# ---- block 1 ----
<file path="config.mk">
export PLATFORM = sky130hd
export DESIGN_NAME = ts_src_sched
export DESIGN_NICKNAME = d
export VERILOG_FILES = /design/src/rtl/ts_sched_pkg.sv /design/src/rtl/ts_null_src.sv /design/src/rtl/ts_src_sched.sv
export SDC_FILE = /design/constraint.sdc
export NUM_CORES = 1
export LEC_CHECK = 0
export CAP_MARGIN = 0
export CORE_ASPECT_RATIO = 1.2
export CORE_MARGIN = 2
export CORE_UTILIZATION = 50
export DETAILED_ROUTE_END_ITERATION = 7
export PLACE_DENSITY = 0.79
export RECOVER_POWER = 50
export REMOVE_ABC_BUFFERS = 1
export SETUP_SLACK_MARGIN = 0.4
export SYNTH_ARGS = -nofsm -noshare
export SYNTH_HDL_FRONTEND = slang
export SYNTH_SLANG_ARGS = --single-unit
</file>
<file path="constraint.sdc">
create_clock -name iclk -period 4.32 [get_ports iclk]
set_input_delay 0.432 -clock iclk [delete_from_list [all_inputs] [get_ports iclk]]
set_output_delay 0.432 -clock iclk [all_outputs]
set_load 0.02 [all_outputs]
</file>
<file path="src/rtl/ts_sched_pkg.sv">
// Shared types and constants for the TS source scheduler: packet geometry,
// source / pattern-FSM encodings and the null-packet byte table.
package ts_sched_pkg;

  localparam int          PKT_LEN   = 188;
  localparam logic [7:0]  SYNC_BYTE = 8'h47;
  localparam logic [12:0] NULL_PID  = 13'h1FFF;

  typedef enum logic [1:0] {
    SRC_LIVE = 2'd0,
    SRC_PAT  = 2'd1,
    SRC_NULL = 2'd2
  } src_t;

  typedef enum logic [1:0] {
    PRIME  = 2'd0,
    PARKED = 2'd1,
    ACTIVE = 2'd2
  } pat_st_t;

  // Null packet: sync, PID 0x1FFF, payload-only/CC=0, then 0xFF stuffing.
  function automatic logic [7:0] null_byte(input logic [7:0] bcnt);
    logic [7:0] b;
    case (bcnt)
      8'd0:    b = SYNC_BYTE;
      8'd1:    b = {3'b000, NULL_PID[12:8]};
      8'd2:    b = NULL_PID[7:0];
      8'd3:    b = 8'h10;
      default: b = 8'hFF;
    endcase
    return b;
  endfunction

endpackage

</file>
<file path="src/rtl/ts_null_src.sv">
// Null-packet byte source: byte position in, registered null byte out one
// cycle later so it lines up with the live FIFO data and the pattern register.
module ts_null_src
  import ts_sched_pkg::*;
(
  input  logic       iclk,
  input  logic       irst,
  input  logic [7:0] ibcnt,
  output logic [7:0] odat
);

  always_ff @(posedge iclk) begin
    if (irst) odat <= 8'h00;
    else      odat <= null_byte(ibcnt);
  end

endmodule

</file>
<file path="src/rtl/ts_src_sched.sv">
// Per-packet source scheduler: live FIFO / PRBS pattern / null packets,
// switched only on packet boundaries, fixed two-cycle irdy-to-oval latency.
//
// state  | meaning
// PRIME  | strobing the pattern generator until it shows a sync byte
// PARKED | generator holds a sync byte, ready to be spliced in
// ACTIVE | pattern packet in progress, generator advances on irdy
module ts_src_sched
  import ts_sched_pkg::*;
#(
  parameter int CNT_W = 16
) (
  input  logic             iclk,
  input  logic             irst,
  input  logic             irdy,
  input  logic [1:0]       imode,
  input  logic             ilive_avail,
  output logic             olive_rd,
  input  logic [7:0]       ilive_dat,
  output logic             opat_rdy,
  input  logic [7:0]       ipat_dat,
  input  logic             ipat_sop,
  output logic [7:0]       odat,
  output logic             osop,
  output logic             oval,
  output logic [1:0]       osrc,
  output logic             osync_err,
  output logic             opat_err,
  output logic [CNT_W-1:0] ostuff_cnt
);

  localparam logic [7:0] LAST = 8'(PKT_LEN - 1);

  logic [7:0] bcnt;
  src_t       src_q, dec, cur_src, s1_src;
  pat_st_t    st_q, st_d;
  logic       pat_end_q, pat_avail, boundary, grant_pat;
  logic       pat_rdy, pat_err_d;
  logic       s1_val, s1_sop;
  logic [7:0] pat_q, null_q, mux_dat;

  assign boundary  = irdy && (bcnt == 8'd0);
  // The cycle after the last pattern strobe the generator may already sit on
  // the next sync byte; treat that as parked so pattern packets run back-to-back.
  assign pat_avail = (st_q == PARKED) || ((st_q == ACTIVE) && pat_end_q && ipat_sop);

  always_comb begin
    dec = SRC_NULL;
    case (imode)
      2'd0:    dec = ilive_avail ? SRC_LIVE : SRC_NULL;
      2'd1:    dec = pat_avail ? SRC_PAT : SRC_NULL;
      2'd2:    dec = SRC_NULL;
      default: dec = ilive_avail ? SRC_LIVE : (pat_avail ? SRC_PAT : SRC_NULL);
    endcase
  end

  assign cur_src   = boundary ? dec : src_q;
  assign grant_pat = boundary && (dec == SRC_PAT);
  assign olive_rd  = !irst && irdy && (cur_src == SRC_LIVE);
  assign opat_rdy  = !irst && pat_rdy;

  always_comb begin
    st_d      = st_q;
    pat_rdy   = 1'b0;
    pat_err_d = 1'b0;
    case (st_q)
      PRIME: begin
        pat_rdy = !ipat_sop;
        if (ipat_sop) st_d = PARKED;
      end
      PARKED: begin
        if (grant_pat) begin
          st_d    = ACTIVE;
          pat_rdy = 1'b1;
        end
      end
      ACTIVE: begin
        if (!pat_end_q) begin
          pat_rdy = irdy;
        end else if (grant_pat) begin
          pat_rdy = 1'b1;
        end else if (ipat_sop) begin
          st_d = PARKED;
        end else begin
          st_d      = PRIME;
          pat_err_d = 1'b1;
        end
      end
      default: st_d = PRIME;
    endcase
  end

  ts_null_src u_null (
    .iclk  (iclk),
    .irst  (irst),
    .ibcnt (bcnt),
    .odat  (null_q)
  );

  always_comb begin
    case (s1_src)
      SRC_LIVE: mux_dat = ilive_dat;
      SRC_PAT:  mux_dat = pat_q;
      default:  mux_dat = null_q;
    endcase
  end

  always_ff @(posedge iclk) begin
    if (irst) begin
      bcnt       <= 8'd0;
      src_q      <= SRC_NULL;
      st_q       <= PRIME;
      pat_end_q  <= 1'b0;
      pat_q      <= 8'h00;
      s1_val     <= 1'b0;
      s1_sop     <= 1'b0;
      s1_src     <= SRC_NULL;
      odat       <= 8'h00;
      osop       <= 1'b0;
      oval       <= 1'b0;
      osrc       <= SRC_NULL;
      osync_err  <= 1'b0;
      opat_err   <= 1'b0;
      ostuff_cnt <= '0;
    end else begin
      st_q      <= st_d;
      pat_end_q <= (st_q == ACTIVE) && irdy && (bcnt == LAST);
      opat_err  <= pat_err_d;
      if (irdy) bcnt <= (bcnt == LAST) ? 8'd0 : bcnt + 8'd1;
      if (boundary) begin
        src_q <= dec;
        if (dec != SRC_LIVE) ostuff_cnt <= ostuff_cnt + CNT_W'(1);
      end
      if (opat_rdy) pat_q <= ipat_dat;

      s1_val <= irdy;
      s1_sop <= boundary;
      s1_src <= cur_src;

      oval      <= s1_val;
      osop      <= s1_val && s1_sop;
      osync_err <= s1_val && s1_sop && (s1_src == SRC_LIVE) && (ilive_dat != SYNC_BYTE);
      if (s1_val) begin
        odat <= mux_dat;
        osrc <= s1_src;
      end
    end
  end

endmodule
</file>
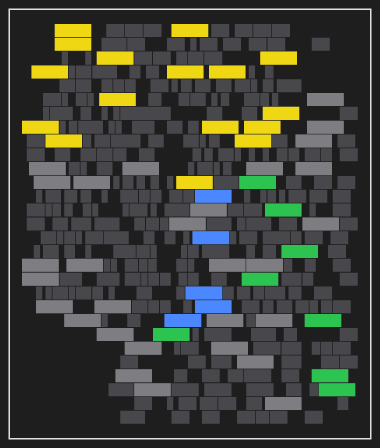
Figure 1: block 1, register map, names as in the netlist.
[yellow] `ostuff_cnt` | flops: 16
[blue] `u_null.odat` | flops: 5
[green] `odat` | flops: 8
not colored: 29
Layout Utilization: 0.660
sequential cell power: 583 uW

==> changes_impl.md <==
## Implementation

- Hold_sp: odat[1]
- ANT cells: 0
- Post-DP Area: 3260 sq um
- Syn avg cell area: 9.66 sq um
- Port bufs: 54
- Wire per inst: 14.4 microns
- Power, Total: 1.21 mW
- Global Route Usage Sum: 0.209
- Non-CTS inverters: 6
- Row count: 29
- Crit start category: input port
- RePlAce Congestion: 0.811
- Tapcell Cnt: 62
- Finished Layout Cells: 401
- Clock sinks: 58
- Comb power: 156 uW
- Cell Pwr Density: 351 nW/um^2
- DP Wirelength: 4120 microns
- Area growth, synth to finish: 28.4%
- Drt pass-1 iters: 5
- CTS Root Cell: clkbuf_8
- Crit path capture type: output pin
- Reg2reg start: bcnt[3]
- CP Max Fanout: 10
- P_sw: 302 uW
- Tool warnings: 27
- Combinational family with the most area after synthesis: simple AND/OR/NAND/NOR gates
- Final Hold Fails: 0
- Yosys top cell by area: dfxtp_1
- Design area: 3450 sq um
- Combinational fraction of design power: 0.129
- Hold EP: odat[1]
- Final hold slack: 0.466 ns
- Max reg flops: 16
- WL final: 5770 microns
- Worst setup endpoint: opat_rdy
- Seq/total area: 0.337
- Iteration-0 DRC count of the detailed router: 85
- First-pass GRT wire length: 9930 microns
- Hold_buf cts: 0
- Main area contributors: dfxtp_1 43%, xor2_1 6.2%, nor2_1 5.0%
- Netlist cell types: 52
- Fin nets: 362
- Die ar.: 5970 sq um
- Switching share of power: 0.250
- Area-dominant cell class after layout: multi-input combinational cells
- Initial antenna violation count: 0
- Async SR Flop Fraction: 0
- Insertion delay to the later sink of the worst-skew pair: 0.35 ns
- Die W: 70.9 microns
- CP Class: in -> out
- Synth Area in Adders: 0.0186
- Number of global-route vias before repair: 2,167
- Flip-flops: 58
- Power share of the clock group: 0.389
- Internal power: 907 uW
- Most flops, register: ostuff_cnt
- CTS tree: built
- Final critical-path required period: 3.42 ns
- P_clk: 471 uW
- Flop2flop setup slack: 1.98 ns
- Cell count of the worst reg-to-reg path: 5
- Status: finished, final reports clean
- Worst path arrival time: 2.99 ns
- Worst hold path type: reg -> reg
-- worst max-delay path: stages --
cell	delay, ns
dlygate4sd3_1	0.75
nand2_1	0.24
nor3_4	0.30
a31oi_1	0.12
or2_1	0.45
inv_2	0.10
clkdlybuf4s50_1	0.60
-- placed cells by master, fill, tap and decap left out, types with 5 or more instances in the layout --
master	synthesis	final
nand2_1	13	13
o211ai_1	5	5
dlygate4sd3_1	0	17
o21ai_0	6	6
clkdlybuf4s50_1	0	37
mux2i_1	9	9
a21oi_1	10	10
nand3_1	9	9
nand4_1	11	11
mux2_2	5	5
nand2b_1	11	11
mux2_4	8	8
inv_1	5	5
nor2_1	36	36
xor2_1	19	19
dfxtp_1	58	58
clkbuf_8	1	13
and2b_2	7	7
-- synth_stat cells, drive strengths merged, types with 5 or more instances --
library cell / count
dfxtp: 58
nor2: 36
xor2: 19
mux2: 13
nand2: 13
nand2b: 11
nand4: 11
a21oi: 10
and2b: 9
mux2i: 9
nand3: 9
clkbuf: 6
inv: 6
o21ai: 6
o211ai: 5
-- metal layers --
metal	part of all wire	GRT usage	vias to the layer above
li1	-	-	1093
met1	0.43	0.255	1072
met2	0.50	0.336	48
met3	0.046	0.0528	13
met4	0.026	0.113	0
met5	0	0	-

# ---- block 2 ----
Figure 2. Nets reached from selected ports (block 2).
Scale bar: 50 microns.
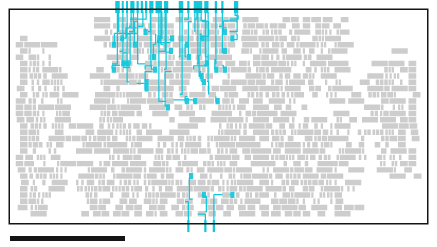
Figure 3. Register map, names as in the netlist (block 2).
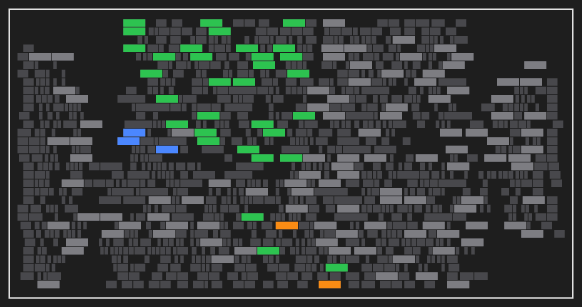
[src/rtl/mem_port_arbiter.sv]
// mem_port_arbiter: shares one memory request port between instruction fetch and load/store,
// data-first priority with a starvation guard for fetches.
module mem_port_arbiter #(
  parameter int ADDR_W = 32,
  parameter int DATA_W = 32,
  parameter int STARVE_LIMIT = 4,
  parameter logic [1:0] WIDTH_WORD = 2'b00
) (
  input  logic              clk,
  input  logic              rst,
  input  logic              i_valid,
  input  logic [ADDR_W-1:0] i_addr,
  output logic              i_ready,
  output logic [DATA_W-1:0] i_rdata,
  input  logic              d_valid,
  input  logic [ADDR_W-1:0] d_addr,
  input  logic              d_write,
  input  logic [DATA_W-1:0] d_wdata,
  input  logic              d_sign,
  input  logic [1:0]        d_width,
  output logic              d_ready,
  output logic [DATA_W-1:0] d_rdata,
  output logic              m_valid,
  output logic [ADDR_W-1:0] m_addr,
  output logic              m_write,
  output logic [DATA_W-1:0] m_wdata,
  output logic              m_sign,
  output logic [1:0]        m_width,
  input  logic [DATA_W-1:0] m_rdata,
  input  logic              m_ready,
  output logic              grant_d,
  output logic              busy
);
  localparam int CW = $clog2(STARVE_LIMIT + 1);
  typedef enum logic [1:0] {IDLE, BUSY, DONE} state_t;
  state_t state, state_n;
  logic [CW-1:0] cnt;
  logic pick_i, go, done;
  always_comb begin
    go = i_valid || d_valid;
    pick_i = i_valid && (!d_valid || cnt == CW'(STARVE_LIMIT));
    done = state == BUSY && m_ready;
    state_n = state == IDLE ? (go ? BUSY : IDLE) : state == BUSY ? (m_ready ? DONE : BUSY) : IDLE;
  end
  assign busy = state != IDLE;
  always_ff @(posedge clk) begin
    if (rst) state <= IDLE;
    else state <= state_n;
  end
  always_ff @(posedge clk) begin
    if (rst) begin
      m_valid <= 1'b0;
      m_addr <= '0;
      m_write <= 1'b0;
      m_wdata <= '0;
      m_sign <= 1'b0;
      m_width <= WIDTH_WORD;
      i_ready <= 1'b0;
      d_ready <= 1'b0;
      i_rdata <= '0;
      d_rdata <= '0;
      grant_d <= 1'b0;
      cnt <= '0;
    end else begin
      i_ready <= done && !grant_d;
      d_ready <= done && grant_d;
      if (state == IDLE && go) begin
        grant_d <= !pick_i;
        m_valid <= 1'b1;
        m_addr <= pick_i ? i_addr : d_addr;
        m_write <= !pick_i && d_write;
        m_wdata <= pick_i ? '0 : d_wdata;
        m_sign <= !pick_i && d_sign;
        m_width <= pick_i ? WIDTH_WORD : d_width;
        // a data grant that bypasses a waiting fetch moves the fetch closer to a forced grant
        cnt <= (!pick_i && i_valid) ? (cnt == CW'(STARVE_LIMIT) ? cnt : cnt + 1'b1) : '0;
      end
      if (done) begin
        m_valid <= 1'b0;
        if (grant_d) d_rdata <= m_rdata;
        else i_rdata <= m_rdata;
      end
    end
  end
endmodule
[config.mk]
export PLATFORM = sky130hd
export DESIGN_NAME = mem_port_arbiter
export DESIGN_NICKNAME = d
export VERILOG_FILES = /design/src/rtl/mem_port_arbiter.sv
export SDC_FILE = /design/constraint.sdc
export NUM_CORES = 1
export LEC_CHECK = 0
export ABC_AREA = 1
export CAP_MARGIN = 20
export CORE_ASPECT_RATIO = 0.5
export CORE_MARGIN = 2
export CORE_UTILIZATION = 37
export DETAILED_ROUTE_END_ITERATION = 10
export GPL_ROUTABILITY_DRIVEN = 0
export PLACE_DENSITY = 0.76
export SLEW_MARGIN = 20
export SYNTH_ARGS = -nofsm -noshare
export SYNTH_HDL_FRONTEND = slang
export SYNTH_SLANG_ARGS = --single-unit
[constraint.sdc]
create_clock -name clk -period 1.5 [get_ports clk]
set_input_delay 0.15 -clock clk [delete_from_list [all_inputs] [get_ports clk]]
set_output_delay 0.15 -clock clk [all_outputs]
set_load 0.01 [all_outputs]
==> changes_impl.md <==
## Implementation

- Status: finished, final reports clean
- Vias: 6,222
- Worst-path clk slew: 0.07 ns
- M1 GR Usage: 0.250
- Worst setup endpoint: d_rdata[21]
- Leak pwr: 4.44 nW
- Final hold slack: 0.290 ns
- Most frequent cells in the layout: 236 x clkdlybuf4s50_1, 180 x nand2_1, 141 x dfxtp_1
- Worst hold path type: in -> reg
- ANT cells: 0
- CTS Root Cell: clkbuf_16
- Main area contributors: dfxtp_1 49%, nand2_1 12%, nand3_1 11%
- Compound Share, Synth: 0.0638
- Met3 wire len: 906 microns
- FF+latch count, synth: 141
- Reg2reg start: cnt[0]
- Final Setup Violations: 0
- Worst path arrival time: 1.34 ns
- Syn Nets: 950
- Slew margin rel.: 0.675
- Post-layout period usage: 0.993
- WP depth: 1
- Postcts setup bufs: 0
- Syn avg cell area: 7.16 sq um
- Worst IR Drop VDD: 864 uV
- Cts repair resizes: 4
- Seq share, synth: 0.486
- Netlist cell types: 17
- Final Skew: 0.0143 ns
- Iteration-0 DRC count of the detailed router: 422
- Finished Layout Cells: 1,289
- CTS tree: built
- FP Util: 0.378
- Power, Total: 10.6 mW
- Pin count of the biggest net entering global routing: 106
- Grt ovf: 0
- Warnings from Yosys: 0
- DP Wirelength: 13,400 microns
- Cell family with most CP delay: buffers and inverters
- Drt pass-1 iters: 5
- Clock sinks: 141
- Crit-path max cell delay: 0.57 ns
- WL final: 18,600 microns
- Met3 usage: 0.0425
- Cell count of the worst reg-to-reg path: 10
Notes on Figure 2 above:
[cyan] `d_wdata` | bits: 32 | direction: input | end cells: 32 | wire: 849 microns
number of I/O pins: 274
port bufs: 273

Notes on Figure 3 above:
[blue] `cnt` | flops: 3
[green] `m_wdata` | flops: 32
[orange] `m_width` | flops: 2
Layout Utilization: 0.623
Flop area: 2820 sq um
sequential cell power: 4.15 mW

-- cells in the mapped netlist --
master and count:
buf_2 23, nand3_1 133, inv_1 42, nor2_4 1
ha_1 2, clkinv_1 1, nor2_1 138, dfxtp_1 141
o21ai_0 3, o21ai_1 1, nand2_1 182, a21oi_1 70
nand3b_1 32, clkbuf_1 28, nor3_1 1, buf_1 4
buf_4 9
-- where the power goes --
group	switching [mW]	internal (mW)	total [mW]	leakage (nW)
Clock	1.67	2.62	4.28	0.286
Combinational	1.01	1.13	2.14	3.00
Sequential	0.141	4.01	4.15	1.15
Total	2.82	7.76	10.6	4.44
-- layout make-up --
type | instances | area share
timing repair buffer | 306 | 0.335
sequential | 141 | 0.294
multi-input combinational | 563 | 0.265
clock buffer | 18 | 0.0448
tap | 204 | 0.0266
clock inverter | 14 | 0.0175
inverter | 43 | 0.0168
-- how the worst min path moves through the flow --
stage	start	end	cells past startpoint
4_1_cts	rst	i_rdata[21]	4
6_report	rst	i_rdata[23]	4
2_1_floorplan	d_wdata[12]	m_wdata[12]	2
5_1_grt	d_width[0]	m_width[0]	3
3_3_place_gp	d_rdata[20]	d_rdata[20]	2
3_5_place_dp	d_rdata[6]	d_rdata[6]	2

# ---- block 3 ----
`src/rtl/split_arbiter_pkg.sv`:
```
// rtl/split_arbiter_pkg.sv - shared state encodings and constant helpers for split_arbiter
// Package split_arb_defs:
//   state_e : IDLE=0, BURST=1, PAD=2 (PAD used only with SPLIT_ARB_TIMEOUT_EN)
//   clog2   : constant ceil(log2) used for parameter checks
package split_arb_defs;

   typedef enum logic [1:0] {
      ST_IDLE  = 2'd0,
      ST_BURST = 2'd1,
      ST_PAD   = 2'd2
   } state_e;

   function automatic int clog2(input int v);
      int r;
      r = 0;
      while ((1 << r) < v) r++;
      return r;
   endfunction

endpackage

```
`src/rtl/split_arbiter_if.sv`:
```
// rtl/split_arbiter_if.sv - source-side and split-side bus of split_arbiter
// Signals:
//   in_data   WIDTH*N_SOURCES  source s at [WIDTH*s +: WIDTH]
//   in_nd     N_SOURCES        per-source valid
//   in_ready  N_SOURCES        per-source ready
//   out_data  WIDTH            word to split
//   out_nd    1                strobe to split
//   out_src   LOG_N_SOURCES    source id of out_data
//   out_first 1                beat 0 of a burst
//   out_pad   1                padding word marker
// Modports: slave = arbiter side, master = sources/sink side.
interface split_arbiter_if #(
   parameter int N_SOURCES     = 4,
   parameter int LOG_N_SOURCES = 2,
   parameter int WIDTH         = 32
);

   logic [WIDTH*N_SOURCES-1:0] in_data;
   logic [N_SOURCES-1:0]       in_nd;
   logic [N_SOURCES-1:0]       in_ready;
   logic [WIDTH-1:0]           out_data;
   logic                       out_nd;
   logic [LOG_N_SOURCES-1:0]   out_src;
   logic                       out_first;
   logic                       out_pad;

   modport slave (
      input  in_data, in_nd,
      output in_ready, out_data, out_nd, out_src, out_first, out_pad
   );

   modport master (
      output in_data, in_nd,
      input  in_ready, out_data, out_nd, out_src, out_first, out_pad
   );

endinterface

```
`src/rtl/split_arbiter_rr_pick.sv`:
```
// rtl/split_arbiter_rr_pick.sv - combinational round-robin priority picker
// Ports:
//   req   in  N_SOURCES      request vector
//   last  in  LOG_N_SOURCES  previously granted index
//   found out 1              any request set
//   idx   out LOG_N_SOURCES  first set request scanning upward from last+1 (mod N_SOURCES)
module rr_pick #(
   parameter int N_SOURCES     = 4,
   parameter int LOG_N_SOURCES = 2
) (
   input  logic [N_SOURCES-1:0]     req,
   input  logic [LOG_N_SOURCES-1:0] last,
   output logic                     found,
   output logic [LOG_N_SOURCES-1:0] idx
);

   // Offset 1..N so that last itself is considered only after every other source.
   always_comb begin
      found = 1'b0;
      idx   = '0;
      for (int i = 1; i <= N_SOURCES; i++) begin
         if (!found && req[(int'(last) + i) % N_SOURCES]) begin
            found = 1'b1;
            idx   = LOG_N_SOURCES'((int'(last) + i) % N_SOURCES);
         end
      end
   end

endmodule

```
`src/rtl/split_arbiter.sv`:
```
// rtl/split_arbiter.sv - packet-granular round-robin arbiter feeding a split deserializer
// Grants one source for BURST_LEN words, forwards them as one registered data/nd stream
// tagged with source id and burst-start flag. One IDLE arbitration cycle between bursts.
// Ports:
//   clk    in  clock
//   rst_n  in  synchronous active-low reset (shared with downstream split)
//   bus    split_arbiter_if.slave (in_data/in_nd/in_ready, out_data/out_nd/out_src/out_first/out_pad)
// Optional: define SPLIT_ARB_TIMEOUT_EN to pad out a burst stalled for TIMEOUT_CYCLES cycles.
module split_arbiter
   import split_arb_defs::*;
#(
   parameter int N_SOURCES      = 4,
   parameter int LOG_N_SOURCES  = 2,
   parameter int WIDTH          = 32,
   parameter int BURST_LEN      = 2,
   parameter int LOG_BURST_LEN  = 1,
   parameter int TIMEOUT_CYCLES = 16,
   parameter int LOG_TIMEOUT    = 5
) (
   input logic           clk,
   input logic           rst_n,
   split_arbiter_if.slave bus
);

   if (LOG_N_SOURCES < clog2(N_SOURCES) || BURST_LEN < 1 ||
       (1 << LOG_BURST_LEN) < BURST_LEN || (1 << LOG_TIMEOUT) <= TIMEOUT_CYCLES) begin : g_bad_params
      $error("split_arbiter: inconsistent parameters");
   end

   localparam logic [LOG_BURST_LEN-1:0] LAST_BEAT = LOG_BURST_LEN'(BURST_LEN - 1);

   state_e                   state_q, state_d;
   logic [LOG_N_SOURCES-1:0] grant_q, grant_d;
   logic [LOG_N_SOURCES-1:0] last_q, last_d;
   logic [LOG_BURST_LEN-1:0] beat_q, beat_d;
   logic [WIDTH-1:0]         out_data_q, out_data_d;
   logic                     out_nd_q, out_nd_d;
   logic [LOG_N_SOURCES-1:0] out_src_q, out_src_d;
   logic                     out_first_q, out_first_d;

   logic                     pick_found;
   logic [LOG_N_SOURCES-1:0] pick_idx;
   logic [N_SOURCES-1:0]     ready_oh;
   logic                     xfer;
   logic [WIDTH-1:0]         grant_word;

   rr_pick #(
      .N_SOURCES     (N_SOURCES),
      .LOG_N_SOURCES (LOG_N_SOURCES)
   ) u_pick (
      .req   (bus.in_nd),
      .last  (last_q),
      .found (pick_found),
      .idx   (pick_idx)
   );

   // Ready comes purely from registered state so sources never see a comb loop through in_nd.
   always_comb begin
      ready_oh = '0;
      if (state_q == ST_BURST) ready_oh[grant_q] = 1'b1;
   end

   assign bus.in_ready = ready_oh;
   assign xfer         = (state_q == ST_BURST) && bus.in_nd[grant_q];
   assign grant_word   = bus.in_data[int'(grant_q)*WIDTH +: WIDTH];

`ifdef SPLIT_ARB_TIMEOUT_EN
   logic [LOG_TIMEOUT-1:0] stall_q, stall_d;
   logic                   out_pad_q, out_pad_d;
`endif

   always_comb begin
      state_d     = state_q;
      grant_d     = grant_q;
      last_d      = last_q;
      beat_d      = beat_q;
      out_data_d  = out_data_q;
      out_nd_d    = 1'b0;
      out_src_d   = out_src_q;
      out_first_d = out_first_q;
`ifdef SPLIT_ARB_TIMEOUT_EN
      stall_d     = stall_q;
      out_pad_d   = 1'b0;
`endif
      case (state_q)
         ST_IDLE: begin
            if (pick_found) begin
               grant_d = pick_idx;
               beat_d  = '0;
               state_d = ST_BURST;
            end
         end
         ST_BURST: begin
            if (xfer) begin
               out_data_d  = grant_word;
               out_nd_d    = 1'b1;
               out_src_d   = grant_q;
               out_first_d = (beat_q == '0);
               beat_d      = beat_q + LOG_BURST_LEN'(1);
`ifdef SPLIT_ARB_TIMEOUT_EN
               stall_d     = '0;
`endif
               if (beat_q == LAST_BEAT) begin
                  last_d  = grant_q;
                  beat_d  = '0;
                  state_d = ST_IDLE;
               end
            end else begin
`ifdef SPLIT_ARB_TIMEOUT_EN
               stall_d = stall_q + LOG_TIMEOUT'(1);
               // Entered even at beat 0 so every grant always yields exactly BURST_LEN words.
               if (stall_q == LOG_TIMEOUT'(TIMEOUT_CYCLES - 1)) state_d = ST_PAD;
`endif
            end
         end
`ifdef SPLIT_ARB_TIMEOUT_EN
         ST_PAD: begin
            out_data_d  = '0;
            out_nd_d    = 1'b1;
            out_pad_d   = 1'b1;
            out_src_d   = grant_q;
            out_first_d = (beat_q == '0);
            beat_d      = beat_q + LOG_BURST_LEN'(1);
            if (beat_q == LAST_BEAT) begin
               last_d  = grant_q;
               beat_d  = '0;
               stall_d = '0;
               state_d = ST_IDLE;
            end
         end
`endif
         default: state_d = ST_IDLE;
      endcase
   end

   always_ff @(posedge clk) begin
      if (!rst_n) begin
         state_q     <= ST_IDLE;
         grant_q     <= '0;
         last_q      <= LOG_N_SOURCES'(N_SOURCES - 1);
         beat_q      <= '0;
         out_data_q  <= '0;
         out_nd_q    <= 1'b0;
         out_src_q   <= '0;
         out_first_q <= 1'b0;
`ifdef SPLIT_ARB_TIMEOUT_EN
         stall_q     <= '0;
         out_pad_q   <= 1'b0;
`endif
      end else begin
         state_q     <= state_d;
         grant_q     <= grant_d;
         last_q      <= last_d;
         beat_q      <= beat_d;
         out_data_q  <= out_data_d;
         out_nd_q    <= out_nd_d;
         out_src_q   <= out_src_d;
         out_first_q <= out_first_d;
`ifdef SPLIT_ARB_TIMEOUT_EN
         stall_q     <= stall_d;
         out_pad_q   <= out_pad_d;
`endif
      end
   end

   assign bus.out_data  = out_data_q;
   assign bus.out_nd    = out_nd_q;
   assign bus.out_src   = out_src_q;
   assign bus.out_first = out_first_q;
`ifdef SPLIT_ARB_TIMEOUT_EN
   assign bus.out_pad   = out_pad_q;
`else
   assign bus.out_pad   = 1'b0;
`endif

endmodule

```
`src/flat_wrapper.sv`:
```
// flat-port wrapper written by rule: the top's interface ports become plain ports
module split_arbiter_flat import split_arb_defs::*;
#(
   parameter int N_SOURCES      = 4,
   parameter int LOG_N_SOURCES  = 2,
   parameter int WIDTH          = 32,
   parameter int BURST_LEN      = 2,
   parameter int LOG_BURST_LEN  = 1,
   parameter int TIMEOUT_CYCLES = 16,
   parameter int LOG_TIMEOUT    = 5
)
  (clk, rst_n, bus_in_data, bus_in_nd, bus_in_ready, bus_out_data, bus_out_nd, bus_out_src, bus_out_first, bus_out_pad);
  split_arbiter_if #(.N_SOURCES(N_SOURCES), .LOG_N_SOURCES(LOG_N_SOURCES), .WIDTH(WIDTH)) bus_i ();
  input logic clk;
  input logic rst_n;
  input wire logic [$bits(bus_i.in_data)-1:0] bus_in_data;
  input wire logic [$bits(bus_i.in_nd)-1:0] bus_in_nd;
  output wire logic [$bits(bus_i.in_ready)-1:0] bus_in_ready;
  output wire logic [$bits(bus_i.out_data)-1:0] bus_out_data;
  output wire logic [$bits(bus_i.out_nd)-1:0] bus_out_nd;
  output wire logic [$bits(bus_i.out_src)-1:0] bus_out_src;
  output wire logic [$bits(bus_i.out_first)-1:0] bus_out_first;
  output wire logic [$bits(bus_i.out_pad)-1:0] bus_out_pad;
  assign bus_i.in_data = bus_in_data;
  assign bus_i.in_nd = bus_in_nd;
  assign bus_in_ready = bus_i.in_ready;
  assign bus_out_data = bus_i.out_data;
  assign bus_out_nd = bus_i.out_nd;
  assign bus_out_src = bus_i.out_src;
  assign bus_out_first = bus_i.out_first;
  assign bus_out_pad = bus_i.out_pad;
  split_arbiter #(.N_SOURCES(N_SOURCES), .LOG_N_SOURCES(LOG_N_SOURCES), .WIDTH(WIDTH), .BURST_LEN(BURST_LEN), .LOG_BURST_LEN(LOG_BURST_LEN), .TIMEOUT_CYCLES(TIMEOUT_CYCLES), .LOG_TIMEOUT(LOG_TIMEOUT)) u_core (.clk(clk), .rst_n(rst_n), .bus(bus_i));
endmodule
```
`config.mk`:
```
export PLATFORM = sky130hd
export DESIGN_NAME = split_arbiter_flat
export DESIGN_NICKNAME = d
export VERILOG_FILES = /design/src/rtl/split_arbiter_pkg.sv /design/src/rtl/split_arbiter_if.sv /design/src/rtl/split_arbiter_rr_pick.sv /design/src/rtl/split_arbiter.sv /design/src/flat_wrapper.sv
export SDC_FILE = /design/constraint.sdc
export NUM_CORES = 1
export LEC_CHECK = 0
export CORE_MARGIN = 1.5
export CORE_UTILIZATION = 35
export CTS_BUF_LIST = sky130_fd_sc_hd__clkbuf_8
export DETAILED_ROUTE_END_ITERATION = 10
export GPL_ROUTABILITY_DRIVEN = 0
export PLACE_DENSITY_LB_ADDON = 0.15
export SLEW_MARGIN = 20
export SYNTH_ARGS = -nofsm -noshare
export SYNTH_HDL_FRONTEND = slang
export SYNTH_SLANG_ARGS = --single-unit
```
`constraint.sdc`:
```
create_clock -name clk -period 1.8 [get_ports clk]
set_input_delay 0.36 -clock clk [delete_from_list [all_inputs] [get_ports clk]]
set_output_delay 0.36 -clock clk [all_outputs]
set_load 0.02 [all_outputs]
```
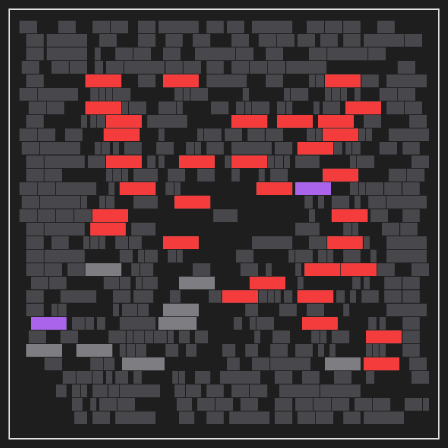
Figure 4: block 3, register map, names as in the netlist.
[purple] `u_core.bus.out_src` | flops: 2
[red] `u_core.bus.out_data` | flops: 32
not colored: 8
Seq/total area: 0.194
Layout Utilization: 0.645
sequential cell power: 1.05 mW
Flop area: 846 sq um

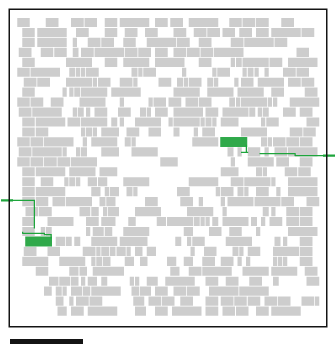
Figure 5: block 3, nets reached from selected ports.
Scale bar: 20 microns.
[green] `bus_out_src` | bits: 2 | direction: output | end cells: 2 | wire: 45.5 microns

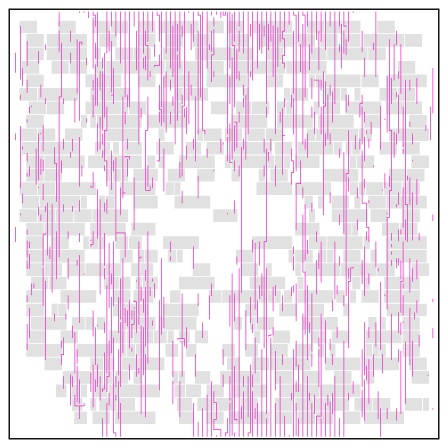
Figure 6: block 3, met2 routing.
main direction: vertical
nets with wire on the layer: 466
wire length on this layer: 3,730 microns
share of all routed wire: 52%
longest straight run: 33.8 microns

==> changes_impl.md <==
## Implementation

- Status: finished, final reports clean
- Count leader, synth: nand2_1
- Synth Flop Type: dfxtp_1
- Tapcell Cnt: 80
- Hold_buf cts: 0
- Power, Total: 2.66 mW
- Syn avg cell area: 10.2 sq um
- Worst path arrival time: 1.35 ns
- Post-synthesis simple-gate area fraction: 0.152
- Global Route Usage Sum: 0.188
- Combinational family with the most area after synthesis: multiplexers
- Critical path buffer and inverter count: 1
- Maximum Capacitance Violations: 0
- FP Util: 0.360
- F_max: 583 MHz
- FF+latch count, synth: 42
- Commonest cells in the netlist: 67 x nand2_1, 42 x dfxtp_1, 38 x a21oi_1
- Max reg flops: 32
- Dominant cell area share: 0.346
- XOR/XNOR Area Share: 0
- Clk_buf instances: 6
- Worst path cell trace: nor2b_1 > and2_1 > dlygate4sd2_1
- Cell Area, Synth: 2430 sq um
- Grt met2 use: 0.337
- Number of global-route vias before repair: 2,397
- # Cells Yosys: 239
- Reg2reg end: u_core.bus.out_data[3]
- M1 GR Usage: 0.221
- Non-CTS inverters: 3
- Post-Syn Instances: 239
- Met3 usage: 0.0438
- Worst IR Drop VDD: 412 uV
- First-pass GRT wire length: 11,100 microns
- Warnings from Yosys: 0
## cell usage in the layout (no fill, tap or decap), types with 2 or more instances in the layout
cell,n
o21ai_0,2
nor2_1,8
nand2_1,67
nor2b_1,2
mux4_2,32
mux2i_4,2
buf_4,17
clkdlybuf4s50_1,169
inv_1,4
a21oi_1,38
dlygate4sd2_1,4
nand2b_1,4
clkbuf_8,6
and3_1,3
o22ai_1,2
dfxtp_1,40
## worst max path at each step
stage / start / endpoint / slack (ns) / depth (start not counted)
2_1_floorplan: u_core.grant_q[0] / u_core.bus.out_data[14] / 0.33 / 5
3_3_place_gp: bus_in_nd[1] / u_core.bus.out_data[24] / -0.04 / 6
3_5_place_dp: bus_in_nd[1] / u_core.bus.out_data[30] / -0.09 / 6
4_1_cts: u_core.state_q[0] / bus_in_ready[2] / 0.07 / 3
5_1_grt: u_core.state_q[0] / bus_in_ready[2] / 0.002 / 3
6_report: u_core.state_q[0] / bus_in_ready[2] / 0.09 / 3
## where the power goes
| part | leakage [nW] | switching [mW] | internal (mW) |
|---|---|---|---|
| Sequential | 0.345 | 0.0465 | 1.00 |
| Clock | 0.0524 | 0.298 | 0.304 |
| Combinational | 1.18 | 0.390 | 0.614 |

# ---- block 4 ----
Figure 7. Register map, names as in the netlist (block 4).
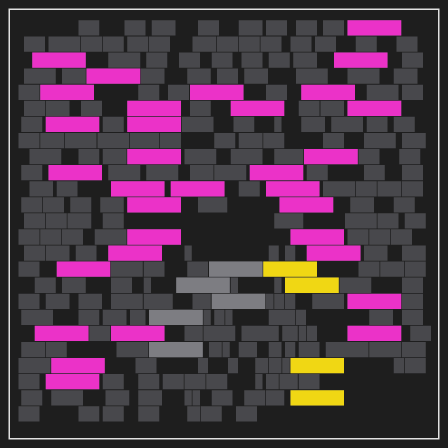
--- config.mk ---
export PLATFORM = sky130hd
export DESIGN_NAME = axis_stream_arbiter
export DESIGN_NICKNAME = d
export VERILOG_FILES = /design/src/rtl/axis_stream_arbiter.sv
export SDC_FILE = /design/constraint.sdc
export NUM_CORES = 1
export LEC_CHECK = 0
export CAP_MARGIN = 40
export CORE_UTILIZATION = 44
export DETAILED_ROUTE_END_ITERATION = 6
export PLACE_DENSITY = 0.84
export SYNTH_ARGS = -nofsm -noshare
export SYNTH_HDL_FRONTEND = slang
export SYNTH_SLANG_ARGS = --single-unit
--- constraint.sdc ---
create_clock -name aclk -period 3.8 [get_ports aclk]
set_clock_uncertainty 0.2 [all_clocks]
set_input_delay 0.76 -clock aclk [delete_from_list [all_inputs] [get_ports aclk]]
set_output_delay 0.76 -clock aclk [all_outputs]
set_load 0.02 [all_outputs]
--- src/rtl/axis_stream_arbiter.sv ---
// Round-robin AXI4-Stream arbiter: NUM_INPUTS slave streams share one registered master stream.
// A grant lasts up to BURST_LEN beats or until the granted slave stalls; tuser carries the source index.
module axis_stream_arbiter #(
    parameter  int unsigned AXIS_TDATA_WIDTH = 32,
    parameter  int unsigned NUM_INPUTS       = 2,
    parameter  int unsigned BURST_LEN        = 16,
    localparam int unsigned ID_WIDTH         = (NUM_INPUTS > 2) ? $clog2(NUM_INPUTS) : 1
) (
    input  logic                                   aclk,
    input  logic                                   aresetn,
    input  logic [NUM_INPUTS-1:0]                  S_AXIS_tvalid,
    input  logic [NUM_INPUTS*AXIS_TDATA_WIDTH-1:0] S_AXIS_tdata,
    output logic [NUM_INPUTS-1:0]                  S_AXIS_tready,
    input  logic                                   M_AXIS_tready,
    output logic                                   M_AXIS_tvalid,
    output logic [AXIS_TDATA_WIDTH-1:0]            M_AXIS_tdata,
    output logic [ID_WIDTH-1:0]                    M_AXIS_tuser
);

    localparam int unsigned CNT_WIDTH = (BURST_LEN > 1) ? $clog2(BURST_LEN) : 1;

    localparam logic [0:0] ST_IDLE  = 1'b0;
    localparam logic [0:0] ST_GRANT = 1'b1;

    localparam logic [ID_WIDTH-1:0]  LAST_ID   = ID_WIDTH'(NUM_INPUTS - 1);
    localparam logic [CNT_WIDTH-1:0] LAST_BEAT = CNT_WIDTH'(BURST_LEN - 1);

    logic [0:0]                  r_state;
    logic [ID_WIDTH-1:0]         r_rr_ptr;
    logic [CNT_WIDTH-1:0]        r_beat_cnt;
    logic [ID_WIDTH-1:0]         r_grant_id;
    logic                        r_m_tvalid;
    logic [AXIS_TDATA_WIDTH-1:0] r_m_tdata;
    logic [ID_WIDTH-1:0]         r_m_tuser;

    logic [0:0]                  w_state_nxt;
    logic [ID_WIDTH-1:0]         w_rr_ptr_nxt;
    logic [CNT_WIDTH-1:0]        w_beat_cnt_nxt;
    logic [ID_WIDTH-1:0]         w_grant_id_nxt;
    logic                        w_can_load;
    logic                        w_gnt_valid;
    logic                        w_accept;
    logic                        w_found;
    logic [ID_WIDTH-1:0]         w_pick;
    logic [ID_WIDTH-1:0]         w_next_id;
    logic [AXIS_TDATA_WIDTH-1:0] w_sel_data;

    // (base + ofs) mod NUM_INPUTS; both operands are below NUM_INPUTS so one subtraction suffices
    function automatic logic [ID_WIDTH-1:0] wrap_idx(input logic [ID_WIDTH-1:0] base,
                                                     input int unsigned        ofs);
        int unsigned sum;
        sum = 32'(base) + ofs;
        if (sum >= NUM_INPUTS) begin
            sum = sum - NUM_INPUTS;
        end
        return ID_WIDTH'(sum);
    endfunction

    assign w_can_load  = !r_m_tvalid || M_AXIS_tready;
    assign w_gnt_valid = S_AXIS_tvalid[r_grant_id];
    assign w_accept    = (r_state == ST_GRANT) && w_can_load && w_gnt_valid;
    assign w_next_id   = (r_grant_id == LAST_ID) ? '0 : r_grant_id + ID_WIDTH'(1);

    // First requesting slave at or after the round-robin pointer
    always_comb begin
        w_found = 1'b0;
        w_pick  = '0;
        for (int unsigned k = 0; k < NUM_INPUTS; k++) begin
            if (!w_found && S_AXIS_tvalid[wrap_idx(r_rr_ptr, k)]) begin
                w_found = 1'b1;
                w_pick  = wrap_idx(r_rr_ptr, k);
            end
        end
    end

    always_comb begin
        w_sel_data    = '0;
        S_AXIS_tready = '0;
        for (int unsigned i = 0; i < NUM_INPUTS; i++) begin
            if (r_grant_id == ID_WIDTH'(i)) begin
                w_sel_data = S_AXIS_tdata[i*AXIS_TDATA_WIDTH +: AXIS_TDATA_WIDTH];
            end
            S_AXIS_tready[i] = (r_state == ST_GRANT) && (r_grant_id == ID_WIDTH'(i)) && w_can_load;
        end
    end

    always_ff @(posedge aclk or negedge aresetn) begin
        if (!aresetn) begin
            r_state    <= ST_IDLE;
            r_rr_ptr   <= '0;
            r_beat_cnt <= '0;
            r_grant_id <= '0;
        end else begin
            r_state    <= w_state_nxt;
            r_rr_ptr   <= w_rr_ptr_nxt;
            r_beat_cnt <= w_beat_cnt_nxt;
            r_grant_id <= w_grant_id_nxt;
        end
    end

    // A downstream stall freezes the grant: no count change and no release
    always_comb begin
        w_state_nxt    = r_state;
        w_rr_ptr_nxt   = r_rr_ptr;
        w_beat_cnt_nxt = r_beat_cnt;
        w_grant_id_nxt = r_grant_id;
        case (r_state)
            ST_IDLE: begin
                if (w_found) begin
                    w_state_nxt    = ST_GRANT;
                    w_grant_id_nxt = w_pick;
                    w_beat_cnt_nxt = '0;
                end
            end
            ST_GRANT: begin
                if (w_can_load) begin
                    if (!w_gnt_valid || (r_beat_cnt == LAST_BEAT)) begin
                        w_state_nxt    = ST_IDLE;
                        w_rr_ptr_nxt   = w_next_id;
                        w_beat_cnt_nxt = '0;
                    end else begin
                        w_beat_cnt_nxt = r_beat_cnt + CNT_WIDTH'(1);
                    end
                end
            end
            default: begin
                w_state_nxt = ST_IDLE;
            end
        endcase
    end

    // Single-entry output register; drains independently of the grant state
    always_ff @(posedge aclk or negedge aresetn) begin
        if (!aresetn) begin
            r_m_tvalid <= 1'b0;
            r_m_tdata  <= '0;
            r_m_tuser  <= '0;
        end else if (w_accept) begin
            r_m_tvalid <= 1'b1;
            r_m_tdata  <= w_sel_data;
            r_m_tuser  <= r_grant_id;
        end else if (M_AXIS_tready) begin
            r_m_tvalid <= 1'b0;
        end
    end

    assign M_AXIS_tvalid = r_m_tvalid;
    assign M_AXIS_tdata  = r_m_tdata;
    assign M_AXIS_tuser  = r_m_tuser;

endmodule

==> changes_impl.md <==
## Implementation

- Pin count of the biggest net entering global routing: 34
- CP Max Fanout: 9
- F_max: 301 MHz
- Global Route Usage Sum: 0.188
- Grt ovf: 0
- Power share of the clock group: 0.101
- Compound Share, Synth: 0.0361
- Number of synthesized flops with an enable pin: 0
- DRC: 0
- FF+latch count, synth: 41
- Flop2flop setup slack: 1.69 ns
- Synth Area in Adders: 0.00574
- ANT cells: 0
- Critical Path RT: 2.84 ns
- Worst-path clk slew: 0.07 ns
- Cts repair resizes: 0
- Comb area: 1070 sq um
- Wire per inst: 14.1 microns
- Syn avg cell area: 14.3 sq um
- Status: finished, final reports clean
- Comb power: 1.55 mW
- FP Util: 0.459
- P_sw: 921 uW
- CTS max path bufs: 2
- WL final: 4600 microns
- Crit start category: input port
- Worst setup endpoint: S_AXIS_tready[0]
- Combinational fraction of design power: 0.592
- Switching share of power: 0.352
- Fillers: 385
- Cell count of the worst reg-to-reg path: 3
- PnR worst setup slack: 0.476 ns
- Seq share, synth: 0.470
- Postcts setup bufs: 0
- Async SR Flop Fraction: 1.00
- Multiplexer share: 0.396
- Final hold slack: 0.204 ns
- Final Hold Fails: 0
- Hold_buf cts: 0
- Initial antenna violation count: 0
- Crit-path max cell delay: 0.61 ns
- # Cells Yosys: 153
- Top logic cell by instance count in the layout: clkdlybuf4s50_1
- Area growth, synth to finish: 53.1%
- Iteration-0 DRC count of the detailed router: 30
- Netlist cell types: 26
- Die ar.: 5240 sq um
- TritonCTS buffer count: 5
- Core area: 4750 sq um
- Yosys stat chip area: 2180 sq um
- H-tree levels: 2
- Tool warnings: 26
- Flop area: 1030 sq um
- Most frequent cells in the layout: 103 x clkdlybuf4s50_1, 41 x dfrtp_1, 35 x mux2_2
- Insertion delay to the later sink of the worst-skew pair: 0.28 ns
About Figure 7:
[yellow] `r_beat_cnt` | flops: 4
[magenta] `M_AXIS_tdata` | flops: 32
not colored: 5

final cells by class:
class | count | area share
well taps | 67 | 0.0251
repair buffers | 106 | 0.319
clock buffers | 8 | 0.0240
inverters | 5 | 0.00562
flip-flops and latches | 41 | 0.307
multi-input cells | 98 | 0.319
flip-flops by register name, indices dropped and copies added, names as in the netlist:
name / cells
M_AXIS_tdata: 32
r_beat_cnt: 4
r_rr_ptr: 1
M_AXIS_tvalid: 1
M_AXIS_tuser: 1
r_state: 1
r_grant_id: 1
synth_stat cells, types with 2 or more instances:
cell / count / area [sq um]
nor2_1: 2 / 7.51
nand2_1: 4 / 15.0
buf_2: 5 / 25.0
buf_6: 4 / 45.0
nand3_1: 3 / 15.0
dfrtp_1: 41 / 1030
nand4_1: 3 / 18.8
mux2_2: 35 / 394
o21ai_0: 5 / 25.0
inv_1: 5 / 18.8
mux2_4: 30 / 450
mux2i_1: 2 / 20.0
per-layer routing:
metal | part of all wire | track usage | vias up
met5 | 0 | 0 | -
met3 | 0.081 | 0.0542 | 5
met4 | 0.0087 | 0.0566 | 0
met2 | 0.49 | 0.322 | 63
met1 | 0.42 | 0.229 | 774
li1 | - | - | 761

# ---- block 5 ----
Figure 8. Nets reached from selected ports (block 5).
Scale bar: 20 microns.
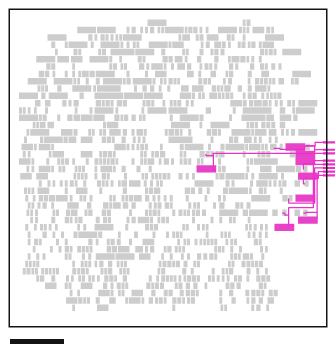
Figure 9. Register map, names as in the netlist (block 5).
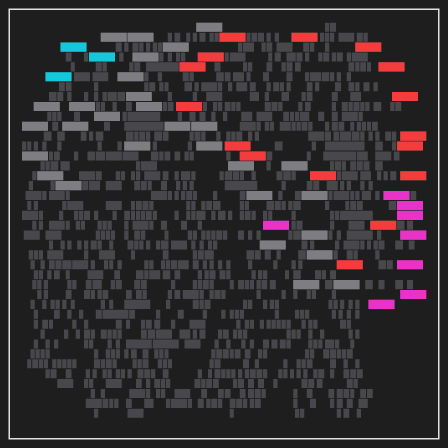
Figure 10. Met2 routing (block 5).
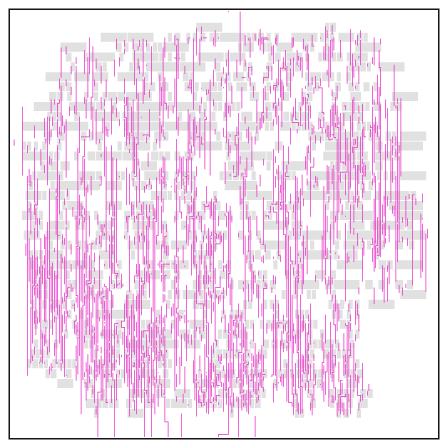
$ cat src/rtl/alu_seq_param.sv
// Registered WIDTH-bit ALU with 16 opcodes, carry-flag chaining and an iterative
// shift-add multiplier, wrapped in valid/ready handshakes on both sides.
module alu_seq_param #(
  parameter int WIDTH = 8
) (
  input  logic             clk,
  input  logic             rst,
  input  logic             in_valid,
  output logic             in_ready,
  input  logic [3:0]       opcode,
  input  logic [WIDTH-1:0] a,
  input  logic [WIDTH-1:0] b,
  output logic             out_valid,
  input  logic             out_ready,
  output logic [WIDTH-1:0] result,
  output logic             carry,
  output logic             zero,
  output logic             overflow
);

  localparam int SHW = $clog2(WIDTH);
  localparam int MSB = WIDTH - 1;

  localparam logic [3:0] OP_ADD  = 4'h0;
  localparam logic [3:0] OP_SUB  = 4'h1;
  localparam logic [3:0] OP_AND  = 4'h2;
  localparam logic [3:0] OP_OR   = 4'h3;
  localparam logic [3:0] OP_XOR  = 4'h4;
  localparam logic [3:0] OP_NOT  = 4'h5;
  localparam logic [3:0] OP_SHL  = 4'h6;
  localparam logic [3:0] OP_SHR  = 4'h7;
  localparam logic [3:0] OP_ADC  = 4'h8;
  localparam logic [3:0] OP_SBB  = 4'h9;
  localparam logic [3:0] OP_SRA  = 4'hA;
  localparam logic [3:0] OP_ROL  = 4'hB;
  localparam logic [3:0] OP_ROR  = 4'hC;
  localparam logic [3:0] OP_MUL  = 4'hD;
  localparam logic [3:0] OP_CMP  = 4'hE;
  localparam logic [3:0] OP_ZERO = 4'hF;

  typedef enum logic [1:0] {
    S_IDLE,
    S_MUL,
    S_DONE
  } state_t;

  state_t state;
  logic   cf;
  logic   accept;

  // Multiplier datapath: multiplicand shifts left, multiplier shifts right.
  logic [2*WIDTH-1:0] mul_acc;
  logic [2*WIDTH-1:0] mul_mcand;
  logic [WIDTH-1:0]   mul_mplier;
  logic [SHW-1:0]     mul_cnt;
  logic [2*WIDTH-1:0] mul_sum;
  logic               mul_hi_nz;

  // Single-cycle ALU evaluated on the live operands; captured only on accept.
  logic [WIDTH:0]     add_ext;
  logic [WIDTH:0]     sub_ext;
  logic [SHW-1:0]     shamt;
  logic [2*WIDTH-1:0] rot_l;
  logic [2*WIDTH-1:0] rot_r;
  logic               ovf_add;
  logic               ovf_sub;
  logic [WIDTH-1:0]   alu_result;
  logic               alu_carry;
  logic               alu_zero;
  logic               alu_overflow;

  assign in_ready = (state == S_IDLE) | ((state == S_DONE) & out_ready);
  assign accept   = in_valid & in_ready;

  assign mul_sum   = mul_acc + (mul_mplier[0] ? mul_mcand : '0);
  assign mul_hi_nz = |mul_sum[2*WIDTH-1:WIDTH];

  // NOTE: every always_comb output gets a default first so no path leaves it unassigned (no latch).
  always_comb begin
    alu_result   = '0;
    alu_carry    = 1'b0;
    alu_overflow = 1'b0;

    add_ext = {1'b0, a} + {1'b0, b} + {{WIDTH{1'b0}}, (opcode == OP_ADC) & cf};
    sub_ext = {1'b0, a} - {1'b0, b} - {{WIDTH{1'b0}}, (opcode == OP_SBB) & cf};
    ovf_add = (~a[MSB] & ~b[MSB] &  add_ext[MSB]) | (a[MSB] &  b[MSB] & ~add_ext[MSB]);
    ovf_sub = (~a[MSB] &  b[MSB] &  sub_ext[MSB]) | (a[MSB] & ~b[MSB] & ~sub_ext[MSB]);

    shamt = b[SHW-1:0];
    rot_l = {a, a} << shamt;
    rot_r = {a, a} >> shamt;

    case (opcode)
      OP_ADD, OP_ADC: begin
        alu_result   = add_ext[WIDTH-1:0];
        alu_carry    = add_ext[WIDTH];
        alu_overflow = ovf_add;
      end
      OP_SUB, OP_SBB: begin
        alu_result   = sub_ext[WIDTH-1:0];
        alu_carry    = sub_ext[WIDTH];
        alu_overflow = ovf_sub;
      end
      OP_AND:  alu_result = a & b;
      OP_OR:   alu_result = a | b;
      OP_XOR:  alu_result = a ^ b;
      OP_NOT:  alu_result = ~a;
      OP_SHL:  alu_result = {a[WIDTH-2:0], 1'b0};
      OP_SHR:  alu_result = {1'b0, a[WIDTH-1:1]};
      OP_SRA:  alu_result = $signed(a) >>> shamt;
      OP_ROL:  alu_result = rot_l[2*WIDTH-1:WIDTH];
      OP_ROR:  alu_result = rot_r[WIDTH-1:0];
      OP_CMP: begin
        alu_result = a;
        alu_carry  = sub_ext[WIDTH];
      end
      OP_MUL, OP_ZERO: alu_result = '0;
      default:         alu_result = '0;
    endcase

    // Compare reports the flags of the subtraction while passing a through.
    alu_zero = (opcode == OP_CMP) ? (sub_ext[WIDTH-1:0] == '0) : (alu_result == '0);
  end

  // NOTE: all state is updated with non-blocking assignments so every register samples pre-edge values.
  always_ff @(posedge clk) begin
    if (rst) begin
      state      <= S_IDLE;
      out_valid  <= 1'b0;
      result     <= '0;
      carry      <= 1'b0;
      zero       <= 1'b0;
      overflow   <= 1'b0;
      cf         <= 1'b0;
      mul_acc    <= '0;
      mul_mcand  <= '0;
      mul_mplier <= '0;
      mul_cnt    <= '0;
    end else begin
      case (state)
        S_IDLE, S_DONE: begin
          if (accept) begin
            if (opcode == OP_MUL) begin
              state      <= S_MUL;
              out_valid  <= 1'b0;
              mul_acc    <= '0;
              mul_mcand  <= {{WIDTH{1'b0}}, a};
              mul_mplier <= b;
              mul_cnt    <= '0;
            end else begin
              state     <= S_DONE;
              out_valid <= 1'b1;
              result    <= alu_result;
              carry     <= alu_carry;
              zero      <= alu_zero;
              overflow  <= alu_overflow;
              cf        <= alu_carry;
            end
          end else if ((state == S_DONE) && out_ready) begin
            state     <= S_IDLE;
            out_valid <= 1'b0;
          end
        end

        S_MUL: begin
          mul_acc    <= mul_sum;
          mul_mcand  <= mul_mcand << 1;
          mul_mplier <= mul_mplier >> 1;
          mul_cnt    <= mul_cnt + SHW'(1);
          // Last of WIDTH steps: the product is complete in mul_sum this cycle.
          if (mul_cnt == SHW'(WIDTH - 1)) begin
            state     <= S_DONE;
            out_valid <= 1'b1;
            result    <= mul_sum[WIDTH-1:0];
            carry     <= mul_hi_nz;
            zero      <= (mul_sum[WIDTH-1:0] == '0);
            overflow  <= 1'b0;
            cf        <= mul_hi_nz;
          end
        end

        default: begin
          state     <= S_IDLE;
          out_valid <= 1'b0;
        end
      endcase
    end
  end

endmodule

$ cat config.mk
export PLATFORM = sky130hd
export DESIGN_NAME = alu_seq_param
export DESIGN_NICKNAME = d
export VERILOG_FILES = /design/src/rtl/alu_seq_param.sv
export SDC_FILE = /design/constraint.sdc
export NUM_CORES = 1
export LEC_CHECK = 0
export ABC_AREA = 1
export CAP_MARGIN = 10
export CORE_MARGIN = 3
export CORE_UTILIZATION = 45
export DETAILED_ROUTE_END_ITERATION = 8
export DONT_BUFFER_PORTS = 1
export GPL_TIMING_DRIVEN = 1
export SLEW_MARGIN = 20
export SYNTH_ARGS = -nofsm -noshare
export SYNTH_HDL_FRONTEND = slang
export SYNTH_SLANG_ARGS = --single-unit
$ cat constraint.sdc
create_clock -name clk -period 4.65 [get_ports clk]
set_input_delay 0.465 -clock clk [delete_from_list [all_inputs] [get_ports clk]]
set_output_delay 0.465 -clock clk [all_outputs]
set_load 0.01 [all_outputs]
==> changes_impl.md <==
## Implementation

- Design area: 5880 sq um
- Status: finished, final reports clean
- Power, Total: 1.31 mW
- Synth Area in Adders: 0.127
- Slew @ Worst Pin: 0.960 ns
- Row count: 40
- Yosys top cell by area: nand2_1
- Combinational family with the most area after synthesis: simple AND/OR/NAND/NOR gates
- Max layer used: met4
- Finished Layout Cells: 1,119
- Core area: 12,100 sq um
- Iteration-0 DRC count of the detailed router: 466
- Layout Utilization: 0.486
- Synth Flop Type: dfxtp_1
- Vias: 6,033
- Pin count of the biggest net entering global routing: 39
- Drt pass-1 iters: 7
- Cts repair resizes: 0
About Figure 8:
[magenta] `result` | bits: 8 | direction: output | end cells: 8 | wire: 202 microns

About Figure 9:
[magenta] `result` | flops: 8 | where: east
[red] `mul_acc` | flops: 16
[cyan] `mul_cnt` | flops: 3
not colored: 29

About Figure 10:
nets with wire on the layer: 753
wire length on this layer: 7,380 microns
main direction: vertical
longest straight run: 54.7 microns

==> final cells by class <==
cell class | count | area (sq um) | share of cell area
multi-input combinational | 780 | 3940 | 0.671
sequential | 56 | 1120 | 0.191
inverter | 104 | 390 | 0.0664
tap | 168 | 210 | 0.0357
clock buffer | 5 | 125 | 0.0213
clock inverter | 2 | 60.1 | 0.0102
timing repair buffer | 4 | 30.0 | 0.00511
==> where the power goes <==
| part | switching (mW) | leakage [nW] | total [mW] | internal (mW) |
|---|---|---|---|---|
| Clock | 0.173 | 0.0899 | 0.479 | 0.306 |
| Combinational | 0.217 | 2.48 | 0.322 | 0.106 |
| Sequential | 0.0171 | 0.454 | 0.511 | 0.494 |
==> path summary, 6_finish.rpt <==
check | start | endpoint | slack (ns) | cells after the start
setup / recovery | cf | cf | 1.76 | 17
hold / removal | rst | mul_acc[14] | 0.23 | 1
setup reg to reg | cf | cf | 1.76 | 17
hold reg to reg | mul_cnt[2] | mul_cnt[2] | 0.46 | 2
==> flip-flops by register name, indices dropped and copies added (netlist names) <==
name / count
state: 1
result: 8
mul_mplier: 8
mul_cnt: 3
cf: 1
mul_mcand: 16
out_valid: 1
overflow: 1
zero: 1
mul_acc: 16

# ---- block 6 ----
[src/rtl/std_data_queue.sv]
// std_data_queue: 16-entry store-data queue indexed by sqIdx, drained in order via deqPtr.
// Optional same-cycle head bypass is enabled by defining STD_DATA_QUEUE_BYPASS_EN.
module std_data_queue (
    input  logic        clock,
    input  logic        reset,
    input  logic        io_in_valid,
    input  logic [6:0]  io_in_bits_uop_ctrl_fuOpType,
    input  logic        io_in_bits_uop_robIdx_flag,
    input  logic [4:0]  io_in_bits_uop_robIdx_value,
    input  logic        io_in_bits_uop_sqIdx_flag,
    input  logic [3:0]  io_in_bits_uop_sqIdx_value,
    input  logic [63:0] io_in_bits_data,
    input  logic        io_redirect_valid,
    input  logic        io_redirect_bits_robIdx_flag,
    input  logic [4:0]  io_redirect_bits_robIdx_value,
    output logic        io_deq_valid,
    input  logic        io_deq_ready,
    output logic [63:0] io_deq_bits_data,
    output logic        io_deq_bits_sqIdx_flag,
    output logic [3:0]  io_deq_bits_sqIdx_value,
    output logic [4:0]  io_count
);
    localparam int DEPTH = 16;

    logic [15:0] valid_reg;
    logic [15:0] valid_next;
    logic [15:0] kill;
    logic [15:0] wr_hit;
    logic [15:0] deq_hit;
    logic [15:0] sq_flag_reg;
    logic [15:0] rob_flag_reg;
    logic [4:0]  rob_value_reg [DEPTH];
    logic [1:0]  size_reg [DEPTH];
    logic [63:0] data_reg [DEPTH];
    logic        deq_flag_reg;
    logic [3:0]  deq_value_reg;
    logic [4:0]  count_reg;

    logic [1:0]  in_size;
    logic        unused_op_bits;
    logic        write_drop;
    logic        write_en;
    logic        write_valid;
    logic        head_valid;
    logic        bypass_hit;
    logic        deq_fire;

    function automatic logic is_after(input logic a_flag, input logic [4:0] a_value,
                                      input logic b_flag, input logic [4:0] b_value);
        return (a_flag ^ b_flag) ^ (a_value > b_value);
    endfunction

    function automatic logic [63:0] replicate(input logic [1:0] size, input logic [63:0] d);
        case (size)
            2'd0:    return {8{d[7:0]}};
            2'd1:    return {4{d[15:0]}};
            2'd2:    return {2{d[31:0]}};
            default: return d;
        endcase
    endfunction

    function automatic logic [4:0] popcount(input logic [15:0] v);
        logic [4:0] n;
        n = '0;
        for (int i = 0; i < DEPTH; i++) begin
            n = n + 5'(v[i]);
        end
        return n;
    endfunction

    assign in_size        = io_in_bits_uop_ctrl_fuOpType[1:0];
    assign unused_op_bits = ^io_in_bits_uop_ctrl_fuOpType[6:2];

    // A write younger than a concurrent redirect belongs to the flushed path.
    assign write_drop = io_redirect_valid &
                        is_after(io_in_bits_uop_robIdx_flag, io_in_bits_uop_robIdx_value,
                                 io_redirect_bits_robIdx_flag, io_redirect_bits_robIdx_value);
    assign write_en   = io_in_valid & ~write_drop;

    assign head_valid = valid_reg[deq_value_reg] & (sq_flag_reg[deq_value_reg] == deq_flag_reg);

`ifdef STD_DATA_QUEUE_BYPASS_EN
    assign bypass_hit = write_en & ~head_valid &
                        (io_in_bits_uop_sqIdx_value == deq_value_reg) &
                        (io_in_bits_uop_sqIdx_flag == deq_flag_reg);
`else
    assign bypass_hit = 1'b0;
`endif

    assign io_deq_valid     = head_valid | bypass_hit;
    assign io_deq_bits_data = bypass_hit ? replicate(in_size, io_in_bits_data)
                                         : replicate(size_reg[deq_value_reg], data_reg[deq_value_reg]);
    assign deq_fire         = io_deq_valid & io_deq_ready;
    // A bypassed write consumed by the handshake never occupies its entry.
    assign write_valid      = write_en & ~(bypass_hit & io_deq_ready);

    generate
        for (genvar gi = 0; gi < DEPTH; gi++) begin : g_entry
            assign kill[gi]    = io_redirect_valid & valid_reg[gi] &
                                 is_after(rob_flag_reg[gi], rob_value_reg[gi],
                                          io_redirect_bits_robIdx_flag, io_redirect_bits_robIdx_value);
            assign deq_hit[gi] = deq_fire & (deq_value_reg == 4'(gi));
            assign wr_hit[gi]  = write_valid & (io_in_bits_uop_sqIdx_value == 4'(gi));
            assign valid_next[gi] = wr_hit[gi] | (valid_reg[gi] & ~deq_hit[gi] & ~kill[gi]);
        end
    endgenerate

    // Payload fields carry no reset; only the valid bits gate their use.
    always_ff @(posedge clock) begin
        if (write_en) begin
            sq_flag_reg[io_in_bits_uop_sqIdx_value]   <= io_in_bits_uop_sqIdx_flag;
            rob_flag_reg[io_in_bits_uop_sqIdx_value]  <= io_in_bits_uop_robIdx_flag;
            rob_value_reg[io_in_bits_uop_sqIdx_value] <= io_in_bits_uop_robIdx_value;
            size_reg[io_in_bits_uop_sqIdx_value]      <= in_size;
            data_reg[io_in_bits_uop_sqIdx_value]      <= io_in_bits_data;
        end
    end

    always_ff @(posedge clock or negedge reset) begin
        if (!reset) begin
            valid_reg     <= '0;
            deq_flag_reg  <= 1'b0;
            deq_value_reg <= 4'd0;
            count_reg     <= 5'd0;
        end else begin
            valid_reg <= valid_next;
            count_reg <= popcount(valid_next);
            if (deq_fire) begin
                {deq_flag_reg, deq_value_reg} <= {deq_flag_reg, deq_value_reg} + 5'd1;
            end
        end
    end

    assign io_deq_bits_sqIdx_flag  = deq_flag_reg;
    assign io_deq_bits_sqIdx_value = deq_value_reg;
    assign io_count                = count_reg;
endmodule

[config.mk]
export PLATFORM = sky130hd
export DESIGN_NAME = std_data_queue
export DESIGN_NICKNAME = d
export VERILOG_FILES = /design/src/rtl/std_data_queue.sv
export SDC_FILE = /design/constraint.sdc
export NUM_CORES = 1
export LEC_CHECK = 0
export ABC_CLOCK_PERIOD_IN_PS = 8700
export CORE_UTILIZATION = 65
export DETAILED_ROUTE_END_ITERATION = 7
export PLACE_DENSITY_LB_ADDON = 0.2
export SLEW_MARGIN = 20
export SYNTH_ARGS = -nofsm -noshare
export SYNTH_HDL_FRONTEND = slang
export SYNTH_SLANG_ARGS = --single-unit
[constraint.sdc]
create_clock -name clock -period 8.7 [get_ports clock]
set_input_delay 0.87 -clock clock [delete_from_list [all_inputs] [get_ports clock]]
set_output_delay 0.87 -clock clock [all_outputs]
set_load 0.01 [all_outputs]
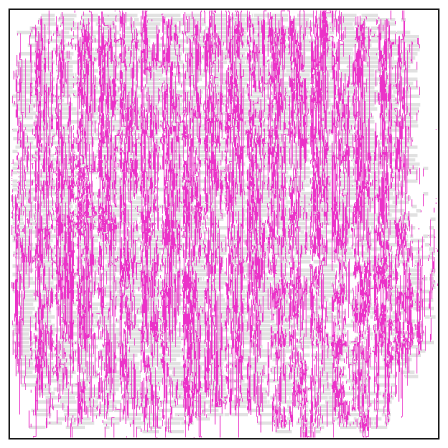
Figure 11: block 6, met2 routing.
main direction: vertical
wire length on this layer: 57.0 mm
longest straight run: 109 microns

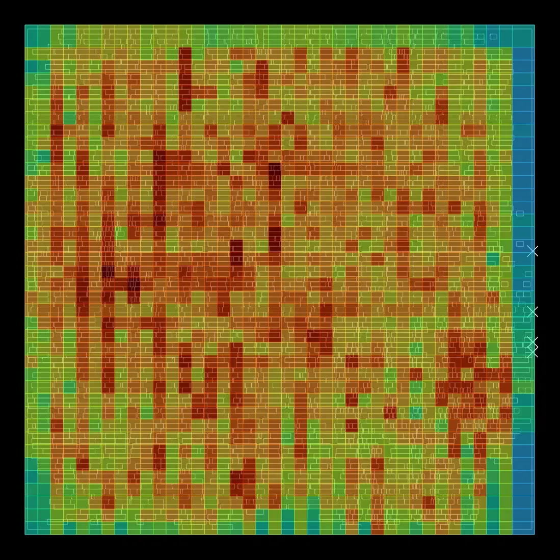
Figure 12: block 6, congestion heat map.
M1 GR Usage: 0.446
wire per inst: 32.4 microns
Layout Utilization: 0.743
grt met2 use: 0.505

==> changes_impl.md <==
## Implementation

- Status: complete, but fails checks
- Failing checks: design-rule violations
- Netlist cell types: 61
- Final Hold Fails: 0
- Warnings from Yosys: 0
- Seq/total area: 0.658
- CTS Root Cell: clkbuf_16
- Top logic cell by instance count in the layout: edfxtp_1
- Cell Area, Synth: 48,100 sq um
- DRC: 16
- Combinational share of cell area: 0.216
- Met3 usage: 0.0669
- XOR/XNOR Area Share: 0.00728
- Post-Syn Instances: 2,314
- Critical Path Source: io_deq_bits_sqIdx_value[2]
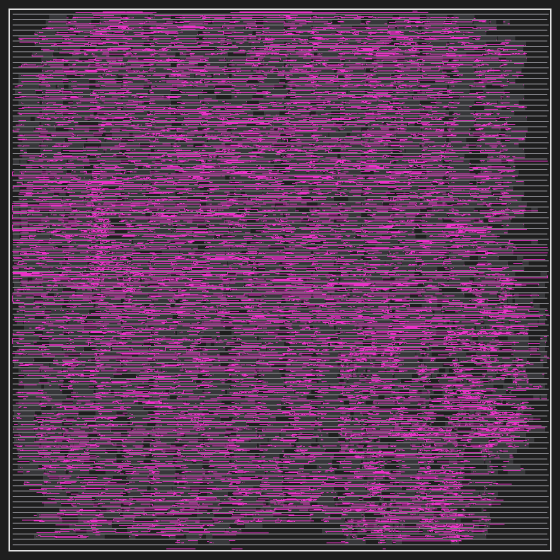
Figure 13: block 6, signal wires on met1.
Supply wires on this layer in gray.
main direction: horizontal
nets with wire on the layer: 2,616
wire length on this layer: 43.4 mm
share of all routed wire: 37%

==> worst max-delay path, stage by stage, from the launching register on <==
cell and delay [ns]:
dfrtp_4 0.75, buf_4 0.66, nor2b_4 0.28, buf_4 0.63, a22oi_2 0.21, nand2_2 0.72
nand2_1 0.84, nor2_1 0.45, nor2_1 0.16, clkdlybuf4s50_1 0.51
==> synth_stat cells, drive strengths merged, types with 9 or more instances <==
| library cell | number |
|---|---|
| a22oi | 52 |
| inv | 50 |
| nand3 | 23 |
| dfrtp | 26 |
| xnor2 | 27 |
| a21oi | 31 |
| nor2b | 31 |
| o31ai | 11 |
| nor2 | 55 |
| and3 | 18 |
| clkbuf | 36 |
| nor3 | 9 |
| mux4 | 302 |
| a221oi | 12 |
| fa | 10 |
| edfxtp | 1168 |
| nand2 | 98 |
| a22o | 22 |
| xor2 | 13 |
| ha | 94 |
| a31oi | 13 |
| o21ai | 44 |
| o21a | 10 |
| buf | 76 |
==> cells by family after synthesis <==
kind of cell               after synthesis
buffers and inverters                  162
and+or+nand+nor                        258
DFF                                   1194
muxes                                  318
adders and majority gates              104
AOI/OAI and AO/OA                      238
xor gates and xnor gates                40

# ---- block 7 ----
Figure 14. Register map, names as in the netlist (block 7).
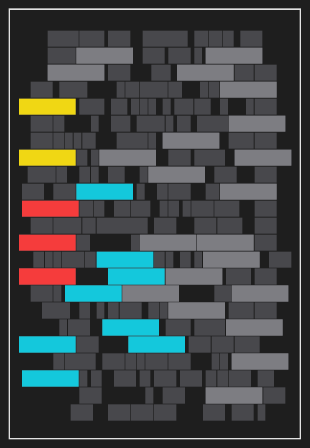
Figure 15. Met2 routing (block 7).
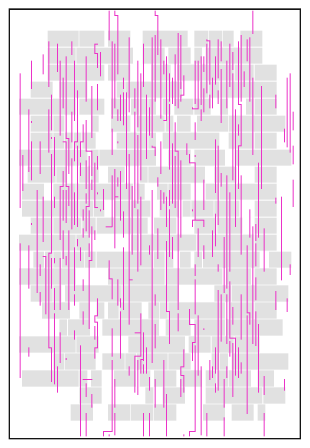
Figure 16. Nets reached from selected ports (block 7).
Scale bar: 10 microns.
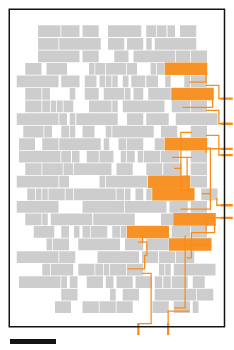
--- src/rtl/serial_alu.sv ---
// Bit-serial ALU: AND/OR/ADD/SUB processed LSB-first, one bit per clock.
// Optional signed-overflow flag enabled by defining SERIAL_ALU_OVF_EN.
module serial_alu #(
   parameter int WIDTH = 8
) (
   input  logic             clk,
   input  logic             rst_n,
   input  logic             start,
   input  logic [1:0]       operation,
   input  logic [WIDTH-1:0] a,
   input  logic [WIDTH-1:0] b,
   output logic             busy,
   output logic             done,
   output logic [WIDTH-1:0] o,
   output logic             c_out,
   output logic             zero,
   output logic             ovf
);

   localparam int CW = $clog2(WIDTH);

   typedef enum logic [1:0] {IDLE, RUN, DONE} state_t;
   typedef enum logic [1:0] {OP_AND = 2'b00, OP_OR = 2'b01, OP_ADD = 2'b10, OP_SUB = 2'b11} op_t;

   state_t           state, next_state;
   op_t              op_r;
   logic [WIDTH-1:0] a_sh;   // operand A in, result bits shifted in from the top
   logic [WIDTH-1:0] b_sh;
   logic [CW-1:0]    cnt;
   logic             carry;

   logic             b_bit;
   logic             slice_bit;
   logic             carry_nxt;
   logic             arith;
   logic             last_bit;
   logic [WIDTH-1:0] res_nxt;

   // One-bit slice
   always_comb begin
      // NOTE: every always_comb output gets a default first so no path can infer a latch.
      b_bit     = (op_r == OP_SUB) ? ~b_sh[0] : b_sh[0];
      slice_bit = 1'b0;
      carry_nxt = carry;
      arith     = (op_r == OP_ADD) || (op_r == OP_SUB);
      case (op_r)
         OP_AND:  slice_bit = a_sh[0] & b_bit;
         OP_OR:   slice_bit = a_sh[0] | b_bit;
         default: begin
            slice_bit = a_sh[0] ^ b_bit ^ carry;
            carry_nxt = (a_sh[0] & b_bit) | (a_sh[0] & carry) | (b_bit & carry);
         end
      endcase
      res_nxt  = {slice_bit, a_sh[WIDTH-1:1]};
      last_bit = (state == RUN) && (cnt == CW'(WIDTH - 1));
   end

   always_ff @(posedge clk or negedge rst_n) begin
      if (!rst_n) state <= IDLE;
      else        state <= next_state;
   end

   always_comb begin
      next_state = state;
      busy       = 1'b0;
      done       = 1'b0;
      case (state)
         IDLE: if (start) next_state = RUN;
         RUN: begin
            busy = 1'b1;
            if (last_bit) next_state = DONE;
         end
         DONE: begin
            busy       = 1'b1;
            done       = 1'b1;
            next_state = IDLE;
         end
         default: next_state = IDLE;
      endcase
   end

   always_ff @(posedge clk or negedge rst_n) begin
      if (!rst_n) begin
         op_r  <= OP_AND;
         a_sh  <= '0;
         b_sh  <= '0;
         cnt   <= '0;
         carry <= 1'b0;
         o     <= '0;
         c_out <= 1'b0;
         zero  <= 1'b0;
`ifdef SERIAL_ALU_OVF_EN
         ovf   <= 1'b0;
`endif
      end else begin
         // NOTE: state registers use non-blocking assignments so every flop samples pre-edge values.
         case (state)
            IDLE: if (start) begin
               a_sh  <= a;
               b_sh  <= b;
               op_r  <= op_t'(operation);
               cnt   <= '0;
               carry <= (operation == OP_SUB);  // two's-complement +1 for a-b
            end
            RUN: begin
               a_sh  <= res_nxt;
               b_sh  <= b_sh >> 1;
               carry <= carry_nxt;
               cnt   <= cnt + 1'b1;
               if (last_bit) begin
                  o     <= res_nxt;
                  c_out <= arith & carry_nxt;
                  zero  <= (res_nxt == '0);
`ifdef SERIAL_ALU_OVF_EN
                  // carry into the MSB differs from carry out of it
                  ovf   <= arith & (carry ^ carry_nxt);
`endif
               end
            end
            default: ;
         endcase
      end
   end

`ifndef SERIAL_ALU_OVF_EN
   assign ovf = 1'b0;
`endif

endmodule

--- config.mk ---
export PLATFORM = sky130hd
export DESIGN_NAME = serial_alu
export DESIGN_NICKNAME = d
export VERILOG_FILES = /design/src/rtl/serial_alu.sv
export SDC_FILE = /design/constraint.sdc
export NUM_CORES = 1
export LEC_CHECK = 0
export CAP_MARGIN = 20
export CORE_ASPECT_RATIO = 1.5
export CORE_UTILIZATION = 57
export CTS_BUF_LIST = sky130_fd_sc_hd__clkbuf_8
export DETAILED_ROUTE_END_ITERATION = 12
export PLACE_DENSITY = 0.86
export SLEW_MARGIN = 25
export SYNTH_ARGS = -nofsm -noshare
export SYNTH_HDL_FRONTEND = slang
export SYNTH_SLANG_ARGS = --single-unit
export TNS_END_PERCENT = 1
--- constraint.sdc ---
create_clock -name clk -period 3.39 [get_ports clk]
set_input_delay 0.5085 -clock clk [delete_from_list [all_inputs] [get_ports clk]]
set_output_delay 0.5085 -clock clk [all_outputs]
set_load 0.02 [all_outputs]
==> changes_impl.md <==
## Implementation

- Status: finished, final reports clean
- P_clk: 294 uW
- Critical Path RT: 2.88 ns
- Area growth, synth to finish: 25.4%
- Post-layout period usage: 0.624
- DR WL met2: 1820 microns
- DP Wirelength: 2400 microns
- Die ar.: 3180 sq um
- Wire per inst: 14.6 microns
- Leak pwr: 0.989 nW
- Flop2flop setup slack: 1.29 ns
- Sequential power share: 0.377
- Insertion delay to the later sink of the worst-skew pair: 0.28 ns
- M1 GR Usage: 0.263
- Pin count of the biggest net entering global routing: 35
- Max layer used: met4
- Worst path cell trace: inv_1 > ha_1 > clkdlybuf4s50_1
- RePlAce Congestion: 0.748
- Post-DP Area: 2020 sq um
- Cell Area, Synth: 1680 sq um
- Reg2reg start: state[1]
- Final critical-path required period: 2.11 ns
- Flop area: 851 sq um
- WL met1: 1270 microns
- Synth Area in Adders: 0.0640
- Internal power: 1.12 mW
- Hold_buf cts: 0
- Worst setup endpoint: busy
- Slew @ Worst Pin: 0.610 ns
- Worst-path clk slew: 0.06 ns
- Post-synthesis simple-gate area fraction: 0.0938
- Power share of the clock group: 0.160
- Sequential cell power: 694 uW
- CTS Root Cell: clkbuf_8
- Final ANT Viol Nets: 0
- Clock sinks: 34
- F_max: 473 MHz
- Grt ovf: 0
- Number of global-route vias before repair: 1,275
- Post-Syn Instances: 153
- Reg2reg end: o[4]
- Worst hold path type: reg -> reg
- Top Registers: a_sh x8, b_sh x8, o x8
- Yosys top cell by area: dfrtp_1
- Combinational fraction of design power: 0.463
- Global Route Usage Sum: 0.245
- Met3 wire len: 135 microns
- Worst path arrival time: 1.61 ns
Notes on Figure 14 above:
[cyan] `b_sh` | flops: 8
[yellow] `state` | flops: 2
[red] `cnt` | flops: 3
not colored: 21

Notes on Figure 15 above:
nets with wire on the layer: 186
main direction: vertical
share of all routed wire: 56%
longest straight run: 27.5 microns
wire length on this layer: 1,820 microns
grt met2 use: 0.424
vias: 1,236
WL final: 3270 microns

Notes on Figure 16 above:
[orange] `o` | bits: 8 | direction: output | end cells: 8 | wire: 178 microns

[stage by stage]
step / instances / utilization / setup WS, ns / hold slack (ns) / total power [mW]
after floorplan: 153 / - / 1.58 / 0.213 / 1.32
after global placement: 216 / 0.738 / 1.46 / 0.466 / 1.49
after detailed placement: 216 / 0.738 / 1.33 / 0.475 / 1.55
after CTS: 224 / 0.772 / 1.25 / 0.487 / 1.86
after global routing: 224 / 0.772 / 1.13 / 0.518 / 2.00
final: 224 / 0.772 / 1.28 / 0.484 / 1.84
[kinds of logic (layout without fill, tap and decap cells)]
| family | count (synthesis) | in the layout |
|---|---|---|
| AOI/OAI and AO/OA | 33 | 33 |
| xor gates and xnor gates | 1 | 1 |
| adders and majority gates | 8 | 8 |
| buffers and inverters | 18 | 52 |
| DFF | 34 | 34 |
| muxes | 24 | 24 |
| other | 1 | 1 |
| and+or+nand+nor | 34 | 34 |
[area by class of cell]
| cell class | instances | share of cell area |
|---|---|---|
| sequential | 34 | 0.403 |
| multi-input combinational | 101 | 0.353 |
| timing repair buffer | 35 | 0.163 |
| clock buffer | 6 | 0.0391 |
| tap | 37 | 0.0219 |
| inverter | 9 | 0.0160 |
| clock inverter | 2 | 0.00415 |

# ---- block 8 ----
$ cat config.mk
export PLATFORM = sky130hd
export DESIGN_NAME = dataselect_skid
export DESIGN_NICKNAME = d
export VERILOG_FILES = /design/src/rtl/dataselect_skid.sv
export SDC_FILE = /design/constraint.sdc
export NUM_CORES = 1
export LEC_CHECK = 0
export CORE_ASPECT_RATIO = 0.8
export CORE_MARGIN = 2
export CORE_UTILIZATION = 42
export CTS_CLUSTER_SIZE = 30
export DETAILED_ROUTE_END_ITERATION = 7
export PLACE_DENSITY = 0.79
export SYNTH_ARGS = -nofsm -noshare
export SYNTH_HDL_FRONTEND = slang
export SYNTH_SLANG_ARGS = --single-unit
$ cat constraint.sdc
create_clock -name clk -period 1.9 [get_ports clk]
set_clock_uncertainty 0.2 [all_clocks]
set_input_delay 0.38 -clock clk [delete_from_list [all_inputs] [get_ports clk]]
set_output_delay 0.38 -clock clk [all_outputs]
set_load 0.01 [all_outputs]
$ cat src/rtl/dataselect_skid.sv
// N-way, W-bit data selector feeding a registered 2-entry skid buffer.
// Both sides use a valid/ready handshake, and out-of-range selects travel with the data as sel_err.
module dataselect_skid #(
  parameter int WIDTH  = 5,
  parameter int NUM_IN = 4,
  parameter int SEL_W  = 3
) (
  input  logic                    clk,
  input  logic                    rst_n,
  input  logic [NUM_IN*WIDTH-1:0] data_in,
  input  logic [SEL_W-1:0]        sel,
  input  logic                    in_valid,
  output logic                    in_ready,
  input  logic                    flush,
  output logic [WIDTH-1:0]        data_out,
  output logic                    sel_err,
  output logic                    out_valid,
  input  logic                    out_ready,
  output logic [1:0]              occupancy
);

  localparam logic [1:0]       ST_EMPTY = 2'd0;
  localparam logic [1:0]       ST_ONE   = 2'd1;
  localparam logic [1:0]       ST_FULL  = 2'd2;
  localparam int               SEL_N    = 2 ** SEL_W;
  localparam logic [SEL_W:0]   NUM_IN_L = (SEL_W + 1)'(NUM_IN);

  logic [1:0]       state_r;
  logic [1:0]       state_n_s;
  logic [WIDTH-1:0] head_data_r;
  logic [WIDTH-1:0] skid_data_r;
  logic             head_err_r;
  logic             skid_err_r;
  logic [WIDTH-1:0] new_data_s;
  logic             new_err_s;
  logic             push_s;
  logic             pop_s;
  logic             head_new_s;
  logic             head_skid_s;
  logic             skid_new_s;
  logic [WIDTH-1:0] cand_s [SEL_N];

  // Pad the candidate table to the full sel range; unused codes fall back to input 0.
  for (genvar k = 0; k < SEL_N; k++) begin : g_cand
    if (k < NUM_IN) begin : g_in
      assign cand_s[k] = data_in[k*WIDTH +: WIDTH];
    end else begin : g_dflt
      assign cand_s[k] = data_in[WIDTH-1:0];
    end
  end

  assign new_data_s = cand_s[sel];
  assign new_err_s  = ({1'b0, sel} >= NUM_IN_L);

  assign in_ready  = (state_r != ST_FULL);
  assign out_valid = (state_r != ST_EMPTY);
  assign occupancy = state_r;
  assign data_out  = head_data_r;
  assign sel_err   = head_err_r;

  assign push_s = in_valid & in_ready;
  assign pop_s  = out_valid & out_ready;

  // Next-state and register-load decisions; flush overrides everything and freezes the data registers.
  always_comb begin
    state_n_s   = state_r;
    head_new_s  = 1'b0;
    head_skid_s = 1'b0;
    skid_new_s  = 1'b0;
    case (state_r)
      ST_EMPTY: begin
        if (push_s) begin
          state_n_s  = ST_ONE;
          head_new_s = 1'b1;
        end else begin
          state_n_s = ST_EMPTY;
        end
      end
      ST_ONE: begin
        if (push_s && pop_s) begin
          state_n_s  = ST_ONE;
          head_new_s = 1'b1;
        end else if (push_s) begin
          state_n_s  = ST_FULL;
          skid_new_s = 1'b1;
        end else if (pop_s) begin
          state_n_s = ST_EMPTY;
        end else begin
          state_n_s = ST_ONE;
        end
      end
      ST_FULL: begin
        if (pop_s) begin
          state_n_s   = ST_ONE;
          head_skid_s = 1'b1;
        end else begin
          state_n_s = ST_FULL;
        end
      end
      default: begin
        state_n_s = ST_EMPTY;
      end
    endcase
    if (flush) begin
      state_n_s   = ST_EMPTY;
      head_new_s  = 1'b0;
      head_skid_s = 1'b0;
      skid_new_s  = 1'b0;
    end else begin
      state_n_s = state_n_s;
    end
  end

  // State and entry registers.
  always_ff @(posedge clk or negedge rst_n) begin
    if (!rst_n) begin
      state_r     <= ST_EMPTY;
      head_data_r <= '0;
      head_err_r  <= 1'b0;
      skid_data_r <= '0;
      skid_err_r  <= 1'b0;
    end else begin
      state_r <= state_n_s;
      if (head_new_s) begin
        head_data_r <= new_data_s;
        head_err_r  <= new_err_s;
      end else if (head_skid_s) begin
        head_data_r <= skid_data_r;
        head_err_r  <= skid_err_r;
      end
      if (skid_new_s) begin
        skid_data_r <= new_data_s;
        skid_err_r  <= new_err_s;
      end
    end
  end

endmodule
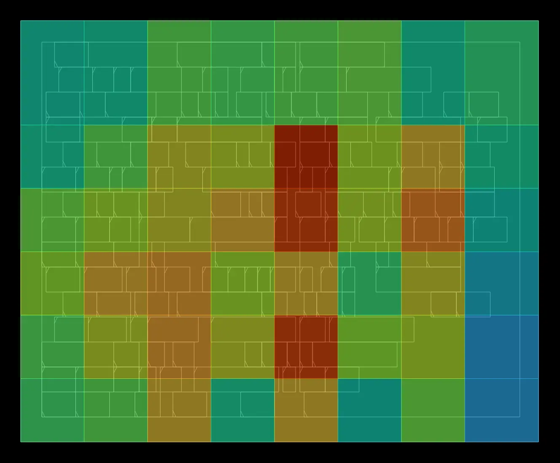
Figure 17: block 8, congestion heat map.
Layout Utilization: 0.687
wire per inst: 12.7 microns
met3 usage: 0.0341

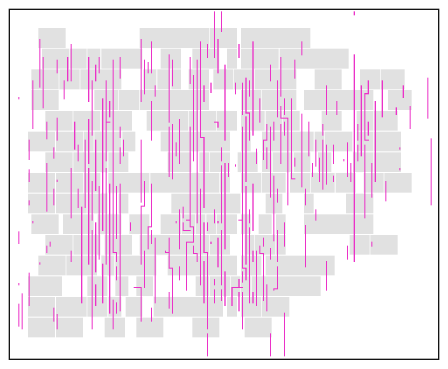
Figure 18: block 8, met2 routing.
share of all routed wire: 47%
main direction: vertical
longest straight run: 27.2 microns

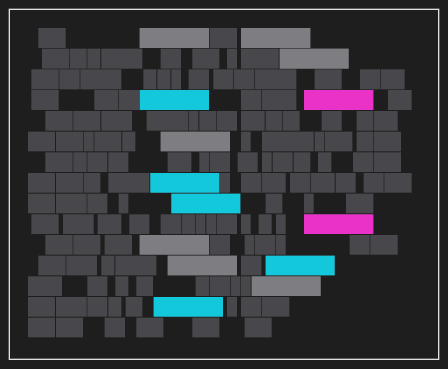
Figure 19: block 8, register map, names as in the netlist.
[cyan] `skid_data_r` | flops: 5
[magenta] `occupancy` | flops: 2

==> changes_impl.md <==
## Implementation

- Worst path arrival time: 1.24 ns
- M1 GR Usage: 0.207
- RePlAce Congestion: 0.781
- FP Util: 0.434
- Syn avg cell area: 9.68 sq um
- Maximum Capacitance Violations: 0
- Top logic cell by instance count in the layout: clkdlybuf4s50_1
- XOR/XNOR Area Share: 0
- Comb area: 549 sq um
- Initial antenna violation count: 0
- Clk_buf instances: 4
- Synth Flop Type: dfrtp_1
- Postcts setup bufs: 0
- Insertion delay to the later sink of the worst-skew pair: 0.28 ns
- ANT cells: 0
- H-tree levels: 1
- Multiplexer share: 0.109
- Clock sinks: 14
- CTS Root Cell: clkbuf_4
- FF+latch count, synth: 14
- Comb power: 313 uW
- P_clk: 212 uW
- Final Hold Fails: 0
- CTS max path bufs: 2
- Fin nets: 177
- Compound Share, Synth: 0.215
- Met3 wire len: 150 microns
- Pin count of the biggest net entering global routing: 15
- Critical path buffer and inverter count: 1
- Non-CTS inverters: 0
- DR WL met2: 1040 microns
- Final non-clock buffer share: 0.336
- Cell Pwr Density: 630 nW/um^2
- Warnings from Yosys: 0
- Final Max-Slew Violation Tally: 0
- Cell family with most CP delay: flip-flops
- Reg2reg end: sel_err
- Non-clock buffer instance count of the final layout: 53
- DRC: 0
- WL final: 2200 microns
- Area-dominant cell class after layout: multi-input combinational cells
- Critical Path Source: occupancy[1]
- Die W: 56.3 microns
- CTS tree: built
- Fraction of layout cells with a size suffix above 1: 0.243
- Area growth, synth to finish: 58.4%
- Worst-path clk slew: 0.08 ns
- Syn Nets: 123
- Slowest stage cell, crit path: dfrtp_1
- Status: finished, final reports clean
- Worst setup endpoint: out_valid
- Post-layout period usage: 0.958
- Sequential power share: 0.429
- Post-Syn Instances: 95
- CP Max Fanout: 3
- Grt met2 use: 0.325
- Grt ovf: 0
- Top power group: sequential cells
[cells in the mapped netlist (2+ instances only)]
| cell type | count | area, sq um |
|---|---|---|
| a21oi_1 | 5 | 25.0 |
| a22oi_1 | 5 | 37.5 |
| buf_6 | 2 | 22.5 |
| nor2b_1 | 3 | 18.8 |
| nor2_1 | 2 | 7.51 |
| mux2_4 | 3 | 45.0 |
| mux2_2 | 4 | 45.0 |
| dfrtp_1 | 14 | 350 |
| a221oi_1 | 3 | 26.3 |
| a21o_1 | 4 | 30.0 |
| o21ai_0 | 3 | 15.0 |
| o21ai_1 | 3 | 15.0 |
| nand2b_1 | 6 | 37.5 |
| nand2_1 | 18 | 67.6 |
| nand3b_1 | 4 | 30.0 |
[flip-flops by register name (all words and copies together) (netlist names)]
signal,cells
occupancy,2
skid_data_r,5
data_out,5
skid_err_r,1
sel_err,1
[metrics by stage]
step	total power, mW	hold WS, ns	instance area [sq um]	std cells	setup TNS [ns]
floorplan	0.543	-0.116	920	95	0
CTS	0.918	0.210	1440	173	0
finish	0.918	0.205	1460	173	0
detailed placement	0.709	0.264	1410	169	-2.53
global route	0.973	0.210	1460	173	0
global placement	0.702	0.262	1410	169	-2.13

# ---- block 9 ----
## src/rtl/seq_alu_pkg.sv

```systemverilog
// Shared opcode encoding and FSM state type for the multi-cycle ALU.
package seq_alu_pkg;

   localparam logic [3:0] OP_EQ  = 4'b0000;
   localparam logic [3:0] OP_GT  = 4'b0001;
   localparam logic [3:0] OP_LT  = 4'b0010;
   localparam logic [3:0] OP_ADD = 4'b0011;
   localparam logic [3:0] OP_SUB = 4'b0100;
   localparam logic [3:0] OP_MUL = 4'b0101;
   localparam logic [3:0] OP_DIV = 4'b0110;
   localparam logic [3:0] OP_SGT = 4'b0111;
   localparam logic [3:0] OP_SLT = 4'b1000;

   typedef enum logic [1:0] {
      IDLE = 2'd0,
      ITER = 2'd1,
      DONE = 2'd2
   } state_t;

   // Divide by zero is resolved in one cycle, so it never enters the iterative path.
   function automatic logic is_iterative(input logic [3:0] op, input logic divisor_zero);
      return (op == OP_MUL) || ((op == OP_DIV) && !divisor_zero);
   endfunction

endpackage

```

## src/rtl/seq_alu_if.sv

```systemverilog
// Request/result handshake bundle between the issuing stage and seq_alu.
interface seq_alu_if #(
   parameter int WIDTH = 8
);
   logic             in_valid;
   logic             in_ready;
   logic [WIDTH-1:0] operand_1;
   logic [WIDTH-1:0] operand_2;
   logic [3:0]       operator;
   logic             out_valid;
   logic             out_ready;
   logic [WIDTH-1:0] answer1;
   logic [WIDTH-1:0] answer2;
   logic             div_by_zero;

   modport master (
      output in_valid, operand_1, operand_2, operator, out_ready,
      input  in_ready, out_valid, answer1, answer2, div_by_zero
   );

   modport slave (
      input  in_valid, operand_1, operand_2, operator, out_ready,
      output in_ready, out_valid, answer1, answer2, div_by_zero
   );
endinterface

```

## src/rtl/seq_alu_iter_unit.sv

```systemverilog
// Shared shift-add multiplier / restoring divider, one step per clock.
// res_hi/res_lo present the post-step value so the caller can capture it on the final step edge.
module seq_alu_iter_unit #(
   parameter int WIDTH = 8,
   parameter int CNT_W = $clog2(WIDTH) + 1
) (
   input  logic             clk,
   input  logic             rst_n,
   input  logic             start,
   input  logic             op_is_div,
   input  logic [WIDTH-1:0] operand_a,
   input  logic [WIDTH-1:0] operand_b,
   output logic             done,
   output logic [WIDTH-1:0] res_hi,
   output logic [WIDTH-1:0] res_lo
);

   logic [WIDTH-1:0] acc_hi, acc_lo, opnd_b;
   logic [WIDTH-1:0] hi_nxt, lo_nxt;
   logic             is_div;
   logic [CNT_W-1:0] cnt;
   logic [WIDTH:0]   rem_shift, add_a, add_b;
   logic [WIDTH+1:0] sum;
   logic             busy;

   assign busy = (cnt != '0);
   assign done = (cnt == CNT_W'(1));

   // One adder serves both: mul adds the multiplicand, div subtracts the divisor (carry = no borrow).
   assign rem_shift = {acc_hi, acc_lo[WIDTH-1]};
   assign add_a     = is_div ? rem_shift : {1'b0, acc_hi};
   assign add_b     = is_div ? ~{1'b0, opnd_b} : {1'b0, opnd_b};
   assign sum       = {1'b0, add_a} + {1'b0, add_b} + {{(WIDTH+1){1'b0}}, is_div};

   always_comb begin
      hi_nxt = acc_hi;
      lo_nxt = acc_lo;
      if (is_div) begin
         if (sum[WIDTH+1]) begin
            hi_nxt = sum[WIDTH-1:0];
            lo_nxt = {acc_lo[WIDTH-2:0], 1'b1};
         end else begin
            hi_nxt = rem_shift[WIDTH-1:0];
            lo_nxt = {acc_lo[WIDTH-2:0], 1'b0};
         end
      end else begin
         if (acc_lo[0]) begin
            hi_nxt = sum[WIDTH:1];
            lo_nxt = {sum[0], acc_lo[WIDTH-1:1]};
         end else begin
            hi_nxt = {1'b0, acc_hi[WIDTH-1:1]};
            lo_nxt = {acc_hi[0], acc_lo[WIDTH-1:1]};
         end
      end
   end

   assign res_hi = hi_nxt;
   assign res_lo = lo_nxt;

   always_ff @(posedge clk or negedge rst_n) begin
      if (!rst_n) begin
         acc_hi <= '0;
         acc_lo <= '0;
         opnd_b <= '0;
         is_div <= 1'b0;
         cnt    <= '0;
      end else if (start) begin
         acc_hi <= '0;
         acc_lo <= operand_a;
         opnd_b <= operand_b;
         is_div <= op_is_div;
         cnt    <= CNT_W'(WIDTH);
      end else if (busy) begin
         acc_hi <= hi_nxt;
         acc_lo <= lo_nxt;
         cnt    <= cnt - CNT_W'(1);
      end
   end

endmodule

```

## src/rtl/seq_alu.sv

```systemverilog
// Multi-cycle ALU with valid/ready request and result handshakes.
// Optional signed compares (opcodes 0111/1000) are enabled by defining SEQ_ALU_SIGNED_CMP_EN.
//
// state | meaning
// IDLE  | ready for a request; single-cycle ops resolve on the accept edge
// ITER  | mul / div stepping in the iteration unit
// DONE  | result valid, held until out_ready
module seq_alu
   import seq_alu_pkg::*;
#(
   parameter int WIDTH = 8,
   parameter int CNT_W = $clog2(WIDTH) + 1
) (
   input logic      clk,
   input logic      rst_n,
   seq_alu_if.slave bus
);

   state_t           state, next_state;
   logic             start, load_single, load_iter, clr_dbz;
   logic             divisor_zero, go_iter;
   logic             iter_done;
   logic [WIDTH-1:0] iter_hi, iter_lo;
   logic [WIDTH-1:0] single_a1, single_a2;
   logic             single_dbz;
   logic [WIDTH-1:0] answer1_q, answer2_q;
   logic             dbz_q;

   assign divisor_zero = (bus.operand_2 == '0);
   assign go_iter      = is_iterative(bus.operator, divisor_zero);

   always_comb begin
      single_a1  = '0;
      single_a2  = '0;
      single_dbz = 1'b0;
      case (bus.operator)
         OP_EQ:  single_a1[0] = (bus.operand_1 == bus.operand_2);
         OP_GT:  single_a1[0] = (bus.operand_1 > bus.operand_2);
         OP_LT:  single_a1[0] = (bus.operand_1 < bus.operand_2);
         OP_ADD: {single_a2[0], single_a1} = {1'b0, bus.operand_1} + {1'b0, bus.operand_2};
         OP_SUB: begin
            single_a1    = bus.operand_1 - bus.operand_2;
            single_a2[0] = (bus.operand_1 < bus.operand_2);
         end
         OP_DIV: begin
            if (divisor_zero) begin
               single_a1  = '1;
               single_a2  = bus.operand_1;
               single_dbz = 1'b1;
            end
         end
`ifdef SEQ_ALU_SIGNED_CMP_EN
         OP_SGT: single_a1[0] = ($signed(bus.operand_1) > $signed(bus.operand_2));
         OP_SLT: single_a1[0] = ($signed(bus.operand_1) < $signed(bus.operand_2));
`endif
         default: ;
      endcase
   end

   always_ff @(posedge clk or negedge rst_n) begin
      if (!rst_n) state <= IDLE;
      else        state <= next_state;
   end

   always_comb begin
      next_state  = state;
      start       = 1'b0;
      load_single = 1'b0;
      load_iter   = 1'b0;
      clr_dbz     = 1'b0;
      case (state)
         IDLE: begin
            if (bus.in_valid) begin
               if (go_iter) begin
                  start      = 1'b1;
                  next_state = ITER;
               end else begin
                  load_single = 1'b1;
                  next_state  = DONE;
               end
            end
         end
         ITER: begin
            if (iter_done) begin
               load_iter  = 1'b1;
               next_state = DONE;
            end
         end
         DONE: begin
            if (bus.out_ready) begin
               clr_dbz    = 1'b1;
               next_state = IDLE;
            end
         end
         default: next_state = IDLE;
      endcase
   end

   seq_alu_iter_unit #(
      .WIDTH(WIDTH),
      .CNT_W(CNT_W)
   ) u_iter (
      .clk       (clk),
      .rst_n     (rst_n),
      .start     (start),
      .op_is_div (bus.operator == OP_DIV),
      .operand_a (bus.operand_1),
      .operand_b (bus.operand_2),
      .done      (iter_done),
      .res_hi    (iter_hi),
      .res_lo    (iter_lo)
   );

   // Answers persist after the handshake; only div_by_zero is cleared there.
   always_ff @(posedge clk or negedge rst_n) begin
      if (!rst_n) begin
         answer1_q <= '0;
         answer2_q <= '0;
         dbz_q     <= 1'b0;
      end else if (load_single) begin
         answer1_q <= single_a1;
         answer2_q <= single_a2;
         dbz_q     <= single_dbz;
      end else if (load_iter) begin
         answer1_q <= iter_lo;
         answer2_q <= iter_hi;
         dbz_q     <= 1'b0;
      end else if (clr_dbz) begin
         dbz_q <= 1'b0;
      end
   end

   assign bus.in_ready    = (state == IDLE);
   assign bus.out_valid   = (state == DONE);
   assign bus.answer1     = answer1_q;
   assign bus.answer2     = answer2_q;
   assign bus.div_by_zero = dbz_q;

endmodule
```

## src/flat_wrapper.sv

```systemverilog
// flat-port wrapper written by rule: the top's interface ports become plain ports
module seq_alu_flat import seq_alu_pkg::*;
#(
   parameter int WIDTH = 8,
   parameter int CNT_W = $clog2(WIDTH) + 1
)
  (clk, rst_n, bus_in_valid, bus_operand_1, bus_operand_2, bus_operator, bus_out_ready, bus_in_ready, bus_out_valid, bus_answer1, bus_answer2, bus_div_by_zero);
  seq_alu_if #(.WIDTH(WIDTH)) bus_i ();
  input logic clk;
  input logic rst_n;
  input wire logic [$bits(bus_i.in_valid)-1:0] bus_in_valid;
  input wire logic [$bits(bus_i.operand_1)-1:0] bus_operand_1;
  input wire logic [$bits(bus_i.operand_2)-1:0] bus_operand_2;
  input wire logic [$bits(bus_i.operator)-1:0] bus_operator;
  input wire logic [$bits(bus_i.out_ready)-1:0] bus_out_ready;
  output wire logic [$bits(bus_i.in_ready)-1:0] bus_in_ready;
  output wire logic [$bits(bus_i.out_valid)-1:0] bus_out_valid;
  output wire logic [$bits(bus_i.answer1)-1:0] bus_answer1;
  output wire logic [$bits(bus_i.answer2)-1:0] bus_answer2;
  output wire logic [$bits(bus_i.div_by_zero)-1:0] bus_div_by_zero;
  assign bus_i.in_valid = bus_in_valid;
  assign bus_i.operand_1 = bus_operand_1;
  assign bus_i.operand_2 = bus_operand_2;
  assign bus_i.operator = bus_operator;
  assign bus_i.out_ready = bus_out_ready;
  assign bus_in_ready = bus_i.in_ready;
  assign bus_out_valid = bus_i.out_valid;
  assign bus_answer1 = bus_i.answer1;
  assign bus_answer2 = bus_i.answer2;
  assign bus_div_by_zero = bus_i.div_by_zero;
  seq_alu #(.WIDTH(WIDTH), .CNT_W(CNT_W)) u_core (.clk(clk), .rst_n(rst_n), .bus(bus_i));
endmodule
```

## config.mk

```make
export PLATFORM = sky130hd
export DESIGN_NAME = seq_alu_flat
export DESIGN_NICKNAME = d
export VERILOG_FILES = /design/src/rtl/seq_alu_pkg.sv /design/src/rtl/seq_alu_if.sv /design/src/rtl/seq_alu_iter_unit.sv /design/src/rtl/seq_alu.sv /design/src/flat_wrapper.sv
export SDC_FILE = /design/constraint.sdc
export NUM_CORES = 1
export LEC_CHECK = 0
export ABC_AREA = 0
export CORE_MARGIN = 8
export CORE_UTILIZATION = 46
export DETAILED_ROUTE_END_ITERATION = 8
export PLACE_DENSITY = 0.78
export RECOVER_POWER = 25
export SETUP_SLACK_MARGIN = 0.5
export SLEW_MARGIN = 25
export SYNTH_ARGS = -nofsm -noshare
export SYNTH_HDL_FRONTEND = slang
export SYNTH_SLANG_ARGS = --single-unit
```

## constraint.sdc

```tcl
create_clock -name clk -period 3.8 [get_ports clk]
set_input_delay 0.57 -clock clk [delete_from_list [all_inputs] [get_ports clk]]
set_output_delay 0.57 -clock clk [all_outputs]
set_load 0.02 [all_outputs]
```

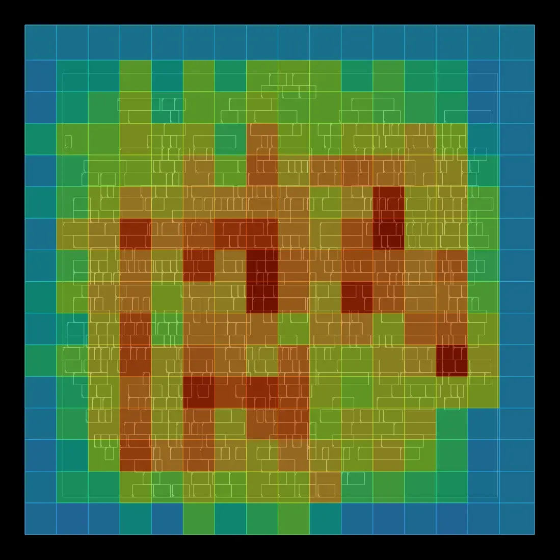
Figure 20: block 9, congestion heat map.
met3 usage: 0.0308
Layout Utilization: 0.551

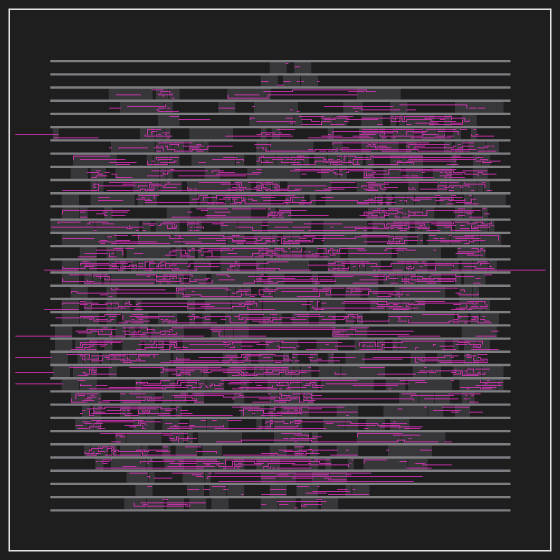
Figure 21: block 9, signal wires on met1.
Supply wires on this layer in gray.
wire length on this layer: 5,500 microns
share of all routed wire: 44%

[cell families (layout without fill, tap and decap cells)]
kind of cell | after synthesis | in the layout | share of synthesized area
muxes | 27 | 27 | 0.0691
buffers and inverters | 45 | 84 | 0.0526
and+or+nand+nor | 174 | 174 | 0.212
AOI/OAI and AO/OA | 156 | 156 | 0.257
xor gates and xnor gates | 15 | 15 | 0.0315
DFF | 48 | 48 | 0.288
adders and majority gates | 28 | 28 | 0.0895
[metrics by stage]
| step | instance area (sq um) | setup slack (ns) | util |
|---|---|---|---|
| after global placement | 4660 | 0.576 | 0.532 |
| after floorplan | 4170 | 0.607 | - |
| after CTS | 4820 | 0.640 | 0.550 |
| final | 4830 | 0.722 | 0.551 |
| after detailed placement | 4680 | 0.605 | 0.534 |
| after global routing | 4830 | 0.483 | 0.551 |
[per-layer routing]
layer  global-route usage  vias up  routed length [microns]
met3               0.0308       25                      787
met2                0.313      159                     5850
met1                0.261     1872                     5500
met4               0.0516        0                      245
li1                     -     1886                        -
met5                    0        -                        0
==> changes_impl.md <==
## Implementation

- Fin nets: 583
- Number of synthesized flops with an enable pin: 0
- P_clk: 449 uW
- Syn avg cell area: 8.45 sq um
- Power share of the clock group: 0.102
- Post-Syn Instances: 493
- Number of I/O pins: 43
- Tool warnings: 35
- Top logic cell by instance count in the layout: dfrtp_1
- Setup_tns: 0 ns
- Fraction of layout cells with a size suffix above 1: 0.105
- Commonest cells in the netlist: 48 x dfrtp_1, 45 x nor2_1, 43 x nand2_1
- Worst path cell trace: buf_4 > mux2_2 > ha_1 > o211ai_2 > a2111oi_4 > a21boi_4 > nor4b_1 > or3_4 > a211oi_2
- Slowest stage cell, crit path: dfrtp_2
- Pin count of the biggest net entering global routing: 49
- CP Class: reg -> reg
- Status: complete, but fails checks
- Core area: 8760 sq um
- Hold_buf cts: 0
- Non-CTS inverters: 23
- Final critical-path required period: 3.08 ns
- Combinational fraction of design power: 0.678
- Dominant cell area share: 0.288
- DRC: 0
- Area growth, synth to finish: 15.9%
- Synth Flop Type: dfrtp_1
- Insertion delay to the later sink of the worst-skew pair: 0.30 ns
- Row count: 34
- F_max: 325 MHz
- Fillers: 800
- Hold_sp: u_core.bus.answer1[4]
- Maximum Capacitance Violations: 1
- Final Hold Fails: 0
- Internal power: 2.26 mW
- WHS Path Cells: 1
- Vias per cell: 6.16
- Count leader, synth: dfrtp_1
- Crit start category: register
- Comb power: 2.99 mW
- Critical path buffer and inverter count: 1
- Slew margin rel.: -0.767
- FF+latch count, synth: 48
- Final ANT Viol Nets: 0
- P_sw: 2.14 mW
- Final Skew: 0.00488 ns
- Crit-path max cell delay: 0.43 ns
- MI comb cells: 400
- RSZ-0062 raised after global routing: false
- Vias: 3,942
- H-tree levels: 2
- Worst-path clk slew: 0.09 ns
- Area-dominant cell class after layout: multi-input combinational cells
- Final non-clock buffer share: 0.104
- Finished Layout Cells: 640
- Async SR Flop Fraction: 1.00
- Worst setup endpoint: u_core.u_iter.acc_hi[0]
- Drt pass-1 iters: 6
- Failing checks: max-capacitance violations, max-slew violations
- Netlist cell types: 78
- Final Max-Slew Violation Tally: 49
- Final hold slack: 0.529 ns
- Flop2flop setup slack: 0.72 ns
- DP Wirelength: 9690 microns
- ANT cells: 0
- Number of global-route vias before repair: 3,824

# ---- block 10 ----
Figure 22. Congestion heat map (block 10).
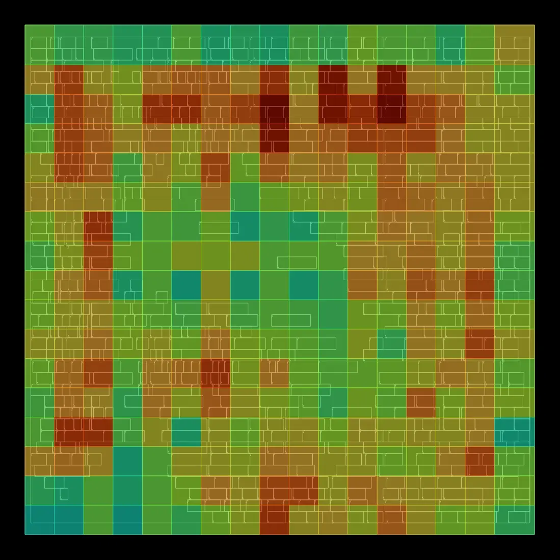
Figure 23. Met2 routing (block 10).
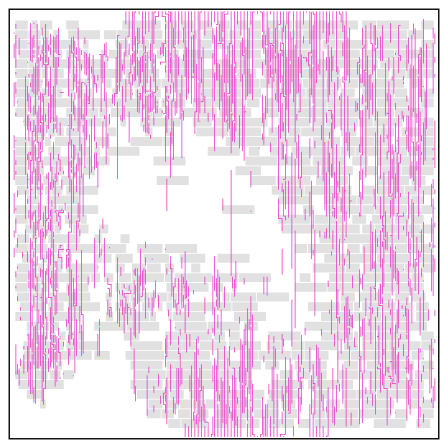
[config.mk]
export PLATFORM = sky130hd
export DESIGN_NAME = mem_port_arbiter
export DESIGN_NICKNAME = d
export VERILOG_FILES = /design/src/rtl/mem_port_arbiter.sv
export SDC_FILE = /design/constraint.sdc
export NUM_CORES = 1
export LEC_CHECK = 0
export ABC_AREA = 0
export CAP_MARGIN = 5
export CORE_UTILIZATION = 42
export CTS_CLUSTER_DIAMETER = 60
export CTS_CLUSTER_SIZE = 25
export DETAILED_ROUTE_END_ITERATION = 8
export GPL_ROUTABILITY_DRIVEN = 0
export PLACE_DENSITY = 0.92
export SLEW_MARGIN = 20
export SYNTH_ARGS = -nofsm -noshare
export SYNTH_HDL_FRONTEND = slang
export SYNTH_SLANG_ARGS = --single-unit
[constraint.sdc]
create_clock -name clock -period 1.79 [get_ports clock]
set_input_delay 0.358 -clock clock [delete_from_list [all_inputs] [get_ports clock]]
set_output_delay 0.358 -clock clock [all_outputs]
set_load 0.02 [all_outputs]
[src/rtl/mem_port_arbiter.sv]
// Arbitrates the single-ported memory controller between instruction fetch (IF)
// and the data stage (DM); DM has priority, a starvation counter guarantees IF progress.
module mem_port_arbiter #(
    parameter int MEM_LATENCY  = 1,
    parameter int STARVE_LIMIT = 4
) (
    input  logic        clock,
    input  logic        reset_n,
    input  logic        if_req,
    input  logic [31:0] if_addr,
    output logic        if_ack,
    output logic [31:0] if_rdata,
    input  logic        dm_req,
    input  logic        dm_we,
    input  logic [31:0] dm_addr,
    input  logic [31:0] dm_wdata,
    output logic        dm_ack,
    output logic [31:0] dm_rdata,
    output logic [31:0] mem_addr,
    output logic        mem_wren,
    output logic [31:0] mem_wdata,
    input  logic [31:0] mem_rdata,
    output logic        busy
);

    localparam int CNT_W    = $clog2(MEM_LATENCY + 1);
    localparam int STARVE_W = $clog2(STARVE_LIMIT + 1);

    typedef enum logic [1:0] {
        IDLE,
        ACCESS,
        DONE
    } state_t;

    state_t                state_q, state_d;
    logic [CNT_W-1:0]      cnt_q, cnt_d;
    logic [STARVE_W-1:0]   starve_q, starve_d;
    logic                  grant_dm_q, grant_dm_d;
    logic [31:0]           mem_addr_q, mem_addr_d;
    logic [31:0]           mem_wdata_q, mem_wdata_d;
    logic                  mem_wren_q, mem_wren_d;
    logic [31:0]           if_rdata_q, if_rdata_d;
    logic [31:0]           dm_rdata_q, dm_rdata_d;
    logic                  if_ack_q, if_ack_d;
    logic                  dm_ack_q, dm_ack_d;
    logic                  busy_q, busy_d;
    logic                  if_forced;

    // IF is forced through only once DM has won STARVE_LIMIT times over a waiting IF.
    assign if_forced = if_req && (starve_q == STARVE_W'(STARVE_LIMIT));

    always_comb begin
        state_d     = state_q;
        cnt_d       = cnt_q;
        starve_d    = starve_q;
        grant_dm_d  = grant_dm_q;
        mem_addr_d  = mem_addr_q;
        mem_wdata_d = mem_wdata_q;
        mem_wren_d  = mem_wren_q;
        if_rdata_d  = if_rdata_q;
        dm_rdata_d  = dm_rdata_q;
        if_ack_d    = 1'b0;
        dm_ack_d    = 1'b0;

        case (state_q)
            IDLE: begin
                if (!if_req) begin
                    starve_d = '0;
                end
                if (if_req || dm_req) begin
                    cnt_d   = CNT_W'(MEM_LATENCY);
                    state_d = ACCESS;
                    if (dm_req && !if_forced) begin
                        grant_dm_d  = 1'b1;
                        mem_addr_d  = dm_addr;
                        mem_wdata_d = dm_wdata;
                        mem_wren_d  = dm_we;
                        if (if_req && (starve_q != STARVE_W'(STARVE_LIMIT))) begin
                            starve_d = starve_q + STARVE_W'(1);
                        end
                    end else begin
                        grant_dm_d = 1'b0;
                        mem_addr_d = if_addr;
                        mem_wren_d = 1'b0;
                        starve_d   = '0;
                    end
                end
            end

            ACCESS: begin
                cnt_d = cnt_q - CNT_W'(1);
                if (cnt_q == CNT_W'(1)) begin
                    // Write data is never captured back; only reads update rdata.
                    if (!mem_wren_q) begin
                        if (grant_dm_q) begin
                            dm_rdata_d = mem_rdata;
                        end else begin
                            if_rdata_d = mem_rdata;
                        end
                    end
                    mem_wren_d = 1'b0;
                    if_ack_d   = !grant_dm_q;
                    dm_ack_d   = grant_dm_q;
                    state_d    = DONE;
                end
            end

            DONE: begin
                state_d = IDLE;
            end

            default: begin
                state_d    = IDLE;
                mem_wren_d = 1'b0;
            end
        endcase

        busy_d = (state_d != IDLE);
    end

    always_ff @(posedge clock or negedge reset_n) begin
        if (!reset_n) begin
            state_q     <= IDLE;
            cnt_q       <= '0;
            starve_q    <= '0;
            grant_dm_q  <= 1'b0;
            mem_addr_q  <= '0;
            mem_wdata_q <= '0;
            mem_wren_q  <= 1'b0;
            if_rdata_q  <= '0;
            dm_rdata_q  <= '0;
            if_ack_q    <= 1'b0;
            dm_ack_q    <= 1'b0;
            busy_q      <= 1'b0;
        end else begin
            state_q     <= state_d;
            cnt_q       <= cnt_d;
            starve_q    <= starve_d;
            grant_dm_q  <= grant_dm_d;
            mem_addr_q  <= mem_addr_d;
            mem_wdata_q <= mem_wdata_d;
            mem_wren_q  <= mem_wren_d;
            if_rdata_q  <= if_rdata_d;
            dm_rdata_q  <= dm_rdata_d;
            if_ack_q    <= if_ack_d;
            dm_ack_q    <= dm_ack_d;
            busy_q      <= busy_d;
        end
    end

    assign if_ack    = if_ack_q;
    assign if_rdata  = if_rdata_q;
    assign dm_ack    = dm_ack_q;
    assign dm_rdata  = dm_rdata_q;
    assign mem_addr  = mem_addr_q;
    assign mem_wren  = mem_wren_q;
    assign mem_wdata = mem_wdata_q;
    assign busy      = busy_q;

endmodule

==> changes_impl.md <==
## Implementation

- Status: finished, final reports clean
- Post-synthesis simple-gate area fraction: 0.0548
- Combinational family with the most area after synthesis: multiplexers
- Syn Nets: 576
- Slew @ Worst Pin: 0.430 ns
- Die W: 120 microns
- Dpl cells: 862
- Area growth, synth to finish: 61.5%
- Synth Area in Adders: 0.00429
- Most frequent cells in the layout: 219 x clkdlybuf4s50_1, 139 x dfrtp_1, 68 x mux2_1
- Final critical-path required period: 1.75 ns
- F_max: 571 MHz
- Number of global-route vias before repair: 5,017
- Critical path buffer and inverter count: 1
- Drt pass-1 iters: 4
- Tool warnings: 28
- Critical Path RT: 1.43 ns
- Non-CTS inverters: 5
- H-tree levels: 4
- Final Hold Fails: 0
- Synth Flop Type: dfrtp_1
- Warnings from Yosys: 0
- Fraction of layout cells with a size suffix above 1: 0.119
- Comb area: 2130 sq um
- Row count: 42
- Maximum Capacitance Violations: 0
- Worst IR Drop VDD: 763 uV
- Setup_tns: 0 ns
- Worst path arrival time: 1.39 ns
- Iteration-0 DRC count of the detailed router: 318
- Wire per inst: 18.6 microns
- DIE HEIGHT: 120 microns
- Switching share of power: 0.367
- Number of I/O pins: 265
- CTS Root Cell: clkbuf_16
- Slowest stage cell, crit path: clkdlybuf4s50_1
- Fin nets: 842
- DP Wirelength: 11,900 microns
- Clock sinks: 139
- Leak pwr: 4.20 nW
- Reg2reg end: mem_wdata[4]
- Seq share, synth: 0.597
- Worst path cell trace: clkdlybuf4s50_1
- Multiplexer share: 0.204
- Initial antenna violation count: 0
- Number of synthesized flops with an enable pin: 0
- Final ANT Viol Nets: 0
- Sequential power share: 0.324
- FF+latch count, synth: 139
- Slew margin rel.: 0.714
- DRC: 0
- Cell family with most CP delay: buffers and inverters
- Insertion delay to the later sink of the worst-skew pair: 0.41 ns
- Crit start category: register
- # Cells Yosys: 441
- CTS tree: built
- Finished Layout Cells: 896
- Seq/total area: 0.370
- Layout Utilization: 0.702
- Crit-path max cell delay: 0.63 ns
- Pin count of the biggest net entering global routing: 56
- Cell count of the worst reg-to-reg path: 6
- Post-place setup slack: -0.0950 ns
- Clk_buf instances: 23
- Design area: 9410 sq um
- Postcts setup bufs: 0
- Fillers: 881
- Final Max-Slew Violation Tally: 0
About Figure 22:
grt met2 use: 0.396
M1 GR Usage: 0.279
met3 usage: 0.0775
Global Route Usage Sum: 0.238

About Figure 23:
main direction: vertical
longest straight run: 45.4 microns
nets with wire on the layer: 778
share of all routed wire: 51%
wire length on this layer: 8,500 microns
vias: 4,737
WL final: 16,700 microns

==> metal layers <==
layer,wire length (microns),track usage
met2,8500,0.396
met5,0,0
met4,365,0.108
met1,6450,0.279
met3,1360,0.0775
==> cell usage after synthesis, types with 2 or more instances <==
master | count | area, sq um
mux2_1 | 68 | 766
buf_4 | 3 | 22.5
o21ai_1 | 2 | 10.0
dfrtp_1 | 139 | 3480
buf_6 | 5 | 56.3
buf_2 | 8 | 40.0
nor2_1 | 4 | 15.0
a21oi_1 | 33 | 165
o21ai_0 | 35 | 175
nand2_1 | 5 | 18.8
a31oi_1 | 32 | 200
ha_1 | 2 | 25.0
inv_1 | 4 | 15.0
mux2_4 | 28 | 420
and2_1 | 2 | 12.5
clkbuf_1 | 17 | 63.8
nor3_1 | 2 | 10.0
and3_1 | 2 | 12.5
buf_8 | 2 | 30.0
nand3_1 | 34 | 170
==> flip-flops by register name, indices dropped and copies added (netlist names), 2 cells and up <==
signal     count
state_q        2
dm_rdata      32
mem_addr      32
starve_q       3
if_rdata      32
mem_wdata     32
==> repair_timing <==
item	in CTS	in global routing
hold buffers	1	0
cloned	0	1
resized	6	39
setup endpoints to repair	6	61
hold endpoints to repair	43	0

# ---- block 11 ----
Figure 24. Nets reached from selected ports (block 11).
Scale bar: 50 microns.
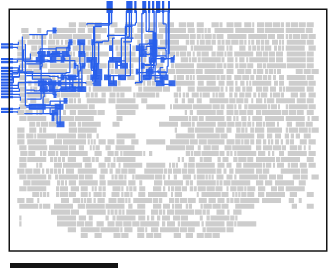
Figure 25. Met2 routing (block 11).
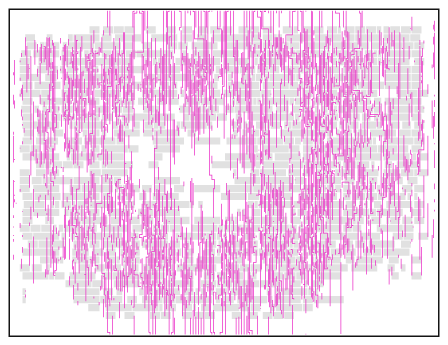
**src/rtl/lumos_pkg.sv**
```systemverilog
// Shared encodings for the MEM-stage load/store path: decode codes, access sizes
// and the bridge FSM states.
package lumos_pkg;

    localparam logic [1:0] MW_NONE = 2'b00;
    localparam logic [1:0] MW_SB   = 2'b01;
    localparam logic [1:0] MW_SH   = 2'b10;
    localparam logic [1:0] MW_SW   = 2'b11;

    localparam logic [2:0] MR_LW   = 3'b000;
    localparam logic [2:0] MR_LB   = 3'b001;
    localparam logic [2:0] MR_LH   = 3'b010;
    localparam logic [2:0] MR_LBU  = 3'b011;
    localparam logic [2:0] MR_LHU  = 3'b100;

    localparam logic [2:0] SIZE_BYTE = 3'd1;
    localparam logic [2:0] SIZE_HALF = 3'd2;
    localparam logic [2:0] SIZE_WORD = 3'd4;

    typedef enum logic [2:0] {
        ST_IDLE  = 3'd0,
        ST_REQ1  = 3'd1,
        ST_WAIT1 = 3'd2,
        ST_REQ2  = 3'd3,
        ST_WAIT2 = 3'd4,
        ST_DONE  = 3'd5
    } lsu_state_e;

    // Store encoding takes precedence; unknown load codes fall back to word size.
    function automatic logic [2:0] access_size(input logic is_store,
                                               input logic [1:0] mem_write,
                                               input logic [2:0] mem_read);
        logic [2:0] size;
        if (is_store) begin
            case (mem_write)
                MW_SB:   size = SIZE_BYTE;
                MW_SH:   size = SIZE_HALF;
                default: size = SIZE_WORD;
            endcase
        end else begin
            case (mem_read)
                MR_LB, MR_LBU: size = SIZE_BYTE;
                MR_LH, MR_LHU: size = SIZE_HALF;
                default:       size = SIZE_WORD;
            endcase
        end
        return size;
    endfunction

endpackage

```
**src/rtl/lsu_load_align.sv**
```systemverilog
// Merges the two read beats, shifts the addressed bytes down to lane 0 and
// applies sign/zero extension for the load type.
module lsu_load_align
    import lumos_pkg::*;
(
    input  logic [31:0] beat1,
    input  logic [31:0] beat2,
    input  logic [1:0]  off,
    input  logic [2:0]  mem_read,
    output logic [31:0] data
);

    logic [63:0] merged_s;
    logic [31:0] raw_s;

    // Shift-and-extend of the 64-bit beat pair.
    always_comb begin
        merged_s = {beat2, beat1} >> {off, 3'b000};
        raw_s    = merged_s[31:0];
        case (mem_read)
            MR_LB:   data = {{24{raw_s[7]}}, raw_s[7:0]};
            MR_LH:   data = {{16{raw_s[15]}}, raw_s[15:0]};
            MR_LBU:  data = {24'h000000, raw_s[7:0]};
            MR_LHU:  data = {16'h0000, raw_s[15:0]};
            default: data = raw_s;
        endcase
    end

endmodule

```
**src/rtl/lsu_mem_bridge.sv**
```systemverilog
// MEM-stage load/store unit: turns decoded memory codes into one or two aligned
// valid/ready bus transactions and stalls the pipeline until the access ends.
module lsu_mem_bridge
    import lumos_pkg::*;
#(
    parameter int ALLOW_MISALIGNED = 1
) (
    input  logic        clk,
    input  logic        rst,
    input  logic        req_valid,
    input  logic [1:0]  mem_write,
    input  logic        is_load,
    input  logic [2:0]  mem_read,
    input  logic [31:0] addr,
    input  logic [31:0] wdata,
    output logic        stall,
    output logic [31:0] load_data,
    output logic        done,
    output logic        misalign_err,
    output logic        bus_valid,
    input  logic        bus_ready,
    output logic        bus_we,
    output logic [3:0]  bus_be,
    output logic [31:0] bus_addr,
    output logic [31:0] bus_wdata,
    input  logic        bus_rvalid,
    input  logic [31:0] bus_rdata
);

    localparam logic SPLIT_OK = (ALLOW_MISALIGNED != 32'sd0);

    lsu_state_e  state_r, next_state_s;
    logic        bus_valid_r, bus_we_r;
    logic [3:0]  bus_be_r;
    logic [31:0] bus_addr_r, bus_wdata_r, beat1_r, load_data_r;

    logic        is_store_s, access_s, cross_s, block_s;
    logic [2:0]  size_s;
    logic [1:0]  off_s;
    logic [7:0]  mask_s;
    logic [63:0] wlane_s;
    logic [31:0] aligned_s, align_b1_s, align_b2_s, align_out_s;

    // Access decode, crossing detection and lane placement.
    always_comb begin
        is_store_s = (mem_write != MW_NONE);
        access_s   = req_valid & (is_load | is_store_s);
        size_s     = access_size(is_store_s, mem_write, mem_read);
        off_s      = addr[1:0];
        cross_s    = (({1'b0, off_s} + size_s) > 3'd4);
        block_s    = access_s & cross_s & ~SPLIT_OK & (state_r == ST_IDLE);
        aligned_s  = {addr[31:2], 2'b00};
        wlane_s    = {32'h0000_0000, wdata} << {off_s, 3'b000};
        case (size_s)
            SIZE_BYTE: mask_s = 8'h01 << off_s;
            SIZE_HALF: mask_s = 8'h03 << off_s;
            default:   mask_s = 8'h0F << off_s;
        endcase
    end

    // The beat arriving this cycle bypasses the capture register into the aligner.
    always_comb begin
        if (state_r == ST_WAIT1) begin
            align_b1_s = bus_rdata;
        end else begin
            align_b1_s = beat1_r;
        end
        if (state_r == ST_WAIT2) begin
            align_b2_s = bus_rdata;
        end else begin
            align_b2_s = 32'h0000_0000;
        end
    end

    lsu_load_align u_align (
        .beat1    (align_b1_s),
        .beat2    (align_b2_s),
        .off      (off_s),
        .mem_read (mem_read),
        .data     (align_out_s)
    );

    // Next-state logic.
    always_comb begin
        next_state_s = state_r;
        case (state_r)
            ST_IDLE: begin
                if (access_s && !block_s) begin
                    next_state_s = ST_REQ1;
                end else begin
                    next_state_s = ST_IDLE;
                end
            end
            ST_REQ1: begin
                if (!bus_ready) begin
                    next_state_s = ST_REQ1;
                end else if (!is_store_s) begin
                    next_state_s = ST_WAIT1;
                end else if (cross_s) begin
                    next_state_s = ST_REQ2;
                end else begin
                    next_state_s = ST_DONE;
                end
            end
            ST_WAIT1: begin
                if (!bus_rvalid) begin
                    next_state_s = ST_WAIT1;
                end else if (cross_s) begin
                    next_state_s = ST_REQ2;
                end else begin
                    next_state_s = ST_DONE;
                end
            end
            ST_REQ2: begin
                if (!bus_ready) begin
                    next_state_s = ST_REQ2;
                end else if (is_store_s) begin
                    next_state_s = ST_DONE;
                end else begin
                    next_state_s = ST_WAIT2;
                end
            end
            ST_WAIT2: begin
                if (bus_rvalid) begin
                    next_state_s = ST_DONE;
                end else begin
                    next_state_s = ST_WAIT2;
                end
            end
            ST_DONE: next_state_s = ST_IDLE;
            default: next_state_s = ST_IDLE;
        endcase
    end

    // State, bus request fields and load capture.
    always_ff @(posedge clk or posedge rst) begin
        if (rst) begin
            state_r     <= ST_IDLE;
            bus_valid_r <= 1'b0;
            bus_we_r    <= 1'b0;
            bus_be_r    <= 4'b0000;
            bus_addr_r  <= 32'h0000_0000;
            bus_wdata_r <= 32'h0000_0000;
            beat1_r     <= 32'h0000_0000;
            load_data_r <= 32'h0000_0000;
        end else begin
            state_r <= next_state_s;
            if (next_state_s == ST_REQ1) begin
                bus_valid_r <= 1'b1;
                bus_we_r    <= is_store_s;
                bus_be_r    <= mask_s[3:0];
                bus_addr_r  <= aligned_s;
                bus_wdata_r <= is_store_s ? wlane_s[31:0] : 32'h0000_0000;
            end else if (next_state_s == ST_REQ2) begin
                bus_valid_r <= 1'b1;
                bus_we_r    <= is_store_s;
                bus_be_r    <= mask_s[7:4];
                bus_addr_r  <= aligned_s + 32'd4;
                bus_wdata_r <= is_store_s ? wlane_s[63:32] : 32'h0000_0000;
            end else begin
                bus_valid_r <= 1'b0;
                bus_we_r    <= 1'b0;
                bus_be_r    <= 4'b0000;
                bus_addr_r  <= 32'h0000_0000;
                bus_wdata_r <= 32'h0000_0000;
            end
            if (state_r == ST_WAIT1 && bus_rvalid) begin
                beat1_r <= bus_rdata;
            end else begin
                beat1_r <= beat1_r;
            end
            if ((state_r == ST_WAIT1 || state_r == ST_WAIT2) && bus_rvalid && next_state_s == ST_DONE) begin
                load_data_r <= align_out_s;
            end else begin
                load_data_r <= load_data_r;
            end
        end
    end

    assign stall        = access_s & (state_r != ST_DONE) & ~block_s;
    assign done         = (state_r == ST_DONE) | block_s;
    assign misalign_err = block_s;
    assign bus_valid    = bus_valid_r;
    assign bus_we       = bus_we_r;
    assign bus_be       = bus_be_r;
    assign bus_addr     = bus_addr_r;
    assign bus_wdata    = bus_wdata_r;
    assign load_data    = load_data_r;

endmodule

```
**config.mk**
```make
export PLATFORM = sky130hd
export DESIGN_NAME = lsu_mem_bridge
export DESIGN_NICKNAME = d
export VERILOG_FILES = /design/src/rtl/lumos_pkg.sv /design/src/rtl/lsu_load_align.sv /design/src/rtl/lsu_mem_bridge.sv
export SDC_FILE = /design/constraint.sdc
export NUM_CORES = 1
export LEC_CHECK = 0
export CORE_ASPECT_RATIO = 0.75
export CORE_MARGIN = 3
export CORE_UTILIZATION = 53
export DETAILED_ROUTE_END_ITERATION = 10
export PLACE_DENSITY = 0.95
export SLEW_MARGIN = 5
export SYNTH_ARGS = -nofsm -noshare
export SYNTH_HDL_FRONTEND = slang
export SYNTH_SLANG_ARGS = --single-unit
```
**constraint.sdc**
```tcl
create_clock -name clk -period 13.55 [get_ports clk]
set_input_delay 2.0325 -clock clk [delete_from_list [all_inputs] [get_ports clk]]
set_output_delay 2.0325 -clock clk [all_outputs]
set_load 0.02 [all_outputs]
```
==> changes_impl.md <==
## Implementation

- Final Max-Slew Violation Tally: 0
- Flop2flop setup slack: 9.35 ns
- Post-synthesis simple-gate area fraction: 0.161
- Yosys stat chip area: 7870 sq um
- Worst IR Drop VDD: 143 uV
- Top logic cell by instance count in the layout: clkdlybuf4s50_1
- WHS Path Cells: 1
- Worst path arrival time: 6.99 ns
- TritonCTS buffer count: 17
- Cts repair resizes: 0
- DRC: 0
- Multiplexer share: 0.172
- Row count: 37
- Status: finished, final reports clean
- Flip-flops: 135
- WL met1: 10,200 microns
- Final non-clock buffer share: 0.201
- Final Hold Fails: 0
- Setup_tns: 0 ns
- Crit path capture type: register
- Combinational share of cell area: 0.391
- CP Max Fanout: 48
- Worst-path clk slew: 0.05 ns
- Tool warnings: 28
- Post-Syn Instances: 837
- Final ANT Viol Nets: 0
- # Cells Yosys: 837
- Cell Pwr Density: 209 nW/um^2
- Fin nets: 1,120
- Core area: 14,100 sq um
- Leak pwr: 4.35 nW
- Syn avg cell area: 9.40 sq um
- FF+latch count, synth: 135
- Max layer used: met4
- Final Skew: 0.0120 ns
- Area growth, synth to finish: 35.2%
- First-pass GRT wire length: 38,800 microns
- Compound Share, Synth: 0.162
## Picture notes: Figure 24
[blue] `wdata` | bits: 32 | direction: input | end cells: 64 | wire: 1,440 microns

## Picture notes: Figure 25
nets with wire on the layer: 988
share of all routed wire: 45%
main direction: vertical
wire length on this layer: 11,000 microns
grt met2 use: 0.444
vias: 7,381
WL final: 24,500 microns

-- through the flow --
step,hold WS (ns),total power [mW],setup WS [ns],area (sq um),cells
3_3_place_gp,0.468,1.66,6.83,9990,1183
4_1_cts,0.508,2.22,6.98,10600,1214
3_5_place_dp,0.495,1.70,6.63,9990,1183
5_1_grt,0.514,2.34,6.56,10600,1214
6_report,0.502,2.23,6.89,10600,1214
2_1_floorplan,0.480,1.27,7.91,7880,839
-- power by group --
part / switching [mW] / leakage [nW] / total, mW / internal (mW)
sequential: 0.0923 / 1.71 / 0.669 / 0.577
combinational: 0.591 / 2.32 / 1.04 / 0.451
clock: 0.178 / 0.316 / 0.514 / 0.336
-- worst min-delay path by stage --
stage / startpoint / to / slack, ns
detailed placement: beat1_r[24] / beat1_r[24] / 0.49
floorplan: beat1_r[10] / beat1_r[10] / 0.48
global route: beat1_r[24] / beat1_r[24] / 0.51
global placement: load_data[7] / load_data[7] / 0.47
finish: load_data[14] / load_data[14] / 0.50
CTS: beat1_r[17] / beat1_r[17] / 0.51
-- sequential cells by signal, summed over array words and instances (netlist names) --
signal and cells:
beat1_r 32, load_data 32, bus_valid 1, bus_wdata 32
bus_we 1, bus_be 4, state_r 3, bus_addr 30

# ---- block 12 ----
`src/rtl/fxp_resize_pipe.sv`:
```
// Fixed-point resize pipeline: Q(WI_IN.WF_IN) -> Q(WI_OUT.WF_OUT), two stages.
// Stage 1 aligns/rounds the fraction, stage 2 resizes the integer part and
// saturates or wraps. Valid/ready handshake on both sides.
// Optional build macro FXP_RESIZE_OVF_CNT_EN adds the 16-bit ovf_count output.
module fxp_resize_pipe #(
  parameter int WI_IN  = 5,
  parameter int WF_IN  = 11,
  parameter int WI_OUT = 6,
  parameter int WF_OUT = 11
) (
  input  logic                     clk,
  input  logic                     reset,
  input  logic                     in_valid,
  output logic                     in_ready,
  input  logic [WI_IN+WF_IN-1:0]   in_data,
  input  logic [1:0]               round_mode,
  input  logic                     sat_en,
  output logic                     out_valid,
  input  logic                     out_ready,
  output logic [WI_OUT+WF_OUT-1:0] out_data,
  output logic                     out_ovf,
  output logic                     ovf_sticky,
  input  logic                     ovf_clr
`ifdef FXP_RESIZE_OVF_CNT_EN
  ,
  output logic [15:0]              ovf_count
`endif
);

  localparam int WIN  = WI_IN + WF_IN;
  localparam int WOUT = WI_OUT + WF_OUT;
  // One extra integer bit so a rounding carry out of the top is kept.
  localparam int WR   = WI_IN + WF_OUT + 1;
  // Wide enough to hold both the rounded value and the output, plus a sign.
  localparam int WC   = ((WR > WOUT) ? WR : WOUT) + 1;

  logic                 s1_valid;
  logic signed [WR-1:0] s1_val;
  logic                 s1_sat;
  logic                 s2_adv;
  logic                 s1_load;
  logic signed [WR-1:0] rnd;

  assign s2_adv   = !out_valid || out_ready;
  assign s1_load  = !s1_valid || s2_adv;
  assign in_ready = !reset && s1_load;

  generate
    if (WF_OUT >= WF_IN) begin : g_extend
      localparam int SH = WF_OUT - WF_IN;
      logic signed [WR-1:0] ext;

      // Widening the fraction is exact: sign-extend, then append zero LSBs.
      assign ext = {{(WR-WIN){in_data[WIN-1]}}, in_data};
      assign rnd = ext <<< SH;
    end else begin : g_round
      localparam int D = WF_IN - WF_OUT;
      logic signed [WR-1:0] trunc;
      logic [D-1:0]         frac;
      logic [D-1:0]         frac_lo;
      logic                 half;
      logic                 below_half;
      logic                 inc;

      // Floor of the value in output LSB units (arithmetic shift by D).
      assign trunc      = {in_data[WIN-1], in_data[WIN-1:D]};
      assign frac       = in_data[D-1:0];
      // Shifting out the half bit leaves only the bits below it.
      assign frac_lo    = frac << 1;
      assign half       = frac[D-1];
      assign below_half = |frac_lo;

      // Round-up decision; an exact tie in convergent mode goes to even.
      always_comb begin
        inc = 1'b0;
        case (round_mode)
          2'b01:   inc = half;
          2'b10:   inc = half && (below_half || trunc[0]);
          default: inc = 1'b0;
        endcase
      end

      assign rnd = trunc + {{(WR-1){1'b0}}, inc};
    end
  endgenerate

  // Stage 1 register: rounded value plus the sat_en captured with it.
  always_ff @(posedge clk) begin
    if (reset) begin
      s1_valid <= 1'b0;
      s1_val   <= '0;
      s1_sat   <= 1'b0;
    end else if (s1_load) begin
      s1_valid <= in_valid;
      if (in_valid) begin
        s1_val <= rnd;
        s1_sat <= sat_en;
      end
    end
  end

  logic signed [WC-1:0] s2_wide;
  logic [WC-WOUT:0]     s2_top;
  logic                 s2_ovf;
  logic [WOUT-1:0]      s2_res;

  assign s2_wide = {{(WC-WR){s1_val[WR-1]}}, s1_val};
  // Representable iff every bit from the output sign bit upward matches.
  assign s2_top  = s2_wide[WC-1:WOUT-1];
  assign s2_ovf  = !((&s2_top) || !(|s2_top));

  // Integer resize: keep low bits, or clamp to the extreme code on overflow.
  always_comb begin
    s2_res = s2_wide[WOUT-1:0];
    if (s2_ovf && s1_sat) begin
      s2_res = s2_wide[WC-1] ? {1'b1, {(WOUT-1){1'b0}}} : {1'b0, {(WOUT-1){1'b1}}};
    end
  end

  // Stage 2 / output register; holds while downstream stalls.
  always_ff @(posedge clk) begin
    if (reset) begin
      out_valid <= 1'b0;
      out_data  <= '0;
      out_ovf   <= 1'b0;
    end else if (s2_adv) begin
      out_valid <= s1_valid;
      if (s1_valid) begin
        out_data <= s2_res;
        out_ovf  <= s2_ovf;
      end
    end
  end

  logic ovf_xfer;
  assign ovf_xfer = out_valid && out_ready && out_ovf;

  // Sticky overflow flag; a set in the same cycle as a clear wins.
  always_ff @(posedge clk) begin
    if (reset) begin
      ovf_sticky <= 1'b0;
    end else if (ovf_xfer) begin
      ovf_sticky <= 1'b1;
    end else if (ovf_clr) begin
      ovf_sticky <= 1'b0;
    end
  end

`ifdef FXP_RESIZE_OVF_CNT_EN
  // Saturating count of overflowing transfers; increment beats clear.
  always_ff @(posedge clk) begin
    if (reset) begin
      ovf_count <= '0;
    end else if (ovf_xfer) begin
      if (ovf_count != 16'hFFFF) ovf_count <= ovf_count + 16'd1;
    end else if (ovf_clr) begin
      ovf_count <= '0;
    end
  end
`endif

endmodule

```
`config.mk`:
```
export PLATFORM = sky130hd
export DESIGN_NAME = fxp_resize_pipe
export DESIGN_NICKNAME = d
export VERILOG_FILES = /design/src/rtl/fxp_resize_pipe.sv
export SDC_FILE = /design/constraint.sdc
export NUM_CORES = 1
export LEC_CHECK = 0
export ABC_AREA = 1
export CAP_MARGIN = 20
export CORE_UTILIZATION = 39
export DETAILED_ROUTE_END_ITERATION = 7
export PLACE_DENSITY = 0.66
export SLEW_MARGIN = 40
export SYNTH_ARGS = -nofsm -noshare
export SYNTH_HDL_FRONTEND = slang
export SYNTH_SLANG_ARGS = --single-unit
```
`constraint.sdc`:
```
create_clock -name clk -period 1.2 [get_ports clk]
set_input_delay 0.3 -clock clk [delete_from_list [all_inputs] [get_ports clk]]
set_output_delay 0.3 -clock clk [all_outputs]
set_load 0.01 [all_outputs]
```
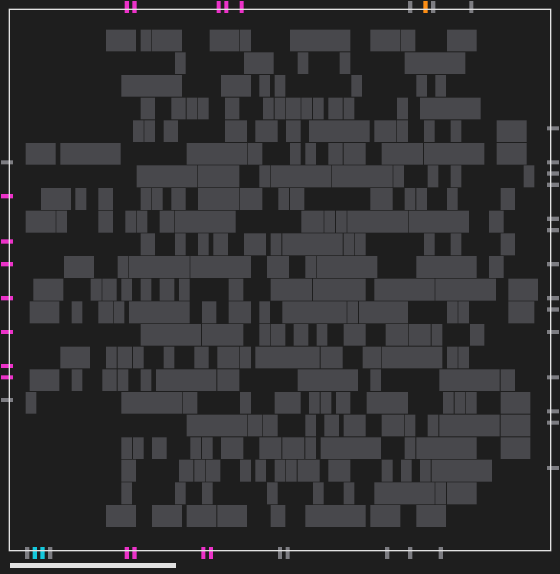
Figure 26: block 12, I/O pins on the die edge.
Scale bar: 20 microns. Pins as bars across the die edge, other pins in gray.
[orange] `clk` | pins: 1 | direction: input | edge: north
[cyan] `round_mode` | pins: 2 | direction: input | edge: south
[magenta] `in_data` | pins: 16 | direction: input | edge: 7 west, 5 north, 4 south

==> changes_impl.md <==
## Implementation

- Post-DP Area: 1950 sq um
- Fraction of layout cells with a size suffix above 1: 0.130
- CTS Root Cell: clkbuf_8
- Post-place setup slack: -0.682 ns
- F_max: 821 MHz
- Core area: 3720 sq um
- Maximum Capacitance Violations: 0
- PnR worst setup slack: -0.0183 ns
- Worst path cell trace: nand3_4 > nand2_1 > inv_1 > buf_2
- Final hold slack: 0.416 ns
- Yosys top cell by area: dfxtp_1
- Number of synthesized flops with an enable pin: 0
- Post-layout period usage: 1.02
- Syn avg cell area: 7.45 sq um
- Combinational family with the most area after synthesis: simple AND/OR/NAND/NOR gates
- First-pass GRT wire length: 4990 microns
- Number of I/O pins: 45
- Yosys stat chip area: 1540 sq um
- Finished Layout Cells: 295
- Crit path capture type: output pin
- Final Setup Violations: 1
- Post-Syn Instances: 207
- Die ar.: 4210 sq um
- Vias per cell: 4.46
- Fillers: 395
- Multiplexer share: 0
- Setup_tns: -0.0183 ns
- Fin nets: 270
- Reg2reg end: out_data[11]
- Hold_buf cts: 0
- Iteration-0 DRC count of the detailed router: 56
- Seq share, synth: 0.442
- Netlist cell types: 16
- Vias: 1,316
- RSZ-0062 raised after global routing: true
- Status: complete, but fails checks
- Die W: 64.9 microns
- WP depth: 4
- Port bufs: 38
- Tool warnings: 32
- Grt ovf: 0
- Number of global-route vias before repair: 1,141
- Commonest cells in the netlist: 48 x nor2_1, 34 x dfxtp_1, 33 x nand2_1
- Final critical-path required period: 1.22 ns
- Leak pwr: 0.959 nW
- Async SR Flop Fraction: 0
- Failing checks: negative setup slack
- Layout Utilization: 0.540
- TritonCTS buffer count: 5
- Pin count of the biggest net entering global routing: 34
- FP Util: 0.415
- WHS Path Cells: 3
- Worst hold path type: in -> reg
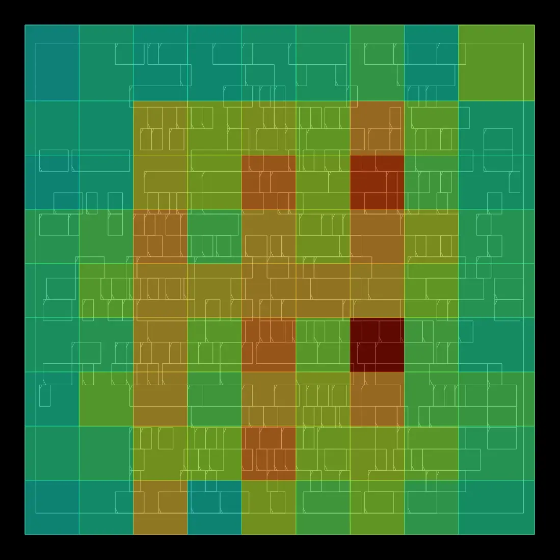
Figure 27: block 12, congestion heat map.
GR peak layer: met2
M1 GR Usage: 0.193
Global Route Usage Sum: 0.155
grt met2 use: 0.240

==> report_power, final <==
| group | switching [mW] | internal (mW) | total (mW) |
|---|---|---|---|
| registers | 0.0396 | 1.21 | 1.25 |
| clock network | 0.385 | 0.462 | 0.848 |
| logic | 0.202 | 0.220 | 0.422 |
==> flip-flops by register name (all words and copies together) (netlist names) <==
register   cells
s1_valid       1
s1_val        16
out_data      16
out_valid      1
==> per-layer routing <==
layer	GRT usage	part of all wire	vias up
li1	-	-	714
met1	0.193	0.50	562
met2	0.240	0.44	36
met3	0.0475	0.053	4
met4	0.0750	0.015	0
met5	0	0	-
==> layout make-up <==
| cell class | count | area, sq um | area share |
|---|---|---|---|
| well taps | 48 | 60.1 | 0.0299 |
| flip-flops and latches | 34 | 683 | 0.341 |
| repair buffers | 48 | 450 | 0.225 |
| clock buffers | 7 | 86.3 | 0.0430 |
| inverters | 21 | 78.8 | 0.0393 |
| multi-input cells | 136 | 642 | 0.320 |
| clock inverters | 1 | 5.00 | 0.00250 |
==> tightest hold or removal path, delay by kind of cell <==
kind                   cells  cell delay, ns
buffers and inverters      2            0.33
AOI/OAI and AO/OA          1            0.03

# ---- block 13 ----
Figure 28. Congestion heat map (block 13).
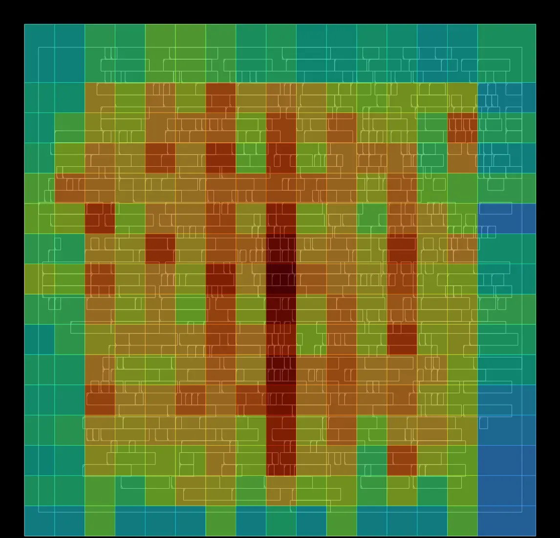
Figure 29. Signal wires on met1 (block 13).
Supply wires on this layer in gray.
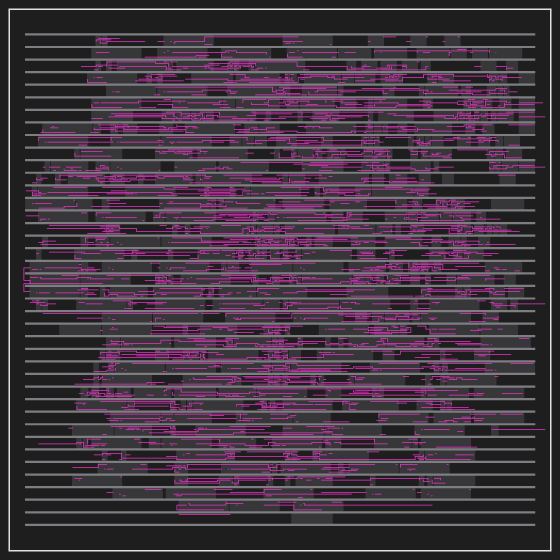
### config.mk
export PLATFORM = sky130hd
export DESIGN_NAME = plru_way_selector_flat
export DESIGN_NICKNAME = d
export VERILOG_FILES = /design/src/rtl/plru_way_selector_pkg.sv /design/src/rtl/plru_way_selector_if.sv /design/src/rtl/plru_way_selector_hit_encoder.sv /design/src/rtl/plru_way_selector.sv /design/src/flat_wrapper.sv
export SDC_FILE = /design/constraint.sdc
export NUM_CORES = 1
export LEC_CHECK = 0
export CORE_MARGIN = 3
export CORE_UTILIZATION = 50
export DETAILED_ROUTE_END_ITERATION = 10
export GPL_TIMING_DRIVEN = 1
export PLACE_DENSITY = 0.67
export SYNTH_ARGS = -nofsm -noshare
export SYNTH_HDL_FRONTEND = slang
export SYNTH_SLANG_ARGS = --single-unit
export TNS_END_PERCENT = 1
### constraint.sdc
create_clock -name clk -period 5.4 [get_ports clk]
set_input_delay 1.35 -clock clk [delete_from_list [all_inputs] [get_ports clk]]
set_output_delay 1.35 -clock clk [all_outputs]
set_load 0.02 [all_outputs]
### src/rtl/plru_way_selector_pkg.sv
// Shared constants and types for the 8-way tree pseudo-LRU tracker.
// The way multiplexors use the same WAYS/WAY_BITS values.
package plru_way_selector_pkg;

    localparam int WAYS      = 8;
    localparam int WAY_BITS  = 3;
    localparam int TREE_BITS = 7;

    // Node 0 is the root, nodes 1..2 form level 1, nodes 3..6 are the leaves
    localparam logic [2:0] ROOT_NODE = 3'd0;
    localparam logic [2:0] L1_BASE   = 3'd1;
    localparam logic [2:0] LEAF_BASE = 3'd3;

    typedef logic [TREE_BITS-1:0] tree_t;
    typedef logic [WAY_BITS-1:0]  way_t;

endpackage

### src/rtl/plru_way_selector_if.sv
// Lookup request / replacement response bundle between the tag array and the PLRU tracker.
interface plru_way_selector_if
    import plru_way_selector_pkg::*;
#(
    parameter int INDEX_BITS = 4
);

    logic                  req_valid;
    logic [INDEX_BITS-1:0] req_index;
    logic [WAYS-1:0]       req_hit_vec;
    logic                  rsp_valid;
    way_t                  rsp_way;
    logic                  rsp_hit;
    logic                  rsp_err;

    modport master (
        output req_valid, req_index, req_hit_vec,
        input  rsp_valid, rsp_way, rsp_hit, rsp_err
    );

    modport slave (
        input  req_valid, req_index, req_hit_vec,
        output rsp_valid, rsp_way, rsp_hit, rsp_err
    );

endinterface

### src/rtl/plru_way_selector_hit_encoder.sv
// Combinational hit-vector encoder: lowest-index way wins, flags any and multi-hot hits.
module hit_encoder
    import plru_way_selector_pkg::*;
(
    input  logic [WAYS-1:0] hit_vec,
    output way_t            way,
    output logic            any,
    output logic            multi
);

    always_comb begin
        way = '0;
        for (int i = WAYS - 1; i >= 0; i--) begin
            if (hit_vec[i]) begin
                way = WAY_BITS'(i);
            end
        end
        any   = |hit_vec;
        // Clearing the lowest set bit leaves something only if two or more were set
        multi = |(hit_vec & (hit_vec - WAYS'(1)));
    end

endmodule

### src/rtl/plru_way_selector.sv
// Per-set tree pseudo-LRU tracker: encodes hits, picks victims on misses,
// and touches the addressed set's tree, with a one-cycle registered response.
module plru_way_selector
    import plru_way_selector_pkg::*;
#(
    parameter int SETS       = 16,
    parameter int INDEX_BITS = 4
) (
    input  logic               clk,
    input  logic               rst_n,
    plru_way_selector_if.slave bus
);

    tree_t trees [SETS];

    tree_t cur_tree;
    tree_t next_tree;
    way_t  enc_way;
    way_t  victim;
    way_t  sel_way;
    logic  enc_any;
    logic  enc_multi;
    logic  walk_root;
    logic  walk_mid;
    logic  [2:0] mid_node;
    logic  [2:0] leaf_node;
    logic  [INDEX_BITS-1:0] index;

    logic  rsp_valid_q;
    way_t  rsp_way_q;
    logic  rsp_hit_q;
    logic  rsp_err_q;

    hit_encoder u_hit_encoder (
        .hit_vec (bus.req_hit_vec),
        .way     (enc_way),
        .any     (enc_any),
        .multi   (enc_multi)
    );

    // Victim walk follows the node bits down; touch points every node on the path away from the chosen way
    always_comb begin
        index     = bus.req_index;
        cur_tree  = trees[index];
        walk_root = cur_tree[ROOT_NODE];
        mid_node  = L1_BASE + {2'b00, walk_root};
        walk_mid  = cur_tree[mid_node];
        leaf_node = LEAF_BASE + {1'b0, walk_root, walk_mid};
        victim    = {walk_root, walk_mid, cur_tree[leaf_node]};
        sel_way   = enc_any ? enc_way : victim;

        next_tree = cur_tree;
        next_tree[ROOT_NODE]                          = ~sel_way[2];
        next_tree[L1_BASE + {2'b00, sel_way[2]}]      = ~sel_way[1];
        next_tree[LEAF_BASE + {1'b0, sel_way[2:1]}]   = ~sel_way[0];
    end

    // A multi-hot lookup is reported but never allowed to disturb the replacement state
    always_ff @(posedge clk) begin
        if (!rst_n) begin
            for (int s = 0; s < SETS; s++) begin
                trees[s] <= '0;
            end
            rsp_valid_q <= 1'b0;
            rsp_way_q   <= '0;
            rsp_hit_q   <= 1'b0;
            rsp_err_q   <= 1'b0;
        end else begin
            rsp_valid_q <= bus.req_valid;
            if (bus.req_valid) begin
                rsp_way_q <= sel_way;
                rsp_hit_q <= enc_any;
                rsp_err_q <= enc_multi;
                if (!enc_multi) begin
                    trees[index] <= next_tree;
                end
            end
        end
    end

    assign bus.rsp_valid = rsp_valid_q;
    assign bus.rsp_way   = rsp_way_q;
    assign bus.rsp_hit   = rsp_hit_q;
    assign bus.rsp_err   = rsp_err_q;

endmodule

### src/flat_wrapper.sv
// flat-port wrapper written by rule: the top's interface ports become plain ports
module plru_way_selector_flat import plru_way_selector_pkg::*;
#(
    parameter int SETS       = 16,
    parameter int INDEX_BITS = 4
)
  (clk, rst_n, bus_req_valid, bus_req_index, bus_req_hit_vec, bus_rsp_valid, bus_rsp_way, bus_rsp_hit, bus_rsp_err);
  plru_way_selector_if #(.INDEX_BITS(INDEX_BITS)) bus_i ();
  input  logic clk;
  input  logic rst_n;
  input wire logic [$bits(bus_i.req_valid)-1:0] bus_req_valid;
  input wire logic [$bits(bus_i.req_index)-1:0] bus_req_index;
  input wire logic [$bits(bus_i.req_hit_vec)-1:0] bus_req_hit_vec;
  output wire logic [$bits(bus_i.rsp_valid)-1:0] bus_rsp_valid;
  output wire logic [$bits(bus_i.rsp_way)-1:0] bus_rsp_way;
  output wire logic [$bits(bus_i.rsp_hit)-1:0] bus_rsp_hit;
  output wire logic [$bits(bus_i.rsp_err)-1:0] bus_rsp_err;
  assign bus_i.req_valid = bus_req_valid;
  assign bus_i.req_index = bus_req_index;
  assign bus_i.req_hit_vec = bus_req_hit_vec;
  assign bus_rsp_valid = bus_i.rsp_valid;
  assign bus_rsp_way = bus_i.rsp_way;
  assign bus_rsp_hit = bus_i.rsp_hit;
  assign bus_rsp_err = bus_i.rsp_err;
  plru_way_selector #(.SETS(SETS), .INDEX_BITS(INDEX_BITS)) u_core (.clk(clk), .rst_n(rst_n), .bus(bus_i));
endmodule
==> changes_impl.md <==
## Implementation

- Cell count of the worst reg-to-reg path: 15
- Max layer used: met4
- MI comb cells: 317
- Design area: 7040 sq um
- Number of global-route vias before repair: 3,969
- Row count: 39
- P_clk: 1.10 mW
- Cell Area, Synth: 6140 sq um
- Worst hold path type: reg -> reg
- Combinational share of cell area: 0.342
- Tapcell Cnt: 143
- Multiplexer share: 0.156
- Met3 wire len: 1080 microns
- CP Max Fanout: 24
- Pin count of the biggest net entering global routing: 25
- Slew @ Worst Pin: 0.592 ns
- CTS Root Cell: clkbuf_16
- Port bufs: 20
- Most flops, register: u_core.trees
- CTS max path bufs: 2
- P_sw: 562 uW
- # Cells Yosys: 474
- Count leader, synth: edfxtp_1
- ANT cells: 0
- WHS Path Cells: 1
- CP Class: in -> reg
- XOR/XNOR Area Share: 0
- Die ar.: 13,600 sq um
- Commonest cells in the netlist: 112 x edfxtp_1, 97 x nor2_1, 44 x nand2_1
- H-tree levels: 4
- Flip-flops: 118
- Core area: 11,700 sq um
- Worst setup endpoint: u_core.trees[0][6]
- Synth Area in Adders: 0.00775
- DRC: 0
- Tool warnings: 28
- Final critical-path required period: 4.80 ns
- F_max: 209 MHz
- Synth Flop Type: edfxtp_1
- CTS tree: built
- Combinational fraction of design power: 0.113
- Crit path capture type: register
- DR WL met2: 7120 microns
- Worst-path clk slew: 0.05 ns
- Async SR Flop Fraction: 0
- Power share of the clock group: 0.454
- FP Util: 0.524
- Clock sinks: 118
- Combinational family with the most area after synthesis: multiplexers
- Flop2flop setup slack: 1.73 ns
- Number of synthesized flops with an enable pin: 112
- WL final: 15,000 microns
- Postcts setup bufs: 0
- Vias: 4,097
- Post-layout period usage: 0.888
- Critical Path RT: 5.55 ns
- Netlist cell types: 59
- Comb area: 2410 sq um
- Compound Share, Synth: 0.0970
- Status: finished, final reports clean
- Final Setup Violations: 0
- Final ANT Viol Nets: 0
- Number of I/O pins: 21
- Critical Path Source: bus_req_index[3]
- Post-synthesis simple-gate area fraction: 0.131
- FF+latch count, synth: 118
- Grt ovf: 0
- RePlAce Congestion: 0.846
About Figure 28:
M1 GR Usage: 0.351
Layout Utilization: 0.601
GR peak layer: met2
met3 usage: 0.0509
wire per inst: 22.6 microns

About Figure 29:
wire length on this layer: 6,610 microns
longest straight run: 39.1 microns
nets with wire on the layer: 507

-- per-stage QoR --
step / worst slack (ns) / instances / hold WS, ns
after floorplan: 0.764 / 474 / 0.590
after global placement: 0.311 / 630 / 0.464
after detailed placement: 0.228 / 630 / 0.478
after CTS: 0.651 / 662 / 0.491
after global routing: 0.354 / 662 / 0.513
final: 0.604 / 662 / 0.486
-- worst max-delay path, stage by stage --
cell and delay, ns:
buf_2 0.48, buf_4 0.32, mux2_2 0.36, o31a_1 0.27
nand4_1 0.09, o32ai_1 0.11, nor2_2 0.13, ha_1 0.30
inv_1 0.14, nand2_1 0.06, a21oi_1 0.15, a31oi_1 0.05
o211ai_1 0.29, o211ai_4 0.18, o2111ai_4 0.23, buf_4 0.30
a21oi_1 0.11
-- layout by cell type, fill, tap and decap left out, types with 4 or more instances in the layout --
master,instances
a31oi_1,5
o21ai_0,4
nand2_1,44
mux2i_1,18
nor2_1,97
mux4_2,28
inv_1,7
dfxtp_1,6
nand3_1,7
clkinv_1,5
mux2_2,4
clkbuf_1,4
edfxtp_1,112
clkdlybuf4s50_1,18
nor2b_1,6
nor3_1,10
a21oi_2,15
clkbuf_16,17
nor3b_1,4
a21oi_1,21
buf_4,20

# ---- block 14 ----
Figure 30. Congestion heat map (block 14).
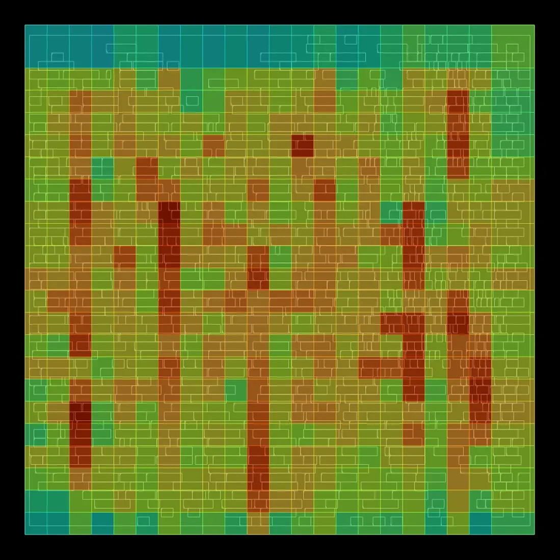
Figure 31. Met2 routing (block 14).
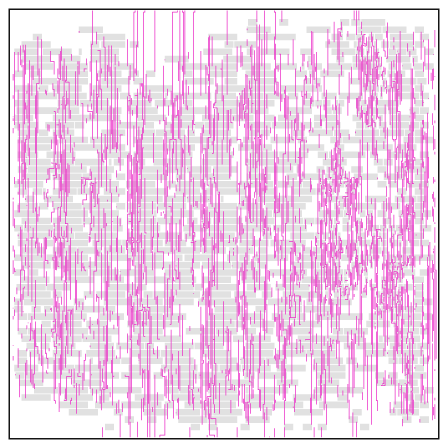
[config.mk]
export PLATFORM = sky130hd
export DESIGN_NAME = arp_req_gen
export DESIGN_NICKNAME = d
export VERILOG_FILES = /design/src/rtl/arp_req_gen.sv
export SDC_FILE = /design/constraint.sdc
export NUM_CORES = 1
export LEC_CHECK = 0
export CORE_UTILIZATION = 54
export DETAILED_ROUTE_END_ITERATION = 8
export PLACE_DENSITY = 0.79
export SYNTH_ARGS = -nofsm -noshare
export SYNTH_HDL_FRONTEND = slang
export SYNTH_SLANG_ARGS = --single-unit
[constraint.sdc]
create_clock -name clk -period 3.63 [get_ports clk]
set_input_delay 0.363 -clock clk [delete_from_list [all_inputs] [get_ports clk]]
set_output_delay 0.363 -clock clk [all_outputs]
set_load 0.05 [all_outputs]
[src/rtl/arp_req_gen.sv]
// ARP request frame generator.
// Incoming resolve requests {req_netport, req_ip} are buffered in a small FIFO
// and each one is turned into a 60-byte ARP request frame on a byte stream
// with valid/ready handshake, followed by a fixed idle gap.
//
// state  | meaning
// -------+-----------------------------------------------------------
// IDLE   | no frame in progress, waiting for a queued request
// LOAD   | pop queue head into frame registers, capture tx_netport
// SEND   | stream 60 frame bytes, byte index advances on acceptance
// GAP    | hold tx_valid low for GAP_CYCLES cycles (min one cycle)
//
// QDEPTH_LOG2 must be at least 1.

module arp_req_gen #(
    parameter int QDEPTH_LOG2 = 2,
    parameter int GAP_CYCLES  = 12
) (
    input  logic        clk,
    input  logic        rst,
    input  logic [23:0] req_netport,
    input  logic [31:0] req_ip,
    input  logic        req_en,
    input  logic [47:0] local_mac,
    input  logic [31:0] local_ip,
    output logic [7:0]  tx_data,
    output logic        tx_valid,
    output logic        tx_sof,
    output logic        tx_eof,
    input  logic        tx_ready,
    output logic [23:0] tx_netport,
    output logic [15:0] drop_cnt
);

    localparam int QDEPTH = 1 << QDEPTH_LOG2;
    localparam int GW     = (GAP_CYCLES > 1) ? $clog2(GAP_CYCLES) : 1;
    // Gap down-counter start value; a zero gap still spends one cycle in GAP.
    localparam logic [GW-1:0] GAP_LOAD = (GAP_CYCLES > 0) ? GW'(GAP_CYCLES - 1) : '0;
    localparam logic [5:0]    LAST_IDX = 6'd59;

    typedef enum logic [1:0] {
        S_IDLE = 2'd0,
        S_LOAD = 2'd1,
        S_SEND = 2'd2,
        S_GAP  = 2'd3
    } state_t;

    state_t state;
    state_t state_nxt;

    // Request queue storage and pointers (one extra wrap bit each).
    logic [55:0]            q_mem [QDEPTH];
    logic [QDEPTH_LOG2:0]   wr_ptr;
    logic [QDEPTH_LOG2:0]   rd_ptr;
    logic                   q_empty;
    logic                   q_full;
    logic                   q_push;
    logic                   q_pop;

    // Frame engine registers.
    logic [31:0]            tgt_ip;
    logic [5:0]             byte_idx;
    logic [GW-1:0]          gap_cnt;
    logic                   accept;
    logic                   last_accept;
    logic [479:0]           frame_vec;
    logic [8:0]             bit_base;
    logic [7:0]             cur_byte;

    assign q_empty = (wr_ptr == rd_ptr);
    assign q_full  = (wr_ptr[QDEPTH_LOG2] != rd_ptr[QDEPTH_LOG2]) &&
                     (wr_ptr[QDEPTH_LOG2-1:0] == rd_ptr[QDEPTH_LOG2-1:0]);

    // Fullness is judged before this edge's pop, so a same-cycle pop never
    // makes room for an incoming request.
    assign q_push = req_en && !q_full;
    assign q_pop  = (state == S_LOAD) && !q_empty;

    assign accept      = tx_valid && tx_ready;
    assign last_accept = accept && (byte_idx == LAST_IDX);

    // Queue pointer update.
    always_ff @(posedge clk or posedge rst) begin
        if (rst) begin
            wr_ptr <= '0;
            rd_ptr <= '0;
        end else begin
            if (q_push) begin
                wr_ptr <= wr_ptr + 1'b1;
            end
            if (q_pop) begin
                rd_ptr <= rd_ptr + 1'b1;
            end
        end
    end

    // Queue storage write; contents are don't-care while the queue is empty.
    always_ff @(posedge clk) begin
        if (q_push) begin
            q_mem[wr_ptr[QDEPTH_LOG2-1:0]] <= {req_netport, req_ip};
        end
    end

    // Saturating count of requests discarded on a full queue.
    always_ff @(posedge clk or posedge rst) begin
        if (rst) begin
            drop_cnt <= '0;
        end else if (req_en && q_full && (drop_cnt != 16'hFFFF)) begin
            drop_cnt <= drop_cnt + 16'd1;
        end
    end

    // FSM state register.
    always_ff @(posedge clk or posedge rst) begin
        if (rst) begin
            state <= S_IDLE;
        end else begin
            state <= state_nxt;
        end
    end

    // FSM next-state logic.
    always_comb begin
        state_nxt = state;
        unique case (state)
            S_IDLE: begin
                if (!q_empty) begin
                    state_nxt = S_LOAD;
                end
            end
            S_LOAD: begin
                state_nxt = S_SEND;
            end
            S_SEND: begin
                if (last_accept) begin
                    state_nxt = S_GAP;
                end
            end
            S_GAP: begin
                if (gap_cnt == '0) begin
                    state_nxt = S_IDLE;
                end
            end
            default: begin
                state_nxt = S_IDLE;
            end
        endcase
    end

    // Capture the popped request; tx_netport then holds for the whole frame.
    always_ff @(posedge clk or posedge rst) begin
        if (rst) begin
            tgt_ip     <= '0;
            tx_netport <= '0;
        end else if (q_pop) begin
            tgt_ip     <= q_mem[rd_ptr[QDEPTH_LOG2-1:0]][31:0];
            tx_netport <= q_mem[rd_ptr[QDEPTH_LOG2-1:0]][55:32];
        end
    end

    // Byte index advances only on accepted bytes; gap timer counts down in GAP.
    always_ff @(posedge clk or posedge rst) begin
        if (rst) begin
            byte_idx <= '0;
            gap_cnt  <= '0;
        end else begin
            unique case (state)
                S_LOAD: begin
                    byte_idx <= '0;
                end
                S_SEND: begin
                    if (last_accept) begin
                        byte_idx <= '0;
                        gap_cnt  <= GAP_LOAD;
                    end else if (accept) begin
                        byte_idx <= byte_idx + 6'd1;
                    end
                end
                S_GAP: begin
                    if (gap_cnt != '0) begin
                        gap_cnt <= gap_cnt - 1'b1;
                    end
                end
                default: begin
                    byte_idx <= '0;
                end
            endcase
        end
    end

    // Whole frame laid out MSB-first; byte 0 sits in the top eight bits.
    always_comb begin
        frame_vec = {
            48'hFFFF_FFFF_FFFF,     // 0-5   broadcast destination
            local_mac,              // 6-11  source MAC
            16'h0806,               // 12-13 ethertype ARP
            16'h0001,               // 14-15 hardware type Ethernet
            16'h0800,               // 16-17 protocol type IPv4
            8'h06,                  // 18    hardware size
            8'h04,                  // 19    protocol size
            16'h0001,               // 20-21 opcode request
            local_mac,              // 22-27 sender MAC
            local_ip,               // 28-31 sender IP
            48'h0,                  // 32-37 target MAC unknown
            tgt_ip,                 // 38-41 target IP
            144'h0                  // 42-59 padding to minimum frame size
        };
    end

    // Select the current byte out of the frame image.
    always_comb begin
        bit_base = 9'd479 - {byte_idx, 3'b000};
        cur_byte = frame_vec[bit_base -: 8];
    end

    // Stream outputs derive from registered state, so reset clears them at once.
    always_comb begin
        tx_valid = (state == S_SEND);
        tx_sof   = tx_valid && (byte_idx == 6'd0);
        tx_eof   = tx_valid && (byte_idx == LAST_IDX);
        tx_data  = tx_valid ? cur_byte : 8'h00;
    end

endmodule
==> changes_impl.md <==
## Implementation

- Warnings from Yosys: 0
- Synth Area in Adders: 0.0190
- Initial antenna violation count: 3
- Final ANT Viol Nets: 0
- PnR worst setup slack: 0.312 ns
- Area growth, synth to finish: 25.4%
- Slew margin rel.: 0.412
- Grt ovf: 0
- CTS tree: built
- F_max: 301 MHz
- Worst path cell trace: buf_12 > ha_1 > and4_1 > and2_1 > clkdlybuf4s50_1
- Worst hold path type: in -> async
- CP Class: reg -> out
- Leak pwr: 5.92 nW
- Clock sinks: 314
- Async SR Flop Fraction: 0.287
- Compound Share, Synth: 0.0392
- Syn avg cell area: 17.7 sq um
- First-pass GRT wire length: 43,200 microns
- Final non-clock buffer share: 0.127
- Cell Pwr Density: 819 nW/um^2
- DIE HEIGHT: 158 microns
- Final Max-Slew Violation Tally: 0
- Status: finished, final reports clean
- DRC: 0
- Fillers: 1,586
- Comb area: 3990 sq um
- Fin nets: 1,110
- Seq share, synth: 0.681
- Vias per cell: 5.86
- Tool warnings: 38
- Critical Path Source: byte_idx[0]
- Non-CTS inverters: 17
- FP Util: 0.557
- Postcts setup bufs: 0
- Area-dominant cell class after layout: registers
- Design area: 16,500 sq um
- Die ar.: 25,000 sq um
- Worst IR Drop VDD: 560 uV
- Netlist cell types: 51
- Synth Flop Type: edfxtp_1
- Flop area: 8990 sq um
- Cell count of the worst reg-to-reg path: 6
- Max reg flops: 224
- Clk tree area frac: 0.0593
- Insertion delay to the later sink of the worst-skew pair: 0.55 ns
- Main area contributors: edfxtp_1 51%, dfrtp_1 17%, mux4_2 12%
Notes on Figure 30 above:
met3 usage: 0.0594
grt met2 use: 0.395
GR peak layer: met2
Layout Utilization: 0.698
wire per inst: 21.9 microns

Notes on Figure 31 above:
share of all routed wire: 49%
wire length on this layer: 14,000 microns
WL final: 28,400 microns
vias: 7,583

synthesized netlist by cell type (2+ instances only):
cell and n:
edfxtp_1 224, dfrtp_1 90, mux4_2 69, mux2_2 59, mux2i_1 23, nand2_1 23
nor2_1 23, o22ai_1 23, ha_1 20, a21oi_1 19, buf_2 19, inv_1 15
clkbuf_1 14, xor2_1 13, nor3_1 12, o21ai_0 12, xnor2_1 12, nand3_1 8
nand4_1 8, and3_1 7, a22oi_1 6, and2_1 5, nand2b_1 3, a211oi_1 2
a221oi_1 2, a31oi_1 2, and4_1 2, mux2_1 2, nor4_1 2, o21a_1 2
o21ai_1 2, o31ai_1 2, o32ai_1 2
metal layers:
metal  vias up  routed length, microns
li1       3366                       -
met1      3801                   11000
met2       363                   14000
met3        49                    2760
met4         4                     536
met5         -                      31
where the power goes:
part | total, mW | switching, mW | leakage [nW] | internal [mW]
clock network | 3.05 | 1.28 | 0.476 | 1.77
logic | 5.04 | 2.77 | 2.30 | 2.27
registers | 5.44 | 0.523 | 3.14 | 4.92
total | 13.5 | 4.56 | 5.92 | 8.97
worst max-delay path: cells and delay by family (launching register included):
kind	cells	cell delay [ns]
simple gates	2	0.37
flops	1	0.63
buf+inv	2	1.14
fa+ha+maj	1	0.26

# ---- block 15 ----
Figure 32. Register map, names as in the netlist (block 15).
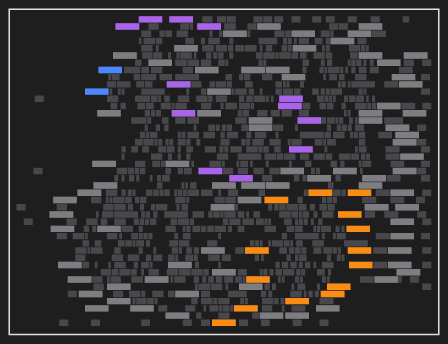
Figure 33. Met2 routing (block 15).
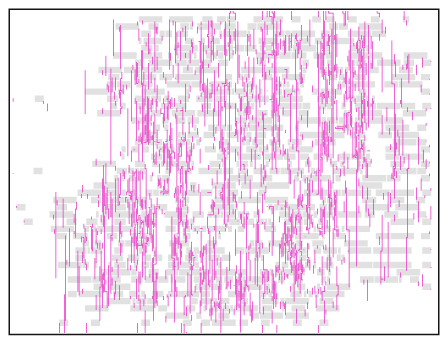
<file path="src/rtl/coord_promedio_pkg.sv">
// Shared definitions for the coordinate averaging block: widths, state
// encoding, default window size / spread threshold and the spread test.
package coord_promedio_pkg;

   localparam int                 COORD_W    = 12;
   localparam int                 N_LOG2_DEF = 2;
   localparam logic [COORD_W-1:0] UMBRAL_DEF = 12'd64;

   typedef enum logic {
      ACUM = 1'b0,
      EVAL = 1'b1
   } estado_t;

   // True when the spread of one axis (max - min) is within the threshold.
   // max >= min always holds inside a window, so the subtraction never wraps.
   function automatic logic dentro_umbral(input logic [COORD_W-1:0] maximo,
                                          input logic [COORD_W-1:0] minimo,
                                          input logic [COORD_W-1:0] umbral);
      logic [COORD_W-1:0] rango;
      rango = maximo - minimo;
      return (rango <= umbral);
   endfunction

endpackage

</file>
<file path="src/rtl/coord_promedio_if.sv">
// Coordinate stream from the ADC controller and averaged result towards the
// application logic.
interface coord_promedio_if;
   import coord_promedio_pkg::*;

   logic               COORD_VALID;
   logic [COORD_W-1:0] X_IN;
   logic [COORD_W-1:0] Y_IN;
   logic               PEN_UP;
   logic [COORD_W-1:0] X_OUT;
   logic [COORD_W-1:0] Y_OUT;
   logic               OUT_VALID;
   logic               RECHAZO;

   modport master (
      output COORD_VALID, X_IN, Y_IN, PEN_UP,
      input  X_OUT, Y_OUT, OUT_VALID, RECHAZO
   );

   modport slave (
      input  COORD_VALID, X_IN, Y_IN, PEN_UP,
      output X_OUT, Y_OUT, OUT_VALID, RECHAZO
   );

endinterface

</file>
<file path="src/rtl/coord_promedio_eje_acum.sv">
// Per-axis window accumulator: running sum plus running min/max.
// carga_i starts a new window with the sample, acum_i folds the sample in.
module eje_acum
   import coord_promedio_pkg::*;
#(
   parameter int N_LOG2 = N_LOG2_DEF
) (
   input  logic                      clk_i,
   input  logic                      rst_ni,
   input  logic                      carga_i,
   input  logic                      acum_i,
   input  logic [COORD_W-1:0]        dato_i,
   output logic [COORD_W+N_LOG2-1:0] suma_o,
   output logic [COORD_W-1:0]        min_o,
   output logic [COORD_W-1:0]        max_o
);

   localparam int SUMA_W = COORD_W + N_LOG2;

   logic [SUMA_W-1:0]  suma_q, suma_d;
   logic [COORD_W-1:0] min_q, min_d;
   logic [COORD_W-1:0] max_q, max_d;

   // Next sum/min/max: load on the first sample, accumulate afterwards.
   always_comb begin
      suma_d = suma_q;
      min_d  = min_q;
      max_d  = max_q;
      if (carga_i) begin
         suma_d = SUMA_W'(dato_i);
         min_d  = dato_i;
         max_d  = dato_i;
      end else if (acum_i) begin
         suma_d = suma_q + SUMA_W'(dato_i);
         if (dato_i < min_q) begin
            min_d = dato_i;
         end else begin
            min_d = min_q;
         end
         if (dato_i > max_q) begin
            max_d = dato_i;
         end else begin
            max_d = max_q;
         end
      end else begin
         suma_d = suma_q;
      end
   end

   // Accumulator registers, cleared by reset.
   always_ff @(posedge clk_i or negedge rst_ni) begin
      if (!rst_ni) begin
         suma_q <= {SUMA_W{1'b0}};
         min_q  <= {COORD_W{1'b0}};
         max_q  <= {COORD_W{1'b0}};
      end else begin
         suma_q <= suma_d;
         min_q  <= min_d;
         max_q  <= max_d;
      end
   end

   assign suma_o = suma_q;
   assign min_o  = min_q;
   assign max_o  = max_q;

endmodule

</file>
<file path="src/rtl/coord_promedio.sv">
// Averages windows of 2^N_LOG2 touch coordinates, discarding windows whose
// per-axis spread exceeds UMBRAL. Pen-up abandons a partial window silently.
module coord_promedio
   import coord_promedio_pkg::*;
#(
   parameter int                 N_LOG2 = N_LOG2_DEF,
   parameter logic [COORD_W-1:0] UMBRAL = UMBRAL_DEF
) (
   input logic             CLK,
   input logic             RST,
   coord_promedio_if.slave bus
);

   localparam int                SUMA_W   = COORD_W + N_LOG2;
   localparam logic [N_LOG2-1:0] CNT_CERO = {N_LOG2{1'b0}};
   localparam logic [N_LOG2-1:0] CNT_UNO  = N_LOG2'(1'b1);
   localparam logic [N_LOG2-1:0] CNT_ULT  = {N_LOG2{1'b1}};

   estado_t            estado_q, estado_d;
   logic [N_LOG2-1:0]  cnt_q, cnt_d;
   logic [COORD_W-1:0] x_out_q, x_out_d;
   logic [COORD_W-1:0] y_out_q, y_out_d;
   logic               out_valid_q, out_valid_d;
   logic               rechazo_q, rechazo_d;

   logic               carga_s;
   logic               acum_s;
   logic [SUMA_W-1:0]  suma_x_s, suma_y_s;
   logic [COORD_W-1:0] min_x_s, max_x_s, min_y_s, max_y_s;

   eje_acum #(.N_LOG2(N_LOG2)) u_eje_x (
      .clk_i   (CLK),
      .rst_ni  (RST),
      .carga_i (carga_s),
      .acum_i  (acum_s),
      .dato_i  (bus.X_IN),
      .suma_o  (suma_x_s),
      .min_o   (min_x_s),
      .max_o   (max_x_s)
   );

   eje_acum #(.N_LOG2(N_LOG2)) u_eje_y (
      .clk_i   (CLK),
      .rst_ni  (RST),
      .carga_i (carga_s),
      .acum_i  (acum_s),
      .dato_i  (bus.Y_IN),
      .suma_o  (suma_y_s),
      .min_o   (min_y_s),
      .max_o   (max_y_s)
   );

   // Next state, sample counter, accumulator controls and output registers.
   // The counter wraps to zero on the last sample of a window, so a sample
   // arriving during EVAL naturally loads as the first of the next window.
   always_comb begin
      estado_d    = estado_q;
      cnt_d       = cnt_q;
      carga_s     = 1'b0;
      acum_s      = 1'b0;
      x_out_d     = x_out_q;
      y_out_d     = y_out_q;
      out_valid_d = 1'b0;
      rechazo_d   = 1'b0;
      if (bus.PEN_UP) begin
         estado_d = ACUM;
         cnt_d    = CNT_CERO;
      end else begin
         case (estado_q)
            ACUM: begin
               if (bus.COORD_VALID && (cnt_q == CNT_ULT)) begin
                  estado_d = EVAL;
               end else begin
                  estado_d = ACUM;
               end
            end
            EVAL: begin
               estado_d = ACUM;
               if (dentro_umbral(max_x_s, min_x_s, UMBRAL) &&
                   dentro_umbral(max_y_s, min_y_s, UMBRAL)) begin
                  x_out_d     = COORD_W'(suma_x_s >> N_LOG2);
                  y_out_d     = COORD_W'(suma_y_s >> N_LOG2);
                  out_valid_d = 1'b1;
               end else begin
                  rechazo_d = 1'b1;
               end
            end
            default: begin
               estado_d = ACUM;
            end
         endcase
         if (bus.COORD_VALID) begin
            if (cnt_q == CNT_CERO) begin
               carga_s = 1'b1;
            end else begin
               acum_s = 1'b1;
            end
            cnt_d = cnt_q + CNT_UNO;
         end else begin
            cnt_d = cnt_q;
         end
      end
   end

   // State, counter and registered outputs.
   always_ff @(posedge CLK or negedge RST) begin
      if (!RST) begin
         estado_q    <= ACUM;
         cnt_q       <= CNT_CERO;
         x_out_q     <= {COORD_W{1'b0}};
         y_out_q     <= {COORD_W{1'b0}};
         out_valid_q <= 1'b0;
         rechazo_q   <= 1'b0;
      end else begin
         estado_q    <= estado_d;
         cnt_q       <= cnt_d;
         x_out_q     <= x_out_d;
         y_out_q     <= y_out_d;
         out_valid_q <= out_valid_d;
         rechazo_q   <= rechazo_d;
      end
   end

   assign bus.X_OUT     = x_out_q;
   assign bus.Y_OUT     = y_out_q;
   assign bus.OUT_VALID = out_valid_q;
   assign bus.RECHAZO   = rechazo_q;

endmodule

</file>
<file path="src/flat_wrapper.sv">
// flat-port wrapper written by rule: the top's interface ports become plain ports
module coord_promedio_flat import coord_promedio_pkg::*;
#(
   parameter int                 N_LOG2 = N_LOG2_DEF,
   parameter logic [COORD_W-1:0] UMBRAL = UMBRAL_DEF
)
  (CLK, RST, bus_COORD_VALID, bus_X_IN, bus_Y_IN, bus_PEN_UP, bus_X_OUT, bus_Y_OUT, bus_OUT_VALID, bus_RECHAZO);
  coord_promedio_if bus_i ();
  input logic CLK;
  input logic RST;
  input wire logic [$bits(bus_i.COORD_VALID)-1:0] bus_COORD_VALID;
  input wire logic [$bits(bus_i.X_IN)-1:0] bus_X_IN;
  input wire logic [$bits(bus_i.Y_IN)-1:0] bus_Y_IN;
  input wire logic [$bits(bus_i.PEN_UP)-1:0] bus_PEN_UP;
  output wire logic [$bits(bus_i.X_OUT)-1:0] bus_X_OUT;
  output wire logic [$bits(bus_i.Y_OUT)-1:0] bus_Y_OUT;
  output wire logic [$bits(bus_i.OUT_VALID)-1:0] bus_OUT_VALID;
  output wire logic [$bits(bus_i.RECHAZO)-1:0] bus_RECHAZO;
  assign bus_i.COORD_VALID = bus_COORD_VALID;
  assign bus_i.X_IN = bus_X_IN;
  assign bus_i.Y_IN = bus_Y_IN;
  assign bus_i.PEN_UP = bus_PEN_UP;
  assign bus_X_OUT = bus_i.X_OUT;
  assign bus_Y_OUT = bus_i.Y_OUT;
  assign bus_OUT_VALID = bus_i.OUT_VALID;
  assign bus_RECHAZO = bus_i.RECHAZO;
  coord_promedio #(.N_LOG2(N_LOG2), .UMBRAL(UMBRAL)) u_core (.CLK(CLK), .RST(RST), .bus(bus_i));
endmodule
</file>
<file path="config.mk">
export PLATFORM = sky130hd
export DESIGN_NAME = coord_promedio_flat
export DESIGN_NICKNAME = d
export VERILOG_FILES = /design/src/rtl/coord_promedio_pkg.sv /design/src/rtl/coord_promedio_if.sv /design/src/rtl/coord_promedio_eje_acum.sv /design/src/rtl/coord_promedio.sv /design/src/flat_wrapper.sv
export SDC_FILE = /design/constraint.sdc
export NUM_CORES = 1
export LEC_CHECK = 0
export ABC_AREA = 0
export CORE_ASPECT_RATIO = 0.75
export CORE_MARGIN = 2
export CORE_UTILIZATION = 40
export CTS_CLUSTER_SIZE = 10
export DETAILED_ROUTE_END_ITERATION = 6
export HOLD_SLACK_MARGIN = 0.02
export PLACE_DENSITY = 0.61
export SYNTH_ARGS = -nofsm -noshare
export SYNTH_HDL_FRONTEND = slang
export SYNTH_SLANG_ARGS = --single-unit
</file>
<file path="constraint.sdc">
create_clock -name CLK -period 4 [get_ports CLK]
set_input_delay 1 -clock CLK [delete_from_list [all_inputs] [get_ports CLK]]
set_output_delay 1 -clock CLK [all_outputs]
set_load 0.02 [all_outputs]
</file>
==> changes_impl.md <==
## Implementation

- Status: finished, final reports clean
- Fraction of layout cells with a size suffix above 1: 0.153
- Port bufs: 53
- Combinational share of cell area: 0.514
- Postcts setup bufs: 0
- Iteration-0 DRC count of the detailed router: 304
- Cell Area, Synth: 7410 sq um
- Synth Flop Type: dfrtp_1
- Met3 wire len: 546 microns
- Syn avg cell area: 10.0 sq um
- Area growth, synth to finish: 16.4%
- Warnings from Yosys: 0
- Row count: 43
- DR WL met2: 6580 microns
- Final Max-Slew Violation Tally: 0
- Syn Nets: 864
- Most frequent cells in the layout: 105 x dfrtp_1, 93 x ha_1, 65 x inv_1
- Worst path arrival time: 3.64 ns
- Main area contributors: dfrtp_1 35%, ha_1 16%, mux2_2 7.3%
- CP Class: in -> reg
- Final critical-path required period: 3.43 ns
- GR peak layer: met1
About Figure 32:
[blue] `u_core.cnt_q` | flops: 2
[purple] `u_core.u_eje_y.min_o` | flops: 12
[orange] `u_core.u_eje_x.suma_o` | flops: 14
not colored: 77
sequential cell power: 1.48 mW
Layout Utilization: 0.471
Flop area: 2630 sq um

About Figure 33:
nets with wire on the layer: 755
wire length on this layer: 6,580 microns
longest straight run: 54.6 microns
share of all routed wire: 40%
main direction: vertical

[metrics by stage]
stage / hold slack (ns) / util / area, sq um / setup WS, ns / power, mW
after floorplan: 0.408 / - / 7410 / 0.879 / 3.26
after global placement: 0.416 / 0.455 / 8330 / 0.230 / 3.77
after detailed placement: 0.423 / 0.455 / 8330 / 0.216 / 3.81
after CTS: 0.432 / 0.471 / 8620 / 0.582 / 4.72
after global routing: 0.478 / 0.471 / 8620 / 0.364 / 5.13
final: 0.430 / 0.471 / 8620 / 0.573 / 4.69
[worst paths after layout]
path | startpoint | to | slack (ns) | cells past startpoint
worst max-delay path | bus_X_IN[0] | u_core.u_eje_x.suma_o[12] | 0.57 | 12
worst min-delay path | u_core.estado_q | u_core.estado_q | 0.43 | 1
worst max register to register | u_core.u_eje_y.max_o[1] | u_core.bus.X_OUT[1] | 0.67 | 10
worst min register to register | u_core.estado_q | u_core.estado_q | 0.43 | 1
max in group asynchronous | RST | u_core.u_eje_x.max_o[2] | 2.56 | 2
min in group asynchronous | RST | u_core.bus.Y_OUT[3] | 0.71 | 1

# ---- block 16 ----
Figure 34. Congestion heat map (block 16).
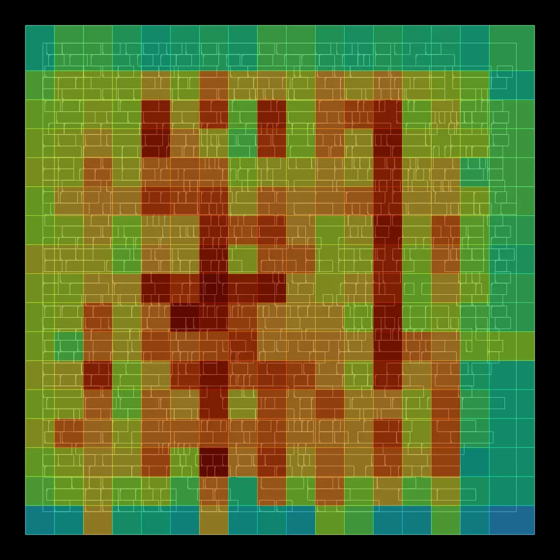
Figure 35. Met2 routing (block 16).
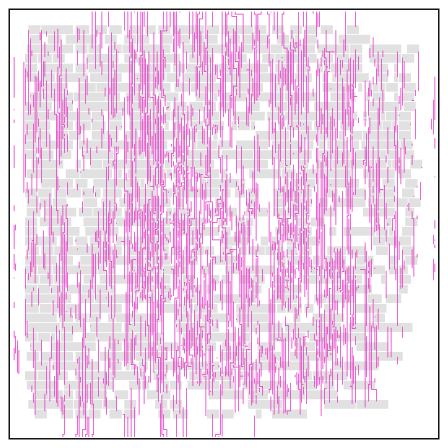
Figure 36. Nets reached from selected ports (block 16).
Scale bar: 20 microns.
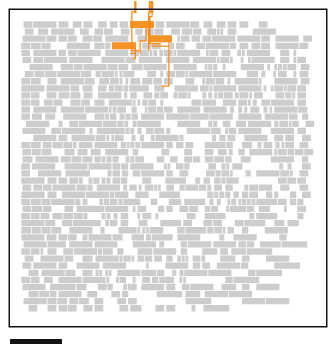
File: src/rtl/decode_issue.sv
// RV32I decode/issue: one-cycle registered output aligned with RF read data.
// Scoreboard stalls RAW/WAW hazards; input blocked by hazard, flush or a full output slot.
module decode_issue #(
    parameter bit CHECK_WAW = 1'b1
) (
    input  logic        clk,
    input  logic        resetn,
    input  logic        in_valid,
    input  logic [31:0] in_instr,
    input  logic [31:0] in_pc,
    output logic        in_ready,
    output logic [4:0]  rf_ra1,
    output logic [4:0]  rf_ra2,
    output logic        rf_re1,
    output logic        rf_re2,
    output logic        out_valid,
    input  logic        out_ready,
    output logic [31:0] out_pc,
    output logic [6:0]  out_opcode,
    output logic [2:0]  out_funct3,
    output logic        out_funct7b5,
    output logic [4:0]  out_rd,
    output logic        out_wr,
    output logic [31:0] out_imm,
    output logic        out_illegal,
    input  logic        wb_we,
    input  logic [4:0]  wb_wa,
    input  logic        flush
);

    localparam logic [6:0] OP_LUI    = 7'b0110111;
    localparam logic [6:0] OP_AUIPC  = 7'b0010111;
    localparam logic [6:0] OP_JAL    = 7'b1101111;
    localparam logic [6:0] OP_JALR   = 7'b1100111;
    localparam logic [6:0] OP_BRANCH = 7'b1100011;
    localparam logic [6:0] OP_LOAD   = 7'b0000011;
    localparam logic [6:0] OP_STORE  = 7'b0100011;
    localparam logic [6:0] OP_IMM    = 7'b0010011;
    localparam logic [6:0] OP_REG    = 7'b0110011;
    localparam logic [6:0] OP_FENCE  = 7'b0001111;
    localparam logic [6:0] OP_SYSTEM = 7'b1110011;

    logic [31:0] r_sb;
    logic        r_out_valid;
    logic [31:0] r_out_pc;
    logic [6:0]  r_out_opcode;
    logic [2:0]  r_out_funct3;
    logic        r_out_funct7b5;
    logic [4:0]  r_out_rd;
    logic        r_out_wr;
    logic [31:0] r_out_imm;
    logic        r_out_illegal;

    logic [4:0]  w_rs1;
    logic [4:0]  w_rs2;
    logic [4:0]  w_rd;
    logic        w_legal;
    logic        w_uses1;
    logic        w_uses2;
    logic        w_wr_cls;
    logic        w_wr;
    logic [31:0] w_imm;
    logic        w_hz;
    logic        w_slot;
    logic        w_accept;
    logic [31:0] w_set;
    logic [31:0] w_clr;

    assign w_rs1 = in_instr[19:15];
    assign w_rs2 = in_instr[24:20];
    assign w_rd  = in_instr[11:7];

    // The full 7-bit match also rejects instr[1:0] != 2'b11.
    always_comb begin
        w_legal  = 1'b0;
        w_uses1  = 1'b0;
        w_uses2  = 1'b0;
        w_wr_cls = 1'b0;
        w_imm    = '0;
        case (in_instr[6:0])
            OP_LUI, OP_AUIPC: begin
                w_legal  = 1'b1;
                w_wr_cls = 1'b1;
                w_imm    = {in_instr[31:12], 12'h000};
            end
            OP_JAL: begin
                w_legal  = 1'b1;
                w_wr_cls = 1'b1;
                w_imm    = {{12{in_instr[31]}}, in_instr[19:12], in_instr[20],
                            in_instr[30:21], 1'b0};
            end
            OP_JALR, OP_LOAD, OP_IMM: begin
                w_legal  = 1'b1;
                w_uses1  = 1'b1;
                w_wr_cls = 1'b1;
                w_imm    = {{21{in_instr[31]}}, in_instr[30:20]};
            end
            OP_BRANCH: begin
                w_legal = 1'b1;
                w_uses1 = 1'b1;
                w_uses2 = 1'b1;
                w_imm   = {{20{in_instr[31]}}, in_instr[7], in_instr[30:25],
                           in_instr[11:8], 1'b0};
            end
            OP_STORE: begin
                w_legal = 1'b1;
                w_uses1 = 1'b1;
                w_uses2 = 1'b1;
                w_imm   = {{21{in_instr[31]}}, in_instr[30:25], in_instr[11:7]};
            end
            OP_REG: begin
                w_legal  = 1'b1;
                w_uses1  = 1'b1;
                w_uses2  = 1'b1;
                w_wr_cls = 1'b1;
            end
            OP_FENCE, OP_SYSTEM: begin
                w_legal = 1'b1;
            end
            default: begin
                w_legal = 1'b0;
            end
        endcase
    end

    assign w_wr = w_wr_cls & (w_rd != 5'd0);

    // Hazard looks only at the registered scoreboard; same-edge writeback is safe next cycle.
    assign w_hz = (r_sb[w_rs1] & w_uses1) | (r_sb[w_rs2] & w_uses2)
                | (CHECK_WAW & r_sb[w_rd] & w_wr);

    assign w_slot   = ~r_out_valid | out_ready;
    assign in_ready = resetn & ~w_hz & ~flush & w_slot;
    assign w_accept = in_valid & in_ready;

    assign rf_ra1 = w_rs1;
    assign rf_ra2 = w_rs2;
    assign rf_re1 = w_accept & w_uses1;
    assign rf_re2 = w_accept & w_uses2;

    always_comb begin
        w_set = '0;
        w_clr = '0;
        if (w_accept & w_wr) begin
            w_set[w_rd] = 1'b1;
        end
        if (wb_we & (wb_wa != 5'd0)) begin
            w_clr[wb_wa] = 1'b1;
        end
        if (flush & r_out_valid & r_out_wr) begin
            w_clr[r_out_rd] = 1'b1;
        end
    end

    always_ff @(posedge clk or negedge resetn) begin
        if (!resetn) begin
            r_sb <= '0;
        end else begin
            r_sb <= ((r_sb & ~w_clr) | w_set) & ~32'd1;
        end
    end

    always_ff @(posedge clk or negedge resetn) begin
        if (!resetn) begin
            r_out_valid    <= 1'b0;
            r_out_pc       <= '0;
            r_out_opcode   <= '0;
            r_out_funct3   <= '0;
            r_out_funct7b5 <= 1'b0;
            r_out_rd       <= '0;
            r_out_wr       <= 1'b0;
            r_out_imm      <= '0;
            r_out_illegal  <= 1'b0;
        end else if (w_accept) begin
            r_out_valid    <= 1'b1;
            r_out_pc       <= in_pc;
            r_out_opcode   <= in_instr[6:0];
            r_out_funct3   <= in_instr[14:12];
            r_out_funct7b5 <= in_instr[30];
            r_out_rd       <= w_rd;
            r_out_wr       <= w_wr;
            r_out_imm      <= w_imm;
            r_out_illegal  <= ~w_legal;
        end else if (out_ready | flush) begin
            r_out_valid <= 1'b0;
        end
    end

    assign out_valid    = r_out_valid;
    assign out_pc       = r_out_pc;
    assign out_opcode   = r_out_opcode;
    assign out_funct3   = r_out_funct3;
    assign out_funct7b5 = r_out_funct7b5;
    assign out_rd       = r_out_rd;
    assign out_wr       = r_out_wr;
    assign out_imm      = r_out_imm;
    assign out_illegal  = r_out_illegal;

endmodule

File: config.mk
export PLATFORM = sky130hd
export DESIGN_NAME = decode_issue
export DESIGN_NICKNAME = d
export VERILOG_FILES = /design/src/rtl/decode_issue.sv
export SDC_FILE = /design/constraint.sdc
export NUM_CORES = 1
export LEC_CHECK = 0
export CAP_MARGIN = 15
export CORE_MARGIN = 4
export CORE_UTILIZATION = 49
export DETAILED_ROUTE_END_ITERATION = 6
export GPL_TIMING_DRIVEN = 0
export PLACE_DENSITY = 0.81
export SYNTH_ARGS = -nofsm -noshare
export SYNTH_HDL_FRONTEND = slang
export SYNTH_SLANG_ARGS = --single-unit
File: constraint.sdc
create_clock -name clk -period 2.5 [get_ports clk]
set_input_delay 0.375 -clock clk [delete_from_list [all_inputs] [get_ports clk]]
set_output_delay 0.375 -clock clk [all_outputs]
set_load 0.03 [all_outputs]
==> changes_impl.md <==
## Implementation

- Post-place setup slack: -1.65 ns
- Async SR Flop Fraction: 1.00
- Seq/total area: 0.306
- Cell family with most CP delay: multiplexers
- # Cells Yosys: 555
- Seq share, synth: 0.455
- Most frequent cells in the layout: 148 x clkdlybuf4s50_1, 114 x dfrtp_1, 57 x mux2_2
- Netlist cell types: 55
- RSZ-0062 raised after global routing: true
- Tapcell Cnt: 172
- Crit start category: register
- Non-clock buffer instance count of the final layout: 231
- Cell Area, Synth: 6270 sq um
- Dominant cell area share: 0.455
- Clk_buf instances: 23
- Flop area: 2850 sq um
- Drt pass-1 iters: 6
- Vias per cell: 6.12
- F_max: 339 MHz
- Dpl cells: 893
- Critical path buffer and inverter count: 2
- Design area: 9320 sq um
- H-tree levels: 4
- Postcts setup bufs: 8
- Worst IR Drop VDD: 596 uV
- Post-Syn Instances: 555
- RePlAce Congestion: 0.990
- CP Max Fanout: 4
- Count leader, synth: dfrtp_1
- Post-DP Area: 8180 sq um
- Global Route Usage Sum: 0.290
- Fraction of layout cells with a size suffix above 1: 0.260
- Commonest cells in the netlist: 114 x dfrtp_1, 57 x mux2_2, 48 x mux2i_1
- DP Wirelength: 14,500 microns
- MI comb cells: 359
- Syn avg cell area: 11.3 sq um
- Failing checks: negative setup slack
- Slew @ Worst Pin: 0.943 ns
- Combinational share of cell area: 0.355
- Status: complete, but fails checks
- PnR worst setup slack: -0.452 ns
- Non-CTS inverters: 34
- FP Util: 0.499
- Final Setup Violations: 109
- Worst hold path type: in -> reg
- Worst path arrival time: 2.58 ns
- Insertion delay to the later sink of the worst-skew pair: 0.42 ns
- ANT cells: 0
- CTS tree: built
- Slowest stage cell, crit path: mux4_2
- Setup_tns: -15.67 ns
- DRC: 0
- Pin count of the biggest net entering global routing: 67
- Final Hold Fails: 0
- WL met1: 8360 microns
- Core area: 12,600 sq um
- Layout Utilization: 0.742
- Final non-clock buffer share: 0.239
About Figure 34:
GR peak layer: met2
wire per inst: 22.5 microns
met3 usage: 0.0970

About Figure 35:
share of all routed wire: 47%
nets with wire on the layer: 766
main direction: vertical
longest straight run: 56.8 microns
grt met2 use: 0.446
WL final: 21,200 microns
vias: 5,766

About Figure 36:
[orange] `out_funct3` | bits: 3 | direction: output | end cells: 3 | wire: 102 microns
port bufs: 165
number of I/O pins: 171

[per-layer routing]
metal  GRT usage  vias up
li1            -     2490
met2       0.446      357
met3      0.0970       79
met4       0.125        0
met1       0.375     2840
met5           0        -
[registers in the layout, summed over array words and instances, names as in the netlist]
signal        count
out_rd            5
out_pc           32
r_sb             31
out_funct3        3
out_imm          32
out_wr            1
out_valid         1
out_illegal       1
out_opcode        7
out_funct7b5      1
[worst paths after layout]
| path | from | to | slack [ns] | depth (start not counted) |
|---|---|---|---|---|
| worst max-delay path | r_sb[15] | rf_re1 | -0.45 | 8 |
| worst min-delay path | in_instr[1] | out_opcode[1] | 0.37 | 2 |
| worst max register to register | r_sb[15] | r_sb[30] | -0.23 | 10 |
| worst min register to register | out_pc[31] | out_pc[31] | 0.50 | 1 |
| max in group asynchronous | resetn | out_pc[28] | 1.35 | 3 |
| min in group asynchronous | resetn | out_pc[14] | 0.51 | 3 |
[cells by family after synthesis]
family          after synthesis  share of synthesized area
flops                       114                      0.455
simple gates                118                      0.103
mux                         117                      0.222
buf+inv                      82                     0.0668
compound gates              124                      0.154
[power by group]
group,switching [mW],total (mW),internal [mW]
clock network,0.864,2.48,1.61
logic,0.928,1.66,0.731
registers,0.123,2.17,2.05


==> layout pictures side by side <==
Congestion heat map.
panel A
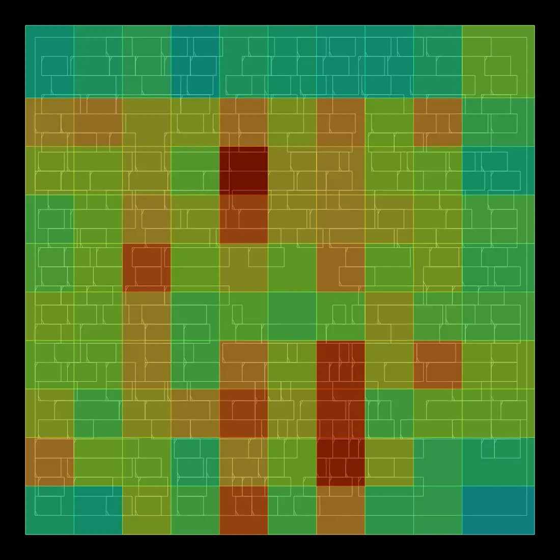
panel B
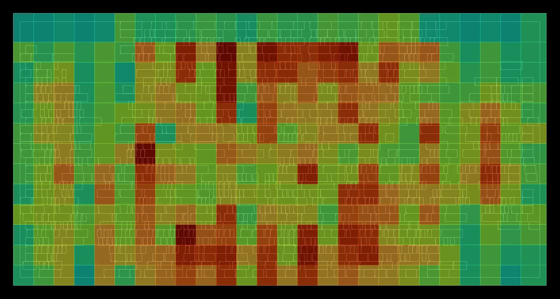
panel C
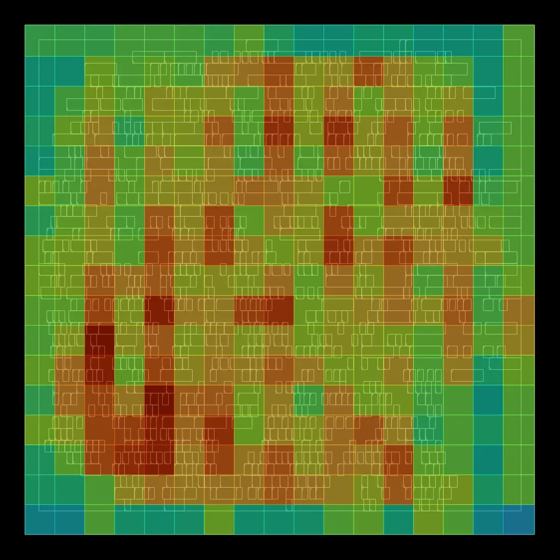
panel D
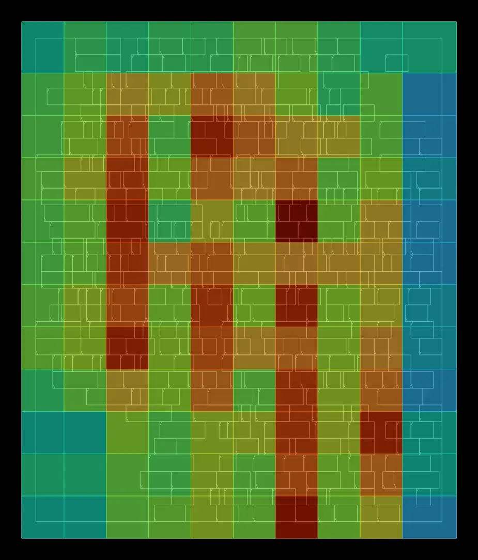
panel E
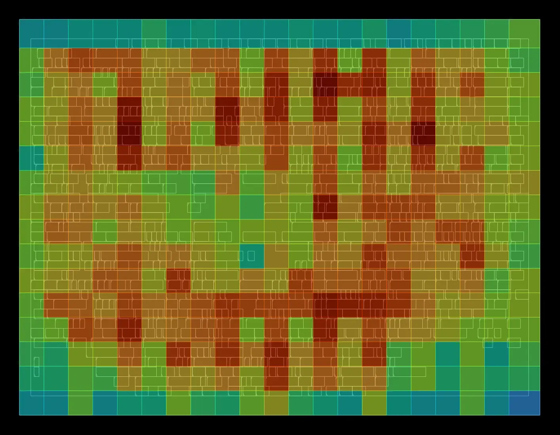
panel F
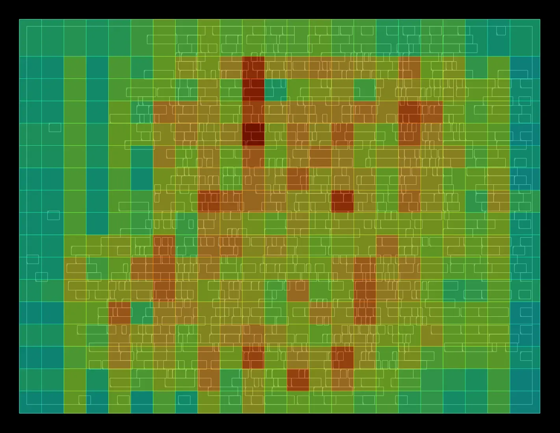
For block 1, see panel D.
For block 5, see panel C.
For block 15, see panel F.
For block 4, see panel A.
For block 2, see panel B.
For block 11, see panel E.


==> layout pictures side by side <==
Nets reached from selected ports.
Plate I
Scale bar: 20 microns.
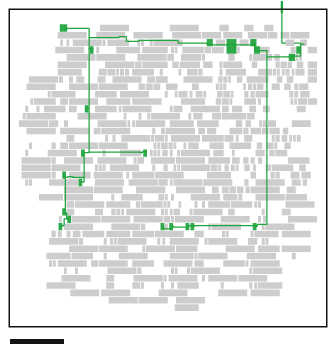
Plate II
Scale bar: 20 microns.
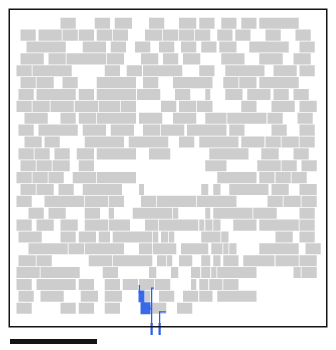
Plate III
Scale bar: 20 microns.
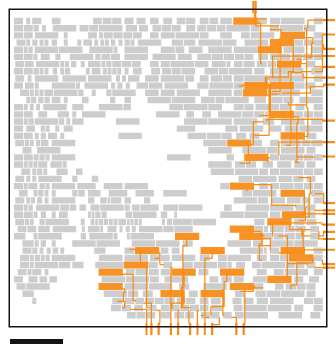
Plate IV
Scale bar: 20 microns.
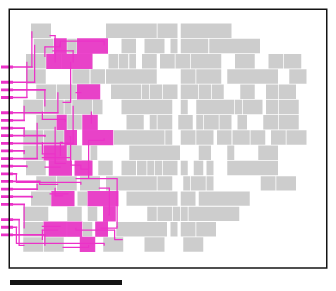
Plate V
Scale bar: 20 microns.
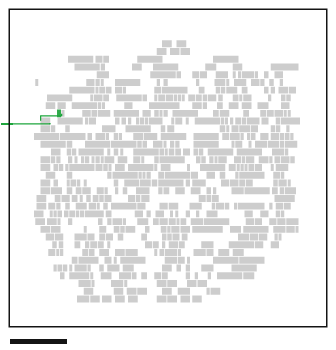
Plate VI
Scale bar: 100 microns.
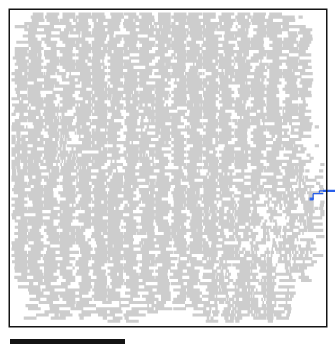
Plate II comes from block 4.
Plate III comes from block 10.
Plate IV comes from block 8.
Plate VI comes from block 6.
Plate I comes from block 13.
Plate V comes from block 9.
- most cells: Plate VI
- smallest die: Plate IV

Key to Plate VI:
[blue] `io_deq_ready` | bits: 1 | direction: input | end cells: 2 | wire: 21.7 microns

Power figures rest on the tool's default switching activity, not on a simulated workload.
